==================== mcp3008_responder
Fig. 1: mcp3008_responder, routed metal, one color a layer
(4 px per µm) Only two layers are drawn.
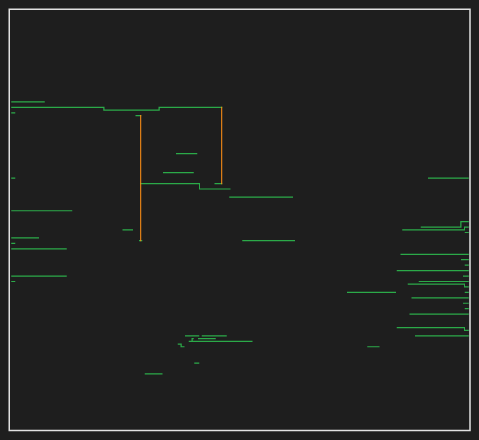
Fig. 2: mcp3008_responder, port wiring
(3 px per µm)
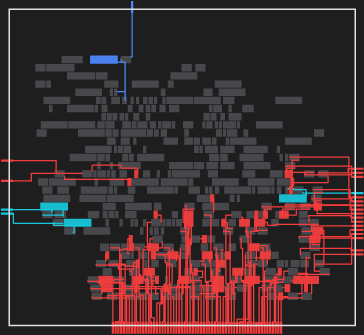
[src/rtl/mcp3008_responder.sv]
// mcp3008_responder: SPI mode (0,0) slave model of an MCP3008 10-bit, 8-channel ADC.
// dclk, cs_n and din are oversampled on clk. A start bit followed by
// SGL/D2/D1/D0 selects one channel of ch_data, and that word is sent on dout
// as a null bit followed by the data MSB first.
// Build option: define MCP3008_LSB_TRAIL_EN to repeat B1..B9 LSB-first after
// B0, as the real part does; otherwise dout stays 0 after B0.
module mcp3008_responder #(
  parameter int DW          = 10,
  parameter int NCH         = 8,
  parameter int SYNC_STAGES = 2
) (
  input  logic              clk,
  input  logic              rst_n,
  input  logic              dclk,
  input  logic              cs_n,
  input  logic              din,
  input  logic [NCH*DW-1:0] ch_data,
  output logic              dout,
  output logic              dout_oe,
  output logic              conv_valid,
  output logic [2:0]        ch_sel,
  output logic              sgl_diff,
  output logic              frame_err
);

  localparam int IW = $clog2(DW + 1);

  typedef enum logic [2:0] {
    S_IDLE,
    S_WAIT_START,
    S_CMD,
    S_NULL,
    S_MSB,
    S_LSB,
    S_ZERO
  } state_t;

  state_t                 state_q, state_d;
  logic [SYNC_STAGES-1:0] dclk_sync_q, dclk_sync_d;
  logic [SYNC_STAGES-1:0] cs_sync_q, cs_sync_d;
  logic [SYNC_STAGES-1:0] din_sync_q, din_sync_d;
  logic [SYNC_STAGES-1:0] fill_q, fill_d;
  logic                   dclk_prev_q, dclk_prev_d;
  logic                   armed_q, armed_d;
  logic [2:0]             cmd_q, cmd_d;
  logic [1:0]             bcnt_q, bcnt_d;
  logic [IW-1:0]          idx_q, idx_d;
  logic [DW-1:0]          shift_q, shift_d;
  logic                   dout_q, dout_d;
  logic                   oe_q, oe_d;
  logic                   conv_q, conv_d;
  logic [2:0]             ch_sel_q, ch_sel_d;
  logic                   sgl_q, sgl_d;
  logic                   ferr_q, ferr_d;

  logic                   dclk_s, cs_s, din_s, sync_ok;
  logic                   rise, fall;
  logic [2:0]             ch_idx;
  logic [DW-1:0]          sel_word;
  logic [IW-1:0]          midx;

  // Synchroniser shift chains and synced dclk edge strobes.
  // fill_q marks when the synchronisers hold real pin samples rather than
  // reset presets, so a cs_n held low through reset is not taken as a frame.
  always_comb begin
    dclk_sync_d = {dclk_sync_q[SYNC_STAGES-2:0], dclk};
    cs_sync_d   = {cs_sync_q[SYNC_STAGES-2:0], cs_n};
    din_sync_d  = {din_sync_q[SYNC_STAGES-2:0], din};
    fill_d      = {fill_q[SYNC_STAGES-2:0], 1'b1};
    dclk_s      = dclk_sync_q[SYNC_STAGES-1];
    cs_s        = cs_sync_q[SYNC_STAGES-1];
    din_s       = din_sync_q[SYNC_STAGES-1];
    sync_ok     = fill_q[SYNC_STAGES-1];
    dclk_prev_d = dclk_s;
    rise        = dclk_s & ~dclk_prev_q;
    fall        = ~dclk_s & dclk_prev_q;
  end

  // Channel word selected by the command bits completing on this rise.
  always_comb begin
    ch_idx   = {cmd_q[1:0], din_s};
    sel_word = '0;
    for (int unsigned n = 0; n < NCH; n++) begin
      if (ch_idx == 3'(n)) sel_word = ch_data[n*DW +: DW];
    end
    midx = IW'(DW - 1) - idx_q;
  end

  // Frame FSM: next state, shift/index updates and registered outputs.
  always_comb begin
    state_d  = state_q;
    armed_d  = armed_q;
    cmd_d    = cmd_q;
    bcnt_d   = bcnt_q;
    idx_d    = idx_q;
    shift_d  = shift_q;
    dout_d   = dout_q;
    oe_d     = oe_q;
    conv_d   = 1'b0;
    ch_sel_d = ch_sel_q;
    sgl_d    = sgl_q;
    ferr_d   = 1'b0;

    if (cs_s) begin
      // cs_n high overrides any dclk edge seen in the same clk.
      state_d = S_IDLE;
      dout_d  = 1'b0;
      oe_d    = 1'b0;
      ferr_d  = (state_q == S_CMD) || (state_q == S_NULL) || (state_q == S_MSB);
      if (sync_ok) armed_d = 1'b1;
    end else begin
      case (state_q)
        S_IDLE: begin
          dout_d = 1'b0;
          oe_d   = 1'b0;
          if (armed_q) begin
            state_d = S_WAIT_START;
            oe_d    = 1'b1;
            armed_d = 1'b0;
          end
        end
        S_WAIT_START: begin
          if (rise && din_s) begin
            state_d = S_CMD;
            bcnt_d  = '0;
          end
        end
        S_CMD: begin
          if (rise) begin
            cmd_d  = {cmd_q[1:0], din_s};
            bcnt_d = bcnt_q + 2'd1;
            if (bcnt_q == 2'd3) begin
              sgl_d    = cmd_q[2];
              ch_sel_d = ch_idx;
              shift_d  = sel_word;
              conv_d   = 1'b1;
              state_d  = S_NULL;
            end
          end
        end
        S_NULL: begin
          if (fall) begin
            dout_d  = 1'b0;
            idx_d   = '0;
            state_d = S_MSB;
          end
        end
        S_MSB: begin
          if (fall) begin
            dout_d = shift_q[midx];
            if (idx_q == IW'(DW - 1)) begin
`ifdef MCP3008_LSB_TRAIL_EN
              idx_d   = IW'(1);
              state_d = S_LSB;
`else
              state_d = S_ZERO;
`endif
            end else begin
              idx_d = idx_q + IW'(1);
            end
          end
        end
        S_LSB: begin
          if (fall) begin
            dout_d = shift_q[idx_q];
            if (idx_q == IW'(DW - 1)) state_d = S_ZERO;
            else                      idx_d   = idx_q + IW'(1);
          end
        end
        S_ZERO: begin
          if (fall) dout_d = 1'b0;
        end
        default: begin
          state_d = S_IDLE;
          dout_d  = 1'b0;
          oe_d    = 1'b0;
        end
      endcase
    end
  end

  // State and output registers; cs_n synchroniser presets to deasserted.
  always_ff @(posedge clk or negedge rst_n) begin
    if (!rst_n) begin
      state_q     <= S_IDLE;
      dclk_sync_q <= '0;
      cs_sync_q   <= '1;
      din_sync_q  <= '0;
      fill_q      <= '0;
      dclk_prev_q <= 1'b0;
      armed_q     <= 1'b0;
      cmd_q       <= '0;
      bcnt_q      <= '0;
      idx_q       <= '0;
      shift_q     <= '0;
      dout_q      <= 1'b0;
      oe_q        <= 1'b0;
      conv_q      <= 1'b0;
      ch_sel_q    <= '0;
      sgl_q       <= 1'b0;
      ferr_q      <= 1'b0;
    end else begin
      state_q     <= state_d;
      dclk_sync_q <= dclk_sync_d;
      cs_sync_q   <= cs_sync_d;
      din_sync_q  <= din_sync_d;
      fill_q      <= fill_d;
      dclk_prev_q <= dclk_prev_d;
      armed_q     <= armed_d;
      cmd_q       <= cmd_d;
      bcnt_q      <= bcnt_d;
      idx_q       <= idx_d;
      shift_q     <= shift_d;
      dout_q      <= dout_d;
      oe_q        <= oe_d;
      conv_q      <= conv_d;
      ch_sel_q    <= ch_sel_d;
      sgl_q       <= sgl_d;
      ferr_q      <= ferr_d;
    end
  end

  assign dout       = dout_q;
  assign dout_oe    = oe_q;
  assign conv_valid = conv_q;
  assign ch_sel     = ch_sel_q;
  assign sgl_diff   = sgl_q;
  assign frame_err  = ferr_q;

endmodule
[config.mk]
export PLATFORM = sky130hd
export DESIGN_NAME = mcp3008_responder
export DESIGN_NICKNAME = d
export VERILOG_FILES = /design/src/rtl/mcp3008_responder.sv
export SDC_FILE = /design/constraint.sdc
export NUM_CORES = 1
export LEC_CHECK = 0
export CAP_MARGIN = 20
export CORE_ASPECT_RATIO = 0.9
export CORE_MARGIN = 8
export CORE_UTILIZATION = 30
export DETAILED_ROUTE_END_ITERATION = 6
export GPL_TIMING_DRIVEN = 0
export PLACE_DENSITY = 0.63
export SYNTH_ARGS = -nofsm -noshare
export SYNTH_HDL_FRONTEND = slang
export SYNTH_SLANG_ARGS = --single-unit
export TNS_END_PERCENT = 5
[constraint.sdc]
create_clock -name clk -period 2.6 [get_ports clk]
set_clock_uncertainty 0.05 [all_clocks]
set_input_delay 0.26 -clock clk [delete_from_list [all_inputs] [get_ports clk]]
set_output_delay 0.26 -clock clk [all_outputs]
set_load 0.05 [all_outputs]
==> impl_metrics.env <==
# flow metrics
export IMPL_synth_flops=40
export IMPL_ir_drop_mv=0.223
export IMPL_drive_gt1_share_pct=10.4
export IMPL_path_delay_family="flip-flops"
export IMPL_warnings=27
export IMPL_seq_share_pct=26.3
export IMPL_tapCellCount=119
export IMPL_path_cells="clkbuf_2 -> inv_1 -> ha_1 -> nand3_1 -> a22o_1 -> nand2_1 -> mux2_2"
export IMPL_post_dp_hpwl_um=6450
export IMPL_crit_path_end_kind="flip-flop"
export IMPL_relSlewSlack_pct=58.6
export IMPL_worst_slew_pin_transition_ns=0.620
export IMPL_drt_met1_wl_um=3740
export IMPL_largest_register="shift_q"
export IMPL_status="complete, no violations"
export IMPL_numCtsBuffers=5
export IMPL_layout_cells_most_common="clkdlybuf4s50_1"
export IMPL_sh_comb_area_pct=38.0
export IMPL_top_usage_layer="met2"
Notes on Fig. 1 above:
- green: metal 3 (wire length 404 µm)
- orange: metal 4 (wire length 50.3 µm)

Notes on Fig. 2 above:
- red: `ch_data` (bits 80; direction input; edge 62 south, 16 east, 2 west; end cells 58; buffers 80; wire 2250 µm)
- cyan: `ch_sel` (bits 3; direction output; edge 2 west, 1 east; end cells 3; buffers 3; wire 88.2 µm)
- blue: `dout_oe` (bits 1; direction output; edge north; end cells 1; buffers 1; wire 35.4 µm)
count of buffers from port buffering: 92
total I/O pin count: 93

-- kinds of logic after synthesis --
logic type	after synthesis	synth area share, %
XOR/XNOR	1	0.332
other	1	0.142
buffers and inverters	39	6.88
adder cells (fa/ha/maj)	4	1.90
flip-flops	40	38.1
multiplexers	27	12.6
AND/OR/NAND/NOR	88	16.8
AND-OR/OR-AND	81	23.2
-- power breakdown --
| group | total (mW) | internal (mW) | switching, mW | leakage [nW] |
|---|---|---|---|---|
| combinational | 0.628 | 0.302 | 0.325 | 1.07 |
| clock | 0.408 | 0.188 | 0.220 | 0.0412 |
| sequential | 0.685 | 0.657 | 0.0275 | 0.479 |

==================== dmem_arbiter
===== config.mk =====
export PLATFORM = sky130hd
export DESIGN_NAME = dmem_arbiter
export DESIGN_NICKNAME = d
export VERILOG_FILES = /design/src/rtl/dmem_arb_pkg.sv /design/src/rtl/dmem_arbiter.sv
export SDC_FILE = /design/constraint.sdc
export NUM_CORES = 1
export LEC_CHECK = 0
export CORE_UTILIZATION = 24
export DETAILED_ROUTE_END_ITERATION = 8
export PLACE_DENSITY = 0.89
export RECOVER_POWER = 100
export SKIP_LAST_GASP = 1
export SLEW_MARGIN = 5
export SYNTH_ARGS = -nofsm -noshare
export SYNTH_HDL_FRONTEND = slang
export SYNTH_SLANG_ARGS = --single-unit

===== constraint.sdc =====
create_clock -name clk -period 5 [get_ports clk]
set_clock_uncertainty 0.05 [all_clocks]
set_input_delay 0.75 -clock clk [delete_from_list [all_inputs] [get_ports clk]]
set_output_delay 0.75 -clock clk [all_outputs]
set_load 0.02 [all_outputs]

===== src/rtl/dmem_arb_pkg.sv =====
// Shared types and constants for the data-memory arbiter.
// Owner-state enum, memory top address, lock timeout, priority helper.
package dmem_arb_pkg;

  typedef enum logic [1:0] {
    IDLE,
    CPU_RD,
    DMA_RD,
    WR
  } state_t;

  typedef enum logic [1:0] {
    OWN_NONE,
    OWN_CPU,
    OWN_DMA
  } owner_t;

  localparam logic [15:0] DMEM_TOP = 16'h0FFF;
  localparam int LOCK_TIMEOUT = 16;

  function automatic owner_t prioSel(
    input logic cpuReq,
    input logic dmaReq,
    input logic dmaFirst
  );
    owner_t o;
    o = OWN_NONE;
    if (dmaReq && dmaFirst) o = OWN_DMA;
    else if (cpuReq) o = OWN_CPU;
    else if (dmaReq) o = OWN_DMA;
    return o;
  endfunction

endpackage


===== src/rtl/dmem_arbiter.sv =====
// CPU/DMA arbiter for the single-port d_ram, CPU priority with DMA starvation guard.
// Optional DMA burst lock enabled by defining DMEM_ARB_LOCK_EN.
module dmem_arbiter
  import dmem_arb_pkg::*;
#(
  parameter int ADDR_W   = 16,
  parameter int DATA_W   = 8,
  parameter int MAX_WAIT = 4
) (
  input  logic              clk,
  input  logic              rst,
  input  logic              cpu_req,
  input  logic              cpu_we,
  input  logic [ADDR_W-1:0] cpu_addr,
  input  logic [DATA_W-1:0] cpu_wdata,
  output logic              cpu_gnt,
  output logic              cpu_rvalid,
  output logic [DATA_W-1:0] cpu_rdata,
  input  logic              dma_req,
  input  logic              dma_we,
  input  logic [ADDR_W-1:0] dma_addr,
  input  logic [DATA_W-1:0] dma_wdata,
`ifdef DMEM_ARB_LOCK_EN
  input  logic              dma_lock,
`endif
  output logic              dma_gnt,
  output logic              dma_rvalid,
  output logic [DATA_W-1:0] dma_rdata,
  output logic              dma_err,
  output logic [ADDR_W-1:0] mem_addr,
  output logic [DATA_W-1:0] mem_din,
  output logic              mem_we,
  output logic              mem_re,
  input  logic [DATA_W-1:0] mem_dout
);

  state_t      state;
  state_t      stateNext;
  owner_t      own;
  logic [3:0]  waitCnt;
  logic        dmaForce;
  logic        dmaFirst;
  logic        dmaOor;

`ifdef DMEM_ARB_LOCK_EN
  logic        lastDma;
  logic [4:0]  lockCnt;
  logic        lockHold;
  logic        lockTo;

  // Lock keeps DMA ahead while it owned the last cycle, until timeout.
  always_comb begin
    lockTo   = (lockCnt == 5'(LOCK_TIMEOUT));
    lockHold = dma_lock & dma_req & lastDma & ~lockTo;
  end

  // Track DMA ownership and locked-grant run length.
  always_ff @(posedge clk) begin
    if (rst) begin
      lastDma <= 1'b0;
      lockCnt <= '0;
    end else begin
      lastDma <= dma_gnt & ~dmaOor;
      if (lockTo)
        lockCnt <= '0;
      else if (lockHold && dma_gnt)
        lockCnt <= lockCnt + 5'd1;
      else if (!(dma_lock && dma_req))
        lockCnt <= '0;
    end
  end
`endif

  // Grant selection and memory port steering.
  always_comb begin
    dmaForce  = (waitCnt == 4'(MAX_WAIT));
`ifdef DMEM_ARB_LOCK_EN
    dmaFirst  = dmaForce | lockHold;
`else
    dmaFirst  = dmaForce;
`endif
    own       = rst ? OWN_NONE
                    : prioSel(cpu_req, dma_req, dmaFirst);
    cpu_gnt   = (own == OWN_CPU);
    dma_gnt   = (own == OWN_DMA);
    dmaOor    = (dma_addr > ADDR_W'(DMEM_TOP));
    dma_err   = dma_gnt & dmaOor;
    mem_addr  = '0;
    mem_din   = '0;
    mem_we    = 1'b0;
    mem_re    = 1'b0;
    stateNext = IDLE;
    if (cpu_gnt) begin
      mem_addr  = cpu_addr;
      mem_din   = cpu_wdata;
      mem_we    = cpu_we;
      mem_re    = ~cpu_we;
      stateNext = cpu_we ? WR : CPU_RD;
    end else if (dma_gnt && !dmaOor) begin
      mem_addr  = dma_addr;
      mem_din   = dma_wdata;
      mem_we    = dma_we;
      mem_re    = ~dma_we;
      stateNext = dma_we ? WR : DMA_RD;
    end
  end

  // Owner of the last cycle.
  always_ff @(posedge clk) begin
    if (rst) state <= IDLE;
    else     state <= stateNext;
  end

  // Count consecutive DMA denials, saturating at the force threshold.
  always_ff @(posedge clk) begin
    if (rst)
      waitCnt <= '0;
    else if (dma_req && !dma_gnt) begin
      if (!dmaForce) waitCnt <= waitCnt + 4'd1;
    end else
      waitCnt <= '0;
  end

  // Route registered read data to whoever issued the read.
  always_comb begin
    cpu_rvalid = ~rst & (state == CPU_RD);
    dma_rvalid = ~rst & (state == DMA_RD);
    cpu_rdata  = cpu_rvalid ? mem_dout : '0;
    dma_rdata  = dma_rvalid ? mem_dout : '0;
  end

endmodule

==> impl_metrics.env <==
# flow metrics
export IMPL_via_per_inst=4.69
export IMPL_placeableCoreArea_mm2=0.00276
export IMPL_grt_overflow=0
export IMPL_dp_cells=217
export IMPL_powerSeq_uw=50.0
export IMPL_regToRegEndpoint="state[0]$_SDFF_PP0_"
export IMPL_top_cell_area_share_pct=25.7
export IMPL_numCtsBuffers=3
export IMPL_routed_wl_um=2810
export IMPL_power_top_group="combinational cells"
export IMPL_fp_util_pct=25.4
export IMPL_fin_nets=255
export IMPL_hp_class="flip-flop to flip-flop"
export IMPL_gp_congestion=0.676
export IMPL_die_h_um=56.0
export IMPL_grt_pass1_vias=1062
export IMPL_ys_async_sr_fraction_pct=0
export IMPL_cts_sinks=6
export IMPL_relSlewSlack_pct=42.3
export IMPL_drive_gt1_share_pct=13.8
export IMPL_final_area_mm2=0.00181
export IMPL_status="complete, no violations"
export IMPL_power_frac_clock_pct=22.0
export IMPL_critPathMaxStageDelay_ns=0.75
export IMPL_grt_pass1_wl_um=4600
export IMPL_hold_end="waitCnt[0]$_SDFFE_PP0P_"
export IMPL_warnings=27
export IMPL_path_delay_family="buffers and inverters"
export IMPL_flop_cell="dfxtp_1"
export IMPL_port_buffers=108
-- cells by family after synthesis --
logic type / share of synthesized area, %
compound gates: 37.3
simple gates: 30.5
buf+inv: 8.93
fa+ha+maj: 3.57
flops: 17.1
xor+xnor: 2.50
-- layout make-up --
cell class	count	area share [%]
Tap cell	31	2.14
Inverter	7	1.45
Clock buffer	3	1.24
Multi-Input combinational cell	64	28.6
Timing Repair Buffer	109	60.0
Sequential cell	6	6.62
-- metal layers --
layer  global-route usage, %  part of all wire, %
met5                       0                    0
met4                    6.62                  2.6
met3                    6.51                  8.4
met2                    36.6                   56
met1                    16.7                   33
Fig. 3: dmem_arbiter, routed metal, one color a layer
(10 px per µm) Only two layers are drawn.
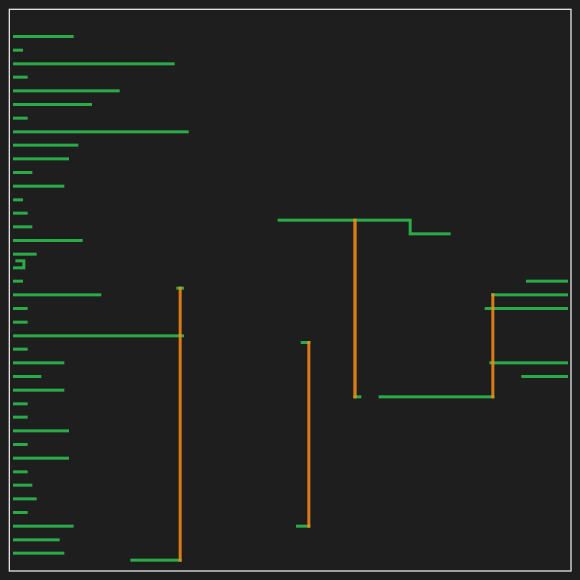
- green: metal 3 (wire length 237 µm)
- orange: metal 4 (wire length 73.4 µm)


==================== dfb_spi_master_flat
Fig. 4: dfb_spi_master_flat, port wiring
(4 px per µm)
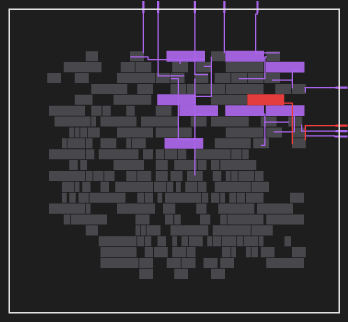
File: config.mk
export PLATFORM = sky130hd
export DESIGN_NAME = dfb_spi_master_flat
export DESIGN_NICKNAME = d
export VERILOG_FILES = /design/src/rtl/dfb_spi_pkg.sv /design/src/rtl/dfb_spi_master_if.sv /design/src/rtl/dfb_spi_clkgen.sv /design/src/rtl/dfb_spi_master.sv /design/src/flat_wrapper.sv
export SDC_FILE = /design/constraint.sdc
export NUM_CORES = 1
export LEC_CHECK = 0
export CAP_MARGIN = 25
export CORE_ASPECT_RATIO = 0.9
export CORE_MARGIN = 8
export CORE_UTILIZATION = 49
export CTS_BUF_LIST = sky130_fd_sc_hd__clkbuf_16
export CTS_CLUSTER_DIAMETER = 30
export DETAILED_ROUTE_END_ITERATION = 10
export PLACE_DENSITY_LB_ADDON = 0.2
export SYNTH_ARGS = -nofsm -noshare
export SYNTH_HDL_FRONTEND = slang
export SYNTH_HIERARCHICAL = 1
export SYNTH_SLANG_ARGS = --single-unit
File: constraint.sdc
create_clock -name CLKOSC -period 2.9 [get_ports CLKOSC]
set_clock_uncertainty 0.2 [all_clocks]
set_input_delay 0.435 -clock CLKOSC [delete_from_list [all_inputs] [get_ports CLKOSC]]
set_output_delay 0.435 -clock CLKOSC [all_outputs]
set_load 0.005 [all_outputs]
File: src/rtl/dfb_spi_pkg.sv
// Shared definitions for the DFB SPI data-port master.
package dfb_spi_pkg;

  typedef enum logic [1:0] {
    ST_IDLE   = 2'd0,
    ST_SHIFT  = 2'd1,
    ST_FINISH = 2'd2
  } spi_state_t;

  localparam logic        SPI_IDLE_MOSI       = 1'b1;
  localparam logic [7:0]  SPI_RD_FILL         = 8'hFF;
  localparam logic [7:0]  SPI_RX_RESET        = 8'hFF;
  localparam int unsigned DFB_SPI_HALF_PERIOD = 50;

endpackage

File: src/rtl/dfb_spi_master_if.sv
// Request/response bus between the DFB register block and the SPI master.
interface dfb_spi_master_if;

  logic       WR_REQ;
  logic       RD_REQ;
  logic [7:0] WR_DATA;
  logic       BUSY;
  logic       DONE;
  logic [7:0] RX_DATA;

  // Register-block side: issues requests, observes status and read data.
  modport master (
    output WR_REQ, RD_REQ, WR_DATA,
    input  BUSY, DONE, RX_DATA
  );

  // SPI engine side.
  modport slave (
    input  WR_REQ, RD_REQ, WR_DATA,
    output BUSY, DONE, RX_DATA
  );

endinterface

File: src/rtl/dfb_spi_clkgen.sv
// SCK generator: half-period counter with SCK toggle on each wrap.
// Strobes flag the clock cycle whose closing edge moves SCK up or down.
module dfb_spi_clkgen #(
  parameter int unsigned HALF_PERIOD = 50,
  parameter int unsigned CNT_W       = 8
) (
  input  logic CLKOSC,
  input  logic RST,
  input  logic en,
  output logic sck,
  output logic rise_strobe,
  output logic fall_strobe
);

  logic [CNT_W-1:0] half_cnt;
  logic             wrap;

  assign wrap        = en && (half_cnt == CNT_W'(HALF_PERIOD - 1));
  assign rise_strobe = wrap && !sck;
  assign fall_strobe = wrap && sck;

  // Count half-periods while enabled; idle with counter cleared and SCK low.
  always_ff @(posedge CLKOSC or negedge RST) begin
    if (!RST) begin
      half_cnt <= '0;
      sck      <= 1'b0;
    end else if (!en) begin
      half_cnt <= '0;
      sck      <= 1'b0;
    end else if (wrap) begin
      half_cnt <= '0;
      sck      <= ~sck;
    end else begin
      half_cnt <= half_cnt + 1'b1;
    end
  end

endmodule

File: src/rtl/dfb_spi_master.sv
// Byte-wide SPI master (mode 0, MSB first) for the DFB SPI data port.
module dfb_spi_master
  import dfb_spi_pkg::*;
#(
  parameter int unsigned HALF_PERIOD = DFB_SPI_HALF_PERIOD,
  parameter int unsigned CNT_W       = 8
) (
  input  logic              CLKOSC,
  input  logic              RST,
  dfb_spi_master_if.slave   bus,
  input  logic              CS_IN,
  input  logic              MISO,
  output logic              SCK,
  output logic              MOSI,
  output logic              CS
);

  spi_state_t state;
  logic       shift_en;
  logic       rise_strobe;
  logic       fall_strobe;
  logic       req;
  logic [7:0] load_byte;
  logic [7:0] tx_shift;
  logic [7:0] rx_shift;
  logic [2:0] bit_cnt;
  logic       busy;
  logic       done;
  logic       mosi;
  logic [7:0] rx_data;

  assign shift_en  = (state == ST_SHIFT);
  assign req       = !bus.WR_REQ || !bus.RD_REQ;
  // Write takes priority when both requests arrive together.
  assign load_byte = !bus.WR_REQ ? bus.WR_DATA : SPI_RD_FILL;

  dfb_spi_clkgen #(
    .HALF_PERIOD (HALF_PERIOD),
    .CNT_W       (CNT_W)
  ) u_clkgen (
    .CLKOSC      (CLKOSC),
    .RST         (RST),
    .en          (shift_en),
    .sck         (SCK),
    .rise_strobe (rise_strobe),
    .fall_strobe (fall_strobe)
  );

  // Transfer FSM with shift registers and registered status outputs.
  always_ff @(posedge CLKOSC or negedge RST) begin
    if (!RST) begin
      state    <= ST_IDLE;
      tx_shift <= SPI_RD_FILL;
      rx_shift <= SPI_RX_RESET;
      bit_cnt  <= '0;
      busy     <= 1'b0;
      done     <= 1'b0;
      mosi     <= SPI_IDLE_MOSI;
      rx_data  <= SPI_RX_RESET;
    end else begin
      done <= 1'b0;
      case (state)
        ST_IDLE: begin
          if (req) begin
            busy     <= 1'b1;
            tx_shift <= load_byte;
            mosi     <= load_byte[7];
            bit_cnt  <= '0;
            state    <= ST_SHIFT;
          end
        end
        ST_SHIFT: begin
          if (rise_strobe) begin
            rx_shift <= {rx_shift[6:0], MISO};
          end else if (fall_strobe) begin
            // Terminal count on the 8th falling edge; counter never wraps past it.
            if (bit_cnt == 3'd7) begin
              state   <= ST_FINISH;
              done    <= 1'b1;
              busy    <= 1'b0;
              rx_data <= rx_shift;
              mosi    <= SPI_IDLE_MOSI;
            end else begin
              bit_cnt  <= bit_cnt + 1'b1;
              tx_shift <= {tx_shift[6:0], 1'b1};
              mosi     <= tx_shift[6];
            end
          end
        end
        ST_FINISH: begin
          state <= ST_IDLE;
        end
        default: begin
          state <= ST_IDLE;
        end
      endcase
    end
  end

  // Chip select is software-framed: a one-cycle registered copy of CS_IN.
  always_ff @(posedge CLKOSC or negedge RST) begin
    if (!RST) begin
      CS <= 1'b1;
    end else begin
      CS <= CS_IN;
    end
  end

  assign MOSI        = mosi;
  assign bus.BUSY    = busy;
  assign bus.DONE    = done;
  assign bus.RX_DATA = rx_data;

endmodule

File: src/flat_wrapper.sv
// flat-port wrapper written by rule: the top's interface ports become plain ports
module dfb_spi_master_flat import dfb_spi_pkg::*;
#(
  parameter int unsigned HALF_PERIOD = DFB_SPI_HALF_PERIOD,
  parameter int unsigned CNT_W       = 8
)
  (CLKOSC, RST, CS_IN, MISO, SCK, MOSI, CS, bus_WR_REQ, bus_RD_REQ, bus_WR_DATA, bus_BUSY, bus_DONE, bus_RX_DATA);
  dfb_spi_master_if bus_i ();
  input  logic CLKOSC;
  input  logic RST;
  input  logic CS_IN;
  input  logic MISO;
  output logic SCK;
  output logic MOSI;
  output logic CS;
  input wire logic [$bits(bus_i.WR_REQ)-1:0] bus_WR_REQ;
  input wire logic [$bits(bus_i.RD_REQ)-1:0] bus_RD_REQ;
  input wire logic [$bits(bus_i.WR_DATA)-1:0] bus_WR_DATA;
  output wire logic [$bits(bus_i.BUSY)-1:0] bus_BUSY;
  output wire logic [$bits(bus_i.DONE)-1:0] bus_DONE;
  output wire logic [$bits(bus_i.RX_DATA)-1:0] bus_RX_DATA;
  assign bus_i.WR_REQ = bus_WR_REQ;
  assign bus_i.RD_REQ = bus_RD_REQ;
  assign bus_i.WR_DATA = bus_WR_DATA;
  assign bus_BUSY = bus_i.BUSY;
  assign bus_DONE = bus_i.DONE;
  assign bus_RX_DATA = bus_i.RX_DATA;
  dfb_spi_master #(.HALF_PERIOD(HALF_PERIOD), .CNT_W(CNT_W)) u_core (.CLKOSC(CLKOSC), .RST(RST), .bus(bus_i), .CS_IN(CS_IN), .MISO(MISO), .SCK(SCK), .MOSI(MOSI), .CS(CS));
endmodule
==> impl_metrics.env <==
# flow metrics
export IMPL_swShare_pct=19.3
export IMPL_drt_met1_wl_um=1560
export IMPL_worstPathMaxFanout=8
export IMPL_nFillCells=293
export IMPL_tapCellCount=46
export IMPL_chipArea_mm2=0.00620
export IMPL_synth_warnings=6
export IMPL_cts_max_level=2
export IMPL_die_w_um=82.1
export IMPL_placeableCoreArea_mm2=0.00376
export IMPL_numCtsBuffers=5
export IMPL_min_period_ns=2.73
export IMPL_enable_flop_cells=0
export IMPL_gp_congestion=0.752
export IMPL_insertion_delay_ns=0.28
export IMPL_critical_path_slowest_cell="or3b_4"
export IMPL_status="complete, no violations"
export IMPL_drtIter0Drc=88
export IMPL_largest_area_cell="dfstp_2"
export IMPL_cp_endpoint="u_core/MOSI$_DFFE_PN1P_"
export IMPL_area_leaders="dfstp_2 34%, dfrtp_1 21%, mux2_2 5.3%, mux2_1 4.7%, a32o_1 3.1%"
export IMPL_topCombFamilyByArea="simple AND/OR/NAND/NOR gates"
export IMPL_area_delta_synth_final_pct=24.6
export IMPL_powerDensity_mw_per_mm2=501
export IMPL_ys_async_sr_fraction_pct=100
Notes on Fig. 4 above:
- red: `bus_DONE` (bits 1; direction output; edge east; end cells 1; buffers 1; wire 23.7 µm)
- purple: `bus_RX_DATA` (bits 8; direction output; edge 5 north, 3 east; end cells 8; buffers 8; wire 246 µm)
count of buffers from port buffering: 26
total I/O pin count: 27

through the flow:
stage          utilization [%]  instance area, µm²  hold WS, ns
2_1_floorplan                -                1930      -0.0606
3_3_place_gp              59.2                2220        0.292
3_5_place_dp              59.2                2220        0.309
4_1_cts                   63.6                2390       0.0975
5_1_grt                   63.9                2400        0.157
6_report                  63.9                2400       0.0679
critical path, delay by kind of cell (launching register included):
| family | cells | cell delay, ns |
|---|---|---|
| and+or+nand+nor | 5 | 1.51 |
| DFF | 1 | 0.40 |
| buffers and inverters | 1 | 0.07 |
| adders and majority gates | 1 | 0.14 |
| muxes | 1 | 0.34 |

==================== light_decoder
Fig. 5: light_decoder, routed metal, one color a layer
(8 px per µm) Only two layers are drawn.
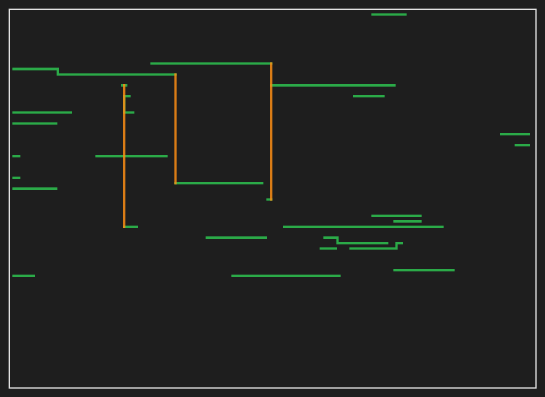
File: config.mk
export PLATFORM = sky130hd
export DESIGN_NAME = light_decoder
export DESIGN_NICKNAME = d
export VERILOG_FILES = /design/src/rtl/light_decoder.sv
export SDC_FILE = /design/constraint.sdc
export NUM_CORES = 1
export LEC_CHECK = 0
export CORE_ASPECT_RATIO = 0.7
export CORE_MARGIN = 2
export CORE_UTILIZATION = 49
export CTS_CLUSTER_SIZE = 20
export DETAILED_ROUTE_END_ITERATION = 7
export PLACE_DENSITY = 0.83
export SLEW_MARGIN = 5
export SYNTH_ARGS = -nofsm -noshare
export SYNTH_HDL_FRONTEND = slang
export SYNTH_SLANG_ARGS = --single-unit
File: constraint.sdc
create_clock -name clk -period 5 [get_ports clk]
set_input_delay 0.75 -clock clk [delete_from_list [all_inputs] [get_ports clk]]
set_output_delay 0.75 -clock clk [all_outputs]
set_load 0.1 [all_outputs]
File: src/rtl/light_decoder.sv
// light_decoder
//
// Receive-side counterpart of the lights selector. It accepts 24-bit light
// words {R, G, B} over a valid/ready handshake and decodes each one to its
// 3-bit colour code {R_on, G_on, B_on}. It flags words that are not a legal
// colour. It also checks that successive cycling colours follow the
// selector's button cycle 1 -> 2 -> ... -> 6 -> 1.
//
// Output stage: a single register with pass-through ready, so latency is one
// cycle and the register can be reloaded in the same cycle it is popped.
//
// Optional feature macro: LIGHT_DEC_THRESHOLD_EN
//   defined   - each byte decodes by its MSB; invalid is tied low, so an
//               invalid word can never raise seq_err.
//   undefined - exact decode; each byte must be 8'h00 or 8'hFF, and any
//               other byte value marks the word invalid with colour 0.
//
// Ports:
//   clk           system clock, rising edge
//   rst           asynchronous reset, active low (0 = reset)
//   light_in      light word {R[23:16], G[15:8], B[7:0]}
//   light_valid   light_in is valid this cycle
//   light_ready   decoder can accept light_in
//   colour_out    decoded colour {R_on, G_on, B_on}
//   colour_valid  colour_out / invalid are valid
//   colour_ready  downstream accepts colour_out
//   invalid       current output word was not a legal colour
//   seq_err       one-cycle pulse: sequence violation on an accepted word
//   err_count     saturating count of seq_err pulses (ERR_CNT_W bits)

module light_decoder #(
    parameter int ERR_CNT_W = 8
) (
    input  logic                 clk,
    input  logic                 rst,
    input  logic [23:0]          light_in,
    input  logic                 light_valid,
    output logic                 light_ready,
    output logic [2:0]           colour_out,
    output logic                 colour_valid,
    input  logic                 colour_ready,
    output logic                 invalid,
    output logic                 seq_err,
    output logic [ERR_CNT_W-1:0] err_count
);

    typedef enum logic {
        START,
        TRACK
    } seq_state_t;

    localparam logic [ERR_CNT_W-1:0] CNT_MAX = {ERR_CNT_W{1'b1}};
    localparam logic [ERR_CNT_W-1:0] CNT_ONE = {{(ERR_CNT_W-1){1'b0}}, 1'b1};

    seq_state_t           state_q, state_d;
    logic [2:0]           last_q, last_d;
    logic [2:0]           colour_q, colour_d;
    logic                 invalid_q, invalid_d;
    logic                 colour_valid_q, colour_valid_d;
    logic                 seq_err_q, seq_err_d;
    logic [ERR_CNT_W-1:0] err_count_q, err_count_d;

    logic [2:0]           dec_colour;
    logic                 dec_invalid;
    logic [2:0]           next_colour;
    logic                 accept;

    // Ready is held low while reset is asserted so nothing is taken in
    // until the block is out of reset.
    assign light_ready = rst & (~colour_valid_q | colour_ready);
    assign accept      = light_valid & light_ready;

    // Byte-wise decode of the incoming light word. Colour bit i comes from
    // byte i, so B lands in bit 0 and R in bit 2.
    always_comb begin
        dec_colour  = 3'd0;
        dec_invalid = 1'b0;
`ifdef LIGHT_DEC_THRESHOLD_EN
        dec_colour  = {light_in[23], light_in[15], light_in[7]};
`else
        for (int i = 0; i < 3; i++) begin
            if (light_in[8*i +: 8] == 8'hFF) begin
                dec_colour[i] = 1'b1;
            end else if (light_in[8*i +: 8] != 8'h00) begin
                dec_invalid = 1'b1;
            end
        end
        if (dec_invalid) begin
            dec_colour = 3'd0;
        end
`endif
    end

    // Output register: load on accept, otherwise drop valid once popped.
    always_comb begin
        colour_d       = colour_q;
        invalid_d      = invalid_q;
        colour_valid_d = colour_valid_q;
        if (accept) begin
            colour_d       = dec_colour;
            invalid_d      = dec_invalid;
            colour_valid_d = 1'b1;
        end else if (colour_ready) begin
            colour_valid_d = 1'b0;
        end
    end

    // Sequence checker, evaluated only on accepted words. White (7) is
    // outside the button cycle and is ignored. An unexpected cycling colour
    // resynchronises the tracker to that colour, so one glitch reports once.
    always_comb begin
        state_d     = state_q;
        last_d      = last_q;
        seq_err_d   = 1'b0;
        next_colour = (last_q == 3'd6) ? 3'd1 : last_q + 3'd1;
        if (accept) begin
            if (dec_invalid) begin
                seq_err_d = 1'b1;
            end else if (dec_colour != 3'd7) begin
                unique case (state_q)
                    START: begin
                        if (dec_colour != 3'd0) begin
                            state_d = TRACK;
                            last_d  = dec_colour;
                        end
                    end
                    TRACK: begin
                        if (dec_colour == last_q) begin
                            last_d = last_q;
                        end else if (dec_colour == next_colour) begin
                            last_d = dec_colour;
                        end else if (dec_colour == 3'd0) begin
                            seq_err_d = 1'b1;
                            state_d   = START;
                            last_d    = 3'd0;
                        end else begin
                            seq_err_d = 1'b1;
                            last_d    = dec_colour;
                        end
                    end
                    default: begin
                        state_d = START;
                        last_d  = 3'd0;
                    end
                endcase
            end
        end
    end

    // The counter steps on the same edge that raises seq_err, so the count
    // already includes a word's error when that word appears on the output.
    always_comb begin
        err_count_d = err_count_q;
        if (seq_err_d && (err_count_q != CNT_MAX)) begin
            err_count_d = err_count_q + CNT_ONE;
        end
    end

    // State registers; reset discards any in-flight word immediately.
    always_ff @(posedge clk or negedge rst) begin
        if (!rst) begin
            state_q        <= START;
            last_q         <= 3'd0;
            colour_q       <= 3'd0;
            invalid_q      <= 1'b0;
            colour_valid_q <= 1'b0;
            seq_err_q      <= 1'b0;
            err_count_q    <= '0;
        end else begin
            state_q        <= state_d;
            last_q         <= last_d;
            colour_q       <= colour_d;
            invalid_q      <= invalid_d;
            colour_valid_q <= colour_valid_d;
            seq_err_q      <= seq_err_d;
            err_count_q    <= err_count_d;
        end
    end

    assign colour_out   = colour_q;
    assign colour_valid = colour_valid_q;
    assign invalid      = invalid_q;
    assign seq_err      = seq_err_q;
    assign err_count    = err_count_q;

endmodule

==> impl_metrics.env <==
# flow metrics
export IMPL_fin_util_pct=72.6
export IMPL_crit_required_ns=5.15
export IMPL_cap_violations=0
export IMPL_ys_async_sr_fraction_pct=100
export IMPL_fp_nets=161
export IMPL_grt_overflow=0
export IMPL_track_usage_pct=23.4
export IMPL_wl_met2_um=1580
export IMPL_grt_use_met1_pct=28.0
export IMPL_hold_end="colour_out[0]$_DFFE_PN0P_"
export IMPL_ir_drop_mv=0.463
export IMPL_met3_usage_pct=7.19
export IMPL_cts_sinks=18
export IMPL_min_period_ns=3.40
export IMPL_synthTopCellsByCount="18 x dfrtp_1, 11 x nand2_1, 10 x nand3_1, 9 x nor2_1"
export IMPL_critical_path_startpoint="light_in[15]"
export IMPL_status="complete, no violations"
export IMPL_logic_area_um2=827
export IMPL_hp_start="colour_out[0]$_DFFE_PN0P_"
export IMPL_critical_path_slowest_cell="nor2_1"
export IMPL_max_freq_mhz=294
export IMPL_dominant_cell_class="multi-input combinational cells"
export IMPL_routed_wl_um=3220
export IMPL_largest_reg_flops=8
export IMPL_top_cell_area_share_pct=34.5
Notes on Fig. 5 above:
- green: metal 3 (wire length 186 µm)
- orange: metal 4 (wire length 48.3 µm)
Avg WL per Cell: 15.3 µm
Vias: 1228

-- cells in the final DEF (no fill, tap or decap), drive strengths merged, types with 3 or more instances in the layout --
cell type / Yosys / final
clkdlybuf4s50: 0 / 41
dfrtp: 18 / 18
nor2: 16 / 16
nand2: 12 / 12
nand3: 11 / 11
o21ai: 8 / 8
nand4: 7 / 7
xnor2: 7 / 7
or4: 6 / 6
mux2: 5 / 5
and3: 4 / 4
clkbuf: 1 / 4
inv: 3 / 3
mux2i: 3 / 3
nor3: 3 / 3

==================== rot_seq_ctrl
Fig. 6: rot_seq_ctrl, clock nets
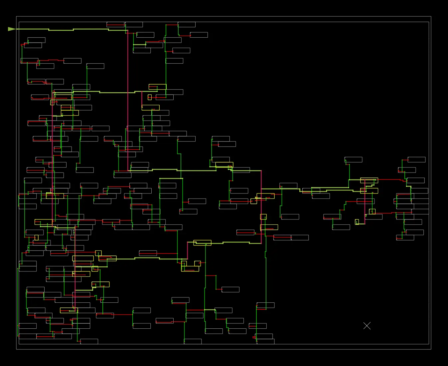
## src/rtl/rot_seq_ctrl.sv

```systemverilog
// Rotate-engine sequencer: walks the source row-major, one read then one write per pixel.
// Zero-wait latency 3 cycles/pixel; valid/addr/data hold until ready, one pixel in flight.
module rot_seq_ctrl #(
    parameter int DIM_W     = 12,
    parameter int ADDR_W    = 32,
    parameter int DATA_W    = 32,
    parameter int BPP_SHIFT = 2
) (
    input  logic                 I_HCLK,
    input  logic                 I_HRESET_N,
    input  logic                 I_START,
    input  logic                 I_ABORT,
    input  logic [ADDR_W-1:0]    I_SRC_ADDR,
    input  logic [ADDR_W-1:0]    I_DST_ADDR,
    input  logic [DIM_W-1:0]     I_WIDTH,
    input  logic [DIM_W-1:0]     I_HEIGHT,
    input  logic [1:0]           I_MODE,
    output logic                 O_BUSY,
    output logic                 O_DONE,
    output logic                 O_ERR,
    output logic                 O_ABORTED,
    output logic [2*DIM_W-1:0]   O_PIX_CNT,
    output logic                 O_RD_VALID,
    output logic [ADDR_W-1:0]    O_RD_ADDR,
    input  logic                 I_RD_READY,
    input  logic                 I_RDATA_VALID,
    input  logic [DATA_W-1:0]    I_RDATA,
    output logic                 O_WR_VALID,
    output logic [ADDR_W-1:0]    O_WR_ADDR,
    output logic [DATA_W-1:0]    O_WR_DATA,
    input  logic                 I_WR_READY
);

    typedef enum logic [2:0] {
        S_IDLE, S_CHECK, S_RD_REQ, S_RD_WAIT, S_WR_REQ, S_DONE
    } state_t;

    state_t               state;
    logic [ADDR_W-1:0]    src_q, dst_q;
    logic [DIM_W-1:0]     w_q, h_q, x_q, y_q;
    logic [1:0]           mode_q;
    logic [DATA_W-1:0]    wdata_q;
    logic [2*DIM_W-1:0]   pix_q;
    logic                 err_q, aborted_q, abort_q;

    logic [DIM_W-1:0]     xd, yd, stride;
    logic [ADDR_W-1:0]    rd_off, wr_off;
    logic                 last_col, last_row;

    // Destination coordinates and row stride of the rotated image for the current pixel.
    always_comb begin
        xd     = x_q;
        yd     = y_q;
        stride = w_q;
        case (mode_q)
            2'd1: begin
                xd     = h_q - y_q - DIM_W'(1);
                yd     = x_q;
                stride = h_q;
            end
            2'd2: begin
                xd = w_q - x_q - DIM_W'(1);
                yd = h_q - y_q - DIM_W'(1);
            end
            2'd3: begin
                xd     = y_q;
                yd     = w_q - x_q - DIM_W'(1);
                stride = h_q;
            end
            default: ;
        endcase
    end

    assign rd_off   = ADDR_W'(y_q) * ADDR_W'(w_q) + ADDR_W'(x_q);
    assign wr_off   = ADDR_W'(yd) * ADDR_W'(stride) + ADDR_W'(xd);
    assign last_col = (x_q == w_q - DIM_W'(1));
    assign last_row = (y_q == h_q - DIM_W'(1));

    assign O_BUSY     = (state != S_IDLE);
    assign O_DONE     = (state == S_DONE);
    assign O_RD_VALID = (state == S_RD_REQ);
    assign O_WR_VALID = (state == S_WR_REQ);
    assign O_RD_ADDR  = O_RD_VALID ? src_q + (rd_off << BPP_SHIFT) : '0;
    assign O_WR_ADDR  = O_WR_VALID ? dst_q + (wr_off << BPP_SHIFT) : '0;
    assign O_WR_DATA  = wdata_q;
    assign O_ERR      = err_q;
    assign O_ABORTED  = aborted_q;
    assign O_PIX_CNT  = pix_q;

    always_ff @(posedge I_HCLK or negedge I_HRESET_N) begin
        if (!I_HRESET_N) begin
            state     <= S_IDLE;
            src_q     <= '0;
            dst_q     <= '0;
            w_q       <= '0;
            h_q       <= '0;
            x_q       <= '0;
            y_q       <= '0;
            mode_q    <= '0;
            wdata_q   <= '0;
            pix_q     <= '0;
            err_q     <= 1'b0;
            aborted_q <= 1'b0;
            abort_q   <= 1'b0;
        end else begin
            // Abort is only honoured at a write handshake, so it is remembered until then.
            if (state != S_IDLE && I_ABORT)
                abort_q <= 1'b1;

            case (state)
                S_IDLE: begin
                    if (I_START) begin
                        src_q     <= I_SRC_ADDR;
                        dst_q     <= I_DST_ADDR;
                        w_q       <= I_WIDTH;
                        h_q       <= I_HEIGHT;
                        mode_q    <= I_MODE;
                        err_q     <= 1'b0;
                        aborted_q <= 1'b0;
                        abort_q   <= 1'b0;
                        pix_q     <= '0;
                        x_q       <= '0;
                        y_q       <= '0;
                        state     <= S_CHECK;
                    end
                end
                S_CHECK: begin
                    if (w_q == '0 || h_q == '0) begin
                        err_q <= 1'b1;
                        state <= S_DONE;
                    end else begin
                        state <= S_RD_REQ;
                    end
                end
                S_RD_REQ: begin
                    if (I_RD_READY)
                        state <= S_RD_WAIT;
                end
                S_RD_WAIT: begin
                    if (I_RDATA_VALID) begin
                        wdata_q <= I_RDATA;
                        state   <= S_WR_REQ;
                    end
                end
                S_WR_REQ: begin
                    if (I_WR_READY) begin
                        pix_q <= pix_q + 1'b1;
                        if (last_col) begin
                            x_q <= '0;
                            y_q <= y_q + 1'b1;
                        end else begin
                            x_q <= x_q + 1'b1;
                        end
                        if (last_col && last_row) begin
                            state <= S_DONE;
                        end else if (abort_q) begin
                            aborted_q <= 1'b1;
                            state     <= S_DONE;
                        end else begin
                            state <= S_RD_REQ;
                        end
                    end
                end
                S_DONE:  state <= S_IDLE;
                default: state <= S_IDLE;
            endcase
        end
    end

endmodule

```

## config.mk

```make
export PLATFORM = sky130hd
export DESIGN_NAME = rot_seq_ctrl
export DESIGN_NICKNAME = d
export VERILOG_FILES = /design/src/rtl/rot_seq_ctrl.sv
export SDC_FILE = /design/constraint.sdc
export NUM_CORES = 1
export LEC_CHECK = 0
export ABC_AREA = 1
export CAP_MARGIN = 25
export CORE_ASPECT_RATIO = 0.8
export CORE_UTILIZATION = 64
export DETAILED_ROUTE_END_ITERATION = 7
export PLACE_DENSITY = 0.89
export SYNTH_ARGS = -nofsm -noshare
export SYNTH_HDL_FRONTEND = slang
export SYNTH_SLANG_ARGS = --single-unit
export TNS_END_PERCENT = 30
```

## constraint.sdc

```tcl
create_clock -name I_HCLK -period 17.4 [get_ports I_HCLK]
set_input_delay 3.48 -clock I_HCLK [delete_from_list [all_inputs] [get_ports I_HCLK]]
set_output_delay 3.48 -clock I_HCLK [all_outputs]
set_load 0.01 [all_outputs]
```

==> impl_metrics.env <==
# flow metrics
export IMPL_status="finished, violations left"
export IMPL_violations="DRC"
export IMPL_post_dp_hpwl_um=66200
export IMPL_path_class="flip-flop to output pin"
export IMPL_max_freq_mhz=71.8
export IMPL_min_period_ns=13.92
export IMPL_route_detailed_drc=2
export IMPL_synth_xor_area_share_pct=3.80
export IMPL_area_delta_synth_final_pct=14.5
export IMPL_yosysUniqueCellTypes=53
export IMPL_hold_viol_final=0
export IMPL_n_all_buffers=270
export IMPL_aoi_share_pct=11.0
export IMPL_worst_slew_pin_transition_ns=1.14
export IMPL_n_antenna_cell=2
export IMPL_synth_seq_area_share_pct=18.5
export IMPL_top_cell_area_share_pct=19.2
export IMPL_hold_end="src_q[21]$_DFFE_PN0P_"
export IMPL_mostFrequentLayoutCells="824 x nand2_1, 528 x inv_1, 300 x nor2_1, 253 x clkdlybuf4s50_1, 228 x fa_1"
export IMPL_rrSetupSlack_ns=13.60
export IMPL_crit_required_ns=13.92
export IMPL_chipArea_mm2=0.0379
export IMPL_via_per_inst=6.10
export IMPL_insertion_delay_ns=0.47
export IMPL_dominant_cell_class="multi-input combinational cells"
About Fig. 6:
clock buffer count: 18
clk_skew: 0.0132 ns
Clock Sinks: 176
Seq cells: 176

==> per-stage QoR <==
step | utilization [%] | instance area (µm²) | hold slack (ns) | instances
6_report | 75.1 | 27200 | 0.488 | 3935
5_1_grt | 75.0 | 27200 | 0.508 | 3934
4_1_cts | 74.9 | 27100 | 0.487 | 3931
3_3_place_gp | 73.3 | 26600 | 0.463 | 3899
2_1_floorplan | - | 23700 | 0.448 | 3249
3_5_place_dp | 73.4 | 26600 | 0.469 | 3901

==================== mac_array_ctrl
File: src/rtl/mac_array_ctrl.sv
// Controller for a 4x4 MAC array: owns the weight registers, feeds input vectors
// into the fixed-latency array and queues its results in a fall-through FIFO.
module mac_array_ctrl #(
    parameter int LAT   = 4,
    parameter int DEPTH = 4
) (
    input  logic         clock,
    input  logic         reset,
    input  logic         start,
    input  logic [7:0]   num_vec,
    output logic         busy,
    output logic         done,
    input  logic         w_we,
    input  logic [3:0]   w_addr,
    input  logic [7:0]   w_data,
    output logic [127:0] weights,
    input  logic         in_valid,
    output logic         in_ready,
    input  logic [31:0]  in_data,
    output logic [31:0]  arr_in,
    input  logic [31:0]  arr_res,
    output logic         out_valid,
    input  logic         out_ready,
    output logic [31:0]  out_data,
    output logic [1:0]   dbg_state
);
    localparam int AW = $clog2(DEPTH);
    localparam int CW = AW + 1;

    typedef enum logic [1:0] {
        IDLE  = 2'd0,
        RUN   = 2'd1,
        DRAIN = 2'd2
    } state_t;

    state_t         state_q, state_d;
    logic [7:0]     num_vec_q, num_vec_d;
    logic [7:0]     accepted_q, accepted_d;
    logic           zero_done_q, zero_done_d;
    logic [LAT-1:0] tag_q, tag_d;
    logic [31:0]    arr_in_q, arr_in_d;
    logic [127:0]   weights_q, weights_d;
    logic [31:0]    mem_q [DEPTH];
    logic [AW-1:0]  wr_ptr_q, rd_ptr_q;
    logic [CW-1:0]  fifo_count_q;
    logic [5:0]     inflight, occupancy;
    logic           hs, push, pop, fifo_empty, drain_done;

    // Handshakes (in_* and out_*): a transfer happens on a rising edge where valid
    // and ready are both high; ready never depends on valid, and the sender holds
    // data stable while valid is high and ready is low.
    assign inflight   = 6'($countones(tag_q));
    assign occupancy  = inflight + 6'(fifo_count_q);
    assign fifo_empty = (fifo_count_q == '0);
    assign in_ready   = (state_q == RUN) && (accepted_q < num_vec_q) && (occupancy < 6'(DEPTH));
    assign hs         = in_valid && in_ready;
    assign push       = tag_q[LAT-1];
    assign pop        = !fifo_empty && out_ready;
    assign drain_done = (state_q == DRAIN) && (inflight == 6'd0) && fifo_empty;

    assign busy      = (state_q != IDLE);
    assign done      = !reset && (zero_done_q || drain_done);
    assign weights   = weights_q;
    assign arr_in    = arr_in_q;
    assign out_valid = !fifo_empty;
    assign out_data  = mem_q[rd_ptr_q];
    assign dbg_state = state_q;

    always_comb begin
        state_d     = state_q;
        num_vec_d   = num_vec_q;
        accepted_d  = accepted_q;
        zero_done_d = 1'b0;
        weights_d   = weights_q;
        case (state_q)
            IDLE: begin
                if (w_we) weights_d[{w_addr, 3'b000} +: 8] = w_data;
                if (start) begin
                    num_vec_d  = num_vec;
                    accepted_d = '0;
                    if (num_vec == 8'd0) zero_done_d = 1'b1;
                    else                 state_d     = RUN;
                end
            end
            RUN:     if (accepted_q == num_vec_q) state_d = DRAIN;
            DRAIN:   if (drain_done) state_d = IDLE;
            default: state_d = IDLE;
        endcase
        if (hs) accepted_d = accepted_q + 8'd1;
    end

    // Low LAT bits of {tag, hs}: a one-stage shift that also works for LAT=1.
    always_comb begin
        tag_d    = LAT'({tag_q, hs});
        arr_in_d = hs ? in_data : 32'd0;
    end

    always_ff @(posedge clock) begin
        if (reset) begin
            state_q     <= IDLE;
            num_vec_q   <= '0;
            accepted_q  <= '0;
            zero_done_q <= 1'b0;
            tag_q       <= '0;
            arr_in_q    <= '0;
            weights_q   <= '0;
        end else begin
            state_q     <= state_d;
            num_vec_q   <= num_vec_d;
            accepted_q  <= accepted_d;
            zero_done_q <= zero_done_d;
            tag_q       <= tag_d;
            arr_in_q    <= arr_in_d;
            weights_q   <= weights_d;
        end
    end

    // Result FIFO; entries are cleared on reset so out_data reads 0 afterwards.
    always_ff @(posedge clock) begin
        if (reset) begin
            for (int i = 0; i < DEPTH; i++) mem_q[i] <= '0;
            wr_ptr_q     <= '0;
            rd_ptr_q     <= '0;
            fifo_count_q <= '0;
        end else begin
            if (push) begin
                mem_q[wr_ptr_q] <= arr_res;
                wr_ptr_q        <= wr_ptr_q + 1'b1;
            end
            if (pop) rd_ptr_q <= rd_ptr_q + 1'b1;
            case ({push, pop})
                2'b10:   fifo_count_q <= fifo_count_q + 1'b1;
                2'b01:   fifo_count_q <= fifo_count_q - 1'b1;
                default: fifo_count_q <= fifo_count_q;
            endcase
        end
    end

endmodule

File: config.mk
export PLATFORM = sky130hd
export DESIGN_NAME = mac_array_ctrl
export DESIGN_NICKNAME = d
export VERILOG_FILES = /design/src/rtl/mac_array_ctrl.sv
export SDC_FILE = /design/constraint.sdc
export NUM_CORES = 1
export LEC_CHECK = 0
export ABC_AREA = 1
export CAP_MARGIN = 20
export CORE_MARGIN = 3
export CORE_UTILIZATION = 55
export CTS_CLUSTER_DIAMETER = 60
export DETAILED_ROUTE_END_ITERATION = 8
export GPL_TIMING_DRIVEN = 0
export HOLD_SLACK_MARGIN = 0.08
export PLACE_DENSITY = 0.89
export SYNTH_ARGS = -nofsm -noshare
export SYNTH_HDL_FRONTEND = slang
export SYNTH_SLANG_ARGS = --single-unit
File: constraint.sdc
create_clock -name clock -period 8.5 [get_ports clock]
set_input_delay 0.85 -clock clock [delete_from_list [all_inputs] [get_ports clock]]
set_output_delay 0.85 -clock clock [all_outputs]
set_load 0.005 [all_outputs]
==> impl_metrics.env <==
# flow metrics
export IMPL_crit_required_ns=7.65
export IMPL_cts_root_buf="clkbuf_16"
export IMPL_post_dp_hpwl_um=27400
export IMPL_drive_gt1_share_pct=5.64
export IMPL_min_period_over_period_pct=50.2
export IMPL_status="complete, no violations"
export IMPL_insertion_delay_ns=0.55
export IMPL_fin_nets=1913
export IMPL_skew_ns=0.0109
export IMPL_clock_buffers=48
export IMPL_wl_per_cell_um=18.3
export IMPL_worst_slew_pin_transition_ns=0.912
export IMPL_drtIter0Drc=1141
export IMPL_seq_share_pct=44.4
export IMPL_wl_met3_um=4310
export IMPL_path_delay_family="adder cells"
export IMPL_finalSetupViolations=0
export IMPL_ant_nets=0
export IMPL_ctsHoldBuffers=0
export IMPL_rrSetupSlack_ns=5.45
export IMPL_enable_flop_cells=128
export IMPL_critical_path_startpoint="tag_q[3]$_SDFF_PP0_"
export IMPL_rows=55
export IMPL_tritoncts="yes"
export IMPL_ys_chip_area_mm2=0.0130
==> tightest hold or removal path: cells and delay by family (launching register included) <==
family	cells	cell delay, ns
buf+inv	1	0.05
flops	1	0.31
simple gates	1	0.03
==> kinds of logic (layout without fill, tap and decap cells) <==
logic type	Yosys count	count (layout)	share of synthesized area [%]
compound gates	318	318	12.5
xor+xnor	1	1	0.211
fa+ha+maj	19	19	1.94
buf+inv	283	621	8.52
flops	320	320	59.0
simple gates	547	547	17.8
Fig. 7: mac_array_ctrl, port wiring
(2 px per µm)
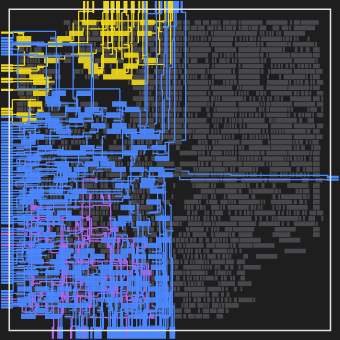
- purple: `w_data` (bits 8; direction input; edge 5 south, 3 west; end cells 66; buffers 8; wire 1340 µm)
- yellow: `arr_in` (bits 32; direction output; edge 22 north, 10 west; end cells 32; buffers 32; wire 872 µm)
- blue: `weights` (bits 128; direction output; edge 71 west, 47 south, 8 north, 2 east; end cells 128; buffers 128; wire 6490 µm)
total I/O pin count: 288
count of buffers from port buffering: 280

Fig. 8: mac_array_ctrl, the metal 2 layer
(2 px per µm)
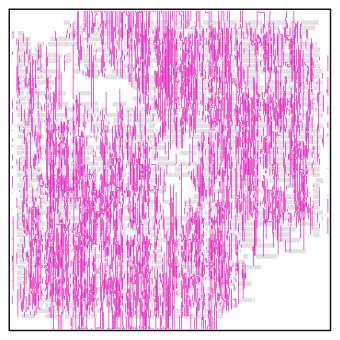
- share of all routed wire: 49%
- longest straight run: 51.8 µm
- main direction: vertical
- wire length on this layer: 19200 µm
- nets with wire on the layer: 1644


==================== ip1_testx_config_clk_gen
<file path="src/rtl/ip1_testx_pkg.sv">
// Shared widths, default periods and the half-period helper for the config clock generator.
package ip1_testx_pkg;
  localparam int FC_W              = 7;
  localparam int SC_W              = 27;
  localparam int MIN_PERIOD        = 2;
  localparam int FC_PERIOD_DEFAULT = 10;
  localparam int SC_PERIOD_DEFAULT = 1000;

  // High time of a channel: floor(P/2), so odd periods spend the extra cycle low.
  function automatic logic [31:0] half_period(input logic [31:0] p);
    return {1'b0, p[31:1]};
  endfunction
endpackage

</file>
<file path="src/rtl/ip1_clk_div_ch.sv">
// One config clock channel: shadow period with clamp, phase counter, clock level, wrap, strobes.
// Latency: outputs registered one clk after inputs; strobes lead the registered clock edge by one clk.
// Backpressure: none; enable=0 idles the channel. Strobes exist only with IP1_CLKGEN_EDGE_STROBE_EN.
module ip1_clk_div_ch
  import ip1_testx_pkg::*;
#(
  parameter int W       = 7,
  parameter int DEFAULT = 10
) (
  input  logic         clk,
  input  logic         reset,
  input  logic         enable,
  input  logic         restart,
  input  logic [W-1:0] period_req,
  output logic [W-1:0] counter,
  output logic         cfg_clk,
  output logic         wrap,
  output logic         period_err,
  output logic         rise,
  output logic         fall
);
  logic [W-1:0] period_q, period_d, req_clamped, cnt_d, half_d;
  logic         running, bad_req, load, clk_d, wrap_d, err_d;

  assign bad_req     = period_req < W'(MIN_PERIOD);
  assign req_clamped = bad_req ? W'(MIN_PERIOD) : period_req;

  always_comb begin
    load     = 1'b0;
    err_d    = period_err;
    period_d = period_q;
    cnt_d    = '0;
    if (restart) begin
      load  = 1'b1;
      err_d = bad_req;
    end else if (enable && running && wrap) begin
      load  = 1'b1;
      err_d = period_err | bad_req;
    end
    if (load) period_d = req_clamped;
    // First enabled cycle after idle starts from phase 0, exactly like a restart.
    if (enable && running && !restart && !wrap) cnt_d = counter + W'(1);
    half_d = W'(half_period(32'(period_d)));
    clk_d  = enable && (cnt_d < half_d);
    wrap_d = enable && (cnt_d == period_d - W'(1));
  end

  always_ff @(posedge clk) begin
    if (reset) begin
      period_q   <= W'(DEFAULT);
      counter    <= '0;
      cfg_clk    <= 1'b0;
      wrap       <= 1'b0;
      period_err <= 1'b0;
      running    <= 1'b0;
    end else begin
      period_q   <= period_d;
      counter    <= cnt_d;
      cfg_clk    <= clk_d;
      wrap       <= wrap_d;
      period_err <= err_d;
      running    <= enable;
    end
  end

`ifdef IP1_CLKGEN_EDGE_STROBE_EN
  assign rise = enable && !reset && clk_d && !cfg_clk;
  assign fall = enable && !reset && !clk_d && cfg_clk;
`else
  assign rise = 1'b0;
  assign fall = 1'b0;
`endif
endmodule

</file>
<file path="src/rtl/ip1_testx_config_clk_gen.sv">
// Fast/slow config clock generator feeding the ip1_testN state machines; optional IP1_CLKGEN_EDGE_STROBE_EN.
// Latency: one clk from enable/restart to counters and clocks. Backpressure: none, free-running.
// Both channels are independent; period_err is the OR of the per-channel sticky flags.
module ip1_testx_config_clk_gen
  import ip1_testx_pkg::*;
(
  input  logic            clk,
  input  logic            reset,
  input  logic            enable,
  input  logic            restart,
  input  logic [FC_W-1:0] fast_configclk_period,
  input  logic [SC_W-1:0] slow_configclk_period,
  output logic [FC_W-1:0] clk_counter_fc,
  output logic [SC_W-1:0] clk_counter_sc,
  output logic            sm_testx_i_fast_config_clk,
  output logic            sm_testx_i_slow_config_clk,
  output logic            fc_wrap,
  output logic            sc_wrap,
  output logic            period_err,
  output logic            fc_rise,
  output logic            fc_fall,
  output logic            sc_rise,
  output logic            sc_fall
);
  logic fc_err, sc_err;

  ip1_clk_div_ch #(.W(FC_W), .DEFAULT(FC_PERIOD_DEFAULT)) u_fast (
    .clk        (clk),
    .reset      (reset),
    .enable     (enable),
    .restart    (restart),
    .period_req (fast_configclk_period),
    .counter    (clk_counter_fc),
    .cfg_clk    (sm_testx_i_fast_config_clk),
    .wrap       (fc_wrap),
    .period_err (fc_err),
    .rise       (fc_rise),
    .fall       (fc_fall)
  );

  ip1_clk_div_ch #(.W(SC_W), .DEFAULT(SC_PERIOD_DEFAULT)) u_slow (
    .clk        (clk),
    .reset      (reset),
    .enable     (enable),
    .restart    (restart),
    .period_req (slow_configclk_period),
    .counter    (clk_counter_sc),
    .cfg_clk    (sm_testx_i_slow_config_clk),
    .wrap       (sc_wrap),
    .period_err (sc_err),
    .rise       (sc_rise),
    .fall       (sc_fall)
  );

  assign period_err = fc_err | sc_err;
endmodule
</file>
<file path="config.mk">
export PLATFORM = sky130hd
export DESIGN_NAME = ip1_testx_config_clk_gen
export DESIGN_NICKNAME = d
export VERILOG_FILES = /design/src/rtl/ip1_testx_pkg.sv /design/src/rtl/ip1_clk_div_ch.sv /design/src/rtl/ip1_testx_config_clk_gen.sv
export SDC_FILE = /design/constraint.sdc
export NUM_CORES = 1
export LEC_CHECK = 0
export CORE_ASPECT_RATIO = 1.2
export CORE_MARGIN = 3
export CORE_UTILIZATION = 50
export CTS_CLUSTER_DIAMETER = 80
export DETAILED_ROUTE_END_ITERATION = 16
export PLACE_DENSITY = 0.83
export REMOVE_ABC_BUFFERS = 1
export SKIP_LAST_GASP = 1
export SLEW_MARGIN = 20
export SYNTH_ARGS = -nofsm -noshare
export SYNTH_HDL_FRONTEND = slang
export SYNTH_SLANG_ARGS = --single-unit
</file>
<file path="constraint.sdc">
create_clock -name clk -period 3.6 [get_ports clk]
set_clock_uncertainty 0.05 [all_clocks]
set_input_delay 0.36 -clock clk [delete_from_list [all_inputs] [get_ports clk]]
set_output_delay 0.36 -clock clk [all_outputs]
set_load 0.05 [all_outputs]
</file>
Fig. 9: ip1_testx_config_clk_gen, the metal 2 layer
(3 px per µm)
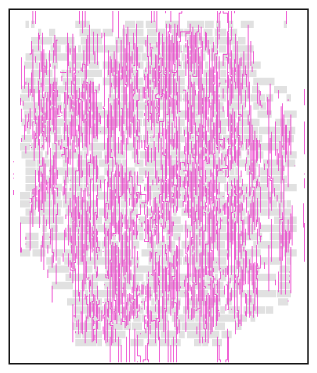
- nets with wire on the layer: 819
- longest straight run: 53.7 µm
- main direction: vertical
- share of all routed wire: 50%
- wire length on this layer: 8840 µm

Fig. 10: ip1_testx_config_clk_gen, port wiring
(3 px per µm)
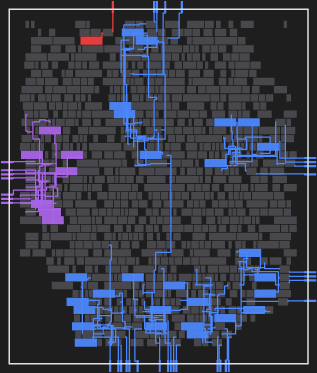
- red: `sm_testx_i_fast_config_clk` (bits 1; direction output; edge north; end cells 1; buffers 1; wire 9.10 µm)
- blue: `clk_counter_sc` (bits 27; direction output; edge 15 south, 8 east, 4 north; end cells 27; buffers 36; wire 1440 µm)
- purple: `clk_counter_fc` (bits 7; direction output; edge west; end cells 7; buffers 7; wire 317 µm)
total I/O pin count: 81
count of buffers from port buffering: 76

Fig. 11: ip1_testx_config_clk_gen, routed metal, one color a layer
(4 px per µm) Only two layers are drawn.
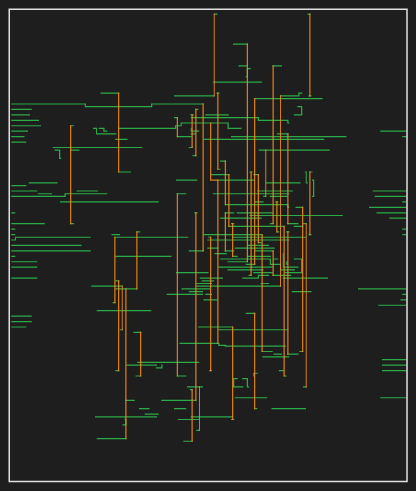
- orange: metal 4 (wire length 1040 µm)
- green: metal 3 (wire length 1270 µm)

==> impl_metrics.env <==
# flow metrics
export IMPL_status="finished, violations left"
export IMPL_violations="setup timing"
export IMPL_cp_endpoint="u_slow.wrap$_SDFF_PP0_"
export IMPL_syn_area_per_cell_um2=8.34
export IMPL_whs_path_depth=3
export IMPL_hold_viol_final=0
export IMPL_hp_start="slow_configclk_period[7]"
export IMPL_drtIter0Drc=427
export IMPL_flop_cell="dfxtp_1"
export IMPL_path_cells="buf_6 -> nor4_4 -> buf_4 -> nand4_1 -> nor2_4 -> buf_4 -> o31ai_4 -> ha_2 -> buf_4 -> buf_4 -> buf_4 -> buf_4 -> xnor2_2 -> xnor2_1 -> or4_4 -> nor4_2 -> nand4_1 -> a211o_1 -> a2111oi_2"
export IMPL_rows=40
export IMPL_min_period_ns=3.60
export IMPL_cp_depth=19
export IMPL_path_delay_family="simple AND/OR/NAND/NOR gates"
export IMPL_critical_path_startpoint="slow_configclk_period[18]"
export IMPL_startpoint_type="input pin"
export IMPL_finalSetupViolations=1
export IMPL_fin_ws_ns=-0.000788
export IMPL_crit_required_ns=3.79
export IMPL_reg_top3="u_slow.counter x27, u_slow.period_q x27"
export IMPL_seq_power_share_pct=37.4
export IMPL_holdWs_ns=0.314
export IMPL_path_class="input pin to flip-flop"
export IMPL_worstPathMaxFanout=3
export IMPL_fin_util_pct=75.1
==> final cells by class <==
type / instances / area [µm²]
inverters: 25 / 93.8
flip-flops and latches: 75 / 1500
well taps: 126 / 158
multi-input cells: 500 / 3690
repair buffers: 208 / 1780
clock inverters: 7 / 101
clock buffers: 9 / 225
fillers: 667 / 2510
==> power groups by stage <==
stage               combinational (mW)  clock (mW)  sequential (mW)
floorplan                        0.208           0            0.887
global placement                 0.401           0            0.882
detailed placement               0.417           0            0.884
CTS                              0.428       0.994            0.866
global route                     0.491        1.03            0.869
finish                           0.457       0.995            0.868

==================== dcache_resp_merge
Fig. 12: dcache_resp_merge, port wiring
(1 px per µm)
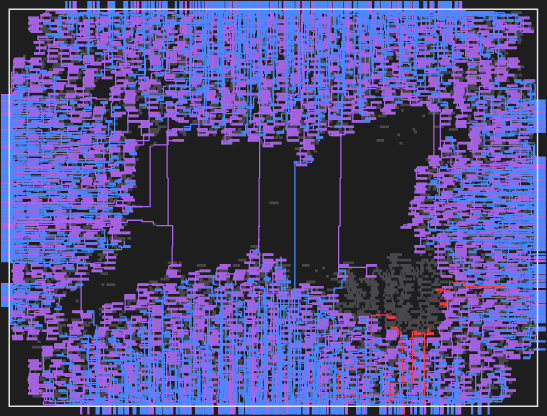
**src/rtl/dcache_resp_merge.sv**
```systemverilog
// Reassembles two 256-bit bus beats per request-queue slot into one 512-bit line for the cache fill.
// Optional DCACHE_RESP_ERR_EN keeps per-slot error tracking; otherwise line_err is tied low.
module dcache_resp_merge #(
    parameter int unsigned NSLOT = 4,
    parameter int unsigned HALFW = 256,
    parameter int unsigned RNDXW = 6,
    localparam int unsigned SW = $clog2(NSLOT)
) (
    input  logic               clk,
    input  logic               rst,
    input  logic               alloc_v,
    input  logic [SW-1:0]      alloc_slot,
    input  logic [RNDXW-1:0]   alloc_rndx,
    input  logic               resp_v,
    output logic               resp_rdy,
    input  logic [SW-1:0]      resp_slot,
    input  logic               resp_half,
    input  logic               resp_err,
    input  logic [HALFW-1:0]   resp_dat,
    output logic               line_v,
    input  logic               line_rdy,
    output logic [SW-1:0]      line_slot,
    output logic [RNDXW-1:0]   line_rndx,
    output logic [2*HALFW-1:0] line_dat,
    output logic               line_err,
    output logic [NSLOT-1:0]   slot_free,
    output logic               stray_o,
    output logic               dup_o
);

    typedef enum logic [1:0] {StIdle, StWait, StFull, StOut} slot_st_e;

    slot_st_e           st_q   [NSLOT];
    logic [1:0]         ld_q   [NSLOT];
    logic [RNDXW-1:0]   rndx_q [NSLOT];
    logic [2*HALFW-1:0] buf_q  [NSLOT];
    logic [SW-1:0]      rr_q;

    logic               line_v_q;
    logic [SW-1:0]      line_slot_q;
    logic [RNDXW-1:0]   line_rndx_q;
    logic [2*HALFW-1:0] line_dat_q;
    logic [NSLOT-1:0]   slot_free_q;
    logic               stray_q, dup_q;

    logic          accept, out_free, sel_v, alloc_ok;
    logic          beat, beat_wr, beat_dup, beat_stray;
    logic [SW-1:0] sel, idx;
    logic [1:0]    ld_nx;

    assign resp_rdy = !rst;

    always_comb begin
        accept   = line_v_q & line_rdy;
        out_free = !line_v_q | accept;
        sel_v    = 1'b0;
        sel      = rr_q;
        idx      = rr_q;
        // Round-robin search starting at the pointer; SW-bit add wraps since NSLOT is 2^SW.
        for (int unsigned k = 0; k < NSLOT; k++) begin
            idx = rr_q + SW'(k);
            if (!sel_v && st_q[idx] == StFull) begin
                sel_v = 1'b1;
                sel   = idx;
            end
        end
    end

    always_comb begin
        beat       = resp_v & resp_rdy;
        ld_nx      = ld_q[resp_slot] | (resp_half ? 2'b10 : 2'b01);
        beat_wr    = beat && st_q[resp_slot] == StWait && !ld_q[resp_slot][resp_half];
        beat_dup   = beat && st_q[resp_slot] != StIdle && ld_q[resp_slot][resp_half];
        beat_stray = beat && !beat_wr && !beat_dup;
        alloc_ok   = alloc_v && (st_q[alloc_slot] == StIdle ||
                                 (accept && line_slot_q == alloc_slot));
    end

    always_ff @(posedge clk) begin
        if (rst) begin
            for (int unsigned i = 0; i < NSLOT; i++) begin
                st_q[i]   <= StIdle;
                ld_q[i]   <= '0;
                rndx_q[i] <= '0;
            end
            rr_q        <= '0;
            line_v_q    <= 1'b0;
            line_slot_q <= '0;
            line_rndx_q <= '0;
            line_dat_q  <= '0;
            slot_free_q <= '0;
            stray_q     <= 1'b0;
            dup_q       <= 1'b0;
        end else begin
            slot_free_q <= '0;
            for (int unsigned i = 0; i < NSLOT; i++) begin
                if (accept && line_slot_q == SW'(i)) begin
                    st_q[i]        <= StIdle;
                    slot_free_q[i] <= 1'b1;
                end
                if (out_free && sel_v && sel == SW'(i)) begin
                    st_q[i] <= StOut;
                end
                if (beat_wr && resp_slot == SW'(i)) begin
                    ld_q[i] <= ld_nx;
                    if (ld_nx == 2'b11) begin
                        st_q[i] <= StFull;
                    end
                end
                // Last so that a same-cycle retire and re-allocate leaves the slot in WAIT.
                if (alloc_ok && alloc_slot == SW'(i)) begin
                    st_q[i]   <= StWait;
                    ld_q[i]   <= '0;
                    rndx_q[i] <= alloc_rndx;
                end
            end
            if (out_free) begin
                line_v_q <= sel_v;
                if (sel_v) begin
                    line_slot_q <= sel;
                    line_rndx_q <= rndx_q[sel];
                    line_dat_q  <= buf_q[sel];
                    rr_q        <= sel + SW'(1);
                end
            end
            stray_q <= stray_q | beat_stray;
            dup_q   <= dup_q | beat_dup;
        end
    end

    // Line data needs no reset: a slot only reaches FULL once both halves are written.
    always_ff @(posedge clk) begin
        if (beat_wr) begin
            if (resp_half) begin
                buf_q[resp_slot][2*HALFW-1:HALFW] <= resp_dat;
            end else begin
                buf_q[resp_slot][HALFW-1:0] <= resp_dat;
            end
        end
    end

`ifdef DCACHE_RESP_ERR_EN
    logic [NSLOT-1:0] err_q;
    logic             line_err_q;

    always_ff @(posedge clk) begin
        if (rst) begin
            err_q      <= '0;
            line_err_q <= 1'b0;
        end else begin
            for (int unsigned i = 0; i < NSLOT; i++) begin
                if (beat_wr && resp_slot == SW'(i)) begin
                    err_q[i] <= err_q[i] | resp_err;
                end
                if (alloc_ok && alloc_slot == SW'(i)) begin
                    err_q[i] <= 1'b0;
                end
            end
            if (out_free && sel_v) begin
                line_err_q <= err_q[sel];
            end
        end
    end

    assign line_err = line_err_q;
`else
    logic unused_resp_err;
    assign unused_resp_err = resp_err;
    assign line_err        = 1'b0;
`endif

    assign line_v    = line_v_q;
    assign line_slot = line_slot_q;
    assign line_rndx = line_rndx_q;
    assign line_dat  = line_dat_q;
    assign slot_free = slot_free_q;
    assign stray_o   = stray_q;
    assign dup_o     = dup_q;

endmodule

```
**config.mk**
```make
export PLATFORM = sky130hd
export DESIGN_NAME = dcache_resp_merge
export DESIGN_NICKNAME = d
export VERILOG_FILES = /design/src/rtl/dcache_resp_merge.sv
export SDC_FILE = /design/constraint.sdc
export NUM_CORES = 2
export LEC_CHECK = 0
export CAP_MARGIN = 5
export CORE_ASPECT_RATIO = 0.75
export CORE_MARGIN = 1
export CORE_UTILIZATION = 45
export DETAILED_ROUTE_END_ITERATION = 16
export PLACE_DENSITY = 0.66
export SYNTH_ARGS = -nofsm -noshare
export SYNTH_HDL_FRONTEND = slang
export SYNTH_SLANG_ARGS = --single-unit
```
**constraint.sdc**
```tcl
create_clock -name clk -period 23.3 [get_ports clk]
set_clock_uncertainty 0.05 [all_clocks]
set_input_delay 4.66 -clock clk [delete_from_list [all_inputs] [get_ports clk]]
set_output_delay 4.66 -clock clk [all_outputs]
set_load 0.01 [all_outputs]
```
==> impl_metrics.env <==
# flow metrics
export IMPL_path_cells="clkdlybuf4s50_1 -> buf_4 -> inv_1 -> clkdlybuf4s50_1"
export IMPL_drtIter0Drc=3408
export IMPL_top_cell_area_share_pct=67.5
export IMPL_post_dp_hpwl_um=121000
export IMPL_cp_common_cell="clkdlybuf4s50_1"
export IMPL_power_frac_clock_pct=26.8
export IMPL_wl_met3_um=15800
export IMPL_status="complete, no violations"
export IMPL_cts_root_buf="clkbuf_16"
export IMPL_met3_usage_pct=5.30
export IMPL_synthTopCellsByCount="2088 x edfxtp_1, 1037 x mux2i_1, 531 x dfxtp_1, 530 x nand2_1, 518 x o221ai_1"
export IMPL_powerDensity_mw_per_mm2=131
export IMPL_yosys_cells=5169
export IMPL_leakagePower_nw=39.7
export IMPL_cp_endpoint="resp_rdy"
About Fig. 12:
- blue: `line_dat` (bits 512; direction output; edge 167 north, 161 south, 95 east, 89 west; end cells 512; buffers 512; wire 37.8 mm)
- purple: `resp_dat` (bits 256; direction input; edge 82 north, 80 south, 51 west, 43 east; end cells 2048; buffers 256; wire 32.5 mm)
- red: `line_rndx` (bits 6; direction output; edge 4 south, 2 east; end cells 6; buffers 6; wire 814 µm)
total I/O pin count: 802
count of buffers from port buffering: 799

[registers in the layout, summed over array words and instances (netlist names), named ones only]
| signal | count |
|---|---|
| st_q | 8 |
| dup_o | 1 |
| stray_o | 1 |
| line_rndx | 6 |
| slot_free | 4 |
| buf_q | 2048 |
| line_dat | 512 |
| line_slot | 2 |
| rr_q | 2 |
| ld_q | 8 |
| line_v | 1 |
| rndx_q | 24 |
[logic make-up after synthesis]
logic type | count (synthesis)
DFF | 2619
muxes | 1044
and+or+nand+nor | 635
AOI/OAI and AO/OA | 561
buffers and inverters | 305
xor gates and xnor gates | 4
other | 1

==================== mskand_hpc2_arb
$ cat src/rtl/mskand_hpc2_arb_pkg.sv
// Shared constants and helpers for the two-requester HPC2 masked-AND arbiter.
package mskand_hpc2_arb_pkg;

    // Number of requesters sharing the single gadget.
    localparam int NREQ = 2;

    // Requester index carried alongside each issue.
    typedef enum logic {
        REQ_0 = 1'b0,
        REQ_1 = 1'b1
    } req_id_e;

    // Fresh random bits one HPC2 issue consumes for a given share count.
    function automatic int hpc2rnd_f(input int shares);
        return (shares * (shares - 1)) / 2;
    endfunction

    // Position of the random bit shared by share pair (i, j), i < j.
    function automatic int rnd_idx(input int i, input int j, input int shares);
        return (i * shares) - ((i * (i + 1)) / 2) + (j - i - 1);
    endfunction

endpackage

$ cat src/rtl/mskand_hpc2_arb_gadget.sv
// HPC2 masked AND gadget: inb and rnd sampled in cycle T, ina in T+1,
// product sharing visible in T+2. Pair (i,j) shares one random bit r_ij = r_ji.
module mskand_hpc2_arb_gadget
    import mskand_hpc2_arb_pkg::*;
#(
    parameter int d       = 2,
    parameter int hpc2rnd = hpc2rnd_f(d)
) (
    input  logic               clk,
    input  logic               rst,
    input  logic [d-1:0]       ina,
    input  logic [d-1:0]       inb,
    input  logic [hpc2rnd-1:0] rnd,
    output logic [d-1:0]       res
);

    for (genvar i = 0; i < d; i++) begin : g_share
        logic [d-1:0] r_s;
        logic [d-1:0] br_s;
        logic         b_q;
        logic [d-1:0] r_q;
        logic [d-1:0] br_q;
        logic         ab_q;
        logic [d-1:0] nar_q;
        logic [d-1:0] abr_q;

        for (genvar j = 0; j < d; j++) begin : g_pair
            if (j == i) begin : g_diag
                assign r_s[j]  = 1'b0;
                assign br_s[j] = 1'b0;
            end else if (i < j) begin : g_upper
                assign r_s[j]  = rnd[rnd_idx(i, j, d)];
                assign br_s[j] = inb[j] ^ r_s[j];
            end else begin : g_lower
                assign r_s[j]  = rnd[rnd_idx(j, i, d)];
                assign br_s[j] = inb[j] ^ r_s[j];
            end
        end

        // Two register layers: first isolates b/r, second the partial products with a.
        always_ff @(posedge clk or posedge rst) begin
            if (rst) begin
                b_q   <= 1'b0;
                r_q   <= '0;
                br_q  <= '0;
                ab_q  <= 1'b0;
                nar_q <= '0;
                abr_q <= '0;
            end else begin
                b_q   <= inb[i];
                r_q   <= r_s;
                br_q  <= br_s;
                ab_q  <= ina[i] & b_q;
                nar_q <= {d{~ina[i]}} & r_q;
                abr_q <= {d{ina[i]}} & br_q;
            end
        end

        // Diagonal terms are zero, so full-width XOR reduction is safe.
        assign res[i] = ab_q ^ (^nar_q) ^ (^abr_q);
    end

endmodule

$ cat src/rtl/mskand_hpc2_arb.sv
// Round-robin arbiter feeding two requesters into one HPC2 masked AND gadget.
// Optional build macro MSKAND_ARB_IDLE_ZERO_EN: zero gadget inputs on idle stages.
module mskand_hpc2_arb
    import mskand_hpc2_arb_pkg::*;
#(
    parameter int d       = 2,
    parameter int hpc2rnd = hpc2rnd_f(d)
) (
    input  logic               clk,
    input  logic               rst,
    input  logic [NREQ-1:0]    req_valid,
    output logic [NREQ-1:0]    req_ready,
    input  logic [d-1:0]       req_a0,
    input  logic [d-1:0]       req_b0,
    input  logic [d-1:0]       req_a1,
    input  logic [d-1:0]       req_b1,
    input  logic [hpc2rnd-1:0] rnd_in,
    input  logic               rnd_valid,
    output logic               rnd_ready,
    output logic [d-1:0]       res,
    output logic               res_valid,
    output logic               res_id,
    output logic               busy
);

    logic               issue_s;
    req_id_e            gnt_s;
    logic [d-1:0]       a_mux_s;
    logic [d-1:0]       b_mux_s;
    logic [d-1:0]       inb_s;
    logic [hpc2rnd-1:0] rnd_s;
    logic [d-1:0]       ina_q;
    logic [d-1:0]       ina_d;
    req_id_e            last_gnt_q;
    logic               v1_q;
    req_id_e            id1_q;
    logic               v2_q;
    req_id_e            id2_q;
    logic [1:0]         count_q;
    logic [1:0]         count_d;

    // Issue decision and round-robin grant selection.
    always_comb begin
        issue_s = 1'b0;
        gnt_s   = REQ_0;
        if (rst) begin
            issue_s = 1'b0;
        end else begin
            issue_s = rnd_valid & (|req_valid);
        end
        case (req_valid)
            2'b01:   gnt_s = REQ_0;
            2'b10:   gnt_s = REQ_1;
            2'b11:   gnt_s = (last_gnt_q == REQ_0) ? REQ_1 : REQ_0;
            default: gnt_s = REQ_0;
        endcase
    end

    // One select drives both operand muxes, so requesters never mix in a stage.
    assign a_mux_s   = (gnt_s == REQ_1) ? req_a1 : req_a0;
    assign b_mux_s   = (gnt_s == REQ_1) ? req_b1 : req_b0;
    assign req_ready = issue_s ? ((gnt_s == REQ_1) ? 2'b10 : 2'b01) : 2'b00;
    assign rnd_ready = issue_s;

    // Stage-0 gadget inputs (inb, rnd) and next value of the ina register.
    always_comb begin
        ina_d = ina_q;
        inb_s = b_mux_s;
        rnd_s = rnd_in;
        if (issue_s) begin
            ina_d = a_mux_s;
        end else begin
`ifdef MSKAND_ARB_IDLE_ZERO_EN
            ina_d = '0;
            inb_s = '0;
            rnd_s = '0;
`else
            ina_d = ina_q;
`endif
        end
    end

    // In-flight count: +1 per issue, -1 when an issue reaches the output stage.
    always_comb begin
        count_d = count_q;
        if (issue_s && !v2_q) begin
            count_d = count_q + 2'd1;
        end else if (!issue_s && v2_q) begin
            count_d = count_q - 2'd1;
        end else begin
            count_d = count_q;
        end
    end

    // Valid/id shift pipeline, ina register, round-robin pointer and counter.
    always_ff @(posedge clk or posedge rst) begin
        if (rst) begin
            ina_q      <= '0;
            last_gnt_q <= REQ_1;
            v1_q       <= 1'b0;
            id1_q      <= REQ_0;
            v2_q       <= 1'b0;
            id2_q      <= REQ_0;
            count_q    <= 2'd0;
        end else begin
            ina_q   <= ina_d;
            v1_q    <= issue_s;
            id1_q   <= gnt_s;
            v2_q    <= v1_q;
            id2_q   <= id1_q;
            count_q <= count_d;
            if (issue_s) begin
                last_gnt_q <= gnt_s;
            end else begin
                last_gnt_q <= last_gnt_q;
            end
        end
    end

    assign res_valid = v2_q;
    assign res_id    = id2_q;
    assign busy      = (count_q != 2'd0) | issue_s;

    mskand_hpc2_arb_gadget #(
        .d       (d),
        .hpc2rnd (hpc2rnd)
    ) u_gadget (
        .clk (clk),
        .rst (rst),
        .ina (ina_q),
        .inb (inb_s),
        .rnd (rnd_s),
        .res (res)
    );

endmodule

$ cat config.mk
export PLATFORM = sky130hd
export DESIGN_NAME = mskand_hpc2_arb
export DESIGN_NICKNAME = d
export VERILOG_FILES = /design/src/rtl/mskand_hpc2_arb_pkg.sv /design/src/rtl/mskand_hpc2_arb_gadget.sv /design/src/rtl/mskand_hpc2_arb.sv
export SDC_FILE = /design/constraint.sdc
export NUM_CORES = 1
export LEC_CHECK = 0
export CAP_MARGIN = 20
export CELL_PAD_IN_SITES_DETAIL_PLACEMENT = 0
export CELL_PAD_IN_SITES_GLOBAL_PLACEMENT = 1
export CORE_MARGIN = 3
export CORE_UTILIZATION = 27
export DETAILED_ROUTE_END_ITERATION = 10
export GPL_TIMING_DRIVEN = 0
export PLACE_DENSITY = 0.64
export REMOVE_ABC_BUFFERS = 1
export SLEW_MARGIN = 20
export SYNTH_ARGS = -nofsm -noshare
export SYNTH_HDL_FRONTEND = slang
export SYNTH_HIERARCHICAL = 1
export SYNTH_SLANG_ARGS = --single-unit
$ cat constraint.sdc
create_clock -name clk -period 2.68 [get_ports clk]
set_clock_uncertainty 0.2 [all_clocks]
set_input_delay 0.536 -clock clk [delete_from_list [all_inputs] [get_ports clk]]
set_output_delay 0.536 -clock clk [all_outputs]
set_load 0.02 [all_outputs]
Fig. 13: mskand_hpc2_arb, close-up of the layout
Window x 35 to 55, y 35 to 55 µm. Cells in gray, sequential cells in the stronger gray; small squares are vias.
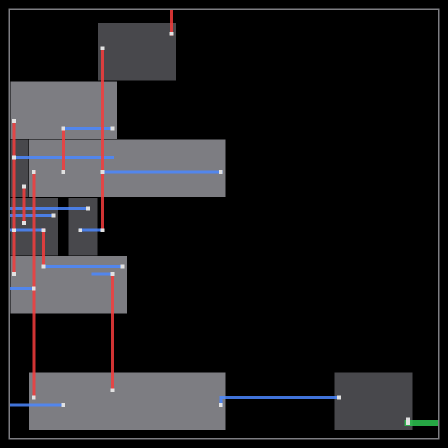
- red: metal 2
- green: metal 3
- blue: metal 1
- sequential cells in the window: 4
- most frequent: dfrtp_1 (4), clkdlybuf4s50_1 (2)
- cells with their middle in the window: 8

Fig. 14: mskand_hpc2_arb, the metal 2 layer
(6 px per µm)
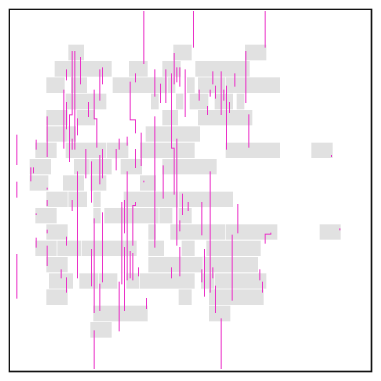
- nets with wire on the layer: 77
- longest straight run: 21.8 µm

==> impl_metrics.env <==
# flow metrics
export IMPL_ys_chip_area_um2=791
export IMPL_worstPathMaxFanout=7
export IMPL_hp_class="flip-flop to flip-flop"
export IMPL_cap_violations=0
export IMPL_clkTransAtPathRegs_ns=0.10
export IMPL_cp_depth=4
export IMPL_status="complete, no violations"
export IMPL_dp_cells=105
export IMPL_route_detailed_drc=0
export IMPL_seq_power_share_pct=53.9
export IMPL_fp_util_pct=30.0
export IMPL_num_vias=463
export IMPL_layout_cells_most_common="dfrtp_1"
export IMPL_finalSetupViolations=0
export IMPL_ir_drop_mv=0.289
export IMPL_synth_seq_area_share_pct=63.4
export IMPL_wl_per_cell_um=10.9
export IMPL_path_class="input pin to output pin"
layout make-up:
class / count / area, µm² / share of cell area [%]
multi-input combinational: 30 / 284 / 26.5
sequential: 20 / 502 / 46.9
clock buffer: 4 / 26.3 / 2.46
timing repair buffer: 21 / 205 / 19.2
tap: 30 / 37.5 / 3.51
inverter: 4 / 15.0 / 1.40
kinds of logic after synthesis:
logic type	count (synthesis)	synth area share, %
xor gates and xnor gates	7	11.6
buffers and inverters	4	1.90
and+or+nand+nor	15	12.2
muxes	2	2.85
DFF	20	63.5
adders and majority gates	1	1.58
AOI/OAI and AO/OA	5	6.49

==================== mem_stall_ctrl
Fig. 15: mem_stall_ctrl, port wiring
(3 px per µm)
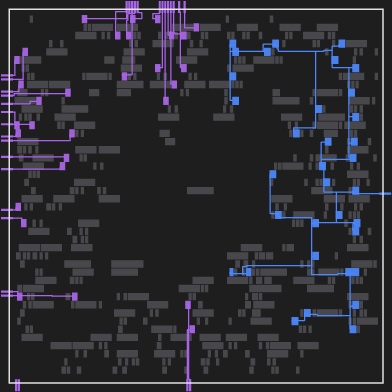
Fig. 16: mem_stall_ctrl, routed metal, one color a layer
(4 px per µm) Only two layers are drawn.
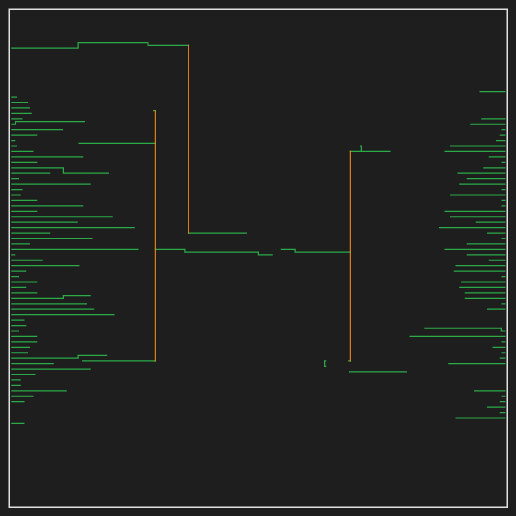
**src/rtl/mem_stall_ctrl.sv**
```systemverilog
// mem_stall_ctrl: stalls the pipeline while a MEM-stage load or store goes
// to a slow backing memory over a req/ack handshake.
//
// Build option: define MEM_STALL_CTRL_LINE_BUF_EN to add a one-entry word
// buffer that answers read hits in IDLE with no stall (write-through on
// matching stores).
//
// state | meaning
// ------+----------------------------------------------------------------
// IDLE  | no transfer; a miss latches the access and stalls this cycle
// REQ   | request held on the memory port until mem_ack_i
// DONE  | one unstalled cycle so the frozen pipeline consumes the result
module mem_stall_ctrl (
    input  logic        clk_i,
    input  logic        rst_i,
    input  logic        MemRead_i,
    input  logic        MemWrite_i,
    input  logic [31:0] Addr_i,
    input  logic [31:0] WriteData_i,
    output logic [31:0] ReadData_o,
    output logic        MemStall_o,
    output logic        mem_req_o,
    output logic        mem_we_o,
    output logic [31:0] mem_addr_o,
    output logic [31:0] mem_wdata_o,
    input  logic        mem_ack_i,
    input  logic [31:0] mem_rdata_i
);

    typedef enum logic [1:0] {
        ST_IDLE = 2'd0,
        ST_REQ  = 2'd1,
        ST_DONE = 2'd2
    } state_t;

    state_t      r_state;
    state_t      w_state_nxt;

    logic [31:0] r_addr;
    logic [31:0] r_wdata;
    logic        r_we;
    logic [31:0] r_rdata;

    logic        w_access;
    logic        w_hit;
    logic        w_start;
    logic        w_ack;
    logic        w_buf_rd;
    logic [31:0] w_buf_data;
    logic [31:0] w_addr_aligned;

    // Byte offset is dropped here: the memory is word-addressed and
    // misaligned accesses are silently rounded down.
    assign w_access       = MemRead_i | MemWrite_i;
    assign w_addr_aligned = {Addr_i[31:2], 2'b00};
    assign w_ack          = (r_state == ST_REQ) & mem_ack_i;
    assign w_buf_rd       = (r_state == ST_IDLE) & w_hit;

`ifdef MEM_STALL_CTRL_LINE_BUF_EN
    logic        r_buf_valid;
    logic [29:0] r_buf_tag;
    logic [31:0] r_buf_data;

    // A combined read+write is a store, so only a pure read can hit.
    assign w_hit      = r_buf_valid & MemRead_i & ~MemWrite_i &
                        (r_buf_tag == w_addr_aligned[31:2]);
    assign w_buf_data = r_buf_data;

    // Buffer fill on read completion, write-through on a matching store.
    always_ff @(posedge clk_i) begin
        if (!rst_i) begin
            r_buf_valid <= 1'b0;
            r_buf_tag   <= '0;
            r_buf_data  <= '0;
        end else if (w_ack) begin
            if (!r_we) begin
                r_buf_valid <= 1'b1;
                r_buf_tag   <= r_addr[31:2];
                r_buf_data  <= mem_rdata_i;
            end else if (r_buf_valid && (r_buf_tag == r_addr[31:2])) begin
                r_buf_data  <= r_wdata;
            end
        end
    end
`else
    assign w_hit      = 1'b0;
    assign w_buf_data = '0;
`endif

    // State register.
    always_ff @(posedge clk_i) begin
        if (!rst_i) begin
            r_state <= ST_IDLE;
        end else begin
            r_state <= w_state_nxt;
        end
    end

    // Next-state and stall decode; stall is raised in the IDLE miss cycle
    // itself so the pipeline freezes before the access slips past.
    always_comb begin
        w_state_nxt = r_state;
        MemStall_o  = 1'b0;
        w_start     = 1'b0;
        case (r_state)
            ST_IDLE: begin
                if (w_access && !w_hit) begin
                    w_start     = 1'b1;
                    MemStall_o  = 1'b1;
                    w_state_nxt = ST_REQ;
                end
            end
            ST_REQ: begin
                MemStall_o = 1'b1;
                if (mem_ack_i) begin
                    w_state_nxt = ST_DONE;
                end
            end
            ST_DONE: begin
                w_state_nxt = ST_IDLE;
            end
            default: begin
                w_state_nxt = ST_IDLE;
            end
        endcase
        if (!rst_i) begin
            MemStall_o = 1'b0;
        end
    end

    // Request latch and load-data register.
    always_ff @(posedge clk_i) begin
        if (!rst_i) begin
            r_addr  <= '0;
            r_wdata <= '0;
            r_we    <= 1'b0;
            r_rdata <= '0;
        end else begin
            if (w_start) begin
                r_addr  <= w_addr_aligned;
                r_wdata <= WriteData_i;
                r_we    <= MemWrite_i;
            end
            if (w_ack && !r_we) begin
                r_rdata <= mem_rdata_i;
            end else if (w_buf_rd) begin
                r_rdata <= w_buf_data;
            end
        end
    end

    assign mem_req_o   = (r_state == ST_REQ);
    assign mem_we_o    = r_we;
    assign mem_addr_o  = r_addr;
    assign mem_wdata_o = r_wdata;
    assign ReadData_o  = r_rdata;

endmodule

```
**config.mk**
```make
export PLATFORM = sky130hd
export DESIGN_NAME = mem_stall_ctrl
export DESIGN_NICKNAME = d
export VERILOG_FILES = /design/src/rtl/mem_stall_ctrl.sv
export SDC_FILE = /design/constraint.sdc
export NUM_CORES = 1
export LEC_CHECK = 0
export ABC_AREA = 1
export CORE_UTILIZATION = 25
export CTS_CLUSTER_DIAMETER = 60
export DETAILED_ROUTE_END_ITERATION = 8
export DONT_BUFFER_PORTS = 1
export PLACE_DENSITY = 0.36
export SYNTH_ARGS = -nofsm -noshare
export SYNTH_HDL_FRONTEND = slang
export SYNTH_SLANG_ARGS = --single-unit
export TNS_END_PERCENT = 1
```
**constraint.sdc**
```tcl
create_clock -name clk_i -period 1.9 [get_ports clk_i]
set_clock_uncertainty 0.15 [all_clocks]
set_input_delay 0.38 -clock clk_i [delete_from_list [all_inputs] [get_ports clk_i]]
set_output_delay 0.38 -clock clk_i [all_outputs]
set_load 0.01 [all_outputs]
```
==> impl_metrics.env <==
# flow metrics
export IMPL_wl_met3_um=1110
export IMPL_relSlewSlack_pct=36.9
export IMPL_use_met2_pct=21.9
export IMPL_antenna_found_initial=0
export IMPL_tritoncts="yes"
export IMPL_path_class="flip-flop to output pin"
export IMPL_gp_congestion=0.669
export IMPL_p_sw_mw=1.36
export IMPL_area_delta_synth_final_pct=12.5
export IMPL_powerSeq_mw=2.47
export IMPL_layout_cells_most_common="nor2_1"
export IMPL_flop_cell="dfxtp_1"
export IMPL_synth_area_mm2=0.00373
export IMPL_status="complete, no violations"
export IMPL_post_dp_hpwl_um=6170
export IMPL_top_usage_layer="met2"
export IMPL_route_detailed_drc=0
export IMPL_cts_root_buf="clkbuf_16"
export IMPL_fin_tns_setup_ns=0
export IMPL_min_period_ns=1.77
export IMPL_power_frac_clock_pct=40.2
export IMPL_finalPower_mw=5.00
Notes on Fig. 15 above:
- purple: `Addr_i` (bits 32; direction input; edge 15 west, 13 north, 4 south; end cells 30; buffers 0; wire 404 µm)
- blue: `mem_ack_i` (bits 1; direction input; edge east; end cells 34; buffers 0; wire 360 µm)
total I/O pin count: 200
count of buffers from port buffering: 0

Notes on Fig. 16 above:
- orange: metal 4 (wire length 162 µm)
- green: metal 3 (wire length 1110 µm)
Total GRT Usage: 13.6%
Avg WL per Cell: 15.2 µm
Vias: 3068
Routed Wire Length: 10300 µm

==> worst reg2reg max path, cell delays in order, from the launching register on <==
cell and delay, ns:
dfxtp_1 0.35, inv_1 0.06, nor2_2 0.09, buf_4 0.37, nand4_1 0.16, nand2_1 0.09, nor2_1 0.05
==> final cells by class <==
class | instances | area, µm² | area share, %
flip-flops and latches | 97 | 1940 | 46.3
multi-input cells | 330 | 1410 | 33.6
clock buffers | 12 | 256 | 6.12
well taps | 184 | 230 | 5.49
inverters | 40 | 155 | 3.70
repair buffers | 11 | 125 | 2.98
clock inverters | 4 | 75.1 | 1.79

==================== pipe_stall_ctrl
===== src/rtl/pipe_stall_ctrl.sv =====
// ---------------------------------------------------------------------------
// pipe_stall_ctrl
//
// Purpose:
//    Central stall/flush controller for a five-stage pipeline with a
//    multi-cycle multiply/divide unit. It decides each cycle whether the PC
//    and IF/ID register advance, whether ID/EX receives a bubble, whether a
//    taken branch flushes IF/ID, and whether the back end freezes on a data
//    memory wait. It also tracks mult/div occupancy and counts stall cycles.
//
// Parameters:
//    MULT_LAT     multiply busy latency in cycles (2..255)
//    DIV_LAT      divide busy latency in cycles (2..255)
//
// Ports:
//    clk          single clock, rising edge
//    rst          synchronous active-high reset
//    mem_wait     data memory not ready; whole pipeline freezes
//    lw_hazard    load-use hazard for the ID instruction
//    br_hazard    ID branch depends on an EX-stage register write
//    br_taken_ID  branch/jump resolved taken in ID
//    md_start_ID  ID instruction is mult/div
//    md_is_div    qualifies md_start_ID: 1 = div, 0 = mult
//    hilo_use_ID  ID instruction reads HI/LO
//    pc_write     PC loads when 1
//    if_id_write  IF/ID register loads when 1
//    if_id_flush  IF/ID cleared to NOP at the next edge when 1
//    id_ex_bubble ID/EX control fields zeroed when 1
//    pipe_freeze  EX/MEM and MEM/WB hold when 1
//    md_busy      multiply/divide unit occupied
//    md_done      single-cycle pulse marking HI/LO valid
//    stall_cycles saturating count of cycles with pc_write=0
// ---------------------------------------------------------------------------
module pipe_stall_ctrl #(
    parameter int unsigned MULT_LAT = 4,
    parameter int unsigned DIV_LAT  = 32
) (
    input  logic        clk,
    input  logic        rst,
    input  logic        mem_wait,
    input  logic        lw_hazard,
    input  logic        br_hazard,
    input  logic        br_taken_ID,
    input  logic        md_start_ID,
    input  logic        md_is_div,
    input  logic        hilo_use_ID,
    output logic        pc_write,
    output logic        if_id_write,
    output logic        if_id_flush,
    output logic        id_ex_bubble,
    output logic        pipe_freeze,
    output logic        md_busy,
    output logic        md_done,
    output logic [15:0] stall_cycles
);

    typedef enum logic [1:0] {
        RUN     = 2'd0,
        MD_BUSY = 2'd1,
        MD_DONE = 2'd2
    } mdState_t;

    localparam logic [7:0] multLat = 8'(MULT_LAT);
    localparam logic [7:0] divLat  = 8'(DIV_LAT);

    mdState_t   state;
    mdState_t   nextState;
    logic [7:0] mdCnt;
    logic [7:0] nextMdCnt;
    logic       mdStall;
    logic       hazardStall;
    logic       issue;

    // A new mult/div or a HI/LO read has to wait while the unit is still
    // working; ordinary data hazards stall regardless of the unit.
    assign mdStall     = (state == MD_BUSY) && (hilo_use_ID || md_start_ID);
    assign hazardStall = lw_hazard || br_hazard;

    // An instruction issues to the unit only when the cycle would otherwise
    // let the pipeline advance. Being in MD_BUSY with md_start_ID already
    // counts as a stall, so the state check is the same condition spelled out.
    assign issue = md_start_ID && !mem_wait && !mdStall && !hazardStall
                   && (state != MD_BUSY);

    // State register: holds the mult/div phase and its remaining count.
    // Reset discards anything in flight.
    always_ff @(posedge clk) begin
        if (rst) begin
            state <= RUN;
            mdCnt <= 8'd0;
        end else begin
            state <= nextState;
            mdCnt <= nextMdCnt;
        end
    end

    // Next-state logic: a memory wait freezes everything, including the
    // countdown, so the busy window stretches by the number of frozen cycles.
    // MD_DONE lasts exactly one unfrozen cycle and can chain straight into a
    // new operation.
    always_comb begin
        nextState = state;
        nextMdCnt = mdCnt;
        if (!mem_wait) begin
            case (state)
                RUN: begin
                    if (issue) begin
                        nextState = MD_BUSY;
                        nextMdCnt = md_is_div ? divLat : multLat;
                    end
                end
                MD_BUSY: begin
                    if (mdCnt == 8'd1) begin
                        nextState = MD_DONE;
                        nextMdCnt = 8'd0;
                    end else begin
                        nextMdCnt = mdCnt - 8'd1;
                    end
                end
                MD_DONE: begin
                    if (issue) begin
                        nextState = MD_BUSY;
                        nextMdCnt = md_is_div ? divLat : multLat;
                    end else begin
                        nextState = RUN;
                    end
                end
                default: begin
                    nextState = RUN;
                    nextMdCnt = 8'd0;
                end
            endcase
        end
    end

    // Output logic: a strict priority chain. A taken branch only flushes
    // once nothing above it is stalling, so the branch stays in ID until the
    // cycle it can really redirect fetch.
    always_comb begin
        pc_write     = 1'b1;
        if_id_write  = 1'b1;
        if_id_flush  = 1'b0;
        id_ex_bubble = 1'b0;
        pipe_freeze  = 1'b0;
        if (mem_wait) begin
            pipe_freeze = 1'b1;
            pc_write    = 1'b0;
            if_id_write = 1'b0;
        end else if (mdStall || hazardStall) begin
            pc_write     = 1'b0;
            if_id_write  = 1'b0;
            id_ex_bubble = 1'b1;
        end else if (br_taken_ID) begin
            if_id_flush = 1'b1;
        end
        md_busy = (state == MD_BUSY);
        md_done = (state == MD_DONE) && !mem_wait;
    end

    // Stall counter: counts every cycle the PC is held, sticking at all-ones
    // instead of wrapping so long stalls remain visible.
    always_ff @(posedge clk) begin
        if (rst) begin
            stall_cycles <= 16'd0;
        end else if (!pc_write && (stall_cycles != 16'hFFFF)) begin
            stall_cycles <= stall_cycles + 16'd1;
        end
    end

endmodule

===== config.mk =====
export PLATFORM = sky130hd
export DESIGN_NAME = pipe_stall_ctrl
export DESIGN_NICKNAME = d
export VERILOG_FILES = /design/src/rtl/pipe_stall_ctrl.sv
export SDC_FILE = /design/constraint.sdc
export NUM_CORES = 1
export LEC_CHECK = 0
export ABC_AREA = 1
export CAP_MARGIN = 40
export CORE_MARGIN = 8
export CORE_UTILIZATION = 36
export CTS_CLUSTER_SIZE = 10
export DETAILED_ROUTE_END_ITERATION = 10
export HOLD_SLACK_MARGIN = 0.12
export PLACE_DENSITY = 0.57
export SKIP_LAST_GASP = 1
export SYNTH_ARGS = -nofsm -noshare
export SYNTH_HDL_FRONTEND = slang
export SYNTH_SLANG_ARGS = --single-unit

===== constraint.sdc =====
create_clock -name clk -period 2.17 [get_ports clk]
set_clock_uncertainty 0.1 [all_clocks]
set_input_delay 0.434 -clock clk [delete_from_list [all_inputs] [get_ports clk]]
set_output_delay 0.434 -clock clk [all_outputs]
set_load 0.01 [all_outputs]

Fig. 17: pipe_stall_ctrl, the metal 2 layer
(4 px per µm)
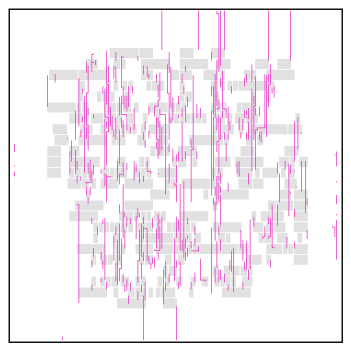
- nets with wire on the layer: 225
- longest straight run: 24.5 µm
Vias: 1607
Routed Wire Length: 3870 µm

Fig. 18: pipe_stall_ctrl, clock nets
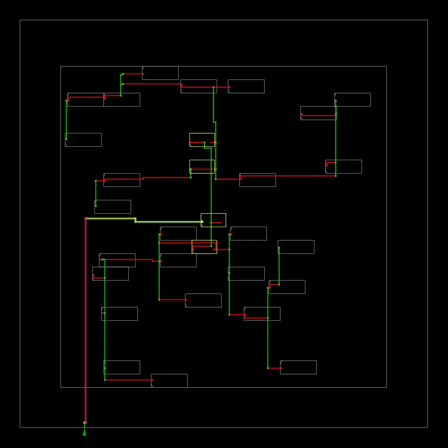
clock latency (worst-skew pair): 0.27 ns
clock buffer count: 4

Fig. 19: pipe_stall_ctrl, port wiring
(4 px per µm)
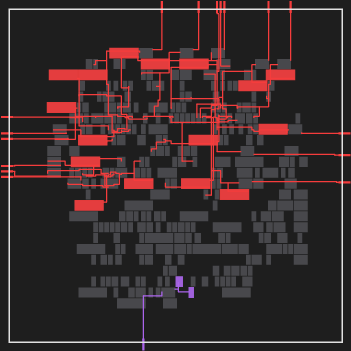
- purple: `md_is_div` (bits 1; direction input; edge south; end cells 2; buffers 1; wire 22.7 µm)
- red: `stall_cycles` (bits 16; direction output; edge 7 north, 6 west, 3 east; end cells 16; buffers 16; wire 879 µm)

==> impl_metrics.env <==
# flow metrics
export IMPL_fin_nets=305
export IMPL_seq_power_share_pct=50.1
export IMPL_synth_xor_area_share_pct=3.81
export IMPL_seq_share_pct=25.1
export IMPL_ff_latch_area_um2=520
export IMPL_largest_area_cell="dfxtp_1"
export IMPL_synth_flops=26
export IMPL_final_area_mm2=0.00208
export IMPL_holdWs_ns=0.381
export IMPL_hp_start="mdCnt[7]$_SDFFE_PP0P_"
export IMPL_use_met2_pct=16.7
export IMPL_grt_setup_unrepaired="no"
export IMPL_status="complete, no violations"
export IMPL_powerDensity_mw_per_mm2=493
export IMPL_finalPower_mw=1.02
export IMPL_finalSetupViolations=0
export IMPL_drtIter0Drc=78
export IMPL_ys_sh_mux_pct=0
export IMPL_flop_cell="dfxtp_1"
export IMPL_n_antenna_cell=0
export IMPL_cp_depth=7
export IMPL_grt_max_degree=18
export IMPL_clkTransAtPathRegs_ns=0.09
export IMPL_tapCellCount=52
cells in the mapped netlist (2+ instances only):
master and n:
nor2_1 40, nor3_1 3, nand4_1 6, buf_6 2, nand2_1 75, xor2_1 6, nand2_2 5, nor2_2 2
nor2_4 3, and2_1 2, inv_2 4, nand3_1 13, inv_1 21, a21oi_1 20, nand2_4 2, dfxtp_1 26
buf_4 2, o21ai_0 11, ha_1 3
sequential cells by signal, indices dropped and copies added (netlist names):
signal / count
mdCnt: 8
stall_cycles: 16
state: 2

==================== alu_mul_sequencer_flat
Fig. 20: alu_mul_sequencer_flat, port wiring
(3 px per µm)
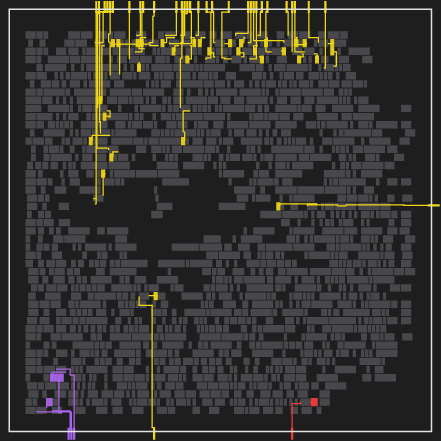
==> src/rtl/alu_mul_sequencer_if.sv <==
// Multiply request/response and ALU operand-port bundle for alu_mul_sequencer.
// The sequencer is the slave; the pipeline/ALU side is the master.
interface alu_mul_sequencer_if #(parameter int XLEN = 32);
  logic            start;
  logic [XLEN-1:0] MulOpA;
  logic [XLEN-1:0] MulOpB;
  logic [XLEN-1:0] PipeOpA;
  logic [XLEN-1:0] PipeOpB;
  logic [XLEN-1:0] PipeExtImm;
  logic [2:0]      PipeFunc;
  logic            PipeOpBSrc;
  logic [XLEN-1:0] AluOpA;
  logic [XLEN-1:0] AluOpB;
  logic [XLEN-1:0] AluExtImm;
  logic [2:0]      AluFunc;
  logic            AluOpBSrc;
  logic [XLEN-1:0] AluResult;
  logic            busy;
  logic            stall;
  logic            done;
  logic [XLEN-1:0] mul_result;

  modport master (
    output start, MulOpA, MulOpB, PipeOpA, PipeOpB, PipeExtImm, PipeFunc, PipeOpBSrc, AluResult,
    input  AluOpA, AluOpB, AluExtImm, AluFunc, AluOpBSrc, busy, stall, done, mul_result
  );

  modport slave (
    input  start, MulOpA, MulOpB, PipeOpA, PipeOpB, PipeExtImm, PipeFunc, PipeOpBSrc, AluResult,
    output AluOpA, AluOpB, AluExtImm, AluFunc, AluOpBSrc, busy, stall, done, mul_result
  );
endinterface

==> src/rtl/alu_mul_sequencer.sv <==
// Shift-add MUL (low XLEN bits) that borrows the execute-stage ALU adder,
// one ADD per multiplier bit, stalling the pipeline while it owns the ALU.
module alu_mul_sequencer #(
  parameter int XLEN       = 32,
  parameter bit EARLY_EXIT = 1'b1
) (
  input logic              clk,
  input logic              reset_n,
  alu_mul_sequencer_if.slave bus
);
  localparam int CW = $clog2(XLEN) + 1;

  typedef enum logic [1:0] {IDLE, RUN, DONE} state_t;

  state_t          state;
  logic [XLEN-1:0] mcand, mplier, acc, acc_nxt, mul_result;
  logic [CW-1:0]   cnt;
  logic            done, last, run, zero_op;

  assign run     = (state == RUN);
  assign acc_nxt = mplier[0] ? bus.AluResult : acc;
  assign last    = (cnt == CW'(XLEN - 1)) || (EARLY_EXIT && ((mplier >> 1) == '0));
  assign zero_op = (bus.MulOpB == '0) || (EARLY_EXIT && (bus.MulOpA == '0));

  always_ff @(posedge clk) begin
    if (!reset_n) begin
      state      <= IDLE;
      mcand      <= '0;
      mplier     <= '0;
      acc        <= '0;
      cnt        <= '0;
      mul_result <= '0;
      done       <= 1'b0;
    end else begin
      case (state)
        IDLE: begin
          done <= 1'b0;
          if (bus.start) begin
            mcand  <= bus.MulOpA;
            mplier <= bus.MulOpB;
            acc    <= '0;
            cnt    <= '0;
            if (zero_op) begin
              state      <= DONE;
              mul_result <= '0;
              done       <= 1'b1;
            end else begin
              state <= RUN;
            end
          end
        end
        RUN: begin
          acc    <= acc_nxt;
          mcand  <= mcand << 1;
          mplier <= mplier >> 1;
          cnt    <= cnt + 1'b1;
          // Capture the final add directly so the result is valid with done.
          if (last) begin
            state      <= DONE;
            mul_result <= acc_nxt;
            done       <= 1'b1;
          end
        end
        DONE: begin
          done  <= 1'b0;
          state <= IDLE;
        end
        default: begin
          done  <= 1'b0;
          state <= IDLE;
        end
      endcase
    end
  end

  assign bus.busy       = (state != IDLE);
  assign bus.stall      = ((state == IDLE) && bus.start) || run;
  assign bus.done       = done;
  assign bus.mul_result = mul_result;

  // ALU belongs to the pipeline except while iterating.
  assign bus.AluOpA    = run ? acc    : bus.PipeOpA;
  assign bus.AluOpB    = run ? mcand  : bus.PipeOpB;
  assign bus.AluExtImm = run ? '0     : bus.PipeExtImm;
  assign bus.AluFunc   = run ? 3'b000 : bus.PipeFunc;
  assign bus.AluOpBSrc = run ? 1'b0   : bus.PipeOpBSrc;
endmodule

==> src/flat_wrapper.sv <==
// flat-port wrapper written by rule: the top's interface ports become plain ports
module alu_mul_sequencer_flat 
#(
  parameter int XLEN       = 32,
  parameter bit EARLY_EXIT = 1'b1
)
  (clk, reset_n, bus_start, bus_MulOpA, bus_MulOpB, bus_PipeOpA, bus_PipeOpB, bus_PipeExtImm, bus_PipeFunc, bus_PipeOpBSrc, bus_AluResult, bus_AluOpA, bus_AluOpB, bus_AluExtImm, bus_AluFunc, bus_AluOpBSrc, bus_busy, bus_stall, bus_done, bus_mul_result);
  alu_mul_sequencer_if #(.XLEN(XLEN)) bus_i ();
  input logic clk;
  input logic reset_n;
  input wire logic [$bits(bus_i.start)-1:0] bus_start;
  input wire logic [$bits(bus_i.MulOpA)-1:0] bus_MulOpA;
  input wire logic [$bits(bus_i.MulOpB)-1:0] bus_MulOpB;
  input wire logic [$bits(bus_i.PipeOpA)-1:0] bus_PipeOpA;
  input wire logic [$bits(bus_i.PipeOpB)-1:0] bus_PipeOpB;
  input wire logic [$bits(bus_i.PipeExtImm)-1:0] bus_PipeExtImm;
  input wire logic [$bits(bus_i.PipeFunc)-1:0] bus_PipeFunc;
  input wire logic [$bits(bus_i.PipeOpBSrc)-1:0] bus_PipeOpBSrc;
  input wire logic [$bits(bus_i.AluResult)-1:0] bus_AluResult;
  output wire logic [$bits(bus_i.AluOpA)-1:0] bus_AluOpA;
  output wire logic [$bits(bus_i.AluOpB)-1:0] bus_AluOpB;
  output wire logic [$bits(bus_i.AluExtImm)-1:0] bus_AluExtImm;
  output wire logic [$bits(bus_i.AluFunc)-1:0] bus_AluFunc;
  output wire logic [$bits(bus_i.AluOpBSrc)-1:0] bus_AluOpBSrc;
  output wire logic [$bits(bus_i.busy)-1:0] bus_busy;
  output wire logic [$bits(bus_i.stall)-1:0] bus_stall;
  output wire logic [$bits(bus_i.done)-1:0] bus_done;
  output wire logic [$bits(bus_i.mul_result)-1:0] bus_mul_result;
  assign bus_i.start = bus_start;
  assign bus_i.MulOpA = bus_MulOpA;
  assign bus_i.MulOpB = bus_MulOpB;
  assign bus_i.PipeOpA = bus_PipeOpA;
  assign bus_i.PipeOpB = bus_PipeOpB;
  assign bus_i.PipeExtImm = bus_PipeExtImm;
  assign bus_i.PipeFunc = bus_PipeFunc;
  assign bus_i.PipeOpBSrc = bus_PipeOpBSrc;
  assign bus_i.AluResult = bus_AluResult;
  assign bus_AluOpA = bus_i.AluOpA;
  assign bus_AluOpB = bus_i.AluOpB;
  assign bus_AluExtImm = bus_i.AluExtImm;
  assign bus_AluFunc = bus_i.AluFunc;
  assign bus_AluOpBSrc = bus_i.AluOpBSrc;
  assign bus_busy = bus_i.busy;
  assign bus_stall = bus_i.stall;
  assign bus_done = bus_i.done;
  assign bus_mul_result = bus_i.mul_result;
  alu_mul_sequencer #(.XLEN(XLEN), .EARLY_EXIT(EARLY_EXIT)) u_core (.clk(clk), .reset_n(reset_n), .bus(bus_i));
endmodule
==> config.mk <==
export PLATFORM = sky130hd
export DESIGN_NAME = alu_mul_sequencer_flat
export DESIGN_NICKNAME = d
export VERILOG_FILES = /design/src/rtl/alu_mul_sequencer_if.sv /design/src/rtl/alu_mul_sequencer.sv /design/src/flat_wrapper.sv
export SDC_FILE = /design/constraint.sdc
export NUM_CORES = 1
export LEC_CHECK = 0
export CAP_MARGIN = 20
export CORE_MARGIN = 5
export CORE_UTILIZATION = 41
export CTS_BUF_LIST = sky130_fd_sc_hd__clkbuf_8 sky130_fd_sc_hd__clkbuf_16
export DETAILED_ROUTE_END_ITERATION = 10
export GPL_TIMING_DRIVEN = 0
export PLACE_DENSITY = 0.87
export SLEW_MARGIN = 0
export SYNTH_ARGS = -nofsm -noshare
export SYNTH_HDL_FRONTEND = slang
export SYNTH_SLANG_ARGS = --single-unit
==> constraint.sdc <==
create_clock -name clk -period 2.1 [get_ports clk]
set_input_delay 0.21 -clock clk [delete_from_list [all_inputs] [get_ports clk]]
set_output_delay 0.21 -clock clk [all_outputs]
set_load 0.05 [all_outputs]
==> impl_metrics.env <==
# flow metrics
export IMPL_postCtsSetupRepairBufs=3
export IMPL_dominant_cell_class="multi-input combinational cells"
export IMPL_n_antenna_cell=2
export IMPL_yosysUniqueCellTypes=37
export IMPL_flop_cell="dfxtp_1"
export IMPL_grt_pass1_vias=8192
export IMPL_min_period_ns=2.02
export IMPL_cts_max_path_buffers=2
export IMPL_status="complete, no violations"
export IMPL_dr_pass1_iters=6
export IMPL_r2r_start="u_core.mplier[19]$_SDFFE_PN0P_"
export IMPL_hp_start="bus_start"
export IMPL_yosys_area_share_adder_pct=0.180
export IMPL_grt_max_degree=17
export IMPL_ys_sh_mux_pct=9.37
Notes on Fig. 20 above:
- yellow: `bus_PipeOpA` (bits 32; direction input; edge 30 north, 1 south, 1 east; end cells 32; buffers 32; wire 866 µm)
- purple: `bus_PipeFunc` (bits 3; direction input; edge south; end cells 3; buffers 3; wire 78.8 µm)
- red: `bus_PipeOpBSrc` (bits 1; direction input; edge south; end cells 1; buffers 1; wire 12.6 µm)
total I/O pin count: 334
count of buffers from port buffering: 332

==> routing by layer <==
metal | up-vias | GRT usage [%] | part of all wire [%] | wire (µm)
li1 | 3984 | - | - | -
met5 | - | 0 | 0 | 0
met4 | 0 | 10.2 | 3.2 | 902
met2 | 385 | 48.2 | 52 | 14400
met3 | 57 | 5.25 | 6.8 | 1890
met1 | 3829 | 32.2 | 38 | 10700
==> report_power, final <==
| part | leakage [nW] | internal (mW) | switching [mW] |
|---|---|---|---|
| Sequential | 1.12 | 2.78 | 0.152 |
| Combinational | 3.36 | 1.13 | 1.79 |
| Clock | 0.265 | 1.66 | 1.18 |

==================== seq_state_gen
$ cat src/rtl/seq_state_gen.sv
// seq_state_gen: autonomous WIDTH-bit sequence generator with selectable
// stepping rule (hold / binary count / Johnson / XNOR-LFSR), parallel load,
// anchor-to-anchor period measurement and LFSR lock-up recovery.
module seq_state_gen #(
    parameter int              WIDTH  = 3,
    parameter logic [WIDTH-1:0] TAPS   = 3'b110,
    parameter logic [WIDTH-1:0] Y_MASK = 3'b011,
    parameter int              PER_W  = WIDTH + 1
) (
    input  logic             clk,
    input  logic             reset,
    input  logic             en,
    input  logic [1:0]       mode,
    input  logic             load,
    input  logic [WIDTH-1:0] load_val,
    output logic [WIDTH-1:0] state,
    output logic             y,
    output logic             wrap,
    output logic             lockup,
    output logic [PER_W-1:0] period,
    output logic             period_vld
);

    typedef enum logic [1:0] {
        MODE_HOLD    = 2'b00,
        MODE_COUNT   = 2'b01,
        MODE_JOHNSON = 2'b10,
        MODE_LFSR    = 2'b11
    } mode_e;

    localparam logic [WIDTH-1:0] ALL_ONES   = {WIDTH{1'b1}};
    localparam logic [PER_W-1:0] STEPS_MAX  = {PER_W{1'b1}};

    // anchor is the value the current measurement started from; a step that
    // lands back on it closes one period.
    logic [WIDTH-1:0] anchor;
    logic [PER_W-1:0] steps;

    mode_e            mode_q;
    logic [WIDTH-1:0] step_next;
    logic             lock_hit;
    logic             counted;
    logic             anchor_hit;
    logic [PER_W-1:0] steps_inc;

    // Candidate successor of the current state under the selected mode.
    always_comb begin
        mode_q    = mode_e'(mode);
        step_next = state;
        lock_hit  = 1'b0;
        unique case (mode_q)
            MODE_HOLD:    step_next = state;
            MODE_COUNT:   step_next = state + 1'b1;
            MODE_JOHNSON: step_next = {state[WIDTH-2:0], ~state[WIDTH-1]};
            MODE_LFSR: begin
                // XNOR feedback sticks at all-ones; force the exit to zero.
                if (state == ALL_ONES) begin
                    step_next = '0;
                    lock_hit  = 1'b1;
                end else begin
                    step_next = {state[WIDTH-2:0], ~^(state & TAPS)};
                end
            end
            default:      step_next = state;
        endcase
    end

    // Qualify the step and derive the period bookkeeping for it.
    always_comb begin
        counted    = en && !load && (mode_q != MODE_HOLD);
        anchor_hit = counted && (step_next == anchor);
        steps_inc  = (steps == STEPS_MAX) ? steps : steps + 1'b1;
    end

    // State, anchor, step counter, period and event pulses.
    always_ff @(posedge clk) begin
        if (reset) begin
            state      <= '0;
            anchor     <= '0;
            steps      <= '0;
            period     <= '0;
            period_vld <= 1'b0;
            wrap       <= 1'b0;
            lockup     <= 1'b0;
        end else if (load) begin
            state      <= load_val;
            anchor     <= load_val;
            steps      <= '0;
            period_vld <= 1'b0;
            wrap       <= 1'b0;
            lockup     <= 1'b0;
        end else if (counted) begin
            state  <= step_next;
            lockup <= lock_hit;
            if (anchor_hit) begin
                wrap       <= 1'b1;
                period     <= steps + 1'b1;
                period_vld <= 1'b1;
                steps      <= '0;
            end else begin
                wrap  <= 1'b0;
                steps <= steps_inc;
            end
        end else begin
            wrap   <= 1'b0;
            lockup <= 1'b0;
        end
    end

    // Activity output straight from the registered state.
    always_comb begin
        y = |(state & Y_MASK);
    end

endmodule

$ cat config.mk
export PLATFORM = sky130hd
export DESIGN_NAME = seq_state_gen
export DESIGN_NICKNAME = d
export VERILOG_FILES = /design/src/rtl/seq_state_gen.sv
export SDC_FILE = /design/constraint.sdc
export NUM_CORES = 1
export LEC_CHECK = 0
export ABC_AREA = 1
export CORE_ASPECT_RATIO = 1.4
export CORE_MARGIN = 4
export CORE_UTILIZATION = 48
export CTS_CLUSTER_DIAMETER = 200
export CTS_CLUSTER_SIZE = 10
export DETAILED_ROUTE_END_ITERATION = 7
export HOLD_SLACK_MARGIN = 0.12
export PLACE_DENSITY_LB_ADDON = 0.08
export SLEW_MARGIN = 25
export SYNTH_ARGS = -nofsm -noshare
export SYNTH_HDL_FRONTEND = slang
export SYNTH_SLANG_ARGS = --single-unit
$ cat constraint.sdc
create_clock -name clk -period 2.07 [get_ports clk]
set_clock_uncertainty 0.1 [all_clocks]
set_input_delay 0.621 -clock clk [delete_from_list [all_inputs] [get_ports clk]]
set_output_delay 0.621 -clock clk [all_outputs]
set_load 0.005 [all_outputs]
Fig. 21: seq_state_gen, routed metal, one color a layer
(10 px per µm) Only two layers are drawn.
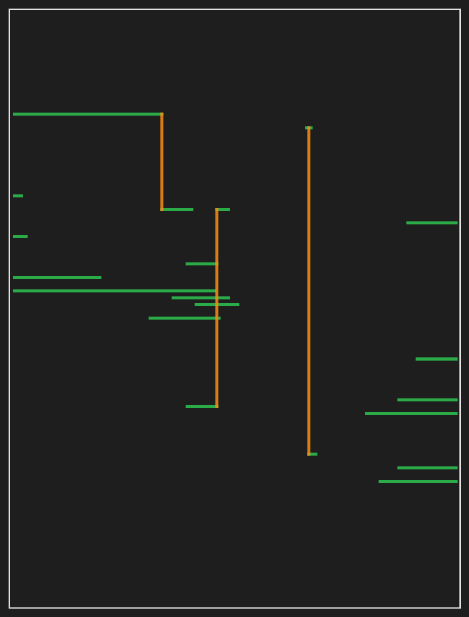
- green: metal 3 (wire length 110 µm)
- orange: metal 4 (wire length 61.9 µm)

Fig. 22: seq_state_gen, close-up of the layout
Window x 24 to 44, y 35 to 55 µm. Cells in gray, sequential cells in the stronger gray; small squares are vias.
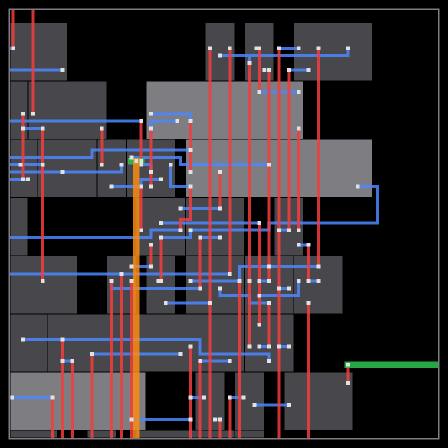
- blue: metal 1
- orange: metal 4
- red: metal 2
- green: metal 3
- sequential cells in the window: 3
- netlist names of flops here include: `state` (2), `anchor` (1)
- cells with their middle in the window: 28
- most frequent: inv_1 (5), nand2_1 (5), buf_4 (4)

Fig. 23: seq_state_gen, clock nets
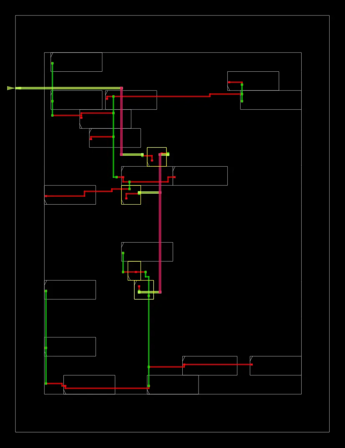
clock latency (worst-skew pair): 0.30 ns
Seq cells: 17
Clk. pwr: 179 µW
clock buffer count: 3

==> impl_metrics.env <==
# flow metrics
export IMPL_bufAreaShareNonClock_pct=21.7
export IMPL_grt_max_degree=11
export IMPL_status="complete, no violations"
export IMPL_dp_slack_ns=-0.379
export IMPL_crit_path_end_kind="flip-flop"
export IMPL_fin_ws_ns=0.0512
export IMPL_min_period_ns=2.02
export IMPL_numCtsBuffers=3
export IMPL_grt_use_met1_pct=20.7
export IMPL_yosys_area_share_adder_pct=5.46
export IMPL_largest_area_cell="dfxtp_1"
export IMPL_drt_met1_wl_um=904
export IMPL_enable_flop_cells=0
export IMPL_clkTransAtPathRegs_ns=0.10
export IMPL_rrSetupSlack_ns=0.05
export IMPL_synthCells=129
through the flow:
step                util (%)  total power [mW]  hold slack [ns]
finish                  72.5             0.706            0.398
global route            72.5             0.746            0.438
CTS                     68.4             0.695            0.398
detailed placement      66.4             0.519            0.376
global placement        66.4             0.516            0.358
floorplan                  -             0.448            0.352
report_power, final:
group          switching [mW]  total (mW)  internal [mW]
Clock                   0.107       0.179         0.0720
Combinational          0.0942       0.175         0.0813
Sequential             0.0108       0.352          0.341
Total                   0.212       0.706          0.494

==================== unidade_de_desvio
### src/rtl/unidade_de_desvio_pkg.sv
// Shared definitions for the branch-resolution unit: FSM states, condition
// codes and the bit positions of the {N,V,Z} status register.
package unidade_de_desvio_pkg;

   typedef enum logic [1:0] {
      ST_IDLE = 2'd0,
      ST_WAIT = 2'd1,
      ST_EVAL = 2'd2,
      ST_HOLD = 2'd3
   } state_t;

   // Also used by the ALU-control decoder, so the encodings must stay fixed.
   localparam logic [2:0] COND_AL = 3'b000;
   localparam logic [2:0] COND_EQ = 3'b001;
   localparam logic [2:0] COND_NE = 3'b010;
   localparam logic [2:0] COND_LT = 3'b011;
   localparam logic [2:0] COND_GE = 3'b100;
   localparam logic [2:0] COND_VS = 3'b101;
   localparam logic [2:0] COND_VC = 3'b110;
   localparam logic [2:0] COND_NV = 3'b111;

   localparam int FLAG_N = 2;
   localparam int FLAG_V = 1;
   localparam int FLAG_Z = 0;

endpackage

### src/rtl/unidade_de_desvio_avaliador_de_condicao.sv
// Combinational condition evaluator: decides taken/not-taken from {N,V,Z}
// and a 3-bit condition code. Kept standalone for a future conditional-move path.
module avaliador_de_condicao
   import unidade_de_desvio_pkg::*;
(
   input  logic [2:0] flags_i,
   input  logic [2:0] cond_i,
   output logic       taken_o
);

   logic lessThan;
   assign lessThan = flags_i[FLAG_N] ^ flags_i[FLAG_V];

   always_comb begin
      taken_o = 1'b0;
      case (cond_i)
         COND_AL: taken_o = 1'b1;
         COND_EQ: taken_o = flags_i[FLAG_Z];
         COND_NE: taken_o = ~flags_i[FLAG_Z];
         COND_LT: taken_o = lessThan;
         COND_GE: taken_o = ~lessThan;
         COND_VS: taken_o = flags_i[FLAG_V];
         COND_VC: taken_o = ~flags_i[FLAG_V];
         COND_NV: taken_o = 1'b0;
         default: taken_o = 1'b0;
      endcase
   end

endmodule

### src/rtl/unidade_de_desvio.sv
// Branch-resolution unit: latches ALU flags, accepts one branch at a time,
// waits out in-flight flag writers and hands the decision to fetch.
module unidade_de_desvio
   import unidade_de_desvio_pkg::*;
#(
   parameter int WIDTH = 32
) (
   input  logic             clk_i,
   input  logic             rst_ni,
   input  logic             flagWrite_i,
   input  logic             zero_i,
   input  logic             overflow_i,
   input  logic             negative_i,
   input  logic             flagBusy_i,
   input  logic             branchValid_i,
   output logic             branchReady_o,
   input  logic [2:0]       branchCond_i,
   input  logic [WIDTH-1:0] branchTarget_i,
   input  logic             flush_i,
   output logic             takeValid_o,
   input  logic             takeReady_i,
   output logic             takeBranch_o,
   output logic [WIDTH-1:0] targetOut_o,
   output logic [2:0]       flags_o
);

   state_t           state_q, state_d;
   logic [2:0]       flags_q;
   logic [2:0]       cond_q;
   logic [WIDTH-1:0] target_q;
   logic             takeValid_q, takeValid_d;
   logic             takeBranch_q, takeBranch_d;
   logic [WIDTH-1:0] targetOut_q, targetOut_d;
   logic             accept;
   logic             flushActive;
   logic             evalTaken;

   avaliador_de_condicao uAvaliador (
      .flags_i (flags_q),
      .cond_i  (cond_q),
      .taken_o (evalTaken)
   );

   assign flushActive = flush_i && (state_q != ST_IDLE);

   always_ff @(posedge clk_i or negedge rst_ni) begin
      if (!rst_ni) state_q <= ST_IDLE;
      else         state_q <= state_d;
   end

   always_comb begin
      state_d = state_q;
      case (state_q)
         ST_IDLE: if (branchValid_i) state_d = flagBusy_i ? ST_WAIT : ST_EVAL;
         ST_WAIT: if (flagWrite_i || !flagBusy_i) state_d = ST_EVAL;
         ST_EVAL: state_d = ST_HOLD;
         ST_HOLD: if (takeReady_i) state_d = ST_IDLE;
         default: state_d = ST_IDLE;
      endcase
      if (flushActive) state_d = ST_IDLE;
   end

   // A flush clears the valid but leaves the last decision/target visible.
   always_comb begin
      branchReady_o = (state_q == ST_IDLE);
      accept        = branchValid_i && (state_q == ST_IDLE);
      takeValid_d   = takeValid_q;
      takeBranch_d  = takeBranch_q;
      targetOut_d   = targetOut_q;
      if (flushActive) begin
         takeValid_d = 1'b0;
      end else if (state_q == ST_EVAL) begin
         takeValid_d  = 1'b1;
         takeBranch_d = evalTaken;
         targetOut_d  = target_q;
      end else if (state_q == ST_HOLD && takeReady_i) begin
         takeValid_d = 1'b0;
      end
   end

   // Flag writes land in every state, independent of the FSM and of flush.
   always_ff @(posedge clk_i or negedge rst_ni) begin
      if (!rst_ni) begin
         flags_q      <= 3'b000;
         cond_q       <= COND_AL;
         target_q     <= '0;
         takeValid_q  <= 1'b0;
         takeBranch_q <= 1'b0;
         targetOut_q  <= '0;
      end else begin
         if (flagWrite_i) flags_q <= {negative_i, overflow_i, zero_i};
         if (accept) begin
            cond_q   <= branchCond_i;
            target_q <= branchTarget_i;
         end
         takeValid_q  <= takeValid_d;
         takeBranch_q <= takeBranch_d;
         targetOut_q  <= targetOut_d;
      end
   end

   assign takeValid_o  = takeValid_q;
   assign takeBranch_o = takeBranch_q;
   assign targetOut_o  = targetOut_q;
   assign flags_o      = flags_q;

endmodule

### config.mk
export PLATFORM = sky130hd
export DESIGN_NAME = unidade_de_desvio
export DESIGN_NICKNAME = d
export VERILOG_FILES = /design/src/rtl/unidade_de_desvio_pkg.sv /design/src/rtl/unidade_de_desvio_avaliador_de_condicao.sv /design/src/rtl/unidade_de_desvio.sv
export SDC_FILE = /design/constraint.sdc
export NUM_CORES = 1
export LEC_CHECK = 0
export ABC_AREA = 1
export CAP_MARGIN = 0
export CORE_MARGIN = 5
export CORE_UTILIZATION = 52
export DETAILED_ROUTE_END_ITERATION = 16
export GPL_TIMING_DRIVEN = 0
export PLACE_DENSITY_LB_ADDON = 0.25
export SYNTH_ARGS = -nofsm -noshare
export SYNTH_HDL_FRONTEND = slang
export SYNTH_SLANG_ARGS = --single-unit
### constraint.sdc
create_clock -name clk_i -period 2.3 [get_ports clk_i]
set_input_delay 0.46 -clock clk_i [delete_from_list [all_inputs] [get_ports clk_i]]
set_output_delay 0.46 -clock clk_i [all_outputs]
set_load 0.005 [all_outputs]
Fig. 24: unidade_de_desvio, port wiring
(4 px per µm)
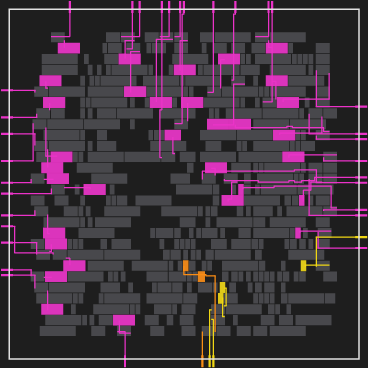
- yellow: `branchCond_i` (bits 3; direction input; edge 2 south, 1 east; end cells 3; buffers 3; wire 56.2 µm)
- magenta: `branchTarget_i` (bits 32; direction input; edge 11 west, 11 north, 9 east, 1 south; end cells 32; buffers 32; wire 751 µm)
- orange: `flagBusy_i` (bits 1; direction input; edge south; end cells 2; buffers 1; wire 30.4 µm)
count of buffers from port buffering: 82
total I/O pin count: 83

==> impl_metrics.env <==
# flow metrics
export IMPL_rrSetupSlack_ns=0.70
export IMPL_ff2ff_path_depth=9
export IMPL_cp_depth=3
export IMPL_leakagePower_nw=2.10
export IMPL_ys_async_sr_fraction_pct=100
export IMPL_cp_arrival_ns=1.66
export IMPL_drive_gt1_share_pct=15.4
export IMPL_rows=28
export IMPL_grt_overflow=0
export IMPL_fin_ws_ns=0.176
export IMPL_yosysUniqueCellTypes=18
export IMPL_top_usage_layer="met2"
export IMPL_ys_chip_area_mm2=0.00309
export IMPL_synth_flops=74
export IMPL_status="complete, no violations"
export IMPL_die_w_um=87.0
export IMPL_skew_ns=0.00603
export IMPL_crit_path_end_kind="output pin"
==> where the power goes <==
| part | switching (mW) | total, mW | leakage (nW) | internal, mW |
|---|---|---|---|---|
| clock | 0.463 | 0.966 | 0.0925 | 0.503 |
| combinational | 0.961 | 2.33 | 1.12 | 1.36 |
| sequential | 0.353 | 2.28 | 0.890 | 1.93 |
| total | 1.78 | 5.58 | 2.10 | 3.80 |
==> cell families (layout without fill, tap and decap cells) <==
group	Yosys count	count (layout)
multiplexers	29	29
adder cells (fa/ha/maj)	4	4
flip-flops	74	74
AND/OR/NAND/NOR	132	132
AND-OR/OR-AND	19	19
buffers and inverters	27	125

==================== unified_mem_arbiter
===== src/rtl/unified_mem_arbiter_pkg.sv =====
// Shared types and constants for the unified memory arbiter.
// Latency: n/a (declarations only).
// Backpressure: n/a.
package unified_mem_arbiter_pkg;

  typedef enum logic {
    IDLE   = 1'b0,
    ACCESS = 1'b1
  } state_t;

  // Owner encoding stored in the owner latch.
  localparam logic OWN_IF = 1'b0;
  localparam logic OWN_DM = 1'b1;

  // Width of the latency counter and the starvation counter.
  localparam int CNT_W = 4;

endpackage


===== src/rtl/mem_arb_prio.sv =====
// Winner select between IF and DM plus the IF starvation counter.
// Latency: win_dm is combinational; the starvation count updates on the clock edge.
// Backpressure: none; evaluated every arbitration cycle.
//
// Ports:
//   clock, reset      rising-edge clock, asynchronous active-low reset
//   if_req, dm_req    effective (already masked) requests
//   arb_cycle         high while the arbiter is idle and may grant
//   win_dm            1 = DM wins, 0 = IF wins (meaningful when a request exists)
module mem_arb_prio
  import unified_mem_arbiter_pkg::*;
#(
  parameter int STARVE_MAX = 4
) (
  input  logic clock,
  input  logic reset,
  input  logic if_req,
  input  logic dm_req,
  input  logic arb_cycle,
  output logic win_dm
);

  logic [CNT_W-1:0] starveCnt;
  logic             starved;

  assign starved = (starveCnt == CNT_W'(STARVE_MAX));

  // DM has priority unless IF has lost STARVE_MAX arbitrations in a row.
  assign win_dm = dm_req && !(if_req && starved);

  always_ff @(posedge clock or negedge reset) begin
    if (!reset) begin
      starveCnt <= '0;
    end else if (arb_cycle) begin
      // No IF demand, or IF just won: the losing streak ends.
      if (!if_req || !win_dm) begin
        starveCnt <= '0;
      end else if (!starved) begin
        starveCnt <= starveCnt + CNT_W'(1);
      end
    end
  end

endmodule


===== src/rtl/unified_mem_arbiter.sv =====
// Shares one fixed-latency single-ported memory between IF and DM requesters.
// Latency: gnt/mem_en one cycle after the request, rvalid MEM_LAT+2 cycles after it.
// Backpressure: one access in flight; other requests wait (held high) until granted.
//
// Ports:
//   clock, reset                 rising-edge clock, asynchronous active-low reset
//   if_req/if_addr               IF read request, held until if_rvalid
//   if_gnt/if_rvalid/if_rdata    IF accept pulse, completion pulse, read data
//   dm_req/dm_we/dm_addr/dm_wdata  DM read/write request, held until dm_rvalid
//   dm_gnt/dm_rvalid/dm_rdata    DM accept pulse, completion pulse, read data
//   mem_en/mem_we/mem_addr/mem_wdata/mem_rdata  memory side
//   busy                         high while an access is in flight
module unified_mem_arbiter
  import unified_mem_arbiter_pkg::*;
#(
  parameter int ADDR_W     = 32,
  parameter int DATA_W     = 32,
  parameter int MEM_LAT    = 2,
  parameter int STARVE_MAX = 4
) (
  input  logic              clock,
  input  logic              reset,
  input  logic              if_req,
  input  logic [ADDR_W-1:0] if_addr,
  output logic              if_gnt,
  output logic              if_rvalid,
  output logic [DATA_W-1:0] if_rdata,
  input  logic              dm_req,
  input  logic              dm_we,
  input  logic [ADDR_W-1:0] dm_addr,
  input  logic [DATA_W-1:0] dm_wdata,
  output logic              dm_gnt,
  output logic              dm_rvalid,
  output logic [DATA_W-1:0] dm_rdata,
  output logic              mem_en,
  output logic              mem_we,
  output logic [ADDR_W-1:0] mem_addr,
  output logic [DATA_W-1:0] mem_wdata,
  input  logic [DATA_W-1:0] mem_rdata,
  output logic              busy
);

  state_t           state;
  logic [CNT_W-1:0] cnt;
  logic             owner;

  logic ifEff;
  logic dmEff;
  logic winDm;
  logic arbCycle;

  // A requester still holding req during its own rvalid cycle is not re-granted.
  assign ifEff    = if_req && !if_rvalid;
  assign dmEff    = dm_req && !dm_rvalid;
  assign arbCycle = (state == IDLE);

  mem_arb_prio #(
    .STARVE_MAX(STARVE_MAX)
  ) uPrio (
    .clock    (clock),
    .reset    (reset),
    .if_req   (ifEff),
    .dm_req   (dmEff),
    .arb_cycle(arbCycle),
    .win_dm   (winDm)
  );

  // mem_addr/mem_we/mem_wdata double as the request latches for the access.
  // cnt is loaded with MEM_LAT on the strobe and reaches 0 in the cycle the
  // memory data is valid.
  always_ff @(posedge clock or negedge reset) begin
    if (!reset) begin
      state     <= IDLE;
      cnt       <= '0;
      owner     <= OWN_IF;
      busy      <= 1'b0;
      if_gnt    <= 1'b0;
      dm_gnt    <= 1'b0;
      if_rvalid <= 1'b0;
      dm_rvalid <= 1'b0;
      if_rdata  <= '0;
      dm_rdata  <= '0;
      mem_en    <= 1'b0;
      mem_we    <= 1'b0;
      mem_addr  <= '0;
      mem_wdata <= '0;
    end else begin
      if_gnt    <= 1'b0;
      dm_gnt    <= 1'b0;
      mem_en    <= 1'b0;
      if_rvalid <= 1'b0;
      dm_rvalid <= 1'b0;
      case (state)
        IDLE: begin
          if (ifEff || dmEff) begin
            owner    <= winDm ? OWN_DM : OWN_IF;
            mem_addr <= winDm ? dm_addr : if_addr;
            mem_we   <= winDm && dm_we;
            if (winDm) begin
              mem_wdata <= dm_wdata;
            end
            if_gnt <= !winDm;
            dm_gnt <= winDm;
            mem_en <= 1'b1;
            busy   <= 1'b1;
            cnt    <= CNT_W'(MEM_LAT);
            state  <= ACCESS;
          end
        end
        ACCESS: begin
          if (cnt == '0) begin
            // Writes complete without touching the read-data registers.
            if (!mem_we) begin
              if (owner == OWN_DM) begin
                dm_rdata <= mem_rdata;
              end else begin
                if_rdata <= mem_rdata;
              end
            end
            if_rvalid <= (owner == OWN_IF);
            dm_rvalid <= (owner == OWN_DM);
            busy      <= 1'b0;
            state     <= IDLE;
          end else begin
            cnt <= cnt - CNT_W'(1);
          end
        end
        default: state <= IDLE;
      endcase
    end
  end

endmodule


===== config.mk =====
export PLATFORM = sky130hd
export DESIGN_NAME = unified_mem_arbiter
export DESIGN_NICKNAME = d
export VERILOG_FILES = /design/src/rtl/unified_mem_arbiter_pkg.sv /design/src/rtl/mem_arb_prio.sv /design/src/rtl/unified_mem_arbiter.sv
export SDC_FILE = /design/constraint.sdc
export NUM_CORES = 1
export LEC_CHECK = 0
export ABC_AREA = 1
export CAP_MARGIN = 20
export CORE_UTILIZATION = 42
export DETAILED_ROUTE_END_ITERATION = 8
export PLACE_DENSITY = 0.81
export SYNTH_ARGS = -nofsm -noshare
export SYNTH_HDL_FRONTEND = slang
export SYNTH_SLANG_ARGS = --single-unit
export TNS_END_PERCENT = 30

===== constraint.sdc =====
create_clock -name clock -period 1.95 [get_ports clock]
set_clock_uncertainty 0.2 [all_clocks]
set_input_delay 0.195 -clock clock [delete_from_list [all_inputs] [get_ports clock]]
set_output_delay 0.195 -clock clock [all_outputs]
set_load 0.02 [all_outputs]

==> impl_metrics.env <==
# flow metrics
export IMPL_use_met2_pct=41.2
export IMPL_min_period_over_period_pct=96.4
export IMPL_cts_max_level=4
export IMPL_area_delta_synth_final_pct=61.6
export IMPL_synth_seq_area_share_pct=60.6
export IMPL_cap_violations=0
export IMPL_synth_area_mm2=0.00599
export IMPL_top_cell_area_share_pct=60.6
export IMPL_status="complete, no violations"
export IMPL_ir_drop_mv=1.02
export IMPL_hold_viol_final=0
export IMPL_grt_use_met1_pct=27.9
export IMPL_path_buffers=1
export IMPL_num_vias=5488
export IMPL_top_usage_layer="met2"
export IMPL_path_delay_family="buffers and inverters"
export IMPL_min_period_ns=1.88
export IMPL_ys_chip_area_mm2=0.00599
export IMPL_crit_path_end_kind="output pin"
export IMPL_syn_area_per_cell_um2=9.12
[through the flow]
step / cell area (µm²) / TNS [ns] / total power [mW] / std cells
after floorplan: 5990 / 0 / 9.24 / 657
after global placement: 8970 / 0 / 13.0 / 1088
after detailed placement: 8970 / -0.00409 / 13.2 / 1088
after CTS: 9650 / 0 / 17.0 / 1121
after global routing: 9690 / 0 / 17.9 / 1122
final: 9690 / 0 / 16.9 / 1122
[area by class of cell]
type	instances	area share, %
clock buffers	18	4.53
clock inverters	14	2.42
inverters	56	2.25
multi-input cells	418	20.1
flip-flops and latches	145	37.5
well taps	180	2.33
repair buffers	291	31.0
Fig. 25: unified_mem_arbiter, close-up of the layout
Window x 81 to 101, y 81 to 101 µm. Cells in gray, sequential cells in the stronger gray; small squares are vias.
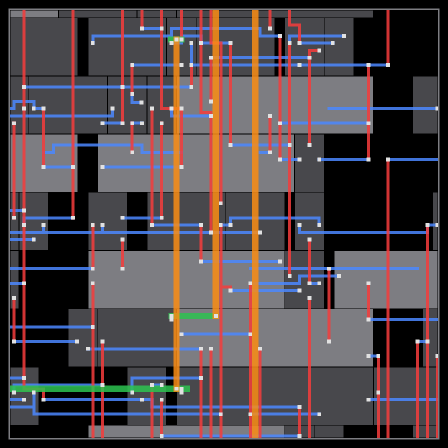
- orange: metal 4
- green: metal 3
- blue: metal 1
- red: metal 2
- cells with their middle in the window: 28
- most frequent: nand2_1 (8), clkdlybuf4s50_1 (6)
- sequential cells in the window: 5
- netlist names of flops here include: `dm_rdata` (2), `if_rdata` (2)

Fig. 26: unified_mem_arbiter, the metal 2 layer
(3 px per µm)
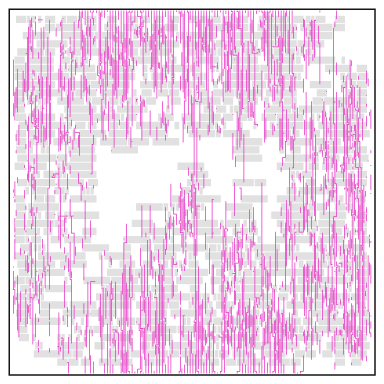
- longest straight run: 41.8 µm
- main direction: vertical
- share of all routed wire: 51%
- nets with wire on the layer: 896
- wire length on this layer: 8620 µm


==================== rf_writeback
Fig. 27: rf_writeback, the metal 2 layer
(2 px per µm)
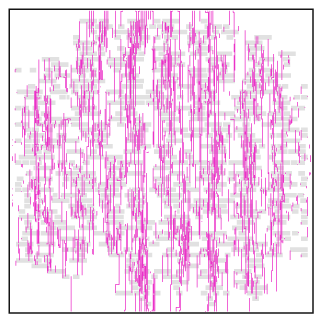
`src/rtl/rf_wb_pkg.sv`:
```
// rf_wb_pkg: shared types for the register-file write-back arbiter.
//   WB_DATA_W / WB_ADDR_W : default register data / index widths
//   REG_ZERO              : index of the hard-wired zero register (x0)
//   wb_req_t              : one write request {rd, data}
//   wb_src_e              : which producer owns the write port this cycle
package rf_wb_pkg;

  localparam int unsigned WB_DATA_W = 32;
  localparam int unsigned WB_ADDR_W = $clog2(WB_DATA_W);

  localparam logic [WB_ADDR_W-1:0] REG_ZERO = '0;

  typedef struct packed {
    logic [WB_ADDR_W-1:0] rd;
    logic [WB_DATA_W-1:0] data;
  } wb_req_t;

  typedef enum logic [1:0] {
    SRC_NONE,
    SRC_ALU,
    SRC_LNG
  } wb_src_e;

endpackage

```
`src/rtl/wb_fifo.sv`:
```
// wb_fifo: synchronous FIFO of write-back requests.
//   Clk    : clock, rising edge
//   reset  : asynchronous active-low clear (pointers, count, storage)
//   push   : write din at tail (ignored when full)
//   pop    : drop head (ignored when empty)
//   din    : request to enqueue
//   head   : request at head, valid when !empty
//   count  : occupancy 0..DEPTH
//   full   : count == DEPTH
//   empty  : count == 0
module wb_fifo
  import rf_wb_pkg::*;
#(
  parameter type         req_t = wb_req_t,
  parameter int unsigned DEPTH = 4
) (
  input  logic                   Clk,
  input  logic                   reset,
  input  logic                   push,
  input  logic                   pop,
  input  req_t                   din,
  output req_t                   head,
  output logic [$clog2(DEPTH):0] count,
  output logic                   full,
  output logic                   empty
);

  localparam int unsigned PW = $clog2(DEPTH);
  localparam int unsigned CW = PW + 1;

  req_t          mem_q [DEPTH];
  req_t          mem_d [DEPTH];
  logic [PW-1:0] wr_ptr_q, wr_ptr_d;
  logic [PW-1:0] rd_ptr_q, rd_ptr_d;
  logic [CW-1:0] count_q, count_d;
  logic          do_push, do_pop;

  assign full  = (count_q == CW'(DEPTH));
  assign empty = (count_q == '0);
  assign count = count_q;
  assign head  = mem_q[rd_ptr_q];

  always_comb begin
    mem_d    = mem_q;
    wr_ptr_d = wr_ptr_q;
    rd_ptr_d = rd_ptr_q;
    count_d  = count_q;
    do_push  = push && !full;
    do_pop   = pop && !empty;
    if (do_push) begin
      mem_d[wr_ptr_q] = din;
      wr_ptr_d        = wr_ptr_q + PW'(1);
    end
    if (do_pop) begin
      rd_ptr_d = rd_ptr_q + PW'(1);
    end
    // Simultaneous push and pop leaves occupancy unchanged.
    case ({do_push, do_pop})
      2'b10:   count_d = count_q + CW'(1);
      2'b01:   count_d = count_q - CW'(1);
      default: count_d = count_q;
    endcase
  end

  always_ff @(posedge Clk or negedge reset) begin
    if (!reset) begin
      for (int unsigned i = 0; i < DEPTH; i++) begin
        mem_q[i] <= '0;
      end
      wr_ptr_q <= '0;
      rd_ptr_q <= '0;
      count_q  <= '0;
    end else begin
      mem_q    <= mem_d;
      wr_ptr_q <= wr_ptr_d;
      rd_ptr_q <= rd_ptr_d;
      count_q  <= count_d;
    end
  end

endmodule

```
`src/rtl/rf_writeback.sv`:
```
// rf_writeback: drives the single register-file write port from two producers.
// The single-cycle ALU result is written directly; long-latency results
// (LSU, mul/div) are queued in a FIFO and drained when the ALU is idle, or
// forcibly when the FIFO is full. Writes to x0 are consumed but not issued.
//   Clk, reset            : clock; asynchronous active-low reset
//   alu_valid/ready/rd/data : ALU result handshake
//   lng_valid/ready/rd/data : long-latency result handshake (into FIFO)
//   RFwrite, RegW, dataW  : registered register-file write port
//   fifo_count            : long-path FIFO occupancy
module rf_writeback
  import rf_wb_pkg::*;
#(
  parameter int unsigned dataWidth    = 32,
  parameter int unsigned AddressWidth = $clog2(dataWidth),
  parameter int unsigned DEPTH        = 4
) (
  input  logic                    Clk,
  input  logic                    reset,
  input  logic                    alu_valid,
  output logic                    alu_ready,
  input  logic [AddressWidth-1:0] alu_rd,
  input  logic [dataWidth-1:0]    alu_data,
  input  logic                    lng_valid,
  output logic                    lng_ready,
  input  logic [AddressWidth-1:0] lng_rd,
  input  logic [dataWidth-1:0]    lng_data,
  output logic                    RFwrite,
  output logic [AddressWidth-1:0] RegW,
  output logic [dataWidth-1:0]    dataW,
  output logic [$clog2(DEPTH):0]  fifo_count
);

  typedef struct packed {
    logic [AddressWidth-1:0] rd;
    logic [dataWidth-1:0]    data;
  } req_t;

  req_t                    lng_req, fifo_head;
  logic                    fifo_full, fifo_empty;
  logic                    fifo_push, fifo_pop;
  wb_src_e                 src;
  logic [AddressWidth-1:0] sel_rd;
  logic [dataWidth-1:0]    sel_data;

  logic                    rf_write_q, rf_write_d;
  logic [AddressWidth-1:0] reg_w_q, reg_w_d;
  logic [dataWidth-1:0]    data_w_q, data_w_d;

  assign lng_req.rd   = lng_rd;
  assign lng_req.data = lng_data;

  // Both readies depend only on occupancy: when full, the FIFO head owns
  // the write port so the ALU is held off for that cycle.
  assign alu_ready = !fifo_full;
  assign lng_ready = !fifo_full;
  assign fifo_push = lng_valid && lng_ready;
  assign fifo_pop  = (src == SRC_LNG);

  wb_fifo #(
    .req_t (req_t),
    .DEPTH (DEPTH)
  ) u_fifo (
    .Clk   (Clk),
    .reset (reset),
    .push  (fifo_push),
    .pop   (fifo_pop),
    .din   (lng_req),
    .head  (fifo_head),
    .count (fifo_count),
    .full  (fifo_full),
    .empty (fifo_empty)
  );

  always_comb begin
    src = SRC_NONE;
    if (fifo_full) begin
      src = SRC_LNG;
    end else if (alu_valid) begin
      src = SRC_ALU;
    end else if (!fifo_empty) begin
      src = SRC_LNG;
    end
  end

  always_comb begin
    sel_rd   = '0;
    sel_data = '0;
    case (src)
      SRC_ALU: begin
        sel_rd   = alu_rd;
        sel_data = alu_data;
      end
      SRC_LNG: begin
        sel_rd   = fifo_head.rd;
        sel_data = fifo_head.data;
      end
      default: begin
        sel_rd   = '0;
        sel_data = '0;
      end
    endcase
  end

  // A selected x0 request is consumed but leaves RegW/dataW untouched.
  always_comb begin
    rf_write_d = (src != SRC_NONE) && (sel_rd != AddressWidth'(REG_ZERO));
    reg_w_d    = rf_write_d ? sel_rd   : reg_w_q;
    data_w_d   = rf_write_d ? sel_data : data_w_q;
  end

  always_ff @(posedge Clk or negedge reset) begin
    if (!reset) begin
      rf_write_q <= 1'b0;
      reg_w_q    <= '0;
      data_w_q   <= '0;
    end else begin
      rf_write_q <= rf_write_d;
      reg_w_q    <= reg_w_d;
      data_w_q   <= data_w_d;
    end
  end

  assign RFwrite = rf_write_q;
  assign RegW    = reg_w_q;
  assign dataW   = data_w_q;

endmodule

```
`config.mk`:
```
export PLATFORM = sky130hd
export DESIGN_NAME = rf_writeback
export DESIGN_NICKNAME = d
export VERILOG_FILES = /design/src/rtl/rf_wb_pkg.sv /design/src/rtl/wb_fifo.sv /design/src/rtl/rf_writeback.sv
export SDC_FILE = /design/constraint.sdc
export NUM_CORES = 1
export LEC_CHECK = 0
export ABC_CLOCK_PERIOD_IN_PS = 6930
export CAP_MARGIN = 10
export CORE_MARGIN = 2
export CORE_UTILIZATION = 40
export DETAILED_ROUTE_END_ITERATION = 16
export SKIP_CTS_REPAIR_TIMING = 1
export SLEW_MARGIN = 30
export SYNTH_ARGS = -nofsm -noshare
export SYNTH_HDL_FRONTEND = slang
export SYNTH_SLANG_ARGS = --single-unit
```
`constraint.sdc`:
```
create_clock -name Clk -period 6.93 [get_ports Clk]
set_input_delay 1.7325 -clock Clk [delete_from_list [all_inputs] [get_ports Clk]]
set_output_delay 1.7325 -clock Clk [all_outputs]
set_load 0.05 [all_outputs]
```
==> impl_metrics.env <==
# flow metrics
export IMPL_status="complete, no violations"
export IMPL_dr_pass1_iters=4
export IMPL_yosysMostFrequentCell="dfrtp_1"
export IMPL_die_h_um=151
export IMPL_port_buffers=120
export IMPL_wl_met2_um=9410
export IMPL_met3_usage_pct=4.10
export IMPL_hold_viol_final=0
export IMPL_syn_area_per_cell_um2=16.3
export IMPL_drive_gt1_share_pct=40.3
export IMPL_final_area_mm2=0.0107
export IMPL_ant_nets=0
export IMPL_path_buffers=3
export IMPL_post_dp_hpwl_um=12000
export IMPL_wl_met3_um=774
export IMPL_wl_per_cell_um=20.5
export IMPL_path_delay_family="buffers and inverters"
export IMPL_simple_gate_area_share_pct=1.26
export IMPL_synth_flops=193
export IMPL_ys_async_sr_fraction_pct=100
export IMPL_grt_pass1_wl_um=30600
export IMPL_worstPathMaxFanout=42
export IMPL_gp_congestion=0.719
export IMPL_power_frac_clock_pct=16.7
export IMPL_finalSetupViolations=0
export IMPL_drt_met1_wl_um=8740
About Fig. 27:
- longest straight run: 101 µm
- nets with wire on the layer: 676
- main direction: vertical

## layout make-up
type | count | area [µm²] | share of cell area (%)
Timing Repair Buffer | 128 | 1280 | 12.0
Clock inverter | 9 | 81.3 | 0.762
Sequential cell | 193 | 4830 | 45.3
Clock buffer | 23 | 488 | 4.57
Inverter | 10 | 37.5 | 0.352
Multi-Input combinational cell | 294 | 3610 | 33.8
Tap cell | 275 | 344 | 3.23
## state kept, by name (all words and copies together) (netlist names)
signal and count:
u_fifo.mem_q 148, dataW 32, RFwrite 1, u_fifo.rd_ptr_q 2
u_fifo.wr_ptr_q 2, u_fifo.count 3, RegW 5

==================== wb_master_pipelined
Fig. 28: wb_master_pipelined, routed metal, one color a layer
(6 px per µm) Only two layers are drawn.
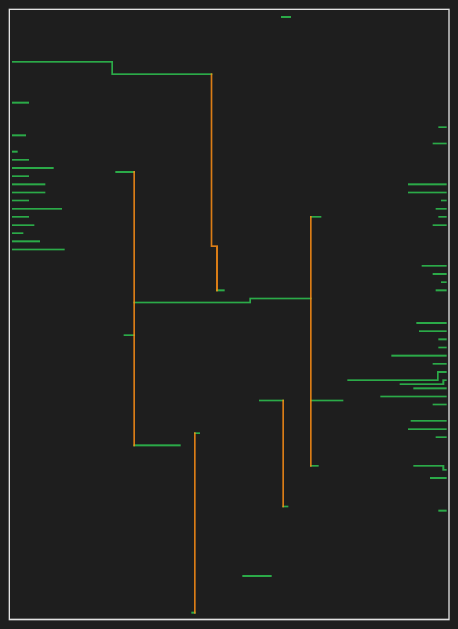
Fig. 29: wb_master_pipelined, clock nets
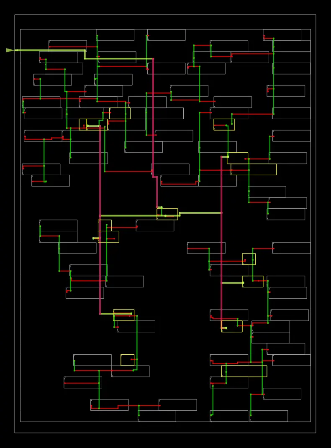
Fig. 30: wb_master_pipelined, port wiring
(4 px per µm)
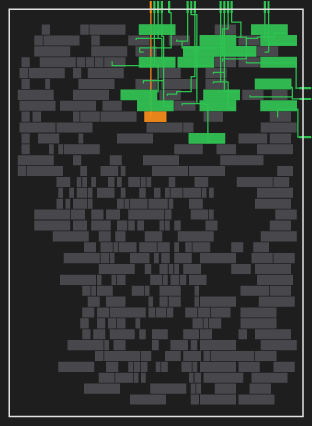
### config.mk
export PLATFORM = sky130hd
export DESIGN_NAME = wb_master_pipelined
export DESIGN_NICKNAME = d
export VERILOG_FILES = /design/src/rtl/wb_master_pipelined.sv
export SDC_FILE = /design/constraint.sdc
export NUM_CORES = 1
export LEC_CHECK = 0
export ABC_CLOCK_PERIOD_IN_PS = 5250
export CAP_MARGIN = 10
export CORE_ASPECT_RATIO = 1.4
export CORE_MARGIN = 1
export CORE_UTILIZATION = 50
export DETAILED_ROUTE_END_ITERATION = 8
export DONT_BUFFER_PORTS = 1
export GPL_ROUTABILITY_DRIVEN = 0
export GPL_TIMING_DRIVEN = 0
export PLACE_DENSITY = 0.71
export SLEW_MARGIN = 30
export SYNTH_ARGS = -nofsm -noshare
export SYNTH_HDL_FRONTEND = slang
export SYNTH_SLANG_ARGS = --single-unit
export TNS_END_PERCENT = 5
### constraint.sdc
create_clock -name clk -period 5.25 [get_ports clk]
set_clock_uncertainty 0.05 [all_clocks]
set_input_delay 0.7875 -clock clk [delete_from_list [all_inputs] [get_ports clk]]
set_output_delay 0.7875 -clock clk [all_outputs]
set_load 0.02 [all_outputs]
### src/rtl/wb_master_pipelined.sv
// Pipelined Wishbone B4 initiator.
// Turns a valid/ready command stream into pipelined single transfers and
// returns read data and termination status on a one-cycle response stream.
module wb_master_pipelined #(
  parameter int adr_width       = 16,
  parameter int dat_width       = 16,
  parameter int max_outstanding = 4,
  parameter int timeout         = 255
) (
  input  logic                 clk,
  input  logic                 rst,
  input  logic                 cmd_valid,
  output logic                 cmd_ready,
  input  logic                 cmd_we,
  input  logic [adr_width-1:0] cmd_adr,
  input  logic [dat_width-1:0] cmd_dat,
  input  logic                 cmd_last,
  output logic                 rsp_valid,
  output logic [dat_width-1:0] rsp_dat,
  output logic                 rsp_err,
  output logic                 busy,
  output logic                 timeout_flag,
  output logic [adr_width-1:0] wb_adr,
  output logic [dat_width-1:0] wb_dat_o,
  output logic                 wb_we,
  output logic                 wb_cyc,
  output logic                 wb_stb,
  input  logic [dat_width-1:0] wb_dat_i,
  input  logic                 wb_ack,
  input  logic                 wb_err,
  input  logic                 wb_stall
);

  localparam int ow = $clog2(max_outstanding + 1);
  localparam int tw = (timeout > 0) ? $clog2(timeout + 1) : 1;

  // ABORT replays one error response per transfer lost to a timeout.
  typedef enum logic [1:0] {IDLE, BUS, DRAIN, ABORT} state_t;

  state_t                     state_q, state_d;
  logic [ow-1:0]              out_q;
  logic [ow-1:0]              abort_left_q;
  logic [tw-1:0]              timer_q;
  logic                       last_q;
  logic [max_outstanding-1:0] we_fifo_q, we_fifo_d;
  int                         wr_idx;

  logic xfer, term, active, abort, accept;

  assign xfer   = wb_stb & ~wb_stall;
  // Terminations with nothing outstanding are stray and ignored.
  assign term   = (wb_ack | wb_err) & (out_q != '0);
  assign active = (state_q == BUS) | (state_q == DRAIN);
  // A termination in the deadline cycle wins over the abort.
  assign abort  = (timeout != 0) & active & (out_q != '0) & ~term &
                  (timer_q == tw'(timeout));

  // The pending strobe counts toward the limit; a pending last command
  // closes the cycle, so nothing more is taken while it waits or transfers.
  assign cmd_ready = ~rst & ((state_q == IDLE) |
                     ((state_q == BUS) & ~abort & (~wb_stb | ~wb_stall) &
                      ~(wb_stb & last_q) &
                      (int'(out_q) + int'(wb_stb) < max_outstanding)));
  assign accept    = cmd_valid & cmd_ready;
  assign busy      = ~rst & ((state_q != IDLE) | cmd_valid);

  // State register.
  always_ff @(posedge clk or posedge rst) begin
    // NOTE: sequential state uses non-blocking assignments so every flop
    // samples pre-edge values regardless of block evaluation order.
    if (rst) state_q <= IDLE;
    else     state_q <= state_d;
  end

  // Next-state logic.
  always_comb begin
    // NOTE: every combinational output gets a default first so that no path
    // through the case leaves it unassigned and infers a latch.
    state_d = state_q;
    case (state_q)
      IDLE:    if (accept) state_d = BUS;
      BUS: begin
        if (abort)               state_d = ABORT;
        else if (xfer && last_q) state_d = DRAIN;
      end
      DRAIN: begin
        if (abort)                           state_d = ABORT;
        else if (term && out_q == ow'(1))    state_d = IDLE;
      end
      ABORT:   if (abort_left_q <= ow'(1)) state_d = IDLE;
      default: state_d = IDLE;
    endcase
  end

  // Per-transfer write flag, in issue order; entry 0 is the oldest.
  always_comb begin
    we_fifo_d = we_fifo_q;
    wr_idx    = int'(out_q) - int'(term);
    if (term) we_fifo_d = we_fifo_q >> 1;
    if (xfer) begin
      for (int i = 0; i < max_outstanding; i++) begin
        if (i == wr_idx) we_fifo_d[i] = wb_we;
      end
    end
  end

  // Bus outputs, counters, timer and responses.
  always_ff @(posedge clk or posedge rst) begin
    if (rst) begin
      // NOTE: the we FIFO is only a few flops, so it is reset along with the
      // rest; entries at or above the outstanding count are never read.
      we_fifo_q    <= '0;
      wb_cyc       <= 1'b0;
      wb_stb       <= 1'b0;
      wb_adr       <= '0;
      wb_dat_o     <= '0;
      wb_we        <= 1'b0;
      last_q       <= 1'b0;
      out_q        <= '0;
      abort_left_q <= '0;
      timer_q      <= '0;
      timeout_flag <= 1'b0;
      rsp_valid    <= 1'b0;
      rsp_err      <= 1'b0;
      rsp_dat      <= '0;
    end else begin
      wb_cyc    <= (state_d == BUS) | (state_d == DRAIN);
      we_fifo_q <= we_fifo_d;
      rsp_valid <= 1'b0;
      rsp_err   <= 1'b0;
      rsp_dat   <= '0;
      if (abort) begin
        // In-flight transfers are abandoned; a pending strobe is discarded.
        wb_stb       <= 1'b0;
        out_q        <= '0;
        timer_q      <= '0;
        timeout_flag <= 1'b1;
        abort_left_q <= out_q;
      end else begin
        if (accept) begin
          wb_stb   <= 1'b1;
          wb_adr   <= cmd_adr;
          wb_dat_o <= cmd_dat;
          wb_we    <= cmd_we;
          last_q   <= cmd_last;
        end else if (xfer) begin
          wb_stb <= 1'b0;
        end
        if (xfer && !term)      out_q <= out_q + ow'(1);
        else if (!xfer && term) out_q <= out_q - ow'(1);
        // Any bus progress (new phase or termination) restarts the deadline.
        if (xfer || term)        timer_q <= '0;
        else if (out_q != '0)    timer_q <= timer_q + tw'(1);
        if (term) begin
          rsp_valid <= 1'b1;
          rsp_err   <= wb_err;
          rsp_dat   <= we_fifo_q[0] ? '0 : wb_dat_i;
        end
        if (state_q == ABORT) begin
          rsp_valid    <= 1'b1;
          rsp_err      <= 1'b1;
          abort_left_q <= abort_left_q - ow'(1);
        end
      end
    end
  end

endmodule

==> impl_metrics.env <==
# flow metrics
export IMPL_status="complete, no violations"
export IMPL_cp_arrival_ns=3.18
export IMPL_startpoint_type="flip-flop"
export IMPL_fin_ws_ns=2.23
export IMPL_path_class="flip-flop to flip-flop"
export IMPL_seq_power_share_pct=49.8
export IMPL_chipArea_mm2=0.00741
export IMPL_fin_tns_setup_ns=0
export IMPL_fp_nets=346
export IMPL_simple_gate_area_share_pct=12.5
export IMPL_tritoncts="yes"
export IMPL_critPathMaxStageDelay_ns=0.40
export IMPL_warnings=34
export IMPL_regToRegEndpoint="we_fifo_q[3]$_DFF_PP0_"
export IMPL_dominant_cell_class="sequential cells"
export IMPL_p_int_mw=1.47
export IMPL_ff_latch_area_mm2=0.00188
export IMPL_critical_path_startpoint="out_q[1]$_DFFE_PP0P_"
export IMPL_critical_path_slowest_cell="dfrtp_1"
export IMPL_area_delta_synth_final_pct=10.2
export IMPL_min_period_over_period_pct=57.6
export IMPL_yosysUniqueCellTypes=47
export IMPL_antenna_found_initial=0
export IMPL_cts_max_path_buffers=2
export IMPL_powerDensity_mw_per_mm2=616
export IMPL_ys_chip_area_mm2=0.00353
export IMPL_swShare_pct=38.8
export IMPL_ys_sh_mux_pct=15.8
About Fig. 28:
- green: metal 3 (wire length 275 µm)
- orange: metal 4 (wire length 172 µm)
Avg WL per Cell: 16.8 µm
Routed Wire Length: 6450 µm
Vias: 2111

About Fig. 29:
clock latency (worst-skew pair): 0.35 ns
cts bufs inserted: 9
clock buffer count: 9
Clk. pwr: 475 µW

About Fig. 30:
- orange: `cmd_last` (bits 1; direction input; edge north; end cells 1; buffers 0; wire 26.0 µm)
- green: `wb_adr` (bits 16; direction output; edge 13 north, 3 east; end cells 16; buffers 0; wire 393 µm)
count of buffers from port buffering: 0
total I/O pin count: 112

==> metal layers <==
layer  up-vias  global-route usage, %
li1        971                      -
met1      1065                   19.6
met2        61                   30.8
met3        14                   4.58
met4         0                   11.0
met5         -                      0
==> sequential cells by signal, summed over array words and instances, names as in the netlist <==
name	count
out_q	3
wb_dat_o	16
wb_cyc	1
last_q	1
we_fifo_q	4
abort_left_q	3
wb_we	1
rsp_err	1
rsp_valid	1
wb_adr	16
timeout_flag	1
timer_q	8
rsp_dat	16
state_q	2
wb_stb	1

==================== processing_element
Fig. 31: processing_element, the metal 2 layer
(4 px per µm)
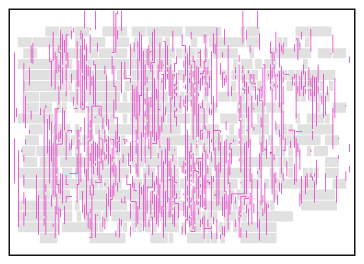
**src/rtl/internal_defines.sv**
```systemverilog
`default_nettype none
// ============================================================================
//  Module      : internal_defines (package)
//  Description : Shared types for the processing element: operation codes,
//                the demuxed control word and the FSM state encoding.
//  Contents    : pe_op_t        - 3-bit operation code
//                ctrl_signals_t - packed control word (carries op)
//                pe_state_t     - processing-element FSM states
//                is_multi_cycle - true for ops that run through EXEC
//  Revision    : 1.0 - initial release
// ============================================================================
package internal_defines;

  typedef enum logic [2:0] {
    NOP  = 3'd0,
    ADD  = 3'd1,
    SUB  = 3'd2,
    AND  = 3'd3,
    OR   = 3'd4,
    XOR  = 3'd5,
    MUL  = 3'd6,
    PASS = 3'd7
  } pe_op_t;

  typedef struct packed {
    pe_op_t op;
  } ctrl_signals_t;

  typedef enum logic [1:0] {
    IDLE = 2'd0,
    EXEC = 2'd1,
    DONE = 2'd2
  } pe_state_t;

  function automatic logic is_multi_cycle(input pe_op_t op);
    return (op == MUL);
  endfunction

endpackage
`default_nettype wire

```
**src/rtl/pe_multiplier.sv**
```systemverilog
`default_nettype none
// ============================================================================
//  Module      : pe_multiplier
//  Description : Unsigned shift-add multiplier. A start pulse loads the
//                operands; one partial product is accumulated per clock for
//                exactly DATA_W clocks. done is high during the clock whose
//                rising edge performs the final iteration, so product is
//                complete right after that edge and holds until next start.
//  Ports       : clock   - rising-edge clock
//                reset   - asynchronous active-high reset
//                start   - load operands and begin (only while idle)
//                a, b    - DATA_W-bit unsigned operands
//                done    - final iteration happens on the coming edge
//                product - 2*DATA_W-bit accumulated product
//  Revision    : 1.0 - initial release
// ============================================================================
module pe_multiplier #(
  parameter int DATA_W = 4
) (
  input  logic                  clock,
  input  logic                  reset,
  input  logic                  start,
  input  logic [DATA_W-1:0]     a,
  input  logic [DATA_W-1:0]     b,
  output logic                  done,
  output logic [2*DATA_W-1:0]   product
);

  localparam int CNT_W = $clog2(DATA_W + 1);

  logic                busy_q,   busy_d;
  logic [CNT_W-1:0]    iter_q,   iter_d;
  logic [2*DATA_W-1:0] mcand_q,  mcand_d;
  logic [DATA_W-1:0]   mplier_q, mplier_d;
  logic [2*DATA_W-1:0] acc_q,    acc_d;

  assign done    = busy_q && (iter_q == CNT_W'(DATA_W - 1));
  assign product = acc_q;

  always_comb begin
    busy_d   = busy_q;
    iter_d   = iter_q;
    mcand_d  = mcand_q;
    mplier_d = mplier_q;
    acc_d    = acc_q;
    if (start) begin
      busy_d   = 1'b1;
      iter_d   = '0;
      mcand_d  = {{DATA_W{1'b0}}, a};
      mplier_d = b;
      acc_d    = '0;
    end else if (busy_q) begin
      // Add the shifted multiplicand for each set multiplier bit, LSB first.
      if (mplier_q[0]) begin
        acc_d = acc_q + mcand_q;
      end
      mcand_d  = mcand_q << 1;
      mplier_d = mplier_q >> 1;
      iter_d   = iter_q + CNT_W'(1);
      if (done) begin
        busy_d = 1'b0;
      end
    end
  end

  always_ff @(posedge clock or posedge reset) begin
    if (reset) begin
      busy_q   <= 1'b0;
      iter_q   <= '0;
      mcand_q  <= '0;
      mplier_q <= '0;
      acc_q    <= '0;
    end else begin
      busy_q   <= busy_d;
      iter_q   <= iter_d;
      mcand_q  <= mcand_d;
      mplier_q <= mplier_d;
      acc_q    <= acc_d;
    end
  end

endmodule
`default_nettype wire

```
**src/rtl/processing_element.sv**
```systemverilog
`default_nettype none
// ============================================================================
//  Module      : processing_element
//  Description : Single-issue ALU element with an IDLE/EXEC/DONE FSM.
//                Operands are captured on the accepting edge into operand
//                registers; the result register is written one edge later
//                from those registers (a pending-write stage). MUL runs in
//                the pe_multiplier sub-module for DATA_W cycles in EXEC, then
//                uses the same pending-write stage on the way to DONE.
//  Ports       : clock, reset   - rising-edge clock, async active-high reset
//                en_pe          - operation-issue strobe
//                ctrl           - control word (ctrl.op selects the op)
//                op_a, op_b     - DATA_W-bit operands
//                en_out         - result-consume strobe
//                ready          - issue can be accepted (decoded from state)
//                result         - registered RES_W-bit result
//                result_valid   - result holds an unconsumed value
//  Revision    : 1.0 - initial release
// ============================================================================
module processing_element
  import internal_defines::*;
#(
  parameter int DATA_W = 4,
  parameter int RES_W  = 2 * DATA_W
) (
  input  logic                clock,
  input  logic                reset,
  input  logic                en_pe,
  input  ctrl_signals_t       ctrl,
  input  logic [DATA_W-1:0]   op_a,
  input  logic [DATA_W-1:0]   op_b,
  input  logic                en_out,
  output logic                ready,
  output logic [RES_W-1:0]    result,
  output logic                result_valid
);

  pe_state_t           state_q,  state_d;
  logic [RES_W-1:0]    result_q, result_d;
  logic                valid_q,  valid_d;
  pe_op_t              op_q,     op_d;
  logic [DATA_W-1:0]   a_q,      a_d;
  logic [DATA_W-1:0]   b_q,      b_d;
  // A result computed from the operand registers lands on the next edge.
  logic                pend_q,   pend_d;

  logic                accept;
  logic                mul_start;
  logic                mul_done;
  logic [2*DATA_W-1:0] mul_product;
  logic [RES_W-1:0]    alu_out;
  logic [RES_W-1:0]    a_ext;
  logic [RES_W-1:0]    b_ext;

  assign ready        = (state_q != EXEC);
  assign accept       = en_pe && ready;
  assign result       = result_q;
  assign result_valid = valid_q;

  assign a_ext = {{(RES_W-DATA_W){1'b0}}, a_q};
  assign b_ext = {{(RES_W-DATA_W){1'b0}}, b_q};

  pe_multiplier #(
    .DATA_W (DATA_W)
  ) u_mul (
    .clock   (clock),
    .reset   (reset),
    .start   (mul_start),
    .a       (op_a),
    .b       (op_b),
    .done    (mul_done),
    .product (mul_product)
  );

  always_comb begin
    alu_out = '0;
    case (op_q)
      ADD:     alu_out = a_ext + b_ext;
      SUB:     alu_out = a_ext - b_ext;
      AND:     alu_out = a_ext & b_ext;
      OR:      alu_out = a_ext | b_ext;
      XOR:     alu_out = a_ext ^ b_ext;
      PASS:    alu_out = a_ext;
      MUL:     alu_out = RES_W'(mul_product);
      default: alu_out = '0;
    endcase
  end

  always_comb begin
    state_d   = state_q;
    result_d  = result_q;
    valid_d   = valid_q;
    op_d      = op_q;
    a_d       = a_q;
    b_d       = b_q;
    pend_d    = 1'b0;
    mul_start = 1'b0;

    if (pend_q) begin
      result_d = alu_out;
      valid_d  = 1'b1;
    end

    case (state_q)
      IDLE: begin
      end
      EXEC: begin
        if (mul_done) begin
          state_d = DONE;
          pend_d  = 1'b1;
        end
      end
      DONE: begin
        // A landing result is fresh, so consumption only affects an old one.
        if (en_out && !pend_q) begin
          valid_d = 1'b0;
          state_d = IDLE;
        end
      end
      default: state_d = IDLE;
    endcase

    // An accepted issue overrides any consumption-driven state change.
    if (accept && (ctrl.op != NOP)) begin
      if (is_multi_cycle(ctrl.op)) begin
        op_d      = ctrl.op;
        mul_start = 1'b1;
        valid_d   = 1'b0;
        state_d   = EXEC;
      end else begin
        op_d    = ctrl.op;
        a_d     = op_a;
        b_d     = op_b;
        pend_d  = 1'b1;
        state_d = DONE;
      end
    end
  end

  always_ff @(posedge clock or posedge reset) begin
    if (reset) begin
      state_q  <= IDLE;
      result_q <= '0;
      valid_q  <= 1'b0;
      op_q     <= NOP;
      a_q      <= '0;
      b_q      <= '0;
      pend_q   <= 1'b0;
    end else begin
      state_q  <= state_d;
      result_q <= result_d;
      valid_q  <= valid_d;
      op_q     <= op_d;
      a_q      <= a_d;
      b_q      <= b_d;
      pend_q   <= pend_d;
    end
  end

endmodule
`default_nettype wire

```
**config.mk**
```make
export PLATFORM = sky130hd
export DESIGN_NAME = processing_element
export DESIGN_NICKNAME = d
export VERILOG_FILES = /design/src/rtl/internal_defines.sv /design/src/rtl/pe_multiplier.sv /design/src/rtl/processing_element.sv
export SDC_FILE = /design/constraint.sdc
export NUM_CORES = 1
export LEC_CHECK = 0
export ABC_AREA = 1
export CAP_MARGIN = 20
export CORE_ASPECT_RATIO = 0.7
export CORE_MARGIN = 1.5
export CORE_UTILIZATION = 60
export CTS_BUF_LIST = sky130_fd_sc_hd__clkbuf_8
export DETAILED_ROUTE_END_ITERATION = 16
export GPL_TIMING_DRIVEN = 0
export HOLD_SLACK_MARGIN = 0.06
export PLACE_DENSITY = 0.89
export SYNTH_ARGS = -nofsm -noshare
export SYNTH_HDL_FRONTEND = slang
export SYNTH_HIERARCHICAL = 1
export SYNTH_SLANG_ARGS = --single-unit
```
**constraint.sdc**
```tcl
create_clock -name clock -period 2.8 [get_ports clock]
set_clock_uncertainty 0.05 [all_clocks]
set_input_delay 0.56 -clock clock [delete_from_list [all_inputs] [get_ports clock]]
set_output_delay 0.56 -clock clock [all_outputs]
set_load 0.01 [all_outputs]
```
==> impl_metrics.env <==
# flow metrics
export IMPL_path_cells="clkdlybuf4s50_1 -> inv_1 -> nor3_1 -> inv_1 -> nor2_1 -> buf_4 -> inv_2 -> nand2_4 -> nor2_8 -> a22o_1"
export IMPL_nMultiInputCombCells=253
export IMPL_rrSetupSlack_ns=0.88
export IMPL_cp_endpoint="u_mul/product[1]$_DFFE_PP0P_"
export IMPL_insertion_delay_ns=0.31
export IMPL_gp_congestion=0.975
export IMPL_placeableCoreArea_mm2=0.00448
export IMPL_layout_cells_non_filler=449
export IMPL_tritoncts="yes"
export IMPL_critical_path_slowest_cell="clkdlybuf4s50_1"
export IMPL_synth_area_mm2=0.00290
export IMPL_finalPower_mw=2.58
export IMPL_met3_usage_pct=5.76
export IMPL_via_per_inst=5.72
export IMPL_fin_util_pct=73.5
export IMPL_wl_met3_um=488
export IMPL_holdWs_ns=0.436
export IMPL_clock_buffers=5
export IMPL_status="complete, no violations"
export IMPL_cp_arrival_ns=2.34
export IMPL_ys_sh_mux_pct=0
export IMPL_logic_area_mm2=0.00145
export IMPL_fp_nets=401
export IMPL_cp_depth=10
export IMPL_cts_root_buf="clkbuf_8"
About Fig. 31:
- longest straight run: 26.9 µm
- share of all routed wire: 43%
- main direction: vertical
- wire length on this layer: 2880 µm
- nets with wire on the layer: 349
met2 GRT Util: 46.2%
Vias: 2569
Routed Wire Length: 6690 µm

[placed cells by master, fill, tap and decap left out, types with 3 or more instances in the layout]
master	instances
a21oi_2	8
o21ai_0	9
o22ai_1	4
o21ai_1	7
buf_2	4
fa_1	3
dfrtp_1	47
a22oi_1	3
nor2_1	33
inv_2	7
ha_1	21
nand4_1	6
nand3_1	29
a21oi_1	7
clkdlybuf4s50_1	24
clkbuf_8	5
nand2_1	99
nand3b_1	3
a22o_1	4
inv_1	47

==================== bch_31_decoder
### config.mk
export PLATFORM = sky130hd
export DESIGN_NAME = bch_31_decoder
export DESIGN_NICKNAME = d
export VERILOG_FILES = /design/src/rtl/bch_31_decoder.sv
export SDC_FILE = /design/constraint.sdc
export NUM_CORES = 1
export LEC_CHECK = 0
export CORE_MARGIN = 4
export CORE_UTILIZATION = 45
export CTS_CLUSTER_SIZE = 25
export DETAILED_ROUTE_END_ITERATION = 10
export GPL_ROUTABILITY_DRIVEN = 0
export GPL_TIMING_DRIVEN = 0
export HOLD_SLACK_MARGIN = 0.06
export PLACE_DENSITY_LB_ADDON = 0.08
export SKIP_CTS_REPAIR_TIMING = 1
export SLEW_MARGIN = 20
export SYNTH_ARGS = -nofsm -noshare
export SYNTH_HDL_FRONTEND = slang
export SYNTH_SLANG_ARGS = --single-unit
### constraint.sdc
create_clock -name clk -period 7.4 [get_ports clk]
set_clock_uncertainty 0.05 [all_clocks]
set_input_delay 1.48 -clock clk [delete_from_list [all_inputs] [get_ports clk]]
set_output_delay 1.48 -clock clk [all_outputs]
set_load 0.05 [all_outputs]
### src/rtl/bch_31_decoder.sv
// BCH(31,21) double-error correction stage: Peterson t=2 locator solve plus a
// serial Chien search, one bit position per cycle, valid/ready on both sides.
// Optional build macro: BCH31_SYN_CHECK_EN -- also registers S2/S4 and flags the
// word uncorrectable when S2 != S1^2 or S4 != S2^2 (corrupt syndrome delivery).
module bch_31_decoder (
  input  logic        clk,
  input  logic        rst,
  input  logic        in_valid,
  output logic        in_ready,
  input  logic [30:0] codeword,
  input  logic [4:0]  S1,
  input  logic [4:0]  S2,
  input  logic [4:0]  S3,
  input  logic [4:0]  S4,
  output logic        out_valid,
  input  logic        out_ready,
  output logic [30:0] corrected,
  output logic [1:0]  nerr,
  output logic        uncorr
);

  typedef enum logic [1:0] {IDLE = 2'd0, SOLVE = 2'd1, SEARCH = 2'd2, DONE = 2'd3} state_t;

  // GF(2^5), x^5 = x^2 + 1: multiply by alpha
  function automatic logic [4:0] gf_mul_alpha(input logic [4:0] a);
    return {a[3:0], 1'b0} ^ (a[4] ? 5'b00101 : 5'b00000);
  endfunction

  // multiply by alpha^-1 (alpha^-1 = 5'b10010)
  function automatic logic [4:0] gf_div_alpha(input logic [4:0] a);
    return {1'b0, a[4:1]} ^ (a[0] ? 5'b10010 : 5'b00000);
  endfunction

  function automatic logic [4:0] gf_mul(input logic [4:0] a, input logic [4:0] b);
    logic [4:0] acc;
    logic [4:0] aa;
    acc = 5'd0;
    aa  = a;
    for (int i = 0; i < 5; i++) begin
      if (b[i]) acc = acc ^ aa;
      else      acc = acc;
      aa = gf_mul_alpha(aa);
    end
    return acc;
  endfunction

  function automatic logic [4:0] gf_sq(input logic [4:0] a);
    return gf_mul(a, a);
  endfunction

  // inverse as a^30 = a^16 * a^8 * a^4 * a^2
  function automatic logic [4:0] gf_inv(input logic [4:0] a);
    logic [4:0] a2, a4, a8, a16;
    a2  = gf_sq(a);
    a4  = gf_sq(a2);
    a8  = gf_sq(a4);
    a16 = gf_sq(a8);
    return gf_mul(gf_mul(a16, a8), gf_mul(a4, a2));
  endfunction

  state_t      state_r, state_nx_s;
  logic [30:0] cw_r, work_r, work_nx_s;
  logic [4:0]  s1_r, s3_r, t1_r, t2_r, idx_r;
  logic [1:0]  deg_r, cnt_r, cnt_nx_s, deg_s;
  logic        pre_r, pre_s, pre_chk_s, root_s, fin_unc_s;
  logic [4:0]  s1_cube_s, sig1_s, sig2_s, eval_s;

`ifdef BCH31_SYN_CHECK_EN
  logic [4:0]  s2_r, s4_r;
`else
  logic        unused_syn_s;
  assign unused_syn_s = ^{S2, S4};
`endif

  // next-state logic of the control FSM
  always_comb begin
    state_nx_s = state_r;
    case (state_r)
      IDLE:    if (in_valid && in_ready) state_nx_s = SOLVE;
               else                      state_nx_s = IDLE;
      SOLVE:   state_nx_s = SEARCH;
      SEARCH:  if (idx_r == 5'd30) state_nx_s = DONE;
               else                state_nx_s = SEARCH;
      DONE:    if (out_ready) state_nx_s = IDLE;
               else           state_nx_s = DONE;
      default: state_nx_s = IDLE;
    endcase
  end

  // state register and registered handshake flags
  always_ff @(posedge clk) begin
    if (rst) begin
      state_r   <= IDLE;
      in_ready  <= 1'b1;
      out_valid <= 1'b0;
    end else begin
      state_r   <= state_nx_s;
      in_ready  <= (state_nx_s == IDLE);
      out_valid <= (state_nx_s == DONE);
    end
  end

  // Peterson t=2 solve of the error locator from S1 and S3
  always_comb begin
    s1_cube_s = gf_mul(gf_sq(s1_r), s1_r);
    sig1_s    = 5'd0;
    sig2_s    = 5'd0;
    deg_s     = 2'd0;
    pre_s     = 1'b0;
    pre_chk_s = 1'b0;
    if (s1_r == 5'd0) begin
      pre_s = (s3_r != 5'd0);
    end else if (s1_cube_s == s3_r) begin
      sig1_s = s1_r;
      deg_s  = 2'd1;
    end else begin
      sig1_s = s1_r;
      sig2_s = gf_mul(s3_r ^ s1_cube_s, gf_inv(s1_r));
      deg_s  = 2'd2;
    end
`ifdef BCH31_SYN_CHECK_EN
    if ((s2_r != gf_sq(s1_r)) || (s4_r != gf_sq(s2_r))) pre_chk_s = 1'b1;
    else                                                   pre_chk_s = 1'b0;
`endif
    pre_s = pre_s | pre_chk_s;
  end

  // Chien step: evaluate sigma(alpha^-idx) and apply the flip / root count
  always_comb begin
    eval_s    = 5'd1 ^ t1_r ^ t2_r;
    root_s    = (eval_s == 5'd0);
    work_nx_s = work_r;
    cnt_nx_s  = cnt_r;
    if (root_s) begin
      work_nx_s = work_r ^ (31'd1 << idx_r);
      cnt_nx_s  = (cnt_r == 2'd3) ? 2'd3 : cnt_r + 2'd1;
    end else begin
      work_nx_s = work_r;
      cnt_nx_s  = cnt_r;
    end
    fin_unc_s = pre_r | (cnt_nx_s != deg_r);
  end

  // datapath: capture, solve, serial search and final result write
  always_ff @(posedge clk) begin
    if (rst) begin
      cw_r      <= 31'd0;
      work_r    <= 31'd0;
      s1_r      <= 5'd0;
      s3_r      <= 5'd0;
      t1_r      <= 5'd0;
      t2_r      <= 5'd0;
      idx_r     <= 5'd0;
      deg_r     <= 2'd0;
      cnt_r     <= 2'd0;
      pre_r     <= 1'b0;
      corrected <= 31'd0;
      nerr      <= 2'd0;
      uncorr    <= 1'b0;
`ifdef BCH31_SYN_CHECK_EN
      s2_r      <= 5'd0;
      s4_r      <= 5'd0;
`endif
    end else begin
      case (state_r)
        IDLE: begin
          if (in_valid && in_ready) begin
            cw_r   <= codeword;
            work_r <= codeword;
            s1_r   <= S1;
            s3_r   <= S3;
`ifdef BCH31_SYN_CHECK_EN
            s2_r   <= S2;
            s4_r   <= S4;
`endif
          end
        end
        SOLVE: begin
          t1_r  <= sig1_s;
          t2_r  <= sig2_s;
          deg_r <= deg_s;
          pre_r <= pre_s;
          cnt_r <= 2'd0;
          idx_r <= 5'd0;
        end
        SEARCH: begin
          t1_r   <= gf_div_alpha(t1_r);
          t2_r   <= gf_div_alpha(gf_div_alpha(t2_r));
          work_r <= work_nx_s;
          cnt_r  <= cnt_nx_s;
          if (idx_r == 5'd30) begin
            idx_r     <= 5'd0;
            corrected <= fin_unc_s ? cw_r : work_nx_s;
            nerr      <= fin_unc_s ? 2'd0 : cnt_nx_s;
            uncorr    <= fin_unc_s;
          end else begin
            idx_r <= idx_r + 5'd1;
          end
        end
        DONE: begin
          idx_r <= idx_r;
        end
        default: begin
          idx_r <= 5'd0;
        end
      endcase
    end
  end

endmodule
Fig. 32: bch_31_decoder, routed metal, one color a layer
(4 px per µm) Only two layers are drawn.
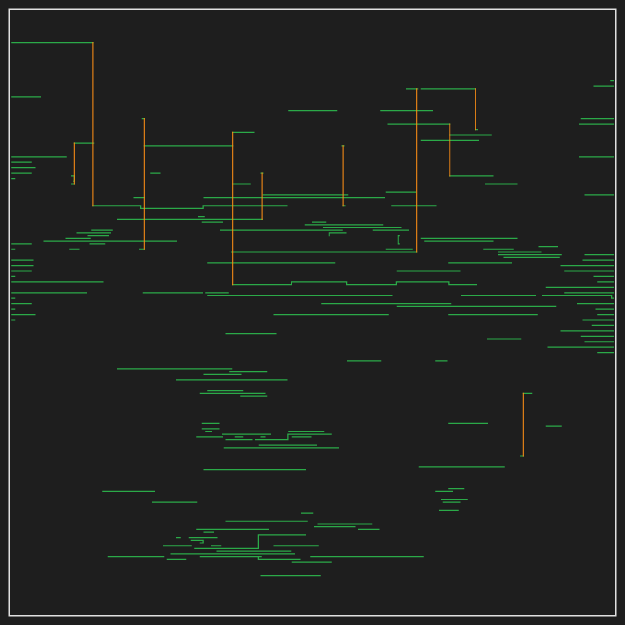
- green: metal 3 (wire length 1940 µm)
- orange: metal 4 (wire length 228 µm)

Fig. 33: bch_31_decoder, clock nets
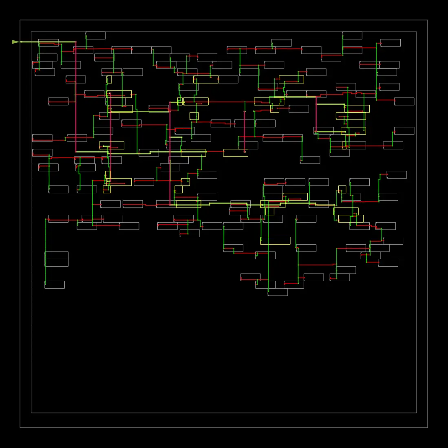
clock latency (worst-skew pair): 0.42 ns
Seq cells: 130
clock buffer count: 18
Clk. pwr: 819 µW
cts bufs inserted: 17

==> flip-flops by register name (all words and copies together) (netlist names), 5 cells and up <==
| name | cells |
|---|---|
| t1_r | 5 |
| t2_r | 5 |
| s1_r | 5 |
| corrected | 31 |
| s3_r | 5 |
| idx_r | 5 |
| work_r | 31 |
| cw_r | 31 |
==> Yosys cell counts (22+ instances only) <==
library cell and n:
xnor2_1 67, xor2_1 50, nand3_1 30, o21ai_0 26, nor2_1 200, dfxtp_1 130
nand2_1 155, mux2i_1 26, a21oi_1 147, a211oi_1 71, nor3_1 22, clkbuf_1 79
==> impl_metrics.env <==
# flow metrics
export IMPL_status="complete, no violations"
export IMPL_syn_area_per_cell_um2=7.35
export IMPL_ff_latch_area_mm2=0.00261
export IMPL_swShare_pct=45.7
export IMPL_clkTransAtPathRegs_ns=0.06
export IMPL_fin_nets=1451
export IMPL_critical_path_slowest_cell="xnor2_2"
export IMPL_drt_met1_wl_um=14100
export IMPL_area_delta_synth_final_pct=22.9
export IMPL_route_detailed_drc=0
export IMPL_nFillCells=2003
export IMPL_synth_warnings=0
export IMPL_num_io_pins=91
export IMPL_area_leaders="dfxtp_1 28%, nor2_1 8.1%, a21oi_1 8.0%, xnor2_1 6.4%, nand2_1 6.3%"
export IMPL_powerSeq_uw=804

==================== uart_rx_ovs
Fig. 34: uart_rx_ovs, the metal 2 layer
(4 px per µm)
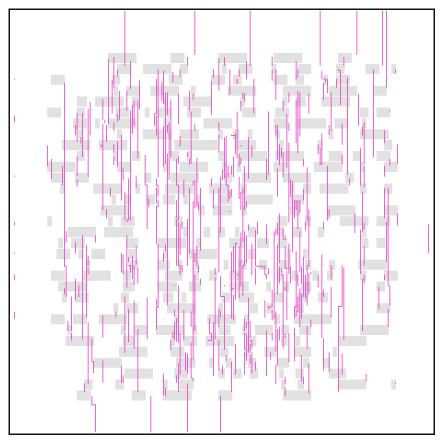
Fig. 35: uart_rx_ovs, clock nets
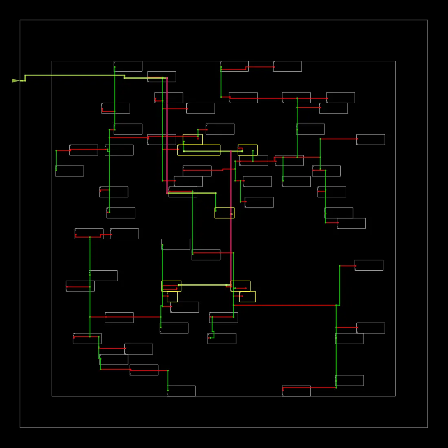
===== config.mk =====
export PLATFORM = sky130hd
export DESIGN_NAME = uart_rx_ovs
export DESIGN_NICKNAME = d
export VERILOG_FILES = /design/src/rtl/uart_pkg.sv /design/src/rtl/uart_rx_fifo.sv /design/src/rtl/uart_rx_ovs.sv
export SDC_FILE = /design/constraint.sdc
export NUM_CORES = 1
export LEC_CHECK = 0
export CELL_PAD_IN_SITES_DETAIL_PLACEMENT = 2
export CELL_PAD_IN_SITES_GLOBAL_PLACEMENT = 2
export CORE_MARGIN = 8
export CORE_UTILIZATION = 30
export CTS_CLUSTER_SIZE = 40
export DETAILED_ROUTE_END_ITERATION = 8
export HOLD_SLACK_MARGIN = 0.08
export PLACE_DENSITY_LB_ADDON = 0.1
export REMOVE_ABC_BUFFERS = 1
export SLEW_MARGIN = 25
export SYNTH_ARGS = -nofsm -noshare
export SYNTH_HDL_FRONTEND = slang
export SYNTH_SLANG_ARGS = --single-unit

===== constraint.sdc =====
create_clock -name i_clk -period 4.38 [get_ports i_clk]
set_input_delay 0.657 -clock i_clk [delete_from_list [all_inputs] [get_ports i_clk]]
set_output_delay 0.657 -clock i_clk [all_outputs]
set_load 0.03 [all_outputs]

===== src/rtl/uart_pkg.sv =====
// Shared types and constants for the oversampling UART receiver.
// Vote ticks are derived from the oversample ratio.
package uart_pkg;

    localparam int DEF_OVS    = 16;
    localparam int DEF_DATA_W = 9;

    typedef enum logic [2:0] {
        S_IDLE,
        S_START,
        S_DATA,
        S_PARITY,
        S_STOP2,
        S_STOP
    } rx_state_e;

    function automatic int vote_a(input int ovs);
        return ovs / 2 - 1;
    endfunction

    function automatic int vote_b(input int ovs);
        return ovs / 2;
    endfunction

    function automatic int vote_c(input int ovs);
        return ovs / 2 + 1;
    endfunction

    function automatic logic maj3(input logic a, input logic b, input logic c);
        return (a & b) | (a & c) | (b & c);
    endfunction

endpackage


===== src/rtl/uart_rx_fifo.sv =====
// First-word-fall-through receive buffer.
// UART_RX_FIFO_EN selects a 2**(CW-1) entry ring; otherwise one holding register.
module uart_rx_fifo #(
    parameter int W  = 9,
    parameter int CW = 4
) (
    input  logic          i_clk,
    input  logic          i_rst,
    input  logic          i_push,
    input  logic [W-1:0]  i_data,
    input  logic          i_pop,
    output logic [W-1:0]  o_data,
    output logic          o_full,
    output logic          o_empty,
    output logic [CW-1:0] o_count
);

`ifdef UART_RX_FIFO_EN
    localparam int DEPTH = 2 ** (CW - 1);
    localparam int AW    = CW - 1;

    logic [W-1:0]  mem_q [DEPTH];
    logic [AW-1:0] wr_q;
    logic [AW-1:0] rd_q;
    logic [CW-1:0] cnt_q;
    logic          wr_en;
    logic          rd_en;

    assign o_full  = (cnt_q == CW'(DEPTH));
    assign o_empty = (cnt_q == '0);
    assign o_count = cnt_q;
    assign o_data  = o_empty ? '0 : mem_q[rd_q];

    // When full, a same-cycle pop frees the slot the push lands in.
    assign wr_en = i_push && (!o_full || i_pop);
    assign rd_en = i_pop && !o_empty;

    always_ff @(posedge i_clk) begin
        if (wr_en) begin
            mem_q[wr_q] <= i_data;
        end
    end

    always_ff @(posedge i_clk) begin
        if (i_rst) begin
            wr_q  <= '0;
            rd_q  <= '0;
            cnt_q <= '0;
        end else begin
            if (wr_en) begin
                wr_q <= wr_q + AW'(1);
            end
            if (rd_en) begin
                rd_q <= rd_q + AW'(1);
            end
            cnt_q <= cnt_q + CW'(wr_en) - CW'(rd_en);
        end
    end
`else
    logic [W-1:0] data_q;
    logic         full_q;
    logic         wr_en;

    assign o_full  = full_q;
    assign o_empty = !full_q;
    assign o_count = CW'(full_q);
    assign o_data  = full_q ? data_q : '0;
    assign wr_en   = i_push && (!full_q || i_pop);

    always_ff @(posedge i_clk) begin
        if (i_rst) begin
            data_q <= '0;
            full_q <= 1'b0;
        end else if (wr_en) begin
            data_q <= i_data;
            full_q <= 1'b1;
        end else if (i_pop) begin
            full_q <= 1'b0;
        end
    end
`endif

endmodule


===== src/rtl/uart_rx_ovs.sv =====
// Oversampling UART receiver with majority-vote bit decisions and a receive buffer.
// Define UART_RX_FIFO_EN for a FIFO_DEPTH-entry buffer; default is one holding register.
module uart_rx_ovs
    import uart_pkg::*;
#(
    parameter int OVS        = DEF_OVS,
    parameter int DATA_W     = DEF_DATA_W,
    parameter int FIFO_DEPTH = 8
) (
    input  logic                        i_clk,
    input  logic                        i_rst,
    input  logic                        i_ce,
    input  logic [1:0]                  i_length,
    input  logic                        i_stop2,
    input  logic                        i_parity,
    input  logic                        i_odd,
    input  logic                        i_rx,
    input  logic                        i_rst_err,
    input  logic                        i_ready,
    output logic [DATA_W-1:0]           o_data,
    output logic                        o_valid,
    output logic                        o_overrun_err,
    output logic                        o_parity_err,
    output logic                        o_frame_err,
    output logic [$clog2(FIFO_DEPTH):0] o_count
);

    localparam int CW = $clog2(FIFO_DEPTH) + 1;
    localparam int TW = $clog2(OVS);
    localparam int BW = $clog2(DATA_W + 1);

    localparam logic [TW-1:0] T_A   = TW'(vote_a(OVS));
    localparam logic [TW-1:0] T_B   = TW'(vote_b(OVS));
    localparam logic [TW-1:0] T_C   = TW'(vote_c(OVS));
    localparam logic [TW-1:0] T_END = TW'(OVS - 1);

    rx_state_e          state_q;
    logic [1:0]         sync_q;
    logic [TW-1:0]      tick_q;
    logic [1:0]         smp_q;
    logic [BW-1:0]      bits_q;
    logic [BW-1:0]      cnt_q;
    logic [DATA_W-1:0]  shr_q;
    logic [DATA_W-1:0]  word_q;
    logic               par_q;
    logic               paren_q;
    logic               odd_q;
    logic               stop2_q;
    logic               push_q;
    logic               ovr_q;
    logic               perr_q;
    logic               ferr_q;

    logic               rx_s;
    logic               vote;
    logic               vote_t;
    logic               end_t;
    logic               full;
    logic               empty;
    logic               pop;

    assign rx_s   = sync_q[1];
    assign vote   = maj3(smp_q[1], smp_q[0], rx_s);
    assign vote_t = (tick_q == T_C);
    assign end_t  = (tick_q == T_END);
    assign o_valid = !empty;
    assign pop     = o_valid && i_ready;

    assign o_overrun_err = ovr_q;
    assign o_parity_err  = perr_q;
    assign o_frame_err   = ferr_q;

    always_ff @(posedge i_clk) begin
        if (i_rst) begin
            sync_q <= 2'b11;
        end else begin
            sync_q <= {sync_q[0], i_rx};
        end
    end

    always_ff @(posedge i_clk) begin
        if (i_rst) begin
            state_q <= S_IDLE;
            tick_q  <= '0;
            smp_q   <= '0;
            bits_q  <= '0;
            cnt_q   <= '0;
            shr_q   <= '0;
            word_q  <= '0;
            par_q   <= 1'b0;
            paren_q <= 1'b0;
            odd_q   <= 1'b0;
            stop2_q <= 1'b0;
            push_q  <= 1'b0;
            ovr_q   <= 1'b0;
            perr_q  <= 1'b0;
            ferr_q  <= 1'b0;
        end else begin
            push_q <= 1'b0;
            // Clear first so a same-cycle set below wins.
            if (i_rst_err) begin
                ovr_q  <= 1'b0;
                perr_q <= 1'b0;
                ferr_q <= 1'b0;
            end
            if (push_q && full && !pop) begin
                ovr_q <= 1'b1;
            end
            if (i_ce) begin
                tick_q <= end_t ? '0 : tick_q + TW'(1);
                if (tick_q == T_A || tick_q == T_B) begin
                    smp_q <= {smp_q[0], rx_s};
                end
                unique case (state_q)
                    S_IDLE: begin
                        if (!rx_s) begin
                            state_q <= S_START;
                            tick_q  <= '0;
                            bits_q  <= BW'(DATA_W - 3) + BW'(i_length);
                            paren_q <= i_parity;
                            odd_q   <= i_odd;
                            stop2_q <= i_stop2;
                            cnt_q   <= '0;
                            shr_q   <= '0;
                            par_q   <= 1'b0;
                        end
                    end
                    S_START: begin
                        if (vote_t && vote) begin
                            state_q <= S_IDLE;
                        end else if (end_t) begin
                            state_q <= S_DATA;
                        end
                    end
                    S_DATA: begin
                        if (vote_t) begin
                            shr_q <= shr_q | (DATA_W'(vote) << cnt_q);
                            cnt_q <= cnt_q + BW'(1);
                            par_q <= par_q ^ vote;
                        end
                        if (end_t && cnt_q == bits_q) begin
                            state_q <= paren_q ? S_PARITY
                                     : stop2_q ? S_STOP2 : S_STOP;
                        end
                    end
                    S_PARITY: begin
                        if (vote_t && (vote != (par_q ^ odd_q))) begin
                            perr_q <= 1'b1;
                        end
                        if (end_t) begin
                            state_q <= stop2_q ? S_STOP2 : S_STOP;
                        end
                    end
                    S_STOP2: begin
                        if (vote_t && !vote) begin
                            ferr_q <= 1'b1;
                        end
                        if (end_t) begin
                            state_q <= S_STOP;
                        end
                    end
                    S_STOP: begin
                        // Leave at mid-bit so the next start edge is caught promptly.
                        if (vote_t) begin
                            if (!vote) begin
                                ferr_q <= 1'b1;
                            end
                            push_q  <= 1'b1;
                            word_q  <= shr_q;
                            state_q <= S_IDLE;
                        end
                    end
                    default: state_q <= S_IDLE;
                endcase
            end
        end
    end

    uart_rx_fifo #(
        .W  (DATA_W),
        .CW (CW)
    ) u_fifo (
        .i_clk   (i_clk),
        .i_rst   (i_rst),
        .i_push  (push_q),
        .i_data  (word_q),
        .i_pop   (pop),
        .o_data  (o_data),
        .o_full  (full),
        .o_empty (empty),
        .o_count (o_count)
    );

endmodule


==> impl_metrics.env <==
# flow metrics
export IMPL_status="complete, no violations"
export IMPL_layout_cells_most_common="dfxtp_1"
export IMPL_drive_gt1_share_pct=6.27
export IMPL_yosysMostFrequentCell="dfxtp_1"
export IMPL_n_antenna_cell=0
export IMPL_path_class="input pin to flip-flop"
export IMPL_met3_usage_pct=2.44
export IMPL_cts_sinks=54
export IMPL_num_vias=1880
export IMPL_drv_slew=0
export IMPL_dp_cells=381
export IMPL_tritoncts="yes"
export IMPL_synth_warnings=0
export IMPL_min_period_over_period_pct=55.1
export IMPL_powerDensity_mw_per_mm2=338
export IMPL_postCtsSetupRepairBufs=0
export IMPL_holdWs_ns=0.423
export IMPL_ys_chip_area_mm2=0.00242
export IMPL_grt_pass1_vias=2062
export IMPL_ir_drop_mv=0.161
export IMPL_area_leaders="dfxtp_1 45%, mux2i_1 11%, nor2_1 7.3%, a21oi_1 4.1%, and2_1 2.8%"
About Fig. 34:
- main direction: vertical
- nets with wire on the layer: 261

About Fig. 35:
clock latency (worst-skew pair): 0.31 ns
clk_skew: 0.00948 ns
clock buffer count: 5
Clk. pwr: 356 µW
Seq cells: 54

-- sequential cells by signal, summed over array words and instances (netlist names), 2 cells and up --
register	cells
bits_q	3
smp_q	2
shr_q	9
u_fifo.data_q	9
sync_q	2
state_q	3
cnt_q	4
word_q	9
tick_q	4
-- where the power goes --
| group | internal, mW | total (mW) | switching [mW] |
|---|---|---|---|
| logic | 0.0349 | 0.0859 | 0.0510 |
| registers | 0.499 | 0.518 | 0.0191 |
| clock network | 0.175 | 0.356 | 0.181 |
-- per-layer routing --
metal	vias to the layer above	routed length [µm]
met5	-	0
met4	0	64
met3	5	179
met2	26	2620
met1	911	3110
li1	938	-

==================== de270_cpu_oci_dct_ctrl
==> src/rtl/de270_dct_pkg.sv <==
// -----------------------------------------------------------------------------
// de270_dct_pkg
// Shared constants, types and helpers for the OCI debug compressed-trace (DCT)
// buffer controller.
//   ATOM_W  : bits per trace atom
//   DEPTH   : atoms per buffer (buffer width BUF_W = ATOM_W*DEPTH)
//   CNT_W   : occupancy count width, must hold DEPTH
//   OVF_W   : dropped-atom counter width
//   TIMEOUT : idle cycles before auto-flush (used only with DE270_DCT_TIMEOUT_EN)
// -----------------------------------------------------------------------------
package de270_dct_pkg;

  localparam int ATOM_W  = 2;
  localparam int DEPTH   = 15;
  localparam int CNT_W   = 4;
  localparam int BUF_W   = ATOM_W * DEPTH;
  localparam int OVF_W   = 8;
  localparam int TIMEOUT = 255;
  localparam int TMR_W   = 8;

  typedef enum logic [1:0] {
    ACCUM = 2'd0,
    EMIT  = 2'd1,
    DRAIN = 2'd2,
    ENDED = 2'd3
  } state_e;

  typedef logic [ATOM_W-1:0] atom_t;
  typedef logic [CNT_W-1:0]  cnt_t;
  typedef logic [BUF_W-1:0]  buf_t;
  typedef logic [OVF_W-1:0]  ovf_t;
  typedef logic [TMR_W-1:0]  tmr_t;

  // Return buffer b with atom a written into slot (atom i lives in [2i+1:2i]).
  function automatic buf_t put_atom(input buf_t b, input cnt_t slot, input atom_t a);
    buf_t r;
    r = b;
    r[int'(slot)*ATOM_W +: ATOM_W] = a;
    return r;
  endfunction

endpackage

==> src/rtl/de270_dct_idle_timer.sv <==
// -----------------------------------------------------------------------------
// de270_dct_idle_timer
// Counts idle cycles of a partially filled buffer and flags when the
// TIMEOUT-th consecutive idle cycle is being sampled, so the controller can
// flush on that same edge.
// Ports:
//   clk, reset : clock, synchronous active-high reset
//   run_i      : idle cycle (ACCUM, count>0, no atom)
//   clear_i    : restart the count (atom accepted or buffer emitted)
//   expired_o  : this idle cycle is the TIMEOUT-th one
// Only instantiated when DE270_DCT_TIMEOUT_EN is defined.
// -----------------------------------------------------------------------------
module de270_dct_idle_timer
  import de270_dct_pkg::*;
(
  input  logic clk,
  input  logic reset,
  input  logic run_i,
  input  logic clear_i,
  output logic expired_o
);

  tmr_t timer_q;

  always_ff @(posedge clk) begin
    if (reset) begin
      timer_q <= '0;
    end else if (clear_i) begin
      timer_q <= '0;
    end else if (run_i && (timer_q != '1)) begin
      timer_q <= timer_q + tmr_t'(1);
    end
  end

  assign expired_o = run_i && (timer_q == tmr_t'(TIMEOUT - 1));

endmodule

==> src/rtl/de270_cpu_oci_dct_ctrl.sv <==
// -----------------------------------------------------------------------------
// de270_cpu_oci_dct_ctrl
// Packs 2-bit trace atoms into a 15-atom buffer, emits full or flushed
// buffers over a valid/ready handshake, and drains the partial buffer at
// end of test.
// Ports:
//   clk, reset        : clock, synchronous active-high reset
//   atom_valid/data   : incoming trace atom
//   atom_ready        : atoms accepted this cycle (ACCUM only)
//   flush_req         : pulse, emit partial buffer if non-empty
//   test_ending       : level, start end-of-test drain
//   dct_valid/ready   : buffer handshake to the trace-memory writer
//   dct_buffer/count  : emitted atoms and number of valid atoms (1..15)
//   ovf_count         : saturating count of atoms dropped while emitting
//   test_has_ended    : sticky drain-complete flag
// Optional build macro: DE270_DCT_TIMEOUT_EN adds an idle auto-flush timer.
// -----------------------------------------------------------------------------
module de270_cpu_oci_dct_ctrl
  import de270_dct_pkg::*;
(
  input  logic              clk,
  input  logic              reset,
  input  logic              atom_valid,
  input  logic [ATOM_W-1:0] atom_data,
  output logic              atom_ready,
  input  logic              flush_req,
  input  logic              test_ending,
  output logic              dct_valid,
  input  logic              dct_ready,
  output logic [BUF_W-1:0]  dct_buffer,
  output logic [CNT_W-1:0]  dct_count,
  output logic [OVF_W-1:0]  ovf_count,
  output logic              test_has_ended
);

  state_e state_q;
  buf_t   buf_q, dct_buffer_q;
  cnt_t   cnt_q, dct_count_q;
  ovf_t   ovf_q;
  logic   atom_ready_q, dct_valid_q, ended_q;

  logic   accept, emit_now, tmo_expired;
  buf_t   buf_d;
  cnt_t   cnt_d;

  // Next buffer/count include a same-cycle atom so that fill, flush and
  // end-of-test all see the atom accepted on the emitting edge.
  // NOTE: every always_comb output gets a default first so no latch is inferred.
  always_comb begin
    accept   = 1'b0;
    buf_d    = buf_q;
    cnt_d    = cnt_q;
    emit_now = 1'b0;
    if (state_q == ACCUM) begin
      accept = atom_valid;
      if (accept) begin
        buf_d = put_atom(buf_q, cnt_q, atom_data);
        cnt_d = cnt_q + cnt_t'(1);
      end
      emit_now = (cnt_d != '0) &&
                 ((cnt_d == cnt_t'(DEPTH)) || flush_req || tmo_expired);
    end
  end

`ifdef DE270_DCT_TIMEOUT_EN
  de270_dct_idle_timer u_idle_timer (
    .clk       (clk),
    .reset     (reset),
    .run_i     ((state_q == ACCUM) && (cnt_q != '0) && !atom_valid),
    .clear_i   (accept || (state_q != ACCUM)),
    .expired_o (tmo_expired)
  );
`else
  assign tmo_expired = 1'b0;
`endif

  // NOTE: sequential state uses non-blocking assignments only, so every
  // register samples the pre-edge values regardless of statement order.
  always_ff @(posedge clk) begin
    if (reset) begin
      state_q      <= ACCUM;
      atom_ready_q <= 1'b1;
      dct_valid_q  <= 1'b0;
      dct_buffer_q <= '0;
      dct_count_q  <= '0;
      ovf_q        <= '0;
      ended_q      <= 1'b0;
      buf_q        <= '0;
      cnt_q        <= '0;
    end else begin
      case (state_q)
        ACCUM: begin
          buf_q <= buf_d;
          cnt_q <= cnt_d;
          if (test_ending) begin
            atom_ready_q <= 1'b0;
            if (cnt_d != '0) begin
              dct_buffer_q <= buf_d;
              dct_count_q  <= cnt_d;
              dct_valid_q  <= 1'b1;
              state_q      <= DRAIN;
            end else begin
              ended_q <= 1'b1;
              state_q <= ENDED;
            end
          end else if (emit_now) begin
            dct_buffer_q <= buf_d;
            dct_count_q  <= cnt_d;
            dct_valid_q  <= 1'b1;
            atom_ready_q <= 1'b0;
            state_q      <= EMIT;
          end
        end
        EMIT, DRAIN: begin
          if (atom_valid && (ovf_q != '1)) begin
            ovf_q <= ovf_q + ovf_t'(1);
          end
          if (dct_ready) begin
            dct_valid_q <= 1'b0;
            buf_q       <= '0;
            cnt_q       <= '0;
            // With the buffer now empty, a pending test_ending ends directly.
            if ((state_q == DRAIN) || test_ending) begin
              ended_q <= 1'b1;
              state_q <= ENDED;
            end else begin
              atom_ready_q <= 1'b1;
              state_q      <= ACCUM;
            end
          end
        end
        ENDED: ;
        default: state_q <= ACCUM;
      endcase
    end
  end

  assign atom_ready     = atom_ready_q;
  assign dct_valid      = dct_valid_q;
  assign dct_buffer     = dct_buffer_q;
  assign dct_count      = dct_count_q;
  assign ovf_count      = ovf_q;
  assign test_has_ended = ended_q;

endmodule

==> config.mk <==
export PLATFORM = sky130hd
export DESIGN_NAME = de270_cpu_oci_dct_ctrl
export DESIGN_NICKNAME = d
export VERILOG_FILES = /design/src/rtl/de270_dct_pkg.sv /design/src/rtl/de270_dct_idle_timer.sv /design/src/rtl/de270_cpu_oci_dct_ctrl.sv
export SDC_FILE = /design/constraint.sdc
export NUM_CORES = 1
export LEC_CHECK = 0
export ABC_CLOCK_PERIOD_IN_PS = 5400
export CAP_MARGIN = 40
export CORE_UTILIZATION = 30
export CTS_CLUSTER_SIZE = 14
export DETAILED_ROUTE_END_ITERATION = 8
export PLACE_DENSITY = 0.46
export SYNTH_ARGS = -nofsm -noshare
export SYNTH_HDL_FRONTEND = slang
export SYNTH_SLANG_ARGS = --single-unit
==> constraint.sdc <==
create_clock -name clk -period 5.4 [get_ports clk]
set_input_delay 0.81 -clock clk [delete_from_list [all_inputs] [get_ports clk]]
set_output_delay 0.81 -clock clk [all_outputs]
set_load 0.05 [all_outputs]
Fig. 36: de270_cpu_oci_dct_ctrl, the metal 2 layer
(3 px per µm)
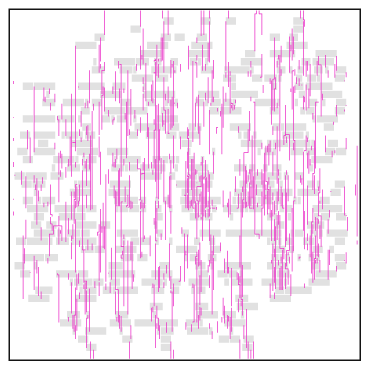
- longest straight run: 44.0 µm
- main direction: vertical
- nets with wire on the layer: 390
- share of all routed wire: 46%
- wire length on this layer: 4270 µm
met2 GRT Util: 23.7%
Vias: 3051

Fig. 37: de270_cpu_oci_dct_ctrl, clock nets
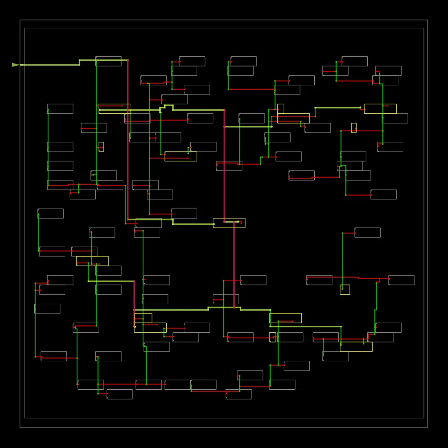
clk_skew: 0.00381 ns
Seq cells: 81

==> impl_metrics.env <==
# flow metrics
export IMPL_status="complete, no violations"
export IMPL_hp_class="flip-flop to flip-flop"
export IMPL_fin_ws_ns=2.43
export IMPL_max_freq_mhz=336
export IMPL_p_comb_share_pct=52.9
export IMPL_critical_path_slowest_cell="clkdlybuf4s50_1"
export IMPL_ys_async_sr_fraction_pct=0
export IMPL_postCtsSetupRepairBufs=0
export IMPL_flop_cell="dfxtp_1"
export IMPL_insertion_delay_ns=0.34
export IMPL_drtIter0Drc=175
export IMPL_seq_share_pct=33.4
export IMPL_finalPower_mw=2.90
export IMPL_path_buffers=2
export IMPL_antenna_found_initial=0
export IMPL_grt_max_degree=45
export IMPL_n_all_buffers=57
export IMPL_synthCells=417
export IMPL_bufAreaShareNonClock_pct=12.2
export IMPL_final_area_mm2=0.00486
how the worst max path moves through the flow:
stage,startpoint,end,slack [ns],cells past startpoint
floorplan,cnt_q[0]$_SDFFE_PP0P_,buf_q[26]$_SDFFE_PP0P_,3.03,10
global placement,atom_valid,dct_count[2]$_SDFFE_PP0P_,2.11,8
detailed placement,atom_valid,dct_count[2]$_SDFFE_PP0P_,2.03,8
CTS,atom_valid,dct_count[2]$_SDFFE_PP0P_,2.39,8
global route,atom_valid,dct_buffer[1]$_SDFFE_PP0P_,2.20,8
finish,atom_valid,dct_count[2]$_SDFFE_PP0P_,2.43,8

==================== v1_peak_finder_flat
==> src/rtl/v1_param.sv <==
// Shared widths and FSM state encoding for the v1 pulse-processing chain.
package v1_param;

    localparam int SIZE_FILTER_DATA = 18;
    localparam int SIZE_PEAK_TS     = 32;

    typedef enum logic [1:0] {
        IDLE    = 2'd0,
        ARMED   = 2'd1,
        HOLDOFF = 2'd2
    } peak_state_e;

endpackage

==> src/rtl/v1_peak_finder_if.sv <==
// Sample-in / event-out bundle between the shaping filter, peak finder and readout.
interface v1_peak_finder_if
    import v1_param::*;
#(
    parameter int TS_WIDTH = SIZE_PEAK_TS
);

    logic signed [SIZE_FILTER_DATA-1:0] filter_data;
    logic                               peak_valid;
    logic signed [SIZE_FILTER_DATA-1:0] peak_amp;
    logic        [TS_WIDTH-1:0]         peak_time;
    logic                               peak_sat;
    logic                               peak_pileup;
    logic        [15:0]                 drop_cnt;

    modport master (
        output filter_data,
        input  peak_valid, peak_amp, peak_time, peak_sat, peak_pileup, drop_cnt
    );

    modport slave (
        input  filter_data,
        output peak_valid, peak_amp, peak_time, peak_sat, peak_pileup, drop_cnt
    );

endinterface

==> src/rtl/v1_peak_ts.sv <==
// Free-running sample timestamp; wraps at 2^TS_WIDTH, synchronous active-low clear.
module v1_peak_ts #(
    parameter int TS_WIDTH = 32
) (
    input  logic                clk,
    input  logic                i_clr_n,
    output logic [TS_WIDTH-1:0] o_ts
);

    logic [TS_WIDTH-1:0] r_ts;

    always_ff @(posedge clk) begin
        if (!i_clr_n) r_ts <= '0;
        else          r_ts <= r_ts + 1'b1;
    end

    assign o_ts = r_ts;

endmodule

==> src/rtl/v1_peak_finder.sv <==
// Per-pulse amplitude/timestamp extractor behind the trapezoidal filter.
// Optional macro V1_PEAK_PILEUP_EN defers emission to the end of holdoff and flags pile-up.
module v1_peak_finder
    import v1_param::*;
#(
    parameter logic signed [SIZE_FILTER_DATA-1:0] THRESHOLD   = SIZE_FILTER_DATA'(100),
    parameter int                                 HOLDOFF_LEN = 32,
    parameter int                                 MAX_WIDTH   = 1024,
    parameter int                                 TS_WIDTH    = 32,
    parameter logic signed [SIZE_FILTER_DATA-1:0] SAT_LEVEL   = SIZE_FILTER_DATA'(65535)
) (
    input logic             clk,
    input logic             reset,
    v1_peak_finder_if.slave pk
);

    localparam int WW = $clog2(MAX_WIDTH + 1);
    localparam int HW = $clog2(HOLDOFF_LEN + 2);
    localparam logic [WW-1:0] MAX_W     = WW'(MAX_WIDTH);
    localparam logic [HW-1:0] HOLD_INIT = HW'(HOLDOFF_LEN);

    logic signed [SIZE_FILTER_DATA-1:0] r_sq, r_sprev, r_max, r_amp;
    logic        [TS_WIDTH-1:0]         r_sq_ts, r_max_ts, r_time;
    logic        [WW-1:0]               r_width;
    logic        [HW-1:0]               r_hold;
    logic                               r_valid, r_sat, r_pile;
    logic        [15:0]                 r_drop;
    peak_state_e                        r_state;

    peak_state_e                        w_state_nxt;
    logic signed [SIZE_FILTER_DATA-1:0] w_max_nxt;
    logic        [TS_WIDTH-1:0]         w_max_ts_nxt, w_ts;
    logic        [WW-1:0]               w_width_nxt, w_width_inc;
    logic        [HW-1:0]               w_hold_nxt;
    logic                               w_above, w_cross, w_end, w_drop, w_emit, w_pile;

    v1_peak_ts #(.TS_WIDTH(TS_WIDTH)) u_ts (
        .clk     (clk),
        .i_clr_n (reset),
        .o_ts    (w_ts)
    );

    assign w_above     = r_sq > THRESHOLD;
    assign w_cross     = (r_sprev <= THRESHOLD) && w_above;
    assign w_width_inc = r_width + 1'b1;

    always_ff @(posedge clk) begin
        if (!reset) r_state <= IDLE;
        else        r_state <= w_state_nxt;
    end

    always_comb begin
        w_state_nxt  = r_state;
        w_max_nxt    = r_max;
        w_max_ts_nxt = r_max_ts;
        w_width_nxt  = r_width;
        w_hold_nxt   = r_hold;
        w_end        = 1'b0;
        w_drop       = 1'b0;
        case (r_state)
            IDLE: begin
                if (w_cross) begin
                    w_state_nxt  = ARMED;
                    w_max_nxt    = r_sq;
                    w_max_ts_nxt = r_sq_ts;
                    w_width_nxt  = WW'(1);
                end
            end
            ARMED: begin
                // A below-threshold sample ends the pulse even on the timeout sample.
                if (!w_above) begin
                    w_state_nxt = HOLDOFF;
                    w_hold_nxt  = HOLD_INIT;
                    w_end       = 1'b1;
                end else begin
                    if (r_sq > r_max) begin
                        w_max_nxt    = r_sq;
                        w_max_ts_nxt = r_sq_ts;
                    end
                    w_width_nxt = w_width_inc;
                    if (w_width_inc >= MAX_W) begin
                        w_state_nxt = HOLDOFF;
                        w_hold_nxt  = HOLD_INIT;
                        w_drop      = 1'b1;
                    end
                end
            end
            HOLDOFF: begin
                if (r_hold == '0) w_state_nxt = IDLE;
                else              w_hold_nxt  = r_hold - 1'b1;
            end
            default: w_state_nxt = IDLE;
        endcase
    end

`ifdef V1_PEAK_PILEUP_EN
    logic r_pend, r_pile_pend;
    logic w_hold_done;

    assign w_hold_done = (r_state == HOLDOFF) && (r_hold == '0);

    // r_pend separates a real pulse end from a timeout holdoff, which emits nothing.
    always_ff @(posedge clk) begin
        if (!reset) begin
            r_pend      <= 1'b0;
            r_pile_pend <= 1'b0;
        end else if (w_end) begin
            r_pend      <= 1'b1;
            r_pile_pend <= 1'b0;
        end else if (w_hold_done) begin
            r_pend      <= 1'b0;
        end else if (r_state == HOLDOFF && w_cross) begin
            r_pile_pend <= 1'b1;
        end
    end

    assign w_emit = w_hold_done && r_pend;
    assign w_pile = r_pile_pend;
`else
    assign w_emit = w_end;
    assign w_pile = 1'b0;
`endif

    always_ff @(posedge clk) begin
        if (!reset) begin
            r_sq     <= '0;
            r_sprev  <= '0;
            r_sq_ts  <= '0;
            r_max    <= '0;
            r_max_ts <= '0;
            r_width  <= '0;
            r_hold   <= '0;
            r_valid  <= 1'b0;
            r_amp    <= '0;
            r_time   <= '0;
            r_sat    <= 1'b0;
            r_pile   <= 1'b0;
            r_drop   <= '0;
        end else begin
            r_sq     <= pk.filter_data;
            r_sprev  <= r_sq;
            r_sq_ts  <= w_ts;
            r_max    <= w_max_nxt;
            r_max_ts <= w_max_ts_nxt;
            r_width  <= w_width_nxt;
            r_hold   <= w_hold_nxt;
            r_valid  <= w_emit;
            if (w_emit) begin
                r_amp  <= r_max;
                r_time <= r_max_ts;
                r_sat  <= (r_max == SAT_LEVEL);
                r_pile <= w_pile;
            end
            if (w_drop && r_drop != 16'hFFFF) r_drop <= r_drop + 1'b1;
        end
    end

    assign pk.peak_valid  = r_valid;
    assign pk.peak_amp    = r_amp;
    assign pk.peak_time   = r_time;
    assign pk.peak_sat    = r_sat;
    assign pk.peak_pileup = r_pile;
    assign pk.drop_cnt    = r_drop;

endmodule

==> src/flat_wrapper.sv <==
// flat-port wrapper written by rule: the top's interface ports become plain ports
module v1_peak_finder_flat import v1_param::*;
#(
    parameter logic signed [SIZE_FILTER_DATA-1:0] THRESHOLD   = SIZE_FILTER_DATA'(100),
    parameter int                                 HOLDOFF_LEN = 32,
    parameter int                                 MAX_WIDTH   = 1024,
    parameter int                                 TS_WIDTH    = 32,
    parameter logic signed [SIZE_FILTER_DATA-1:0] SAT_LEVEL   = SIZE_FILTER_DATA'(65535)
)
  (clk, reset, pk_filter_data, pk_peak_valid, pk_peak_amp, pk_peak_time, pk_peak_sat, pk_peak_pileup, pk_drop_cnt);
  v1_peak_finder_if #(.TS_WIDTH(TS_WIDTH)) pk_i ();
  input logic clk;
  input logic reset;
  input wire logic [$bits(pk_i.filter_data)-1:0] pk_filter_data;
  output wire logic [$bits(pk_i.peak_valid)-1:0] pk_peak_valid;
  output wire logic [$bits(pk_i.peak_amp)-1:0] pk_peak_amp;
  output wire logic [$bits(pk_i.peak_time)-1:0] pk_peak_time;
  output wire logic [$bits(pk_i.peak_sat)-1:0] pk_peak_sat;
  output wire logic [$bits(pk_i.peak_pileup)-1:0] pk_peak_pileup;
  output wire logic [$bits(pk_i.drop_cnt)-1:0] pk_drop_cnt;
  assign pk_i.filter_data = pk_filter_data;
  assign pk_peak_valid = pk_i.peak_valid;
  assign pk_peak_amp = pk_i.peak_amp;
  assign pk_peak_time = pk_i.peak_time;
  assign pk_peak_sat = pk_i.peak_sat;
  assign pk_peak_pileup = pk_i.peak_pileup;
  assign pk_drop_cnt = pk_i.drop_cnt;
  v1_peak_finder #(.THRESHOLD(THRESHOLD), .HOLDOFF_LEN(HOLDOFF_LEN), .MAX_WIDTH(MAX_WIDTH), .TS_WIDTH(TS_WIDTH), .SAT_LEVEL(SAT_LEVEL)) u_core (.clk(clk), .reset(reset), .pk(pk_i));
endmodule
==> config.mk <==
export PLATFORM = sky130hd
export DESIGN_NAME = v1_peak_finder_flat
export DESIGN_NICKNAME = d
export VERILOG_FILES = /design/src/rtl/v1_param.sv /design/src/rtl/v1_peak_finder_if.sv /design/src/rtl/v1_peak_ts.sv /design/src/rtl/v1_peak_finder.sv /design/src/flat_wrapper.sv
export SDC_FILE = /design/constraint.sdc
export NUM_CORES = 1
export LEC_CHECK = 0
export ABC_AREA = 1
export ABC_CLOCK_PERIOD_IN_PS = 2000
export CELL_PAD_IN_SITES_DETAIL_PLACEMENT = 1
export CELL_PAD_IN_SITES_GLOBAL_PLACEMENT = 2
export CORE_MARGIN = 3
export CORE_UTILIZATION = 30
export CTS_CLUSTER_SIZE = 16
export DETAILED_ROUTE_END_ITERATION = 10
export GPL_TIMING_DRIVEN = 0
export HOLD_SLACK_MARGIN = 0.05
export PLACE_DENSITY = 0.8
export SETUP_SLACK_MARGIN = 0.4
export SLEW_MARGIN = 10
export SYNTH_ARGS = -nofsm -noshare
export SYNTH_HDL_FRONTEND = slang
export SYNTH_SLANG_ARGS = --single-unit
==> constraint.sdc <==
create_clock -name clk -period 2 [get_ports clk]
set_input_delay 0.2 -clock clk [delete_from_list [all_inputs] [get_ports clk]]
set_output_delay 0.2 -clock clk [all_outputs]
set_load 0.02 [all_outputs]
Fig. 38: v1_peak_finder_flat, routed metal, one color a layer
(3 px per µm) Only two layers are drawn.
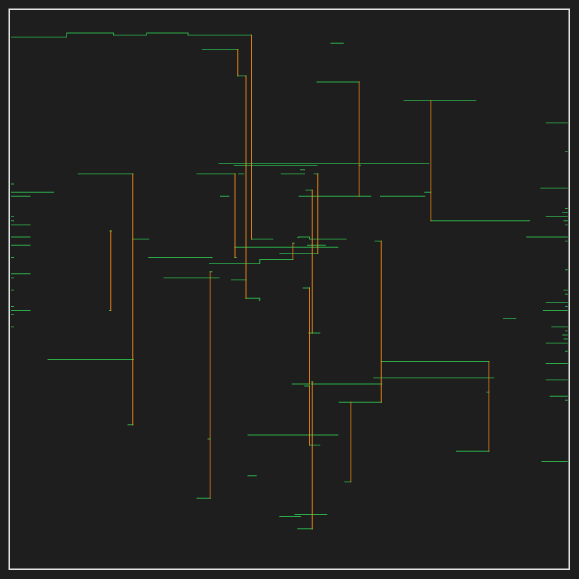
- orange: metal 4 (wire length 733 µm)
- green: metal 3 (wire length 925 µm)
Avg WL per Cell: 16.1 µm
Vias: 9093
Routed Wire Length: 31600 µm

Fig. 39: v1_peak_finder_flat, close-up of the layout
Window x 130 to 150, y 130 to 150 µm. Cells in gray, sequential cells in the stronger gray; small squares are vias.
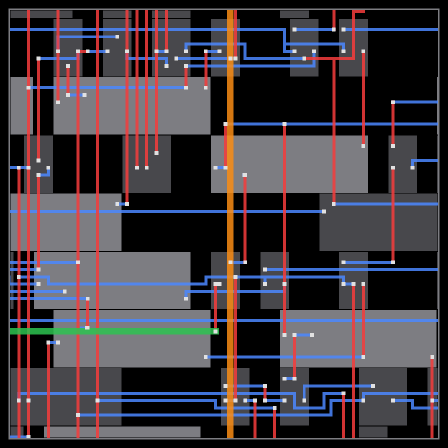
- red: metal 2
- orange: metal 4
- green: metal 3
- blue: metal 1
- sequential cells in the window: 6
- most frequent: nor2_1 (9), dfxtp_1 (6), inv_1 (2)
- netlist names of flops here include: `u_core.r_sq_ts` (4), `u_core.r_max_ts` (2)
- cells with their middle in the window: 23

layout by cell type, fill, tap and decap left out, drive strengths merged:
cell type      count
nand2            253
xor2              13
nor4b              1
nand3             82
ha                26
clkinv             6
xnor2              6
nor3b              3
o21bai             1
bufinv             4
or2                2
o21a               5
o21ba              1
conb               1
nand3b             1
dfxtp            237
clkbuf            77
a211oi             4
a21oi             99
dlymetal6s2s      52
o21ai             76
inv              195
clkinvlp           4
nor3              27
buf              108
o31ai              1
nor2             185
clkdlybuf4s50     20
nor4               7
a21o               1
nand4             16
dlygate4sd2       15
==> impl_metrics.env <==
# flow metrics
export IMPL_area_delta_synth_final_pct=55.1
export IMPL_numCtsBuffers=28
export IMPL_postCtsSetupRepairBufs=51
export IMPL_placeableCoreArea_mm2=0.0318
export IMPL_synth_area_mm2=0.00974
export IMPL_chipArea_mm2=0.0347
export IMPL_die_w_um=186
export IMPL_grt_pass1_wl_um=49100
export IMPL_track_usage_pct=17.4
export IMPL_synth_seq_area_share_pct=48.7
export IMPL_violations="setup timing"
export IMPL_cts_max_level=1
export IMPL_whs_path_depth=3
export IMPL_status="finished, violations left"
export IMPL_synth_flops=237
export IMPL_finalSetupViolations=50
export IMPL_cts_sinks=237
export IMPL_sh_comb_area_pct=35.3
export IMPL_fin_ws_ns=-0.168
export IMPL_clkTransAtPathRegs_ns=0.06

==================== polynomial_evaluate
Fig. 40: polynomial_evaluate, clock nets
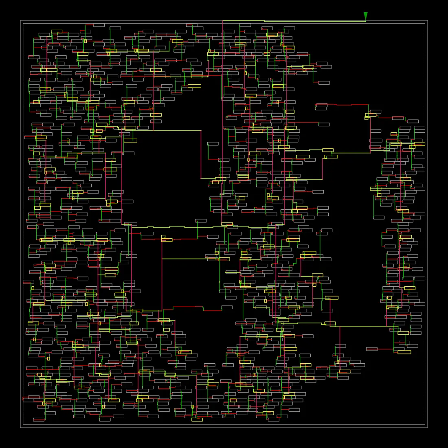
Fig. 41: polynomial_evaluate, port wiring
(1 px per µm)
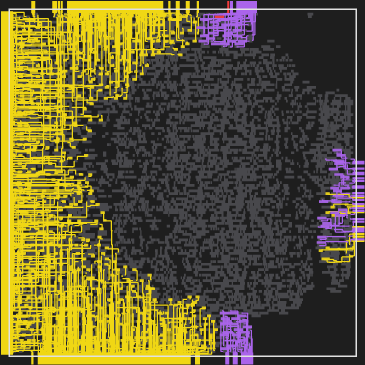
Fig. 42: polynomial_evaluate, the metal 2 layer
(1 px per µm)
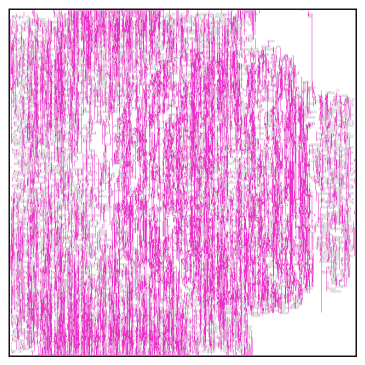
## src/rtl/polynomial_evaluate.sv

```systemverilog
// polynomial_evaluate: evaluates a polynomial over the prime field at
// x = 0..nevals-1 using Horner's rule on one serial multiplier and one adder.
//
// Ports:
//   clk          clock, all state updates on posedge
//   rstb         asynchronous active-low reset
//   en           start request, honoured only while ready is high
//   c            npoints coefficients, c[j] multiplies x^j
//   y_wren       one-cycle strobe, y_data holds p(x)
//   y_data       p(x) mod prime for the current x
//   ready        idle, able to accept en
//   ready_pulse  one-cycle pulse after the last evaluation
//
// The field prime is assumed to satisfy prime > 2^(F_NBITS-1), so any
// F_NBITS-bit value and any sum of two reduced values needs at most one
// conditional subtraction to become fully reduced.

`ifndef F_NBITS
`define F_NBITS 61
`endif
`ifndef F_PRIME
`define F_PRIME 61'h1FFF_FFFF_FFFF_FFFF
`endif

// field_multiplier: bit-serial (a * b) mod prime, MSB first.
// Latches a/b on start, pulses done after nbits steps.
// Cycle count is fixed, independent of the operand values.
module field_multiplier #(
    parameter int               nbits = `F_NBITS,
    parameter logic [nbits-1:0] prime = `F_PRIME
) (
    input  logic             clk,
    input  logic             rstb,
    input  logic             start,
    input  logic [nbits-1:0] a,
    input  logic [nbits-1:0] b,
    output logic [nbits-1:0] prod,
    output logic             done
);
    localparam int cw = $clog2(nbits + 1);

    logic [nbits-1:0] a_q;
    logic [nbits-1:0] b_q;
    logic [cw-1:0]    cnt;
    logic             busy;

    function automatic logic [nbits-1:0] reduce(
        input logic [nbits:0] v
    );
        logic [nbits:0] pz;
        logic [nbits:0] d;
        pz = {1'b0, prime};
        d  = v - pz;
        if (v >= pz) return d[nbits-1:0];
        return v[nbits-1:0];
    endfunction

    // One double-and-add step: r = 2r (+ addend) mod prime.
    function automatic logic [nbits-1:0] step(
        input logic [nbits-1:0] r,
        input logic [nbits-1:0] addend,
        input logic             sel
    );
        logic [nbits-1:0] dbl;
        dbl = reduce({r, 1'b0});
        if (sel) return reduce({1'b0, dbl} + {1'b0, addend});
        return dbl;
    endfunction

    always_ff @(posedge clk or negedge rstb) begin
        if (!rstb) begin
            a_q  <= '0;
            b_q  <= '0;
            cnt  <= '0;
            busy <= 1'b0;
            done <= 1'b0;
            prod <= '0;
        end else begin
            done <= 1'b0;
            if (start) begin
                a_q  <= a;
                b_q  <= b;
                cnt  <= cw'(nbits);
                busy <= 1'b1;
                prod <= '0;
            end else if (busy) begin
                prod <= step(prod, a_q, b_q[nbits-1]);
                b_q  <= b_q << 1;
                cnt  <= cnt - 1'b1;
                if (cnt == cw'(1)) begin
                    busy <= 1'b0;
                    done <= 1'b1;
                end
            end
        end
    end
endmodule

// field_adder: registered (a + b) mod prime, done one cycle after start.
module field_adder #(
    parameter int               nbits = `F_NBITS,
    parameter logic [nbits-1:0] prime = `F_PRIME
) (
    input  logic             clk,
    input  logic             rstb,
    input  logic             start,
    input  logic [nbits-1:0] a,
    input  logic [nbits-1:0] b,
    output logic [nbits-1:0] sum,
    output logic             done
);
    logic [nbits:0] raw;
    logic [nbits:0] sub;

    assign raw = {1'b0, a} + {1'b0, b};
    assign sub = raw - {1'b0, prime};

    always_ff @(posedge clk or negedge rstb) begin
        if (!rstb) begin
            sum  <= '0;
            done <= 1'b0;
        end else begin
            done <= start;
            if (start) begin
                if (raw >= {1'b0, prime}) sum <= sub[nbits-1:0];
                else                      sum <= raw[nbits-1:0];
            end
        end
    end
endmodule

module polynomial_evaluate #(
    parameter int                   npoints = 9,
    parameter int                   nevals  = npoints,
    parameter logic [`F_NBITS-1:0]  prime   = `F_PRIME
) (
    input  logic                               clk,
    input  logic                               rstb,
    input  logic                               en,
    input  logic [npoints-1:0][`F_NBITS-1:0]   c,
    output logic                               y_wren,
    output logic [`F_NBITS-1:0]                y_data,
    output logic                               ready,
    output logic                               ready_pulse
);
    localparam int nb = `F_NBITS;
    localparam int xw = $clog2(nevals + 1);
    localparam int jw = (npoints > 1) ? $clog2(npoints) : 1;
    localparam logic [xw-1:0] x_last = xw'(nevals - 1);
    localparam logic [jw-1:0] j_top  =
        jw'((npoints > 1) ? npoints - 2 : 0);

    typedef enum logic [2:0] {
        s_idle,
        s_load,
        s_mul,
        s_add,
        s_emit,
        s_done
    } state_t;

    state_t                    state;
    logic [npoints-1:0][nb-1:0] creg;
    logic [nb-1:0]             acc;
    logic [xw-1:0]             x;
    logic [jw-1:0]             j;
    logic                      mul_start;
    logic                      mul_done;
    logic [nb-1:0]             mul_prod;
    logic                      add_start;
    logic                      add_done;
    logic [nb-1:0]             add_sum;
    logic [nb-1:0]             lead;
    logic [nb:0]               lead_sub;

    // Coefficients are not required to arrive reduced; the leading one is
    // reduced here, the others are reduced on their way through the adder.
    assign lead_sub = {1'b0, creg[npoints-1]} - {1'b0, prime};
    assign lead = (creg[npoints-1] >= prime) ? lead_sub[nb-1:0]
                                             : creg[npoints-1];

    field_multiplier #(
        .nbits (nb),
        .prime (prime)
    ) u_mul (
        .clk   (clk),
        .rstb  (rstb),
        .start (mul_start),
        .a     (acc),
        .b     ({{(nb - xw){1'b0}}, x}),
        .prod  (mul_prod),
        .done  (mul_done)
    );

    field_adder #(
        .nbits (nb),
        .prime (prime)
    ) u_add (
        .clk   (clk),
        .rstb  (rstb),
        .start (add_start),
        .a     (acc),
        .b     (creg[j]),
        .sum   (add_sum),
        .done  (add_done)
    );

    always_ff @(posedge clk or negedge rstb) begin
        if (!rstb) begin
            state       <= s_idle;
            ready       <= 1'b1;
            ready_pulse <= 1'b0;
            y_wren      <= 1'b0;
            y_data      <= '0;
            x           <= '0;
            j           <= '0;
            acc         <= '0;
            creg        <= '0;
            mul_start   <= 1'b0;
            add_start   <= 1'b0;
        end else begin
            mul_start   <= 1'b0;
            add_start   <= 1'b0;
            y_wren      <= 1'b0;
            ready_pulse <= 1'b0;
            unique case (state)
                s_idle: begin
                    if (en) begin
                        creg  <= c;
                        x     <= '0;
                        ready <= 1'b0;
                        state <= s_load;
                    end
                end
                s_load: begin
                    acc <= lead;
                    j   <= j_top;
                    if (npoints == 1) begin
                        y_wren <= 1'b1;
                        y_data <= lead;
                        state  <= s_emit;
                    end else begin
                        mul_start <= 1'b1;
                        state     <= s_mul;
                    end
                end
                s_mul: begin
                    if (mul_done) begin
                        acc       <= mul_prod;
                        add_start <= 1'b1;
                        state     <= s_add;
                    end
                end
                s_add: begin
                    if (add_done) begin
                        acc <= add_sum;
                        if (j == '0) begin
                            y_wren <= 1'b1;
                            y_data <= add_sum;
                            state  <= s_emit;
                        end else begin
                            j         <= j - 1'b1;
                            mul_start <= 1'b1;
                            state     <= s_mul;
                        end
                    end
                end
                s_emit: begin
                    if (x == x_last) begin
                        ready_pulse <= 1'b1;
                        ready       <= 1'b1;
                        state       <= s_done;
                    end else begin
                        x     <= x + 1'b1;
                        state <= s_load;
                    end
                end
                s_done: begin
                    // A start request here chains straight into a new run.
                    if (en) begin
                        creg  <= c;
                        x     <= '0;
                        ready <= 1'b0;
                        state <= s_load;
                    end else begin
                        state <= s_idle;
                    end
                end
                default: state <= s_idle;
            endcase
        end
    end
endmodule

```

## config.mk

```make
export PLATFORM = sky130hd
export DESIGN_NAME = polynomial_evaluate
export DESIGN_NICKNAME = d
export VERILOG_FILES = /design/src/rtl/polynomial_evaluate.sv
export SDC_FILE = /design/constraint.sdc
export NUM_CORES = 2
export LEC_CHECK = 0
export CAP_MARGIN = 20
export CORE_MARGIN = 2
export CORE_UTILIZATION = 45
export DETAILED_ROUTE_END_ITERATION = 7
export PLACE_DENSITY = 0.66
export SLEW_MARGIN = 0
export SYNTH_ARGS = -nofsm -noshare
export SYNTH_HDL_FRONTEND = slang
export SYNTH_SLANG_ARGS = --single-unit
```

## constraint.sdc

```tcl
create_clock -name clk -period 7.29 [get_ports clk]
set_clock_uncertainty 0.2 [all_clocks]
set_input_delay 0.729 -clock clk [delete_from_list [all_inputs] [get_ports clk]]
set_output_delay 0.729 -clock clk [all_outputs]
set_load 0.005 [all_outputs]
```

==> impl_metrics.env <==
# flow metrics
export IMPL_postCtsSetupRepairBufs=0
export IMPL_synth_xor_area_share_pct=2.77
export IMPL_grt_use_met1_pct=40.4
export IMPL_ys_chip_area_mm2=0.0524
export IMPL_numCtsBuffers=103
export IMPL_fin_util_pct=55.2
export IMPL_synthCells=4749
export IMPL_area_delta_synth_final_pct=21.9
export IMPL_worst_slew_pin_transition_ns=1.13
export IMPL_cp_endpoint="u_add.sum[57]$_DFFE_PN0P_"
export IMPL_cp_common_cell="o21ai_0"
export IMPL_status="complete, no violations"
export IMPL_whs_path_depth=1
export IMPL_startpoint_type="flip-flop"
export IMPL_placed_area_mm2=0.0603
export IMPL_gp_congestion=0.944
export IMPL_regToRegEndpoint="u_add.sum[57]$_DFFE_PN0P_"
Notes on Fig. 40 above:
Clock Sinks: 940
clock latency (worst-skew pair): 0.72 ns
clock buffer count: 146
Seq cells: 940

Notes on Fig. 41 above:
- red: `ready_pulse` (bits 1; direction output; edge north; end cells 1; buffers 1; wire 6.00 µm)
- yellow: `c` (bits 549; direction input; edge 252 west, 170 south, 119 north, 8 east; end cells 549; buffers 549; wire 28.8 mm)
- purple: `y_data` (bits 61; direction output; edge 22 north, 21 east, 18 south; end cells 61; buffers 61; wire 2320 µm)
count of buffers from port buffering: 615
total I/O pin count: 616

Notes on Fig. 42 above:
- main direction: vertical
- longest straight run: 144 µm
- wire length on this layer: 83.8 mm
- nets with wire on the layer: 5197
met2 GRT Util: 47.0%
Vias: 41652
Routed Wire Length: 181000 µm

-- layer usage --
| layer | routed length, µm | part of all wire (%) | vias to the layer above |
|---|---|---|---|
| li1 | - | - | 18715 |
| met3 | 14100 | 7.8 | 309 |
| met1 | 76700 | 42 | 20968 |
| met4 | 5750 | 3.2 | 40 |
| met2 | 83800 | 46 | 1620 |
| met5 | 264 | 0.15 | - |
-- final cells by class --
class                      count  area (µm²)
multi-input combinational   3441       27600
clock inverter                44         593
inverter                      54         203
sequential                   940       23600
tap                         1524        1910
antenna                       13        32.5
fill                       10045       52000
clock buffer                 146        2940
timing repair buffer         717        7120

==================== uart_rx_fifo_flat
`config.mk`:
```
export PLATFORM = sky130hd
export DESIGN_NAME = uart_rx_fifo_flat
export DESIGN_NICKNAME = d
export VERILOG_FILES = /design/src/rtl/uart_rx_fifo_if.sv /design/src/rtl/uart_rx_fifo.sv /design/src/flat_wrapper.sv
export SDC_FILE = /design/constraint.sdc
export NUM_CORES = 1
export LEC_CHECK = 0
export CAP_MARGIN = 25
export CORE_MARGIN = 1.5
export CORE_UTILIZATION = 60
export DETAILED_ROUTE_END_ITERATION = 8
export GPL_TIMING_DRIVEN = 0
export PLACE_DENSITY = 0.76
export SYNTH_ARGS = -nofsm -noshare
export SYNTH_HDL_FRONTEND = slang
export SYNTH_SLANG_ARGS = --single-unit
```
`constraint.sdc`:
```
create_clock -name i_clk -period 4.2 [get_ports i_clk]
set_input_delay 1.05 -clock i_clk [delete_from_list [all_inputs] [get_ports i_clk]]
set_output_delay 1.05 -clock i_clk [all_outputs]
set_load 0.05 [all_outputs]
```
`src/rtl/uart_rx_fifo_if.sv`:
```
// Consumer-side bundle of the UART receiver: FIFO head, handshake and status pulses.
// The receiver drives through the master modport; the command parser uses slave.
interface uart_rx_fifo_if #(
    parameter int NUM_DATA_BITS = 8,
    parameter int FIFO_DEPTH    = 8
);
    logic [NUM_DATA_BITS-1:0]      o_data;
    logic                          o_parity_err;
    logic                          o_frame_err;
    logic                          o_valid;
    logic                          i_ready;
    logic                          o_overrun;
    logic                          o_break;
    logic [$clog2(FIFO_DEPTH):0]   o_fifo_level;

    modport master (
        output o_data, o_parity_err, o_frame_err, o_valid, o_overrun, o_break, o_fifo_level,
        input  i_ready
    );

    modport slave (
        input  o_data, o_parity_err, o_frame_err, o_valid, o_overrun, o_break, o_fifo_level,
        output i_ready
    );
endinterface

```
`src/rtl/uart_rx_fifo.sv`:
```
// Oversampling UART receiver with majority voting, parity/framing/break detection
// and a show-ahead output FIFO so the command parser can stall without losing bytes.
module uart_rx_fifo #(
    parameter int CLK_FREQ_HZ     = 100_000_000,
    parameter int BAUD_RATE       = 3_000_000,
    parameter int OVERSAMPLE_RATE = 16,
    parameter int NUM_DATA_BITS   = 8,
    parameter int PARITY_MODE     = 2,
    parameter int NUM_STOP_BITS   = 1,
    parameter int FIFO_DEPTH      = 8
) (
    input  logic           i_clk,
    input  logic           i_rst_n,
    input  logic           i_rx,
    uart_rx_fifo_if.master rx_if
);
    localparam int TICK_HZ = BAUD_RATE * OVERSAMPLE_RATE;
    localparam int DIV     = (CLK_FREQ_HZ + TICK_HZ / 2) / TICK_HZ;
    localparam int DIV_W   = (DIV > 1) ? $clog2(DIV) : 1;
    localparam int OS_W    = $clog2(OVERSAMPLE_RATE);
    localparam int H       = OVERSAMPLE_RATE / 2;
    localparam int BIT_W   = $clog2(NUM_DATA_BITS);
    localparam int AW      = $clog2(FIFO_DEPTH);
    localparam int WW      = NUM_DATA_BITS + 2;
    localparam logic ODD   = (PARITY_MODE == 2);

    generate
        if (DIV < 1) begin : g_bad_div
            $error("uart_rx_fifo: clock too slow for BAUD_RATE*OVERSAMPLE_RATE");
        end
    endgenerate

    typedef enum logic [2:0] {IDLE, START, DATA, PARITY, STOP, BRK_WAIT} state_e;

    state_e                   state_q, state_d;
    logic [2:0]               sync_q, sync_d;
    logic                     rx_prev_q, rx_prev_d;
    logic [DIV_W-1:0]         div_q, div_d;
    logic [OS_W-1:0]          os_q, os_d;
    logic                     s0_q, s0_d, s1_q, s1_d;
    logic [BIT_W-1:0]         bit_q, bit_d;
    logic                     stop_q, stop_d;
    logic [NUM_DATA_BITS-1:0] shift_q, shift_d;
    logic                     par_err_q, par_err_d, frm_err_q, frm_err_d;
    logic                     zero_q, zero_d;
    logic                     commit_q, commit_d, brk_q, brk_d, ovr_q, ovr_d;
    logic [AW-1:0]            wr_ptr_q, wr_ptr_d, rd_ptr_q, rd_ptr_d;
    logic [AW:0]              count_q, count_d;
    logic [WW-1:0]            mem_q [FIFO_DEPTH];

    logic rx, tick, decide, bit_end, vote;
    logic valid, full, pop, push;
    logic [WW-1:0] head;

    assign rx      = sync_q[2];
    assign tick    = (div_q == DIV_W'(DIV - 1));
    assign decide  = tick && (os_q == OS_W'(H + 1));
    assign bit_end = tick && (os_q == OS_W'(OVERSAMPLE_RATE - 1));
    assign vote    = (s0_q & s1_q) | (s0_q & rx) | (s1_q & rx);

    always_comb begin
        // NOTE: every signal gets a default before the case so no path can infer a latch.
        state_d   = state_q;
        sync_d    = {sync_q[1:0], i_rx};
        rx_prev_d = rx;
        div_d     = div_q;
        os_d      = os_q;
        s0_d      = s0_q;
        s1_d      = s1_q;
        bit_d     = bit_q;
        stop_d    = stop_q;
        shift_d   = shift_q;
        par_err_d = par_err_q;
        frm_err_d = frm_err_q;
        zero_d    = zero_q;
        commit_d  = 1'b0;
        brk_d     = 1'b0;

        if (state_q == IDLE) begin
            div_d = '0;
            os_d  = '0;
        end else if (tick) begin
            div_d = '0;
            os_d  = bit_end ? '0 : os_q + 1'b1;
        end else begin
            div_d = div_q + 1'b1;
        end
        if (tick && os_q == OS_W'(H - 1)) s0_d = rx;
        if (tick && os_q == OS_W'(H))     s1_d = rx;

        case (state_q)
            IDLE: if (rx_prev_q && !rx) begin
                state_d   = START;
                par_err_d = 1'b0;
                frm_err_d = 1'b0;
                zero_d    = 1'b1;
            end
            START: begin
                if (decide && vote) state_d = IDLE;
                else if (bit_end) begin
                    state_d = DATA;
                    bit_d   = '0;
                end
            end
            DATA: begin
                if (decide) begin
                    shift_d = {vote, shift_q[NUM_DATA_BITS-1:1]};
                    zero_d  = zero_q & ~vote;
                end
                if (bit_end) begin
                    if (bit_q == BIT_W'(NUM_DATA_BITS - 1)) begin
                        state_d = (PARITY_MODE != 0) ? PARITY : STOP;
                        stop_d  = 1'b0;
                    end else begin
                        bit_d = bit_q + 1'b1;
                    end
                end
            end
            PARITY: begin
                if (decide) begin
                    par_err_d = (^shift_q) ^ vote ^ ODD;
                    zero_d    = zero_q & ~vote;
                end
                if (bit_end) state_d = STOP;
            end
            STOP: begin
                if (decide) begin
                    frm_err_d = frm_err_q | ~vote;
                    zero_d    = zero_q & ~vote;
                    // Leave at the last stop decision so a back-to-back start edge is seen.
                    if (stop_q == 1'(NUM_STOP_BITS - 1)) begin
                        if (zero_q && !vote) begin
                            brk_d   = 1'b1;
                            state_d = BRK_WAIT;
                        end else begin
                            commit_d = 1'b1;
                            state_d  = IDLE;
                        end
                    end
                end else if (bit_end) begin
                    stop_d = stop_q + 1'b1;
                end
            end
            BRK_WAIT: if (rx) state_d = IDLE;
            default:  state_d = IDLE;
        endcase
    end

    assign valid = (count_q != '0);
    assign full  = (count_q == (AW+1)'(FIFO_DEPTH));
    assign pop   = valid && rx_if.i_ready;
    assign push  = commit_q && (!full || pop);
    assign head  = mem_q[rd_ptr_q];

    always_comb begin
        ovr_d    = commit_q && full && !pop;
        wr_ptr_d = wr_ptr_q + AW'(push);
        rd_ptr_d = rd_ptr_q + AW'(pop);
        count_d  = count_q + (AW+1)'(push) - (AW+1)'(pop);
    end

    always_ff @(posedge i_clk or negedge i_rst_n) begin
        if (!i_rst_n) begin
            state_q   <= IDLE;
            sync_q    <= '1;
            rx_prev_q <= 1'b1;
            div_q     <= '0;
            os_q      <= '0;
            s0_q      <= 1'b0;
            s1_q      <= 1'b0;
            bit_q     <= '0;
            stop_q    <= 1'b0;
            shift_q   <= '0;
            par_err_q <= 1'b0;
            frm_err_q <= 1'b0;
            zero_q    <= 1'b0;
            commit_q  <= 1'b0;
            brk_q     <= 1'b0;
            ovr_q     <= 1'b0;
            wr_ptr_q  <= '0;
            rd_ptr_q  <= '0;
            count_q   <= '0;
        end else begin
            state_q   <= state_d;
            sync_q    <= sync_d;
            rx_prev_q <= rx_prev_d;
            div_q     <= div_d;
            os_q      <= os_d;
            s0_q      <= s0_d;
            s1_q      <= s1_d;
            bit_q     <= bit_d;
            stop_q    <= stop_d;
            shift_q   <= shift_d;
            par_err_q <= par_err_d;
            frm_err_q <= frm_err_d;
            zero_q    <= zero_d;
            commit_q  <= commit_d;
            brk_q     <= brk_d;
            ovr_q     <= ovr_d;
            wr_ptr_q  <= wr_ptr_d;
            rd_ptr_q  <= rd_ptr_d;
            count_q   <= count_d;
        end
    end

    // NOTE: storage has no reset; outputs are masked by o_valid, so stale entries never show.
    always_ff @(posedge i_clk) begin
        if (push) mem_q[wr_ptr_q] <= {frm_err_q, par_err_q, shift_q};
    end

    assign rx_if.o_data       = valid ? head[NUM_DATA_BITS-1:0] : '0;
    assign rx_if.o_parity_err = valid & head[NUM_DATA_BITS];
    assign rx_if.o_frame_err  = valid & head[NUM_DATA_BITS+1];
    assign rx_if.o_valid      = valid;
    assign rx_if.o_overrun    = ovr_q;
    assign rx_if.o_break      = brk_q;
    assign rx_if.o_fifo_level = count_q;
endmodule

```
`src/flat_wrapper.sv`:
```
// flat-port wrapper written by rule: the top's interface ports become plain ports
module uart_rx_fifo_flat 
#(
    parameter int CLK_FREQ_HZ     = 100_000_000,
    parameter int BAUD_RATE       = 3_000_000,
    parameter int OVERSAMPLE_RATE = 16,
    parameter int NUM_DATA_BITS   = 8,
    parameter int PARITY_MODE     = 2,
    parameter int NUM_STOP_BITS   = 1,
    parameter int FIFO_DEPTH      = 8
)
  (i_clk, i_rst_n, i_rx, rx_if_o_data, rx_if_o_parity_err, rx_if_o_frame_err, rx_if_o_valid, rx_if_o_overrun, rx_if_o_break, rx_if_o_fifo_level, rx_if_i_ready);
  uart_rx_fifo_if #(.NUM_DATA_BITS(NUM_DATA_BITS), .FIFO_DEPTH(FIFO_DEPTH)) rx_if_i ();
  input  logic i_clk;
  input  logic i_rst_n;
  input  logic i_rx;
  output wire logic [$bits(rx_if_i.o_data)-1:0] rx_if_o_data;
  output wire logic [$bits(rx_if_i.o_parity_err)-1:0] rx_if_o_parity_err;
  output wire logic [$bits(rx_if_i.o_frame_err)-1:0] rx_if_o_frame_err;
  output wire logic [$bits(rx_if_i.o_valid)-1:0] rx_if_o_valid;
  output wire logic [$bits(rx_if_i.o_overrun)-1:0] rx_if_o_overrun;
  output wire logic [$bits(rx_if_i.o_break)-1:0] rx_if_o_break;
  output wire logic [$bits(rx_if_i.o_fifo_level)-1:0] rx_if_o_fifo_level;
  input wire logic [$bits(rx_if_i.i_ready)-1:0] rx_if_i_ready;
  assign rx_if_o_data = rx_if_i.o_data;
  assign rx_if_o_parity_err = rx_if_i.o_parity_err;
  assign rx_if_o_frame_err = rx_if_i.o_frame_err;
  assign rx_if_o_valid = rx_if_i.o_valid;
  assign rx_if_o_overrun = rx_if_i.o_overrun;
  assign rx_if_o_break = rx_if_i.o_break;
  assign rx_if_o_fifo_level = rx_if_i.o_fifo_level;
  assign rx_if_i.i_ready = rx_if_i_ready;
  uart_rx_fifo #(.CLK_FREQ_HZ(CLK_FREQ_HZ), .BAUD_RATE(BAUD_RATE), .OVERSAMPLE_RATE(OVERSAMPLE_RATE), .NUM_DATA_BITS(NUM_DATA_BITS), .PARITY_MODE(PARITY_MODE), .NUM_STOP_BITS(NUM_STOP_BITS), .FIFO_DEPTH(FIFO_DEPTH)) u_core (.i_clk(i_clk), .i_rst_n(i_rst_n), .i_rx(i_rx), .rx_if(rx_if_i));
endmodule
```
Fig. 43: uart_rx_fifo_flat, close-up of the layout
Window x 62 to 82, y 62 to 82 µm. Cells in gray, sequential cells in the stronger gray; small squares are vias.
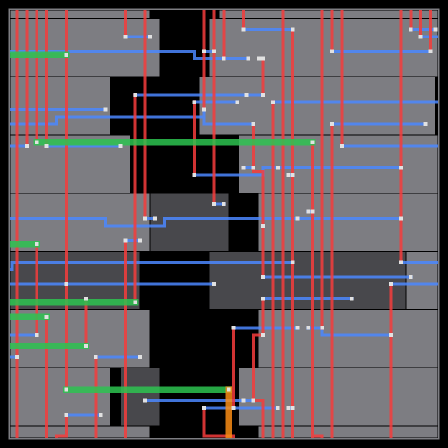
- blue: metal 1
- red: metal 2
- orange: metal 4
- green: metal 3
- sequential cells in the window: 11
- most frequent: edfxtp_1 (10), clkbuf_16 (2)
- cells with their middle in the window: 15
- netlist names of flops here include: `u_core.mem_q` (10), `u_core.rd_ptr_q` (1)

Fig. 44: uart_rx_fifo_flat, port wiring
(4 px per µm)
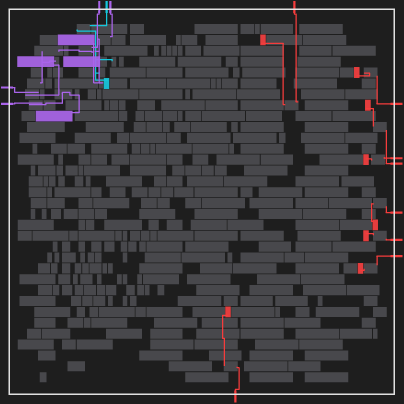
- purple: `rx_if_o_fifo_level` (bits 4; direction output; edge 2 north, 2 west; end cells 4; buffers 4; wire 119 µm)
- cyan: `rx_if_o_valid` (bits 1; direction output; edge north; end cells 1; buffers 1; wire 33.3 µm)
- red: `rx_if_o_data` (bits 8; direction output; edge 6 east, 1 north, 1 south; end cells 8; buffers 8; wire 120 µm)
total I/O pin count: 21
count of buffers from port buffering: 20

==> impl_metrics.env <==
# flow metrics
export IMPL_largest_area_cell="edfxtp_1"
export IMPL_drive_gt1_share_pct=22.8
export IMPL_min_period_ns=3.96
export IMPL_grt_setup_unrepaired="no"
export IMPL_yosysUniqueCellTypes=52
export IMPL_min_period_over_period_pct=94.2
export IMPL_max_freq_mhz=253
export IMPL_cp_depth=5
export IMPL_top_usage_layer="met2"
export IMPL_finalSetupViolations=0
export IMPL_top_cell_area_share_pct=46.4
export IMPL_track_usage_pct=24.2
export IMPL_ir_drop_mv=0.437
export IMPL_powerSeq_mw=1.43
export IMPL_ff_latch_area_mm2=0.00346
export IMPL_warnings=29
export IMPL_p_comb_share_pct=32.6
export IMPL_tapCellCount=105
export IMPL_status="complete, no violations"
export IMPL_cts_max_path_buffers=2
## placed cells by master (no fill, tap or decap), drive strengths merged, types with 4 or more instances in the layout
cell           synthesis  routed
nor2                  30      30
inv                   13      14
mux4                  20      20
mux2                  12      12
edfxtp                80      80
xor2                   5       5
dfrtp                 38      38
nand2b                 8       8
nand3                  4       4
clkinv                 0       5
clkbuf                 5      25
a21oi                  5       5
clkdlybuf4s50          0      19
nor3                   7       7
o21ai                  8       8
nand2                 12      12
ha                    14      14
xnor2                  9       9
bufinv                 0       4
dfstp                  4       4
mux2i                 11      11
buf                    7      14

==================== array5_element_sequencer
==> src/rtl/array5_element_sequencer.sv <==
// Stream-to-array sequencer: gathers DEPTH elements into an operand array, strobes the
// array datapath once, captures its result after LAT cycles and streams the result back out.
module array5_element_sequencer #(
    parameter int WIDTH = 5,
    parameter int DEPTH = 5,
    parameter int LAT   = 1
) (
    input  logic                     CLK,
    input  logic                     RESET,
    input  logic                     in_valid,
    output logic                     in_ready,
    input  logic [WIDTH-1:0]         in_data,
    output logic [WIDTH*DEPTH-1:0]   arr_I,
    output logic                     arr_start,
    input  logic [WIDTH*DEPTH-1:0]   arr_O,
    output logic                     out_valid,
    input  logic                     out_ready,
    output logic [WIDTH-1:0]         out_data,
    output logic                     out_last,
    output logic                     busy
);

    localparam int IW = (DEPTH > 1) ? $clog2(DEPTH) : 1;
    localparam int CW = (LAT > 1) ? $clog2(LAT) : 1;
    localparam logic [IW-1:0] LAST_IDX = IW'(DEPTH - 1);
    localparam logic [CW-1:0] CNT_LOAD = CW'(LAT - 1);

    typedef enum logic [1:0] {
        FILL  = 2'd0,
        ISSUE = 2'd1,
        WAIT  = 2'd2,
        DRAIN = 2'd3
    } state_t;

    state_t           state_reg, state_next;
    logic [IW-1:0]    idx_reg, idx_next;
    logic [CW-1:0]    cnt_reg, cnt_next;
    logic [WIDTH-1:0] operand_reg [DEPTH];
    logic [WIDTH-1:0] result_reg  [DEPTH];

    logic in_fire;
    logic out_fire;
    logic capture;

    assign in_fire  = (state_reg == FILL) && in_valid && !RESET;
    assign out_fire = (state_reg == DRAIN) && out_ready;
    assign capture  = (state_reg == WAIT) && (cnt_reg == '0);

    always_ff @(posedge CLK) begin
        if (RESET) begin
            state_reg <= FILL;
            idx_reg   <= '0;
            cnt_reg   <= '0;
        end else begin
            state_reg <= state_next;
            idx_reg   <= idx_next;
            cnt_reg   <= cnt_next;
        end
    end

    always_comb begin
        state_next = state_reg;
        idx_next   = idx_reg;
        cnt_next   = cnt_reg;
        unique case (state_reg)
            FILL: begin
                if (in_fire) begin
                    if (idx_reg == LAST_IDX) begin
                        idx_next   = '0;
                        state_next = ISSUE;
                    end else begin
                        idx_next = idx_reg + 1'b1;
                    end
                end
            end
            ISSUE: begin
                cnt_next   = CNT_LOAD;
                state_next = WAIT;
            end
            WAIT: begin
                if (cnt_reg == '0) begin
                    state_next = DRAIN;
                end else begin
                    cnt_next = cnt_reg - 1'b1;
                end
            end
            DRAIN: begin
                if (out_fire) begin
                    if (idx_reg == LAST_IDX) begin
                        idx_next   = '0;
                        state_next = FILL;
                    end else begin
                        idx_next = idx_reg + 1'b1;
                    end
                end
            end
            default: begin
                state_next = FILL;
                idx_next   = '0;
            end
        endcase
    end

    // Each element owns its register so only the addressed slot ever changes.
    generate
        for (genvar gi = 0; gi < DEPTH; gi++) begin : g_elem
            always_ff @(posedge CLK) begin
                if (RESET) begin
                    operand_reg[gi] <= '0;
                end else if (in_fire && (idx_reg == IW'(gi))) begin
                    operand_reg[gi] <= in_data;
                end
            end

            always_ff @(posedge CLK) begin
                if (RESET) begin
                    result_reg[gi] <= '0;
                end else if (capture) begin
                    result_reg[gi] <= arr_O[gi*WIDTH +: WIDTH];
                end
            end

            assign arr_I[gi*WIDTH +: WIDTH] = operand_reg[gi];
        end
    endgenerate

    assign in_ready  = (state_reg == FILL) && !RESET;
    assign arr_start = (state_reg == ISSUE);
    assign out_valid = (state_reg == DRAIN);
    assign out_data  = result_reg[idx_reg];
    assign out_last  = (state_reg == DRAIN) && (idx_reg == LAST_IDX);
    assign busy      = (state_reg != FILL);

endmodule

==> config.mk <==
export PLATFORM = sky130hd
export DESIGN_NAME = array5_element_sequencer
export DESIGN_NICKNAME = d
export VERILOG_FILES = /design/src/rtl/array5_element_sequencer.sv
export SDC_FILE = /design/constraint.sdc
export NUM_CORES = 1
export LEC_CHECK = 0
export CORE_ASPECT_RATIO = 1.2
export CORE_MARGIN = 8
export CORE_UTILIZATION = 54
export CTS_CLUSTER_SIZE = 16
export DETAILED_ROUTE_END_ITERATION = 8
export DONT_BUFFER_PORTS = 1
export GPL_ROUTABILITY_DRIVEN = 0
export PLACE_DENSITY = 0.77
export SKIP_CTS_REPAIR_TIMING = 1
export SYNTH_ARGS = -nofsm -noshare
export SYNTH_HDL_FRONTEND = slang
export SYNTH_SLANG_ARGS = --single-unit
==> constraint.sdc <==
create_clock -name CLK -period 2.7 [get_ports CLK]
set_input_delay 0.54 -clock CLK [delete_from_list [all_inputs] [get_ports CLK]]
set_output_delay 0.54 -clock CLK [all_outputs]
set_load 0.01 [all_outputs]
Fig. 45: array5_element_sequencer, port wiring
(4 px per µm)
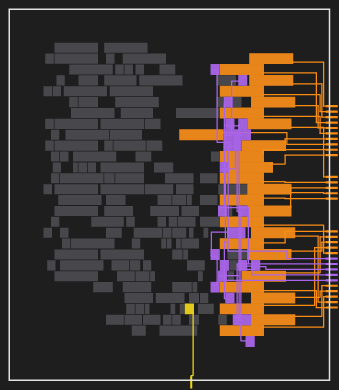
- orange: `arr_I` (bits 25; direction output; edge east; end cells 25; buffers 0; wire 473 µm)
- yellow: `out_last` (bits 1; direction output; edge south; end cells 1; buffers 0; wire 16.9 µm)
- purple: `in_data` (bits 5; direction input; edge east; end cells 25; buffers 0; wire 439 µm)

Fig. 46: array5_element_sequencer, the metal 2 layer
(4 px per µm)
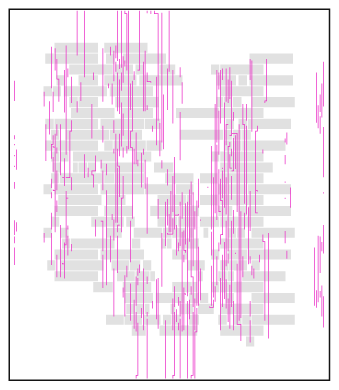
- longest straight run: 49.0 µm
- main direction: vertical
- share of all routed wire: 52%
- wire length on this layer: 2480 µm
- nets with wire on the layer: 203
Vias: 1332
Routed Wire Length: 4780 µm
met2 GRT Util: 23.6%

==> cell families (layout without fill, tap and decap cells) <==
logic type               count (synthesis)  count (layout)  synth area share (%)
adder cells (fa/ha/maj)                 10              10                  4.76
AND-OR/OR-AND                            3               3                  2.05
flip-flops                              58              58                  63.3
buffers and inverters                   11              22                  1.86
multiplexers                            15              15                  8.34
AND/OR/NAND/NOR                         81              81                  19.7
==> cell type report <==
cell class,count,area (µm²)
well taps,60,75.1
clock inverters,6,81.3
flip-flops and latches,58,1660
fillers,364,1920
inverters,6,22.5
clock buffers,10,128
multi-input cells,109,916
==> impl_metrics.env <==
# flow metrics
export IMPL_status="complete, no violations"
export IMPL_dp_cells=233
export IMPL_powerDensity_mw_per_mm2=676
export IMPL_r2r_start="state_reg[0]$_SDFFE_PP0P_"
export IMPL_ys_async_sr_fraction_pct=0
export IMPL_drv_slew=0
export IMPL_path_class="flip-flop to output pin"
export IMPL_critical_path_slowest_cell="mux4_2"
export IMPL_numCtsBuffers=9
export IMPL_power_frac_clock_pct=43.2
export IMPL_grt_setup_unrepaired="no"
export IMPL_max_freq_mhz=440
export IMPL_fin_tns_setup_ns=0
export IMPL_cts_sinks=58
export IMPL_relSlewSlack_pct=27.7
export IMPL_area_leaders="edfxtp_1 57%, and2_1 12%, dfxtp_1 6.1%, ha_1 4.8%, mux4_2 4.3%"
export IMPL_path_cells="mux4_2 -> mux2_2"
export IMPL_enable_flop_cells=50
export IMPL_hold_viol_final=0
export IMPL_synthCells=178


## Gallery

Port wiring.
(a)
(4 px per µm)
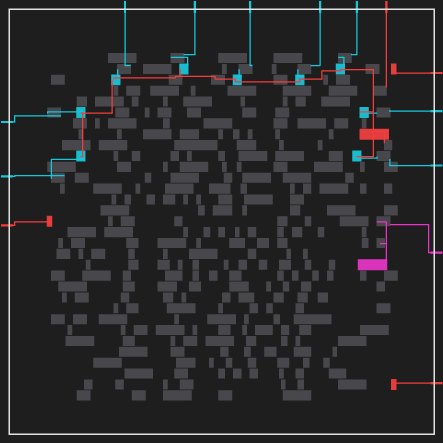
(b)
(3 px per µm)
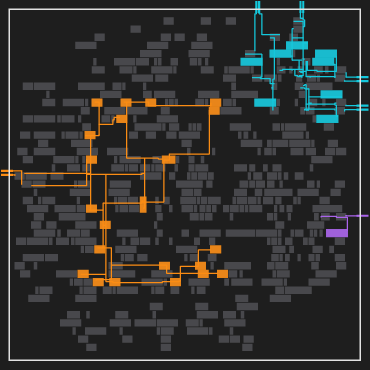
(c)
(2 px per µm)
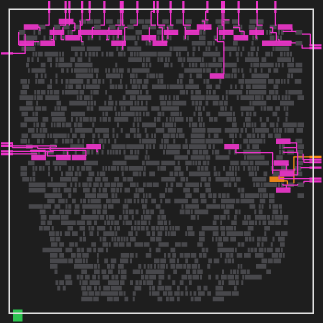
(d)
(1.5 px per µm)
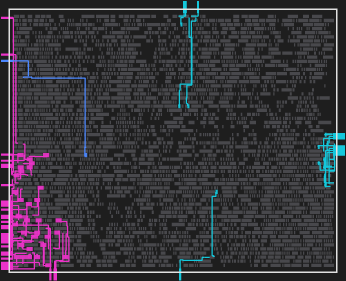
(e)
(2 px per µm)
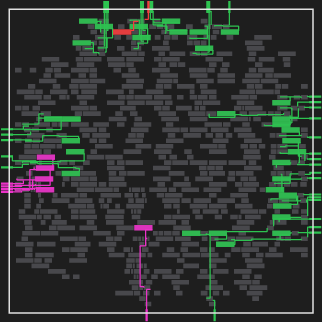
(f)
(3 px per µm)
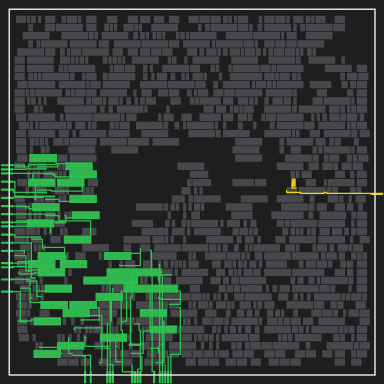
- unified_mem_arbiter = (f)
- de270_cpu_oci_dct_ctrl = (b)
- rf_writeback = (e)
- uart_rx_ovs = (a)
- bch_31_decoder = (c)
- rot_seq_ctrl = (d)
The one with the largest die is (d).
The one with the most cells is (d).


==> screenshots <==
Routed metal, one color a layer.
image #1
(4 px per µm) Only two layers are drawn.
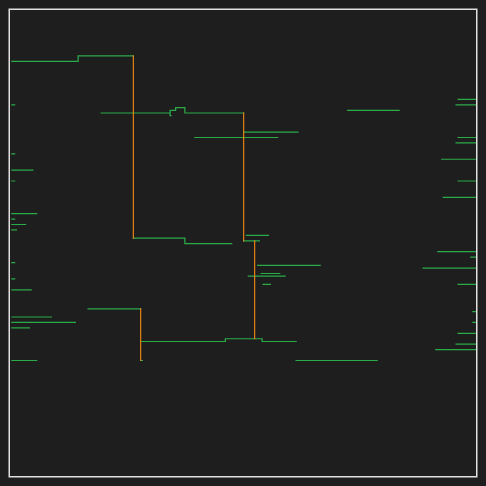
image #2
(4 px per µm) Only two layers are drawn.
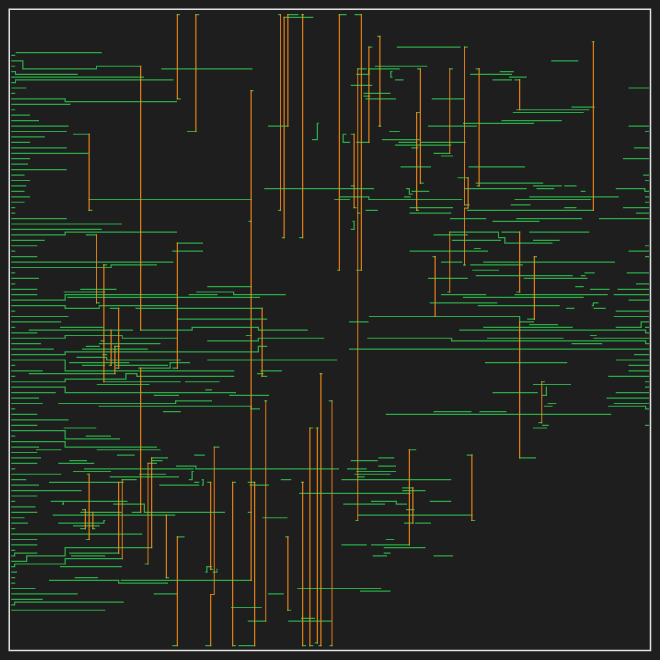
image #3
(4 px per µm) Only two layers are drawn.
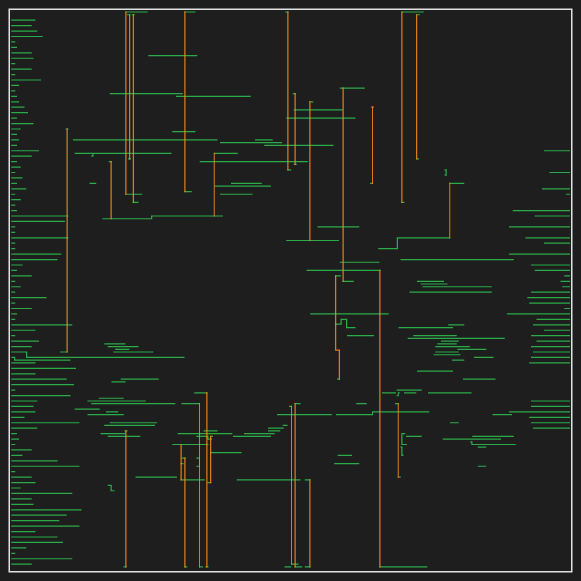
image #4
(6 px per µm) Only two layers are drawn.
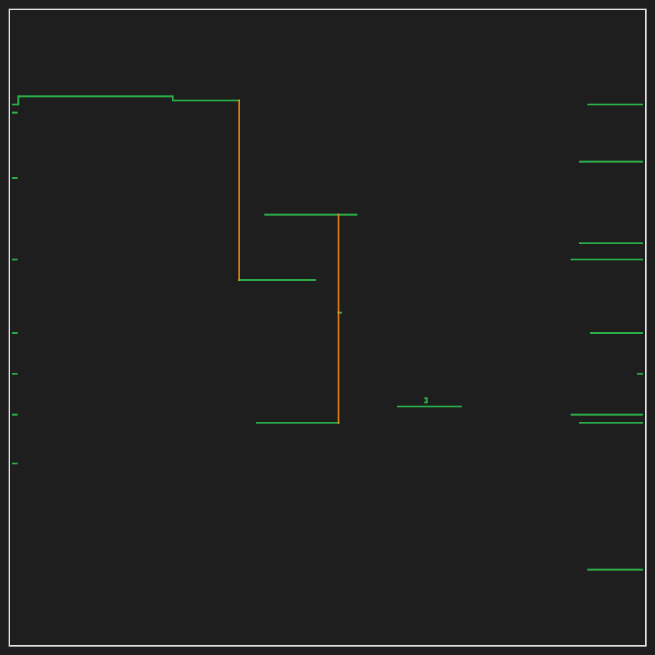
image #5
(6 px per µm) Only two layers are drawn.
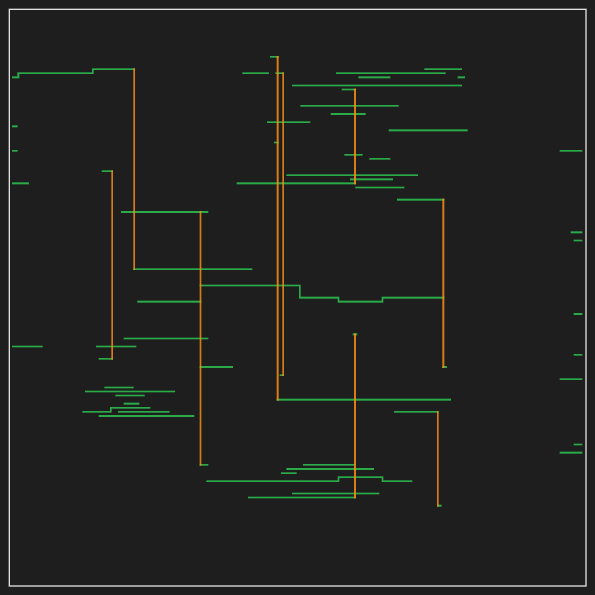
image #6
(10 px per µm) Only two layers are drawn.
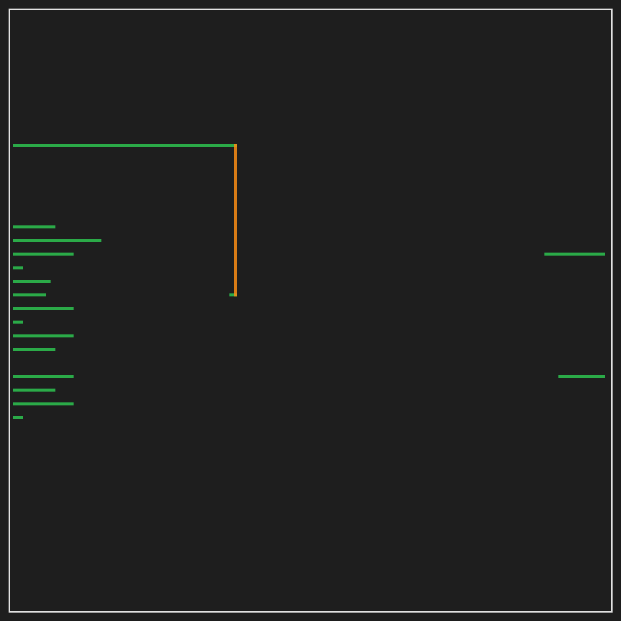
alu_mul_sequencer_flat: image #3
mskand_hpc2_arb: image #6
uart_rx_ovs: image #4
uart_rx_fifo_flat: image #5
de270_cpu_oci_dct_ctrl: image #1
mac_array_ctrl: image #2
Of these, smallest die: image #6
Of these, largest die: image #2

Power is estimated from default activity; no workload was simulated.
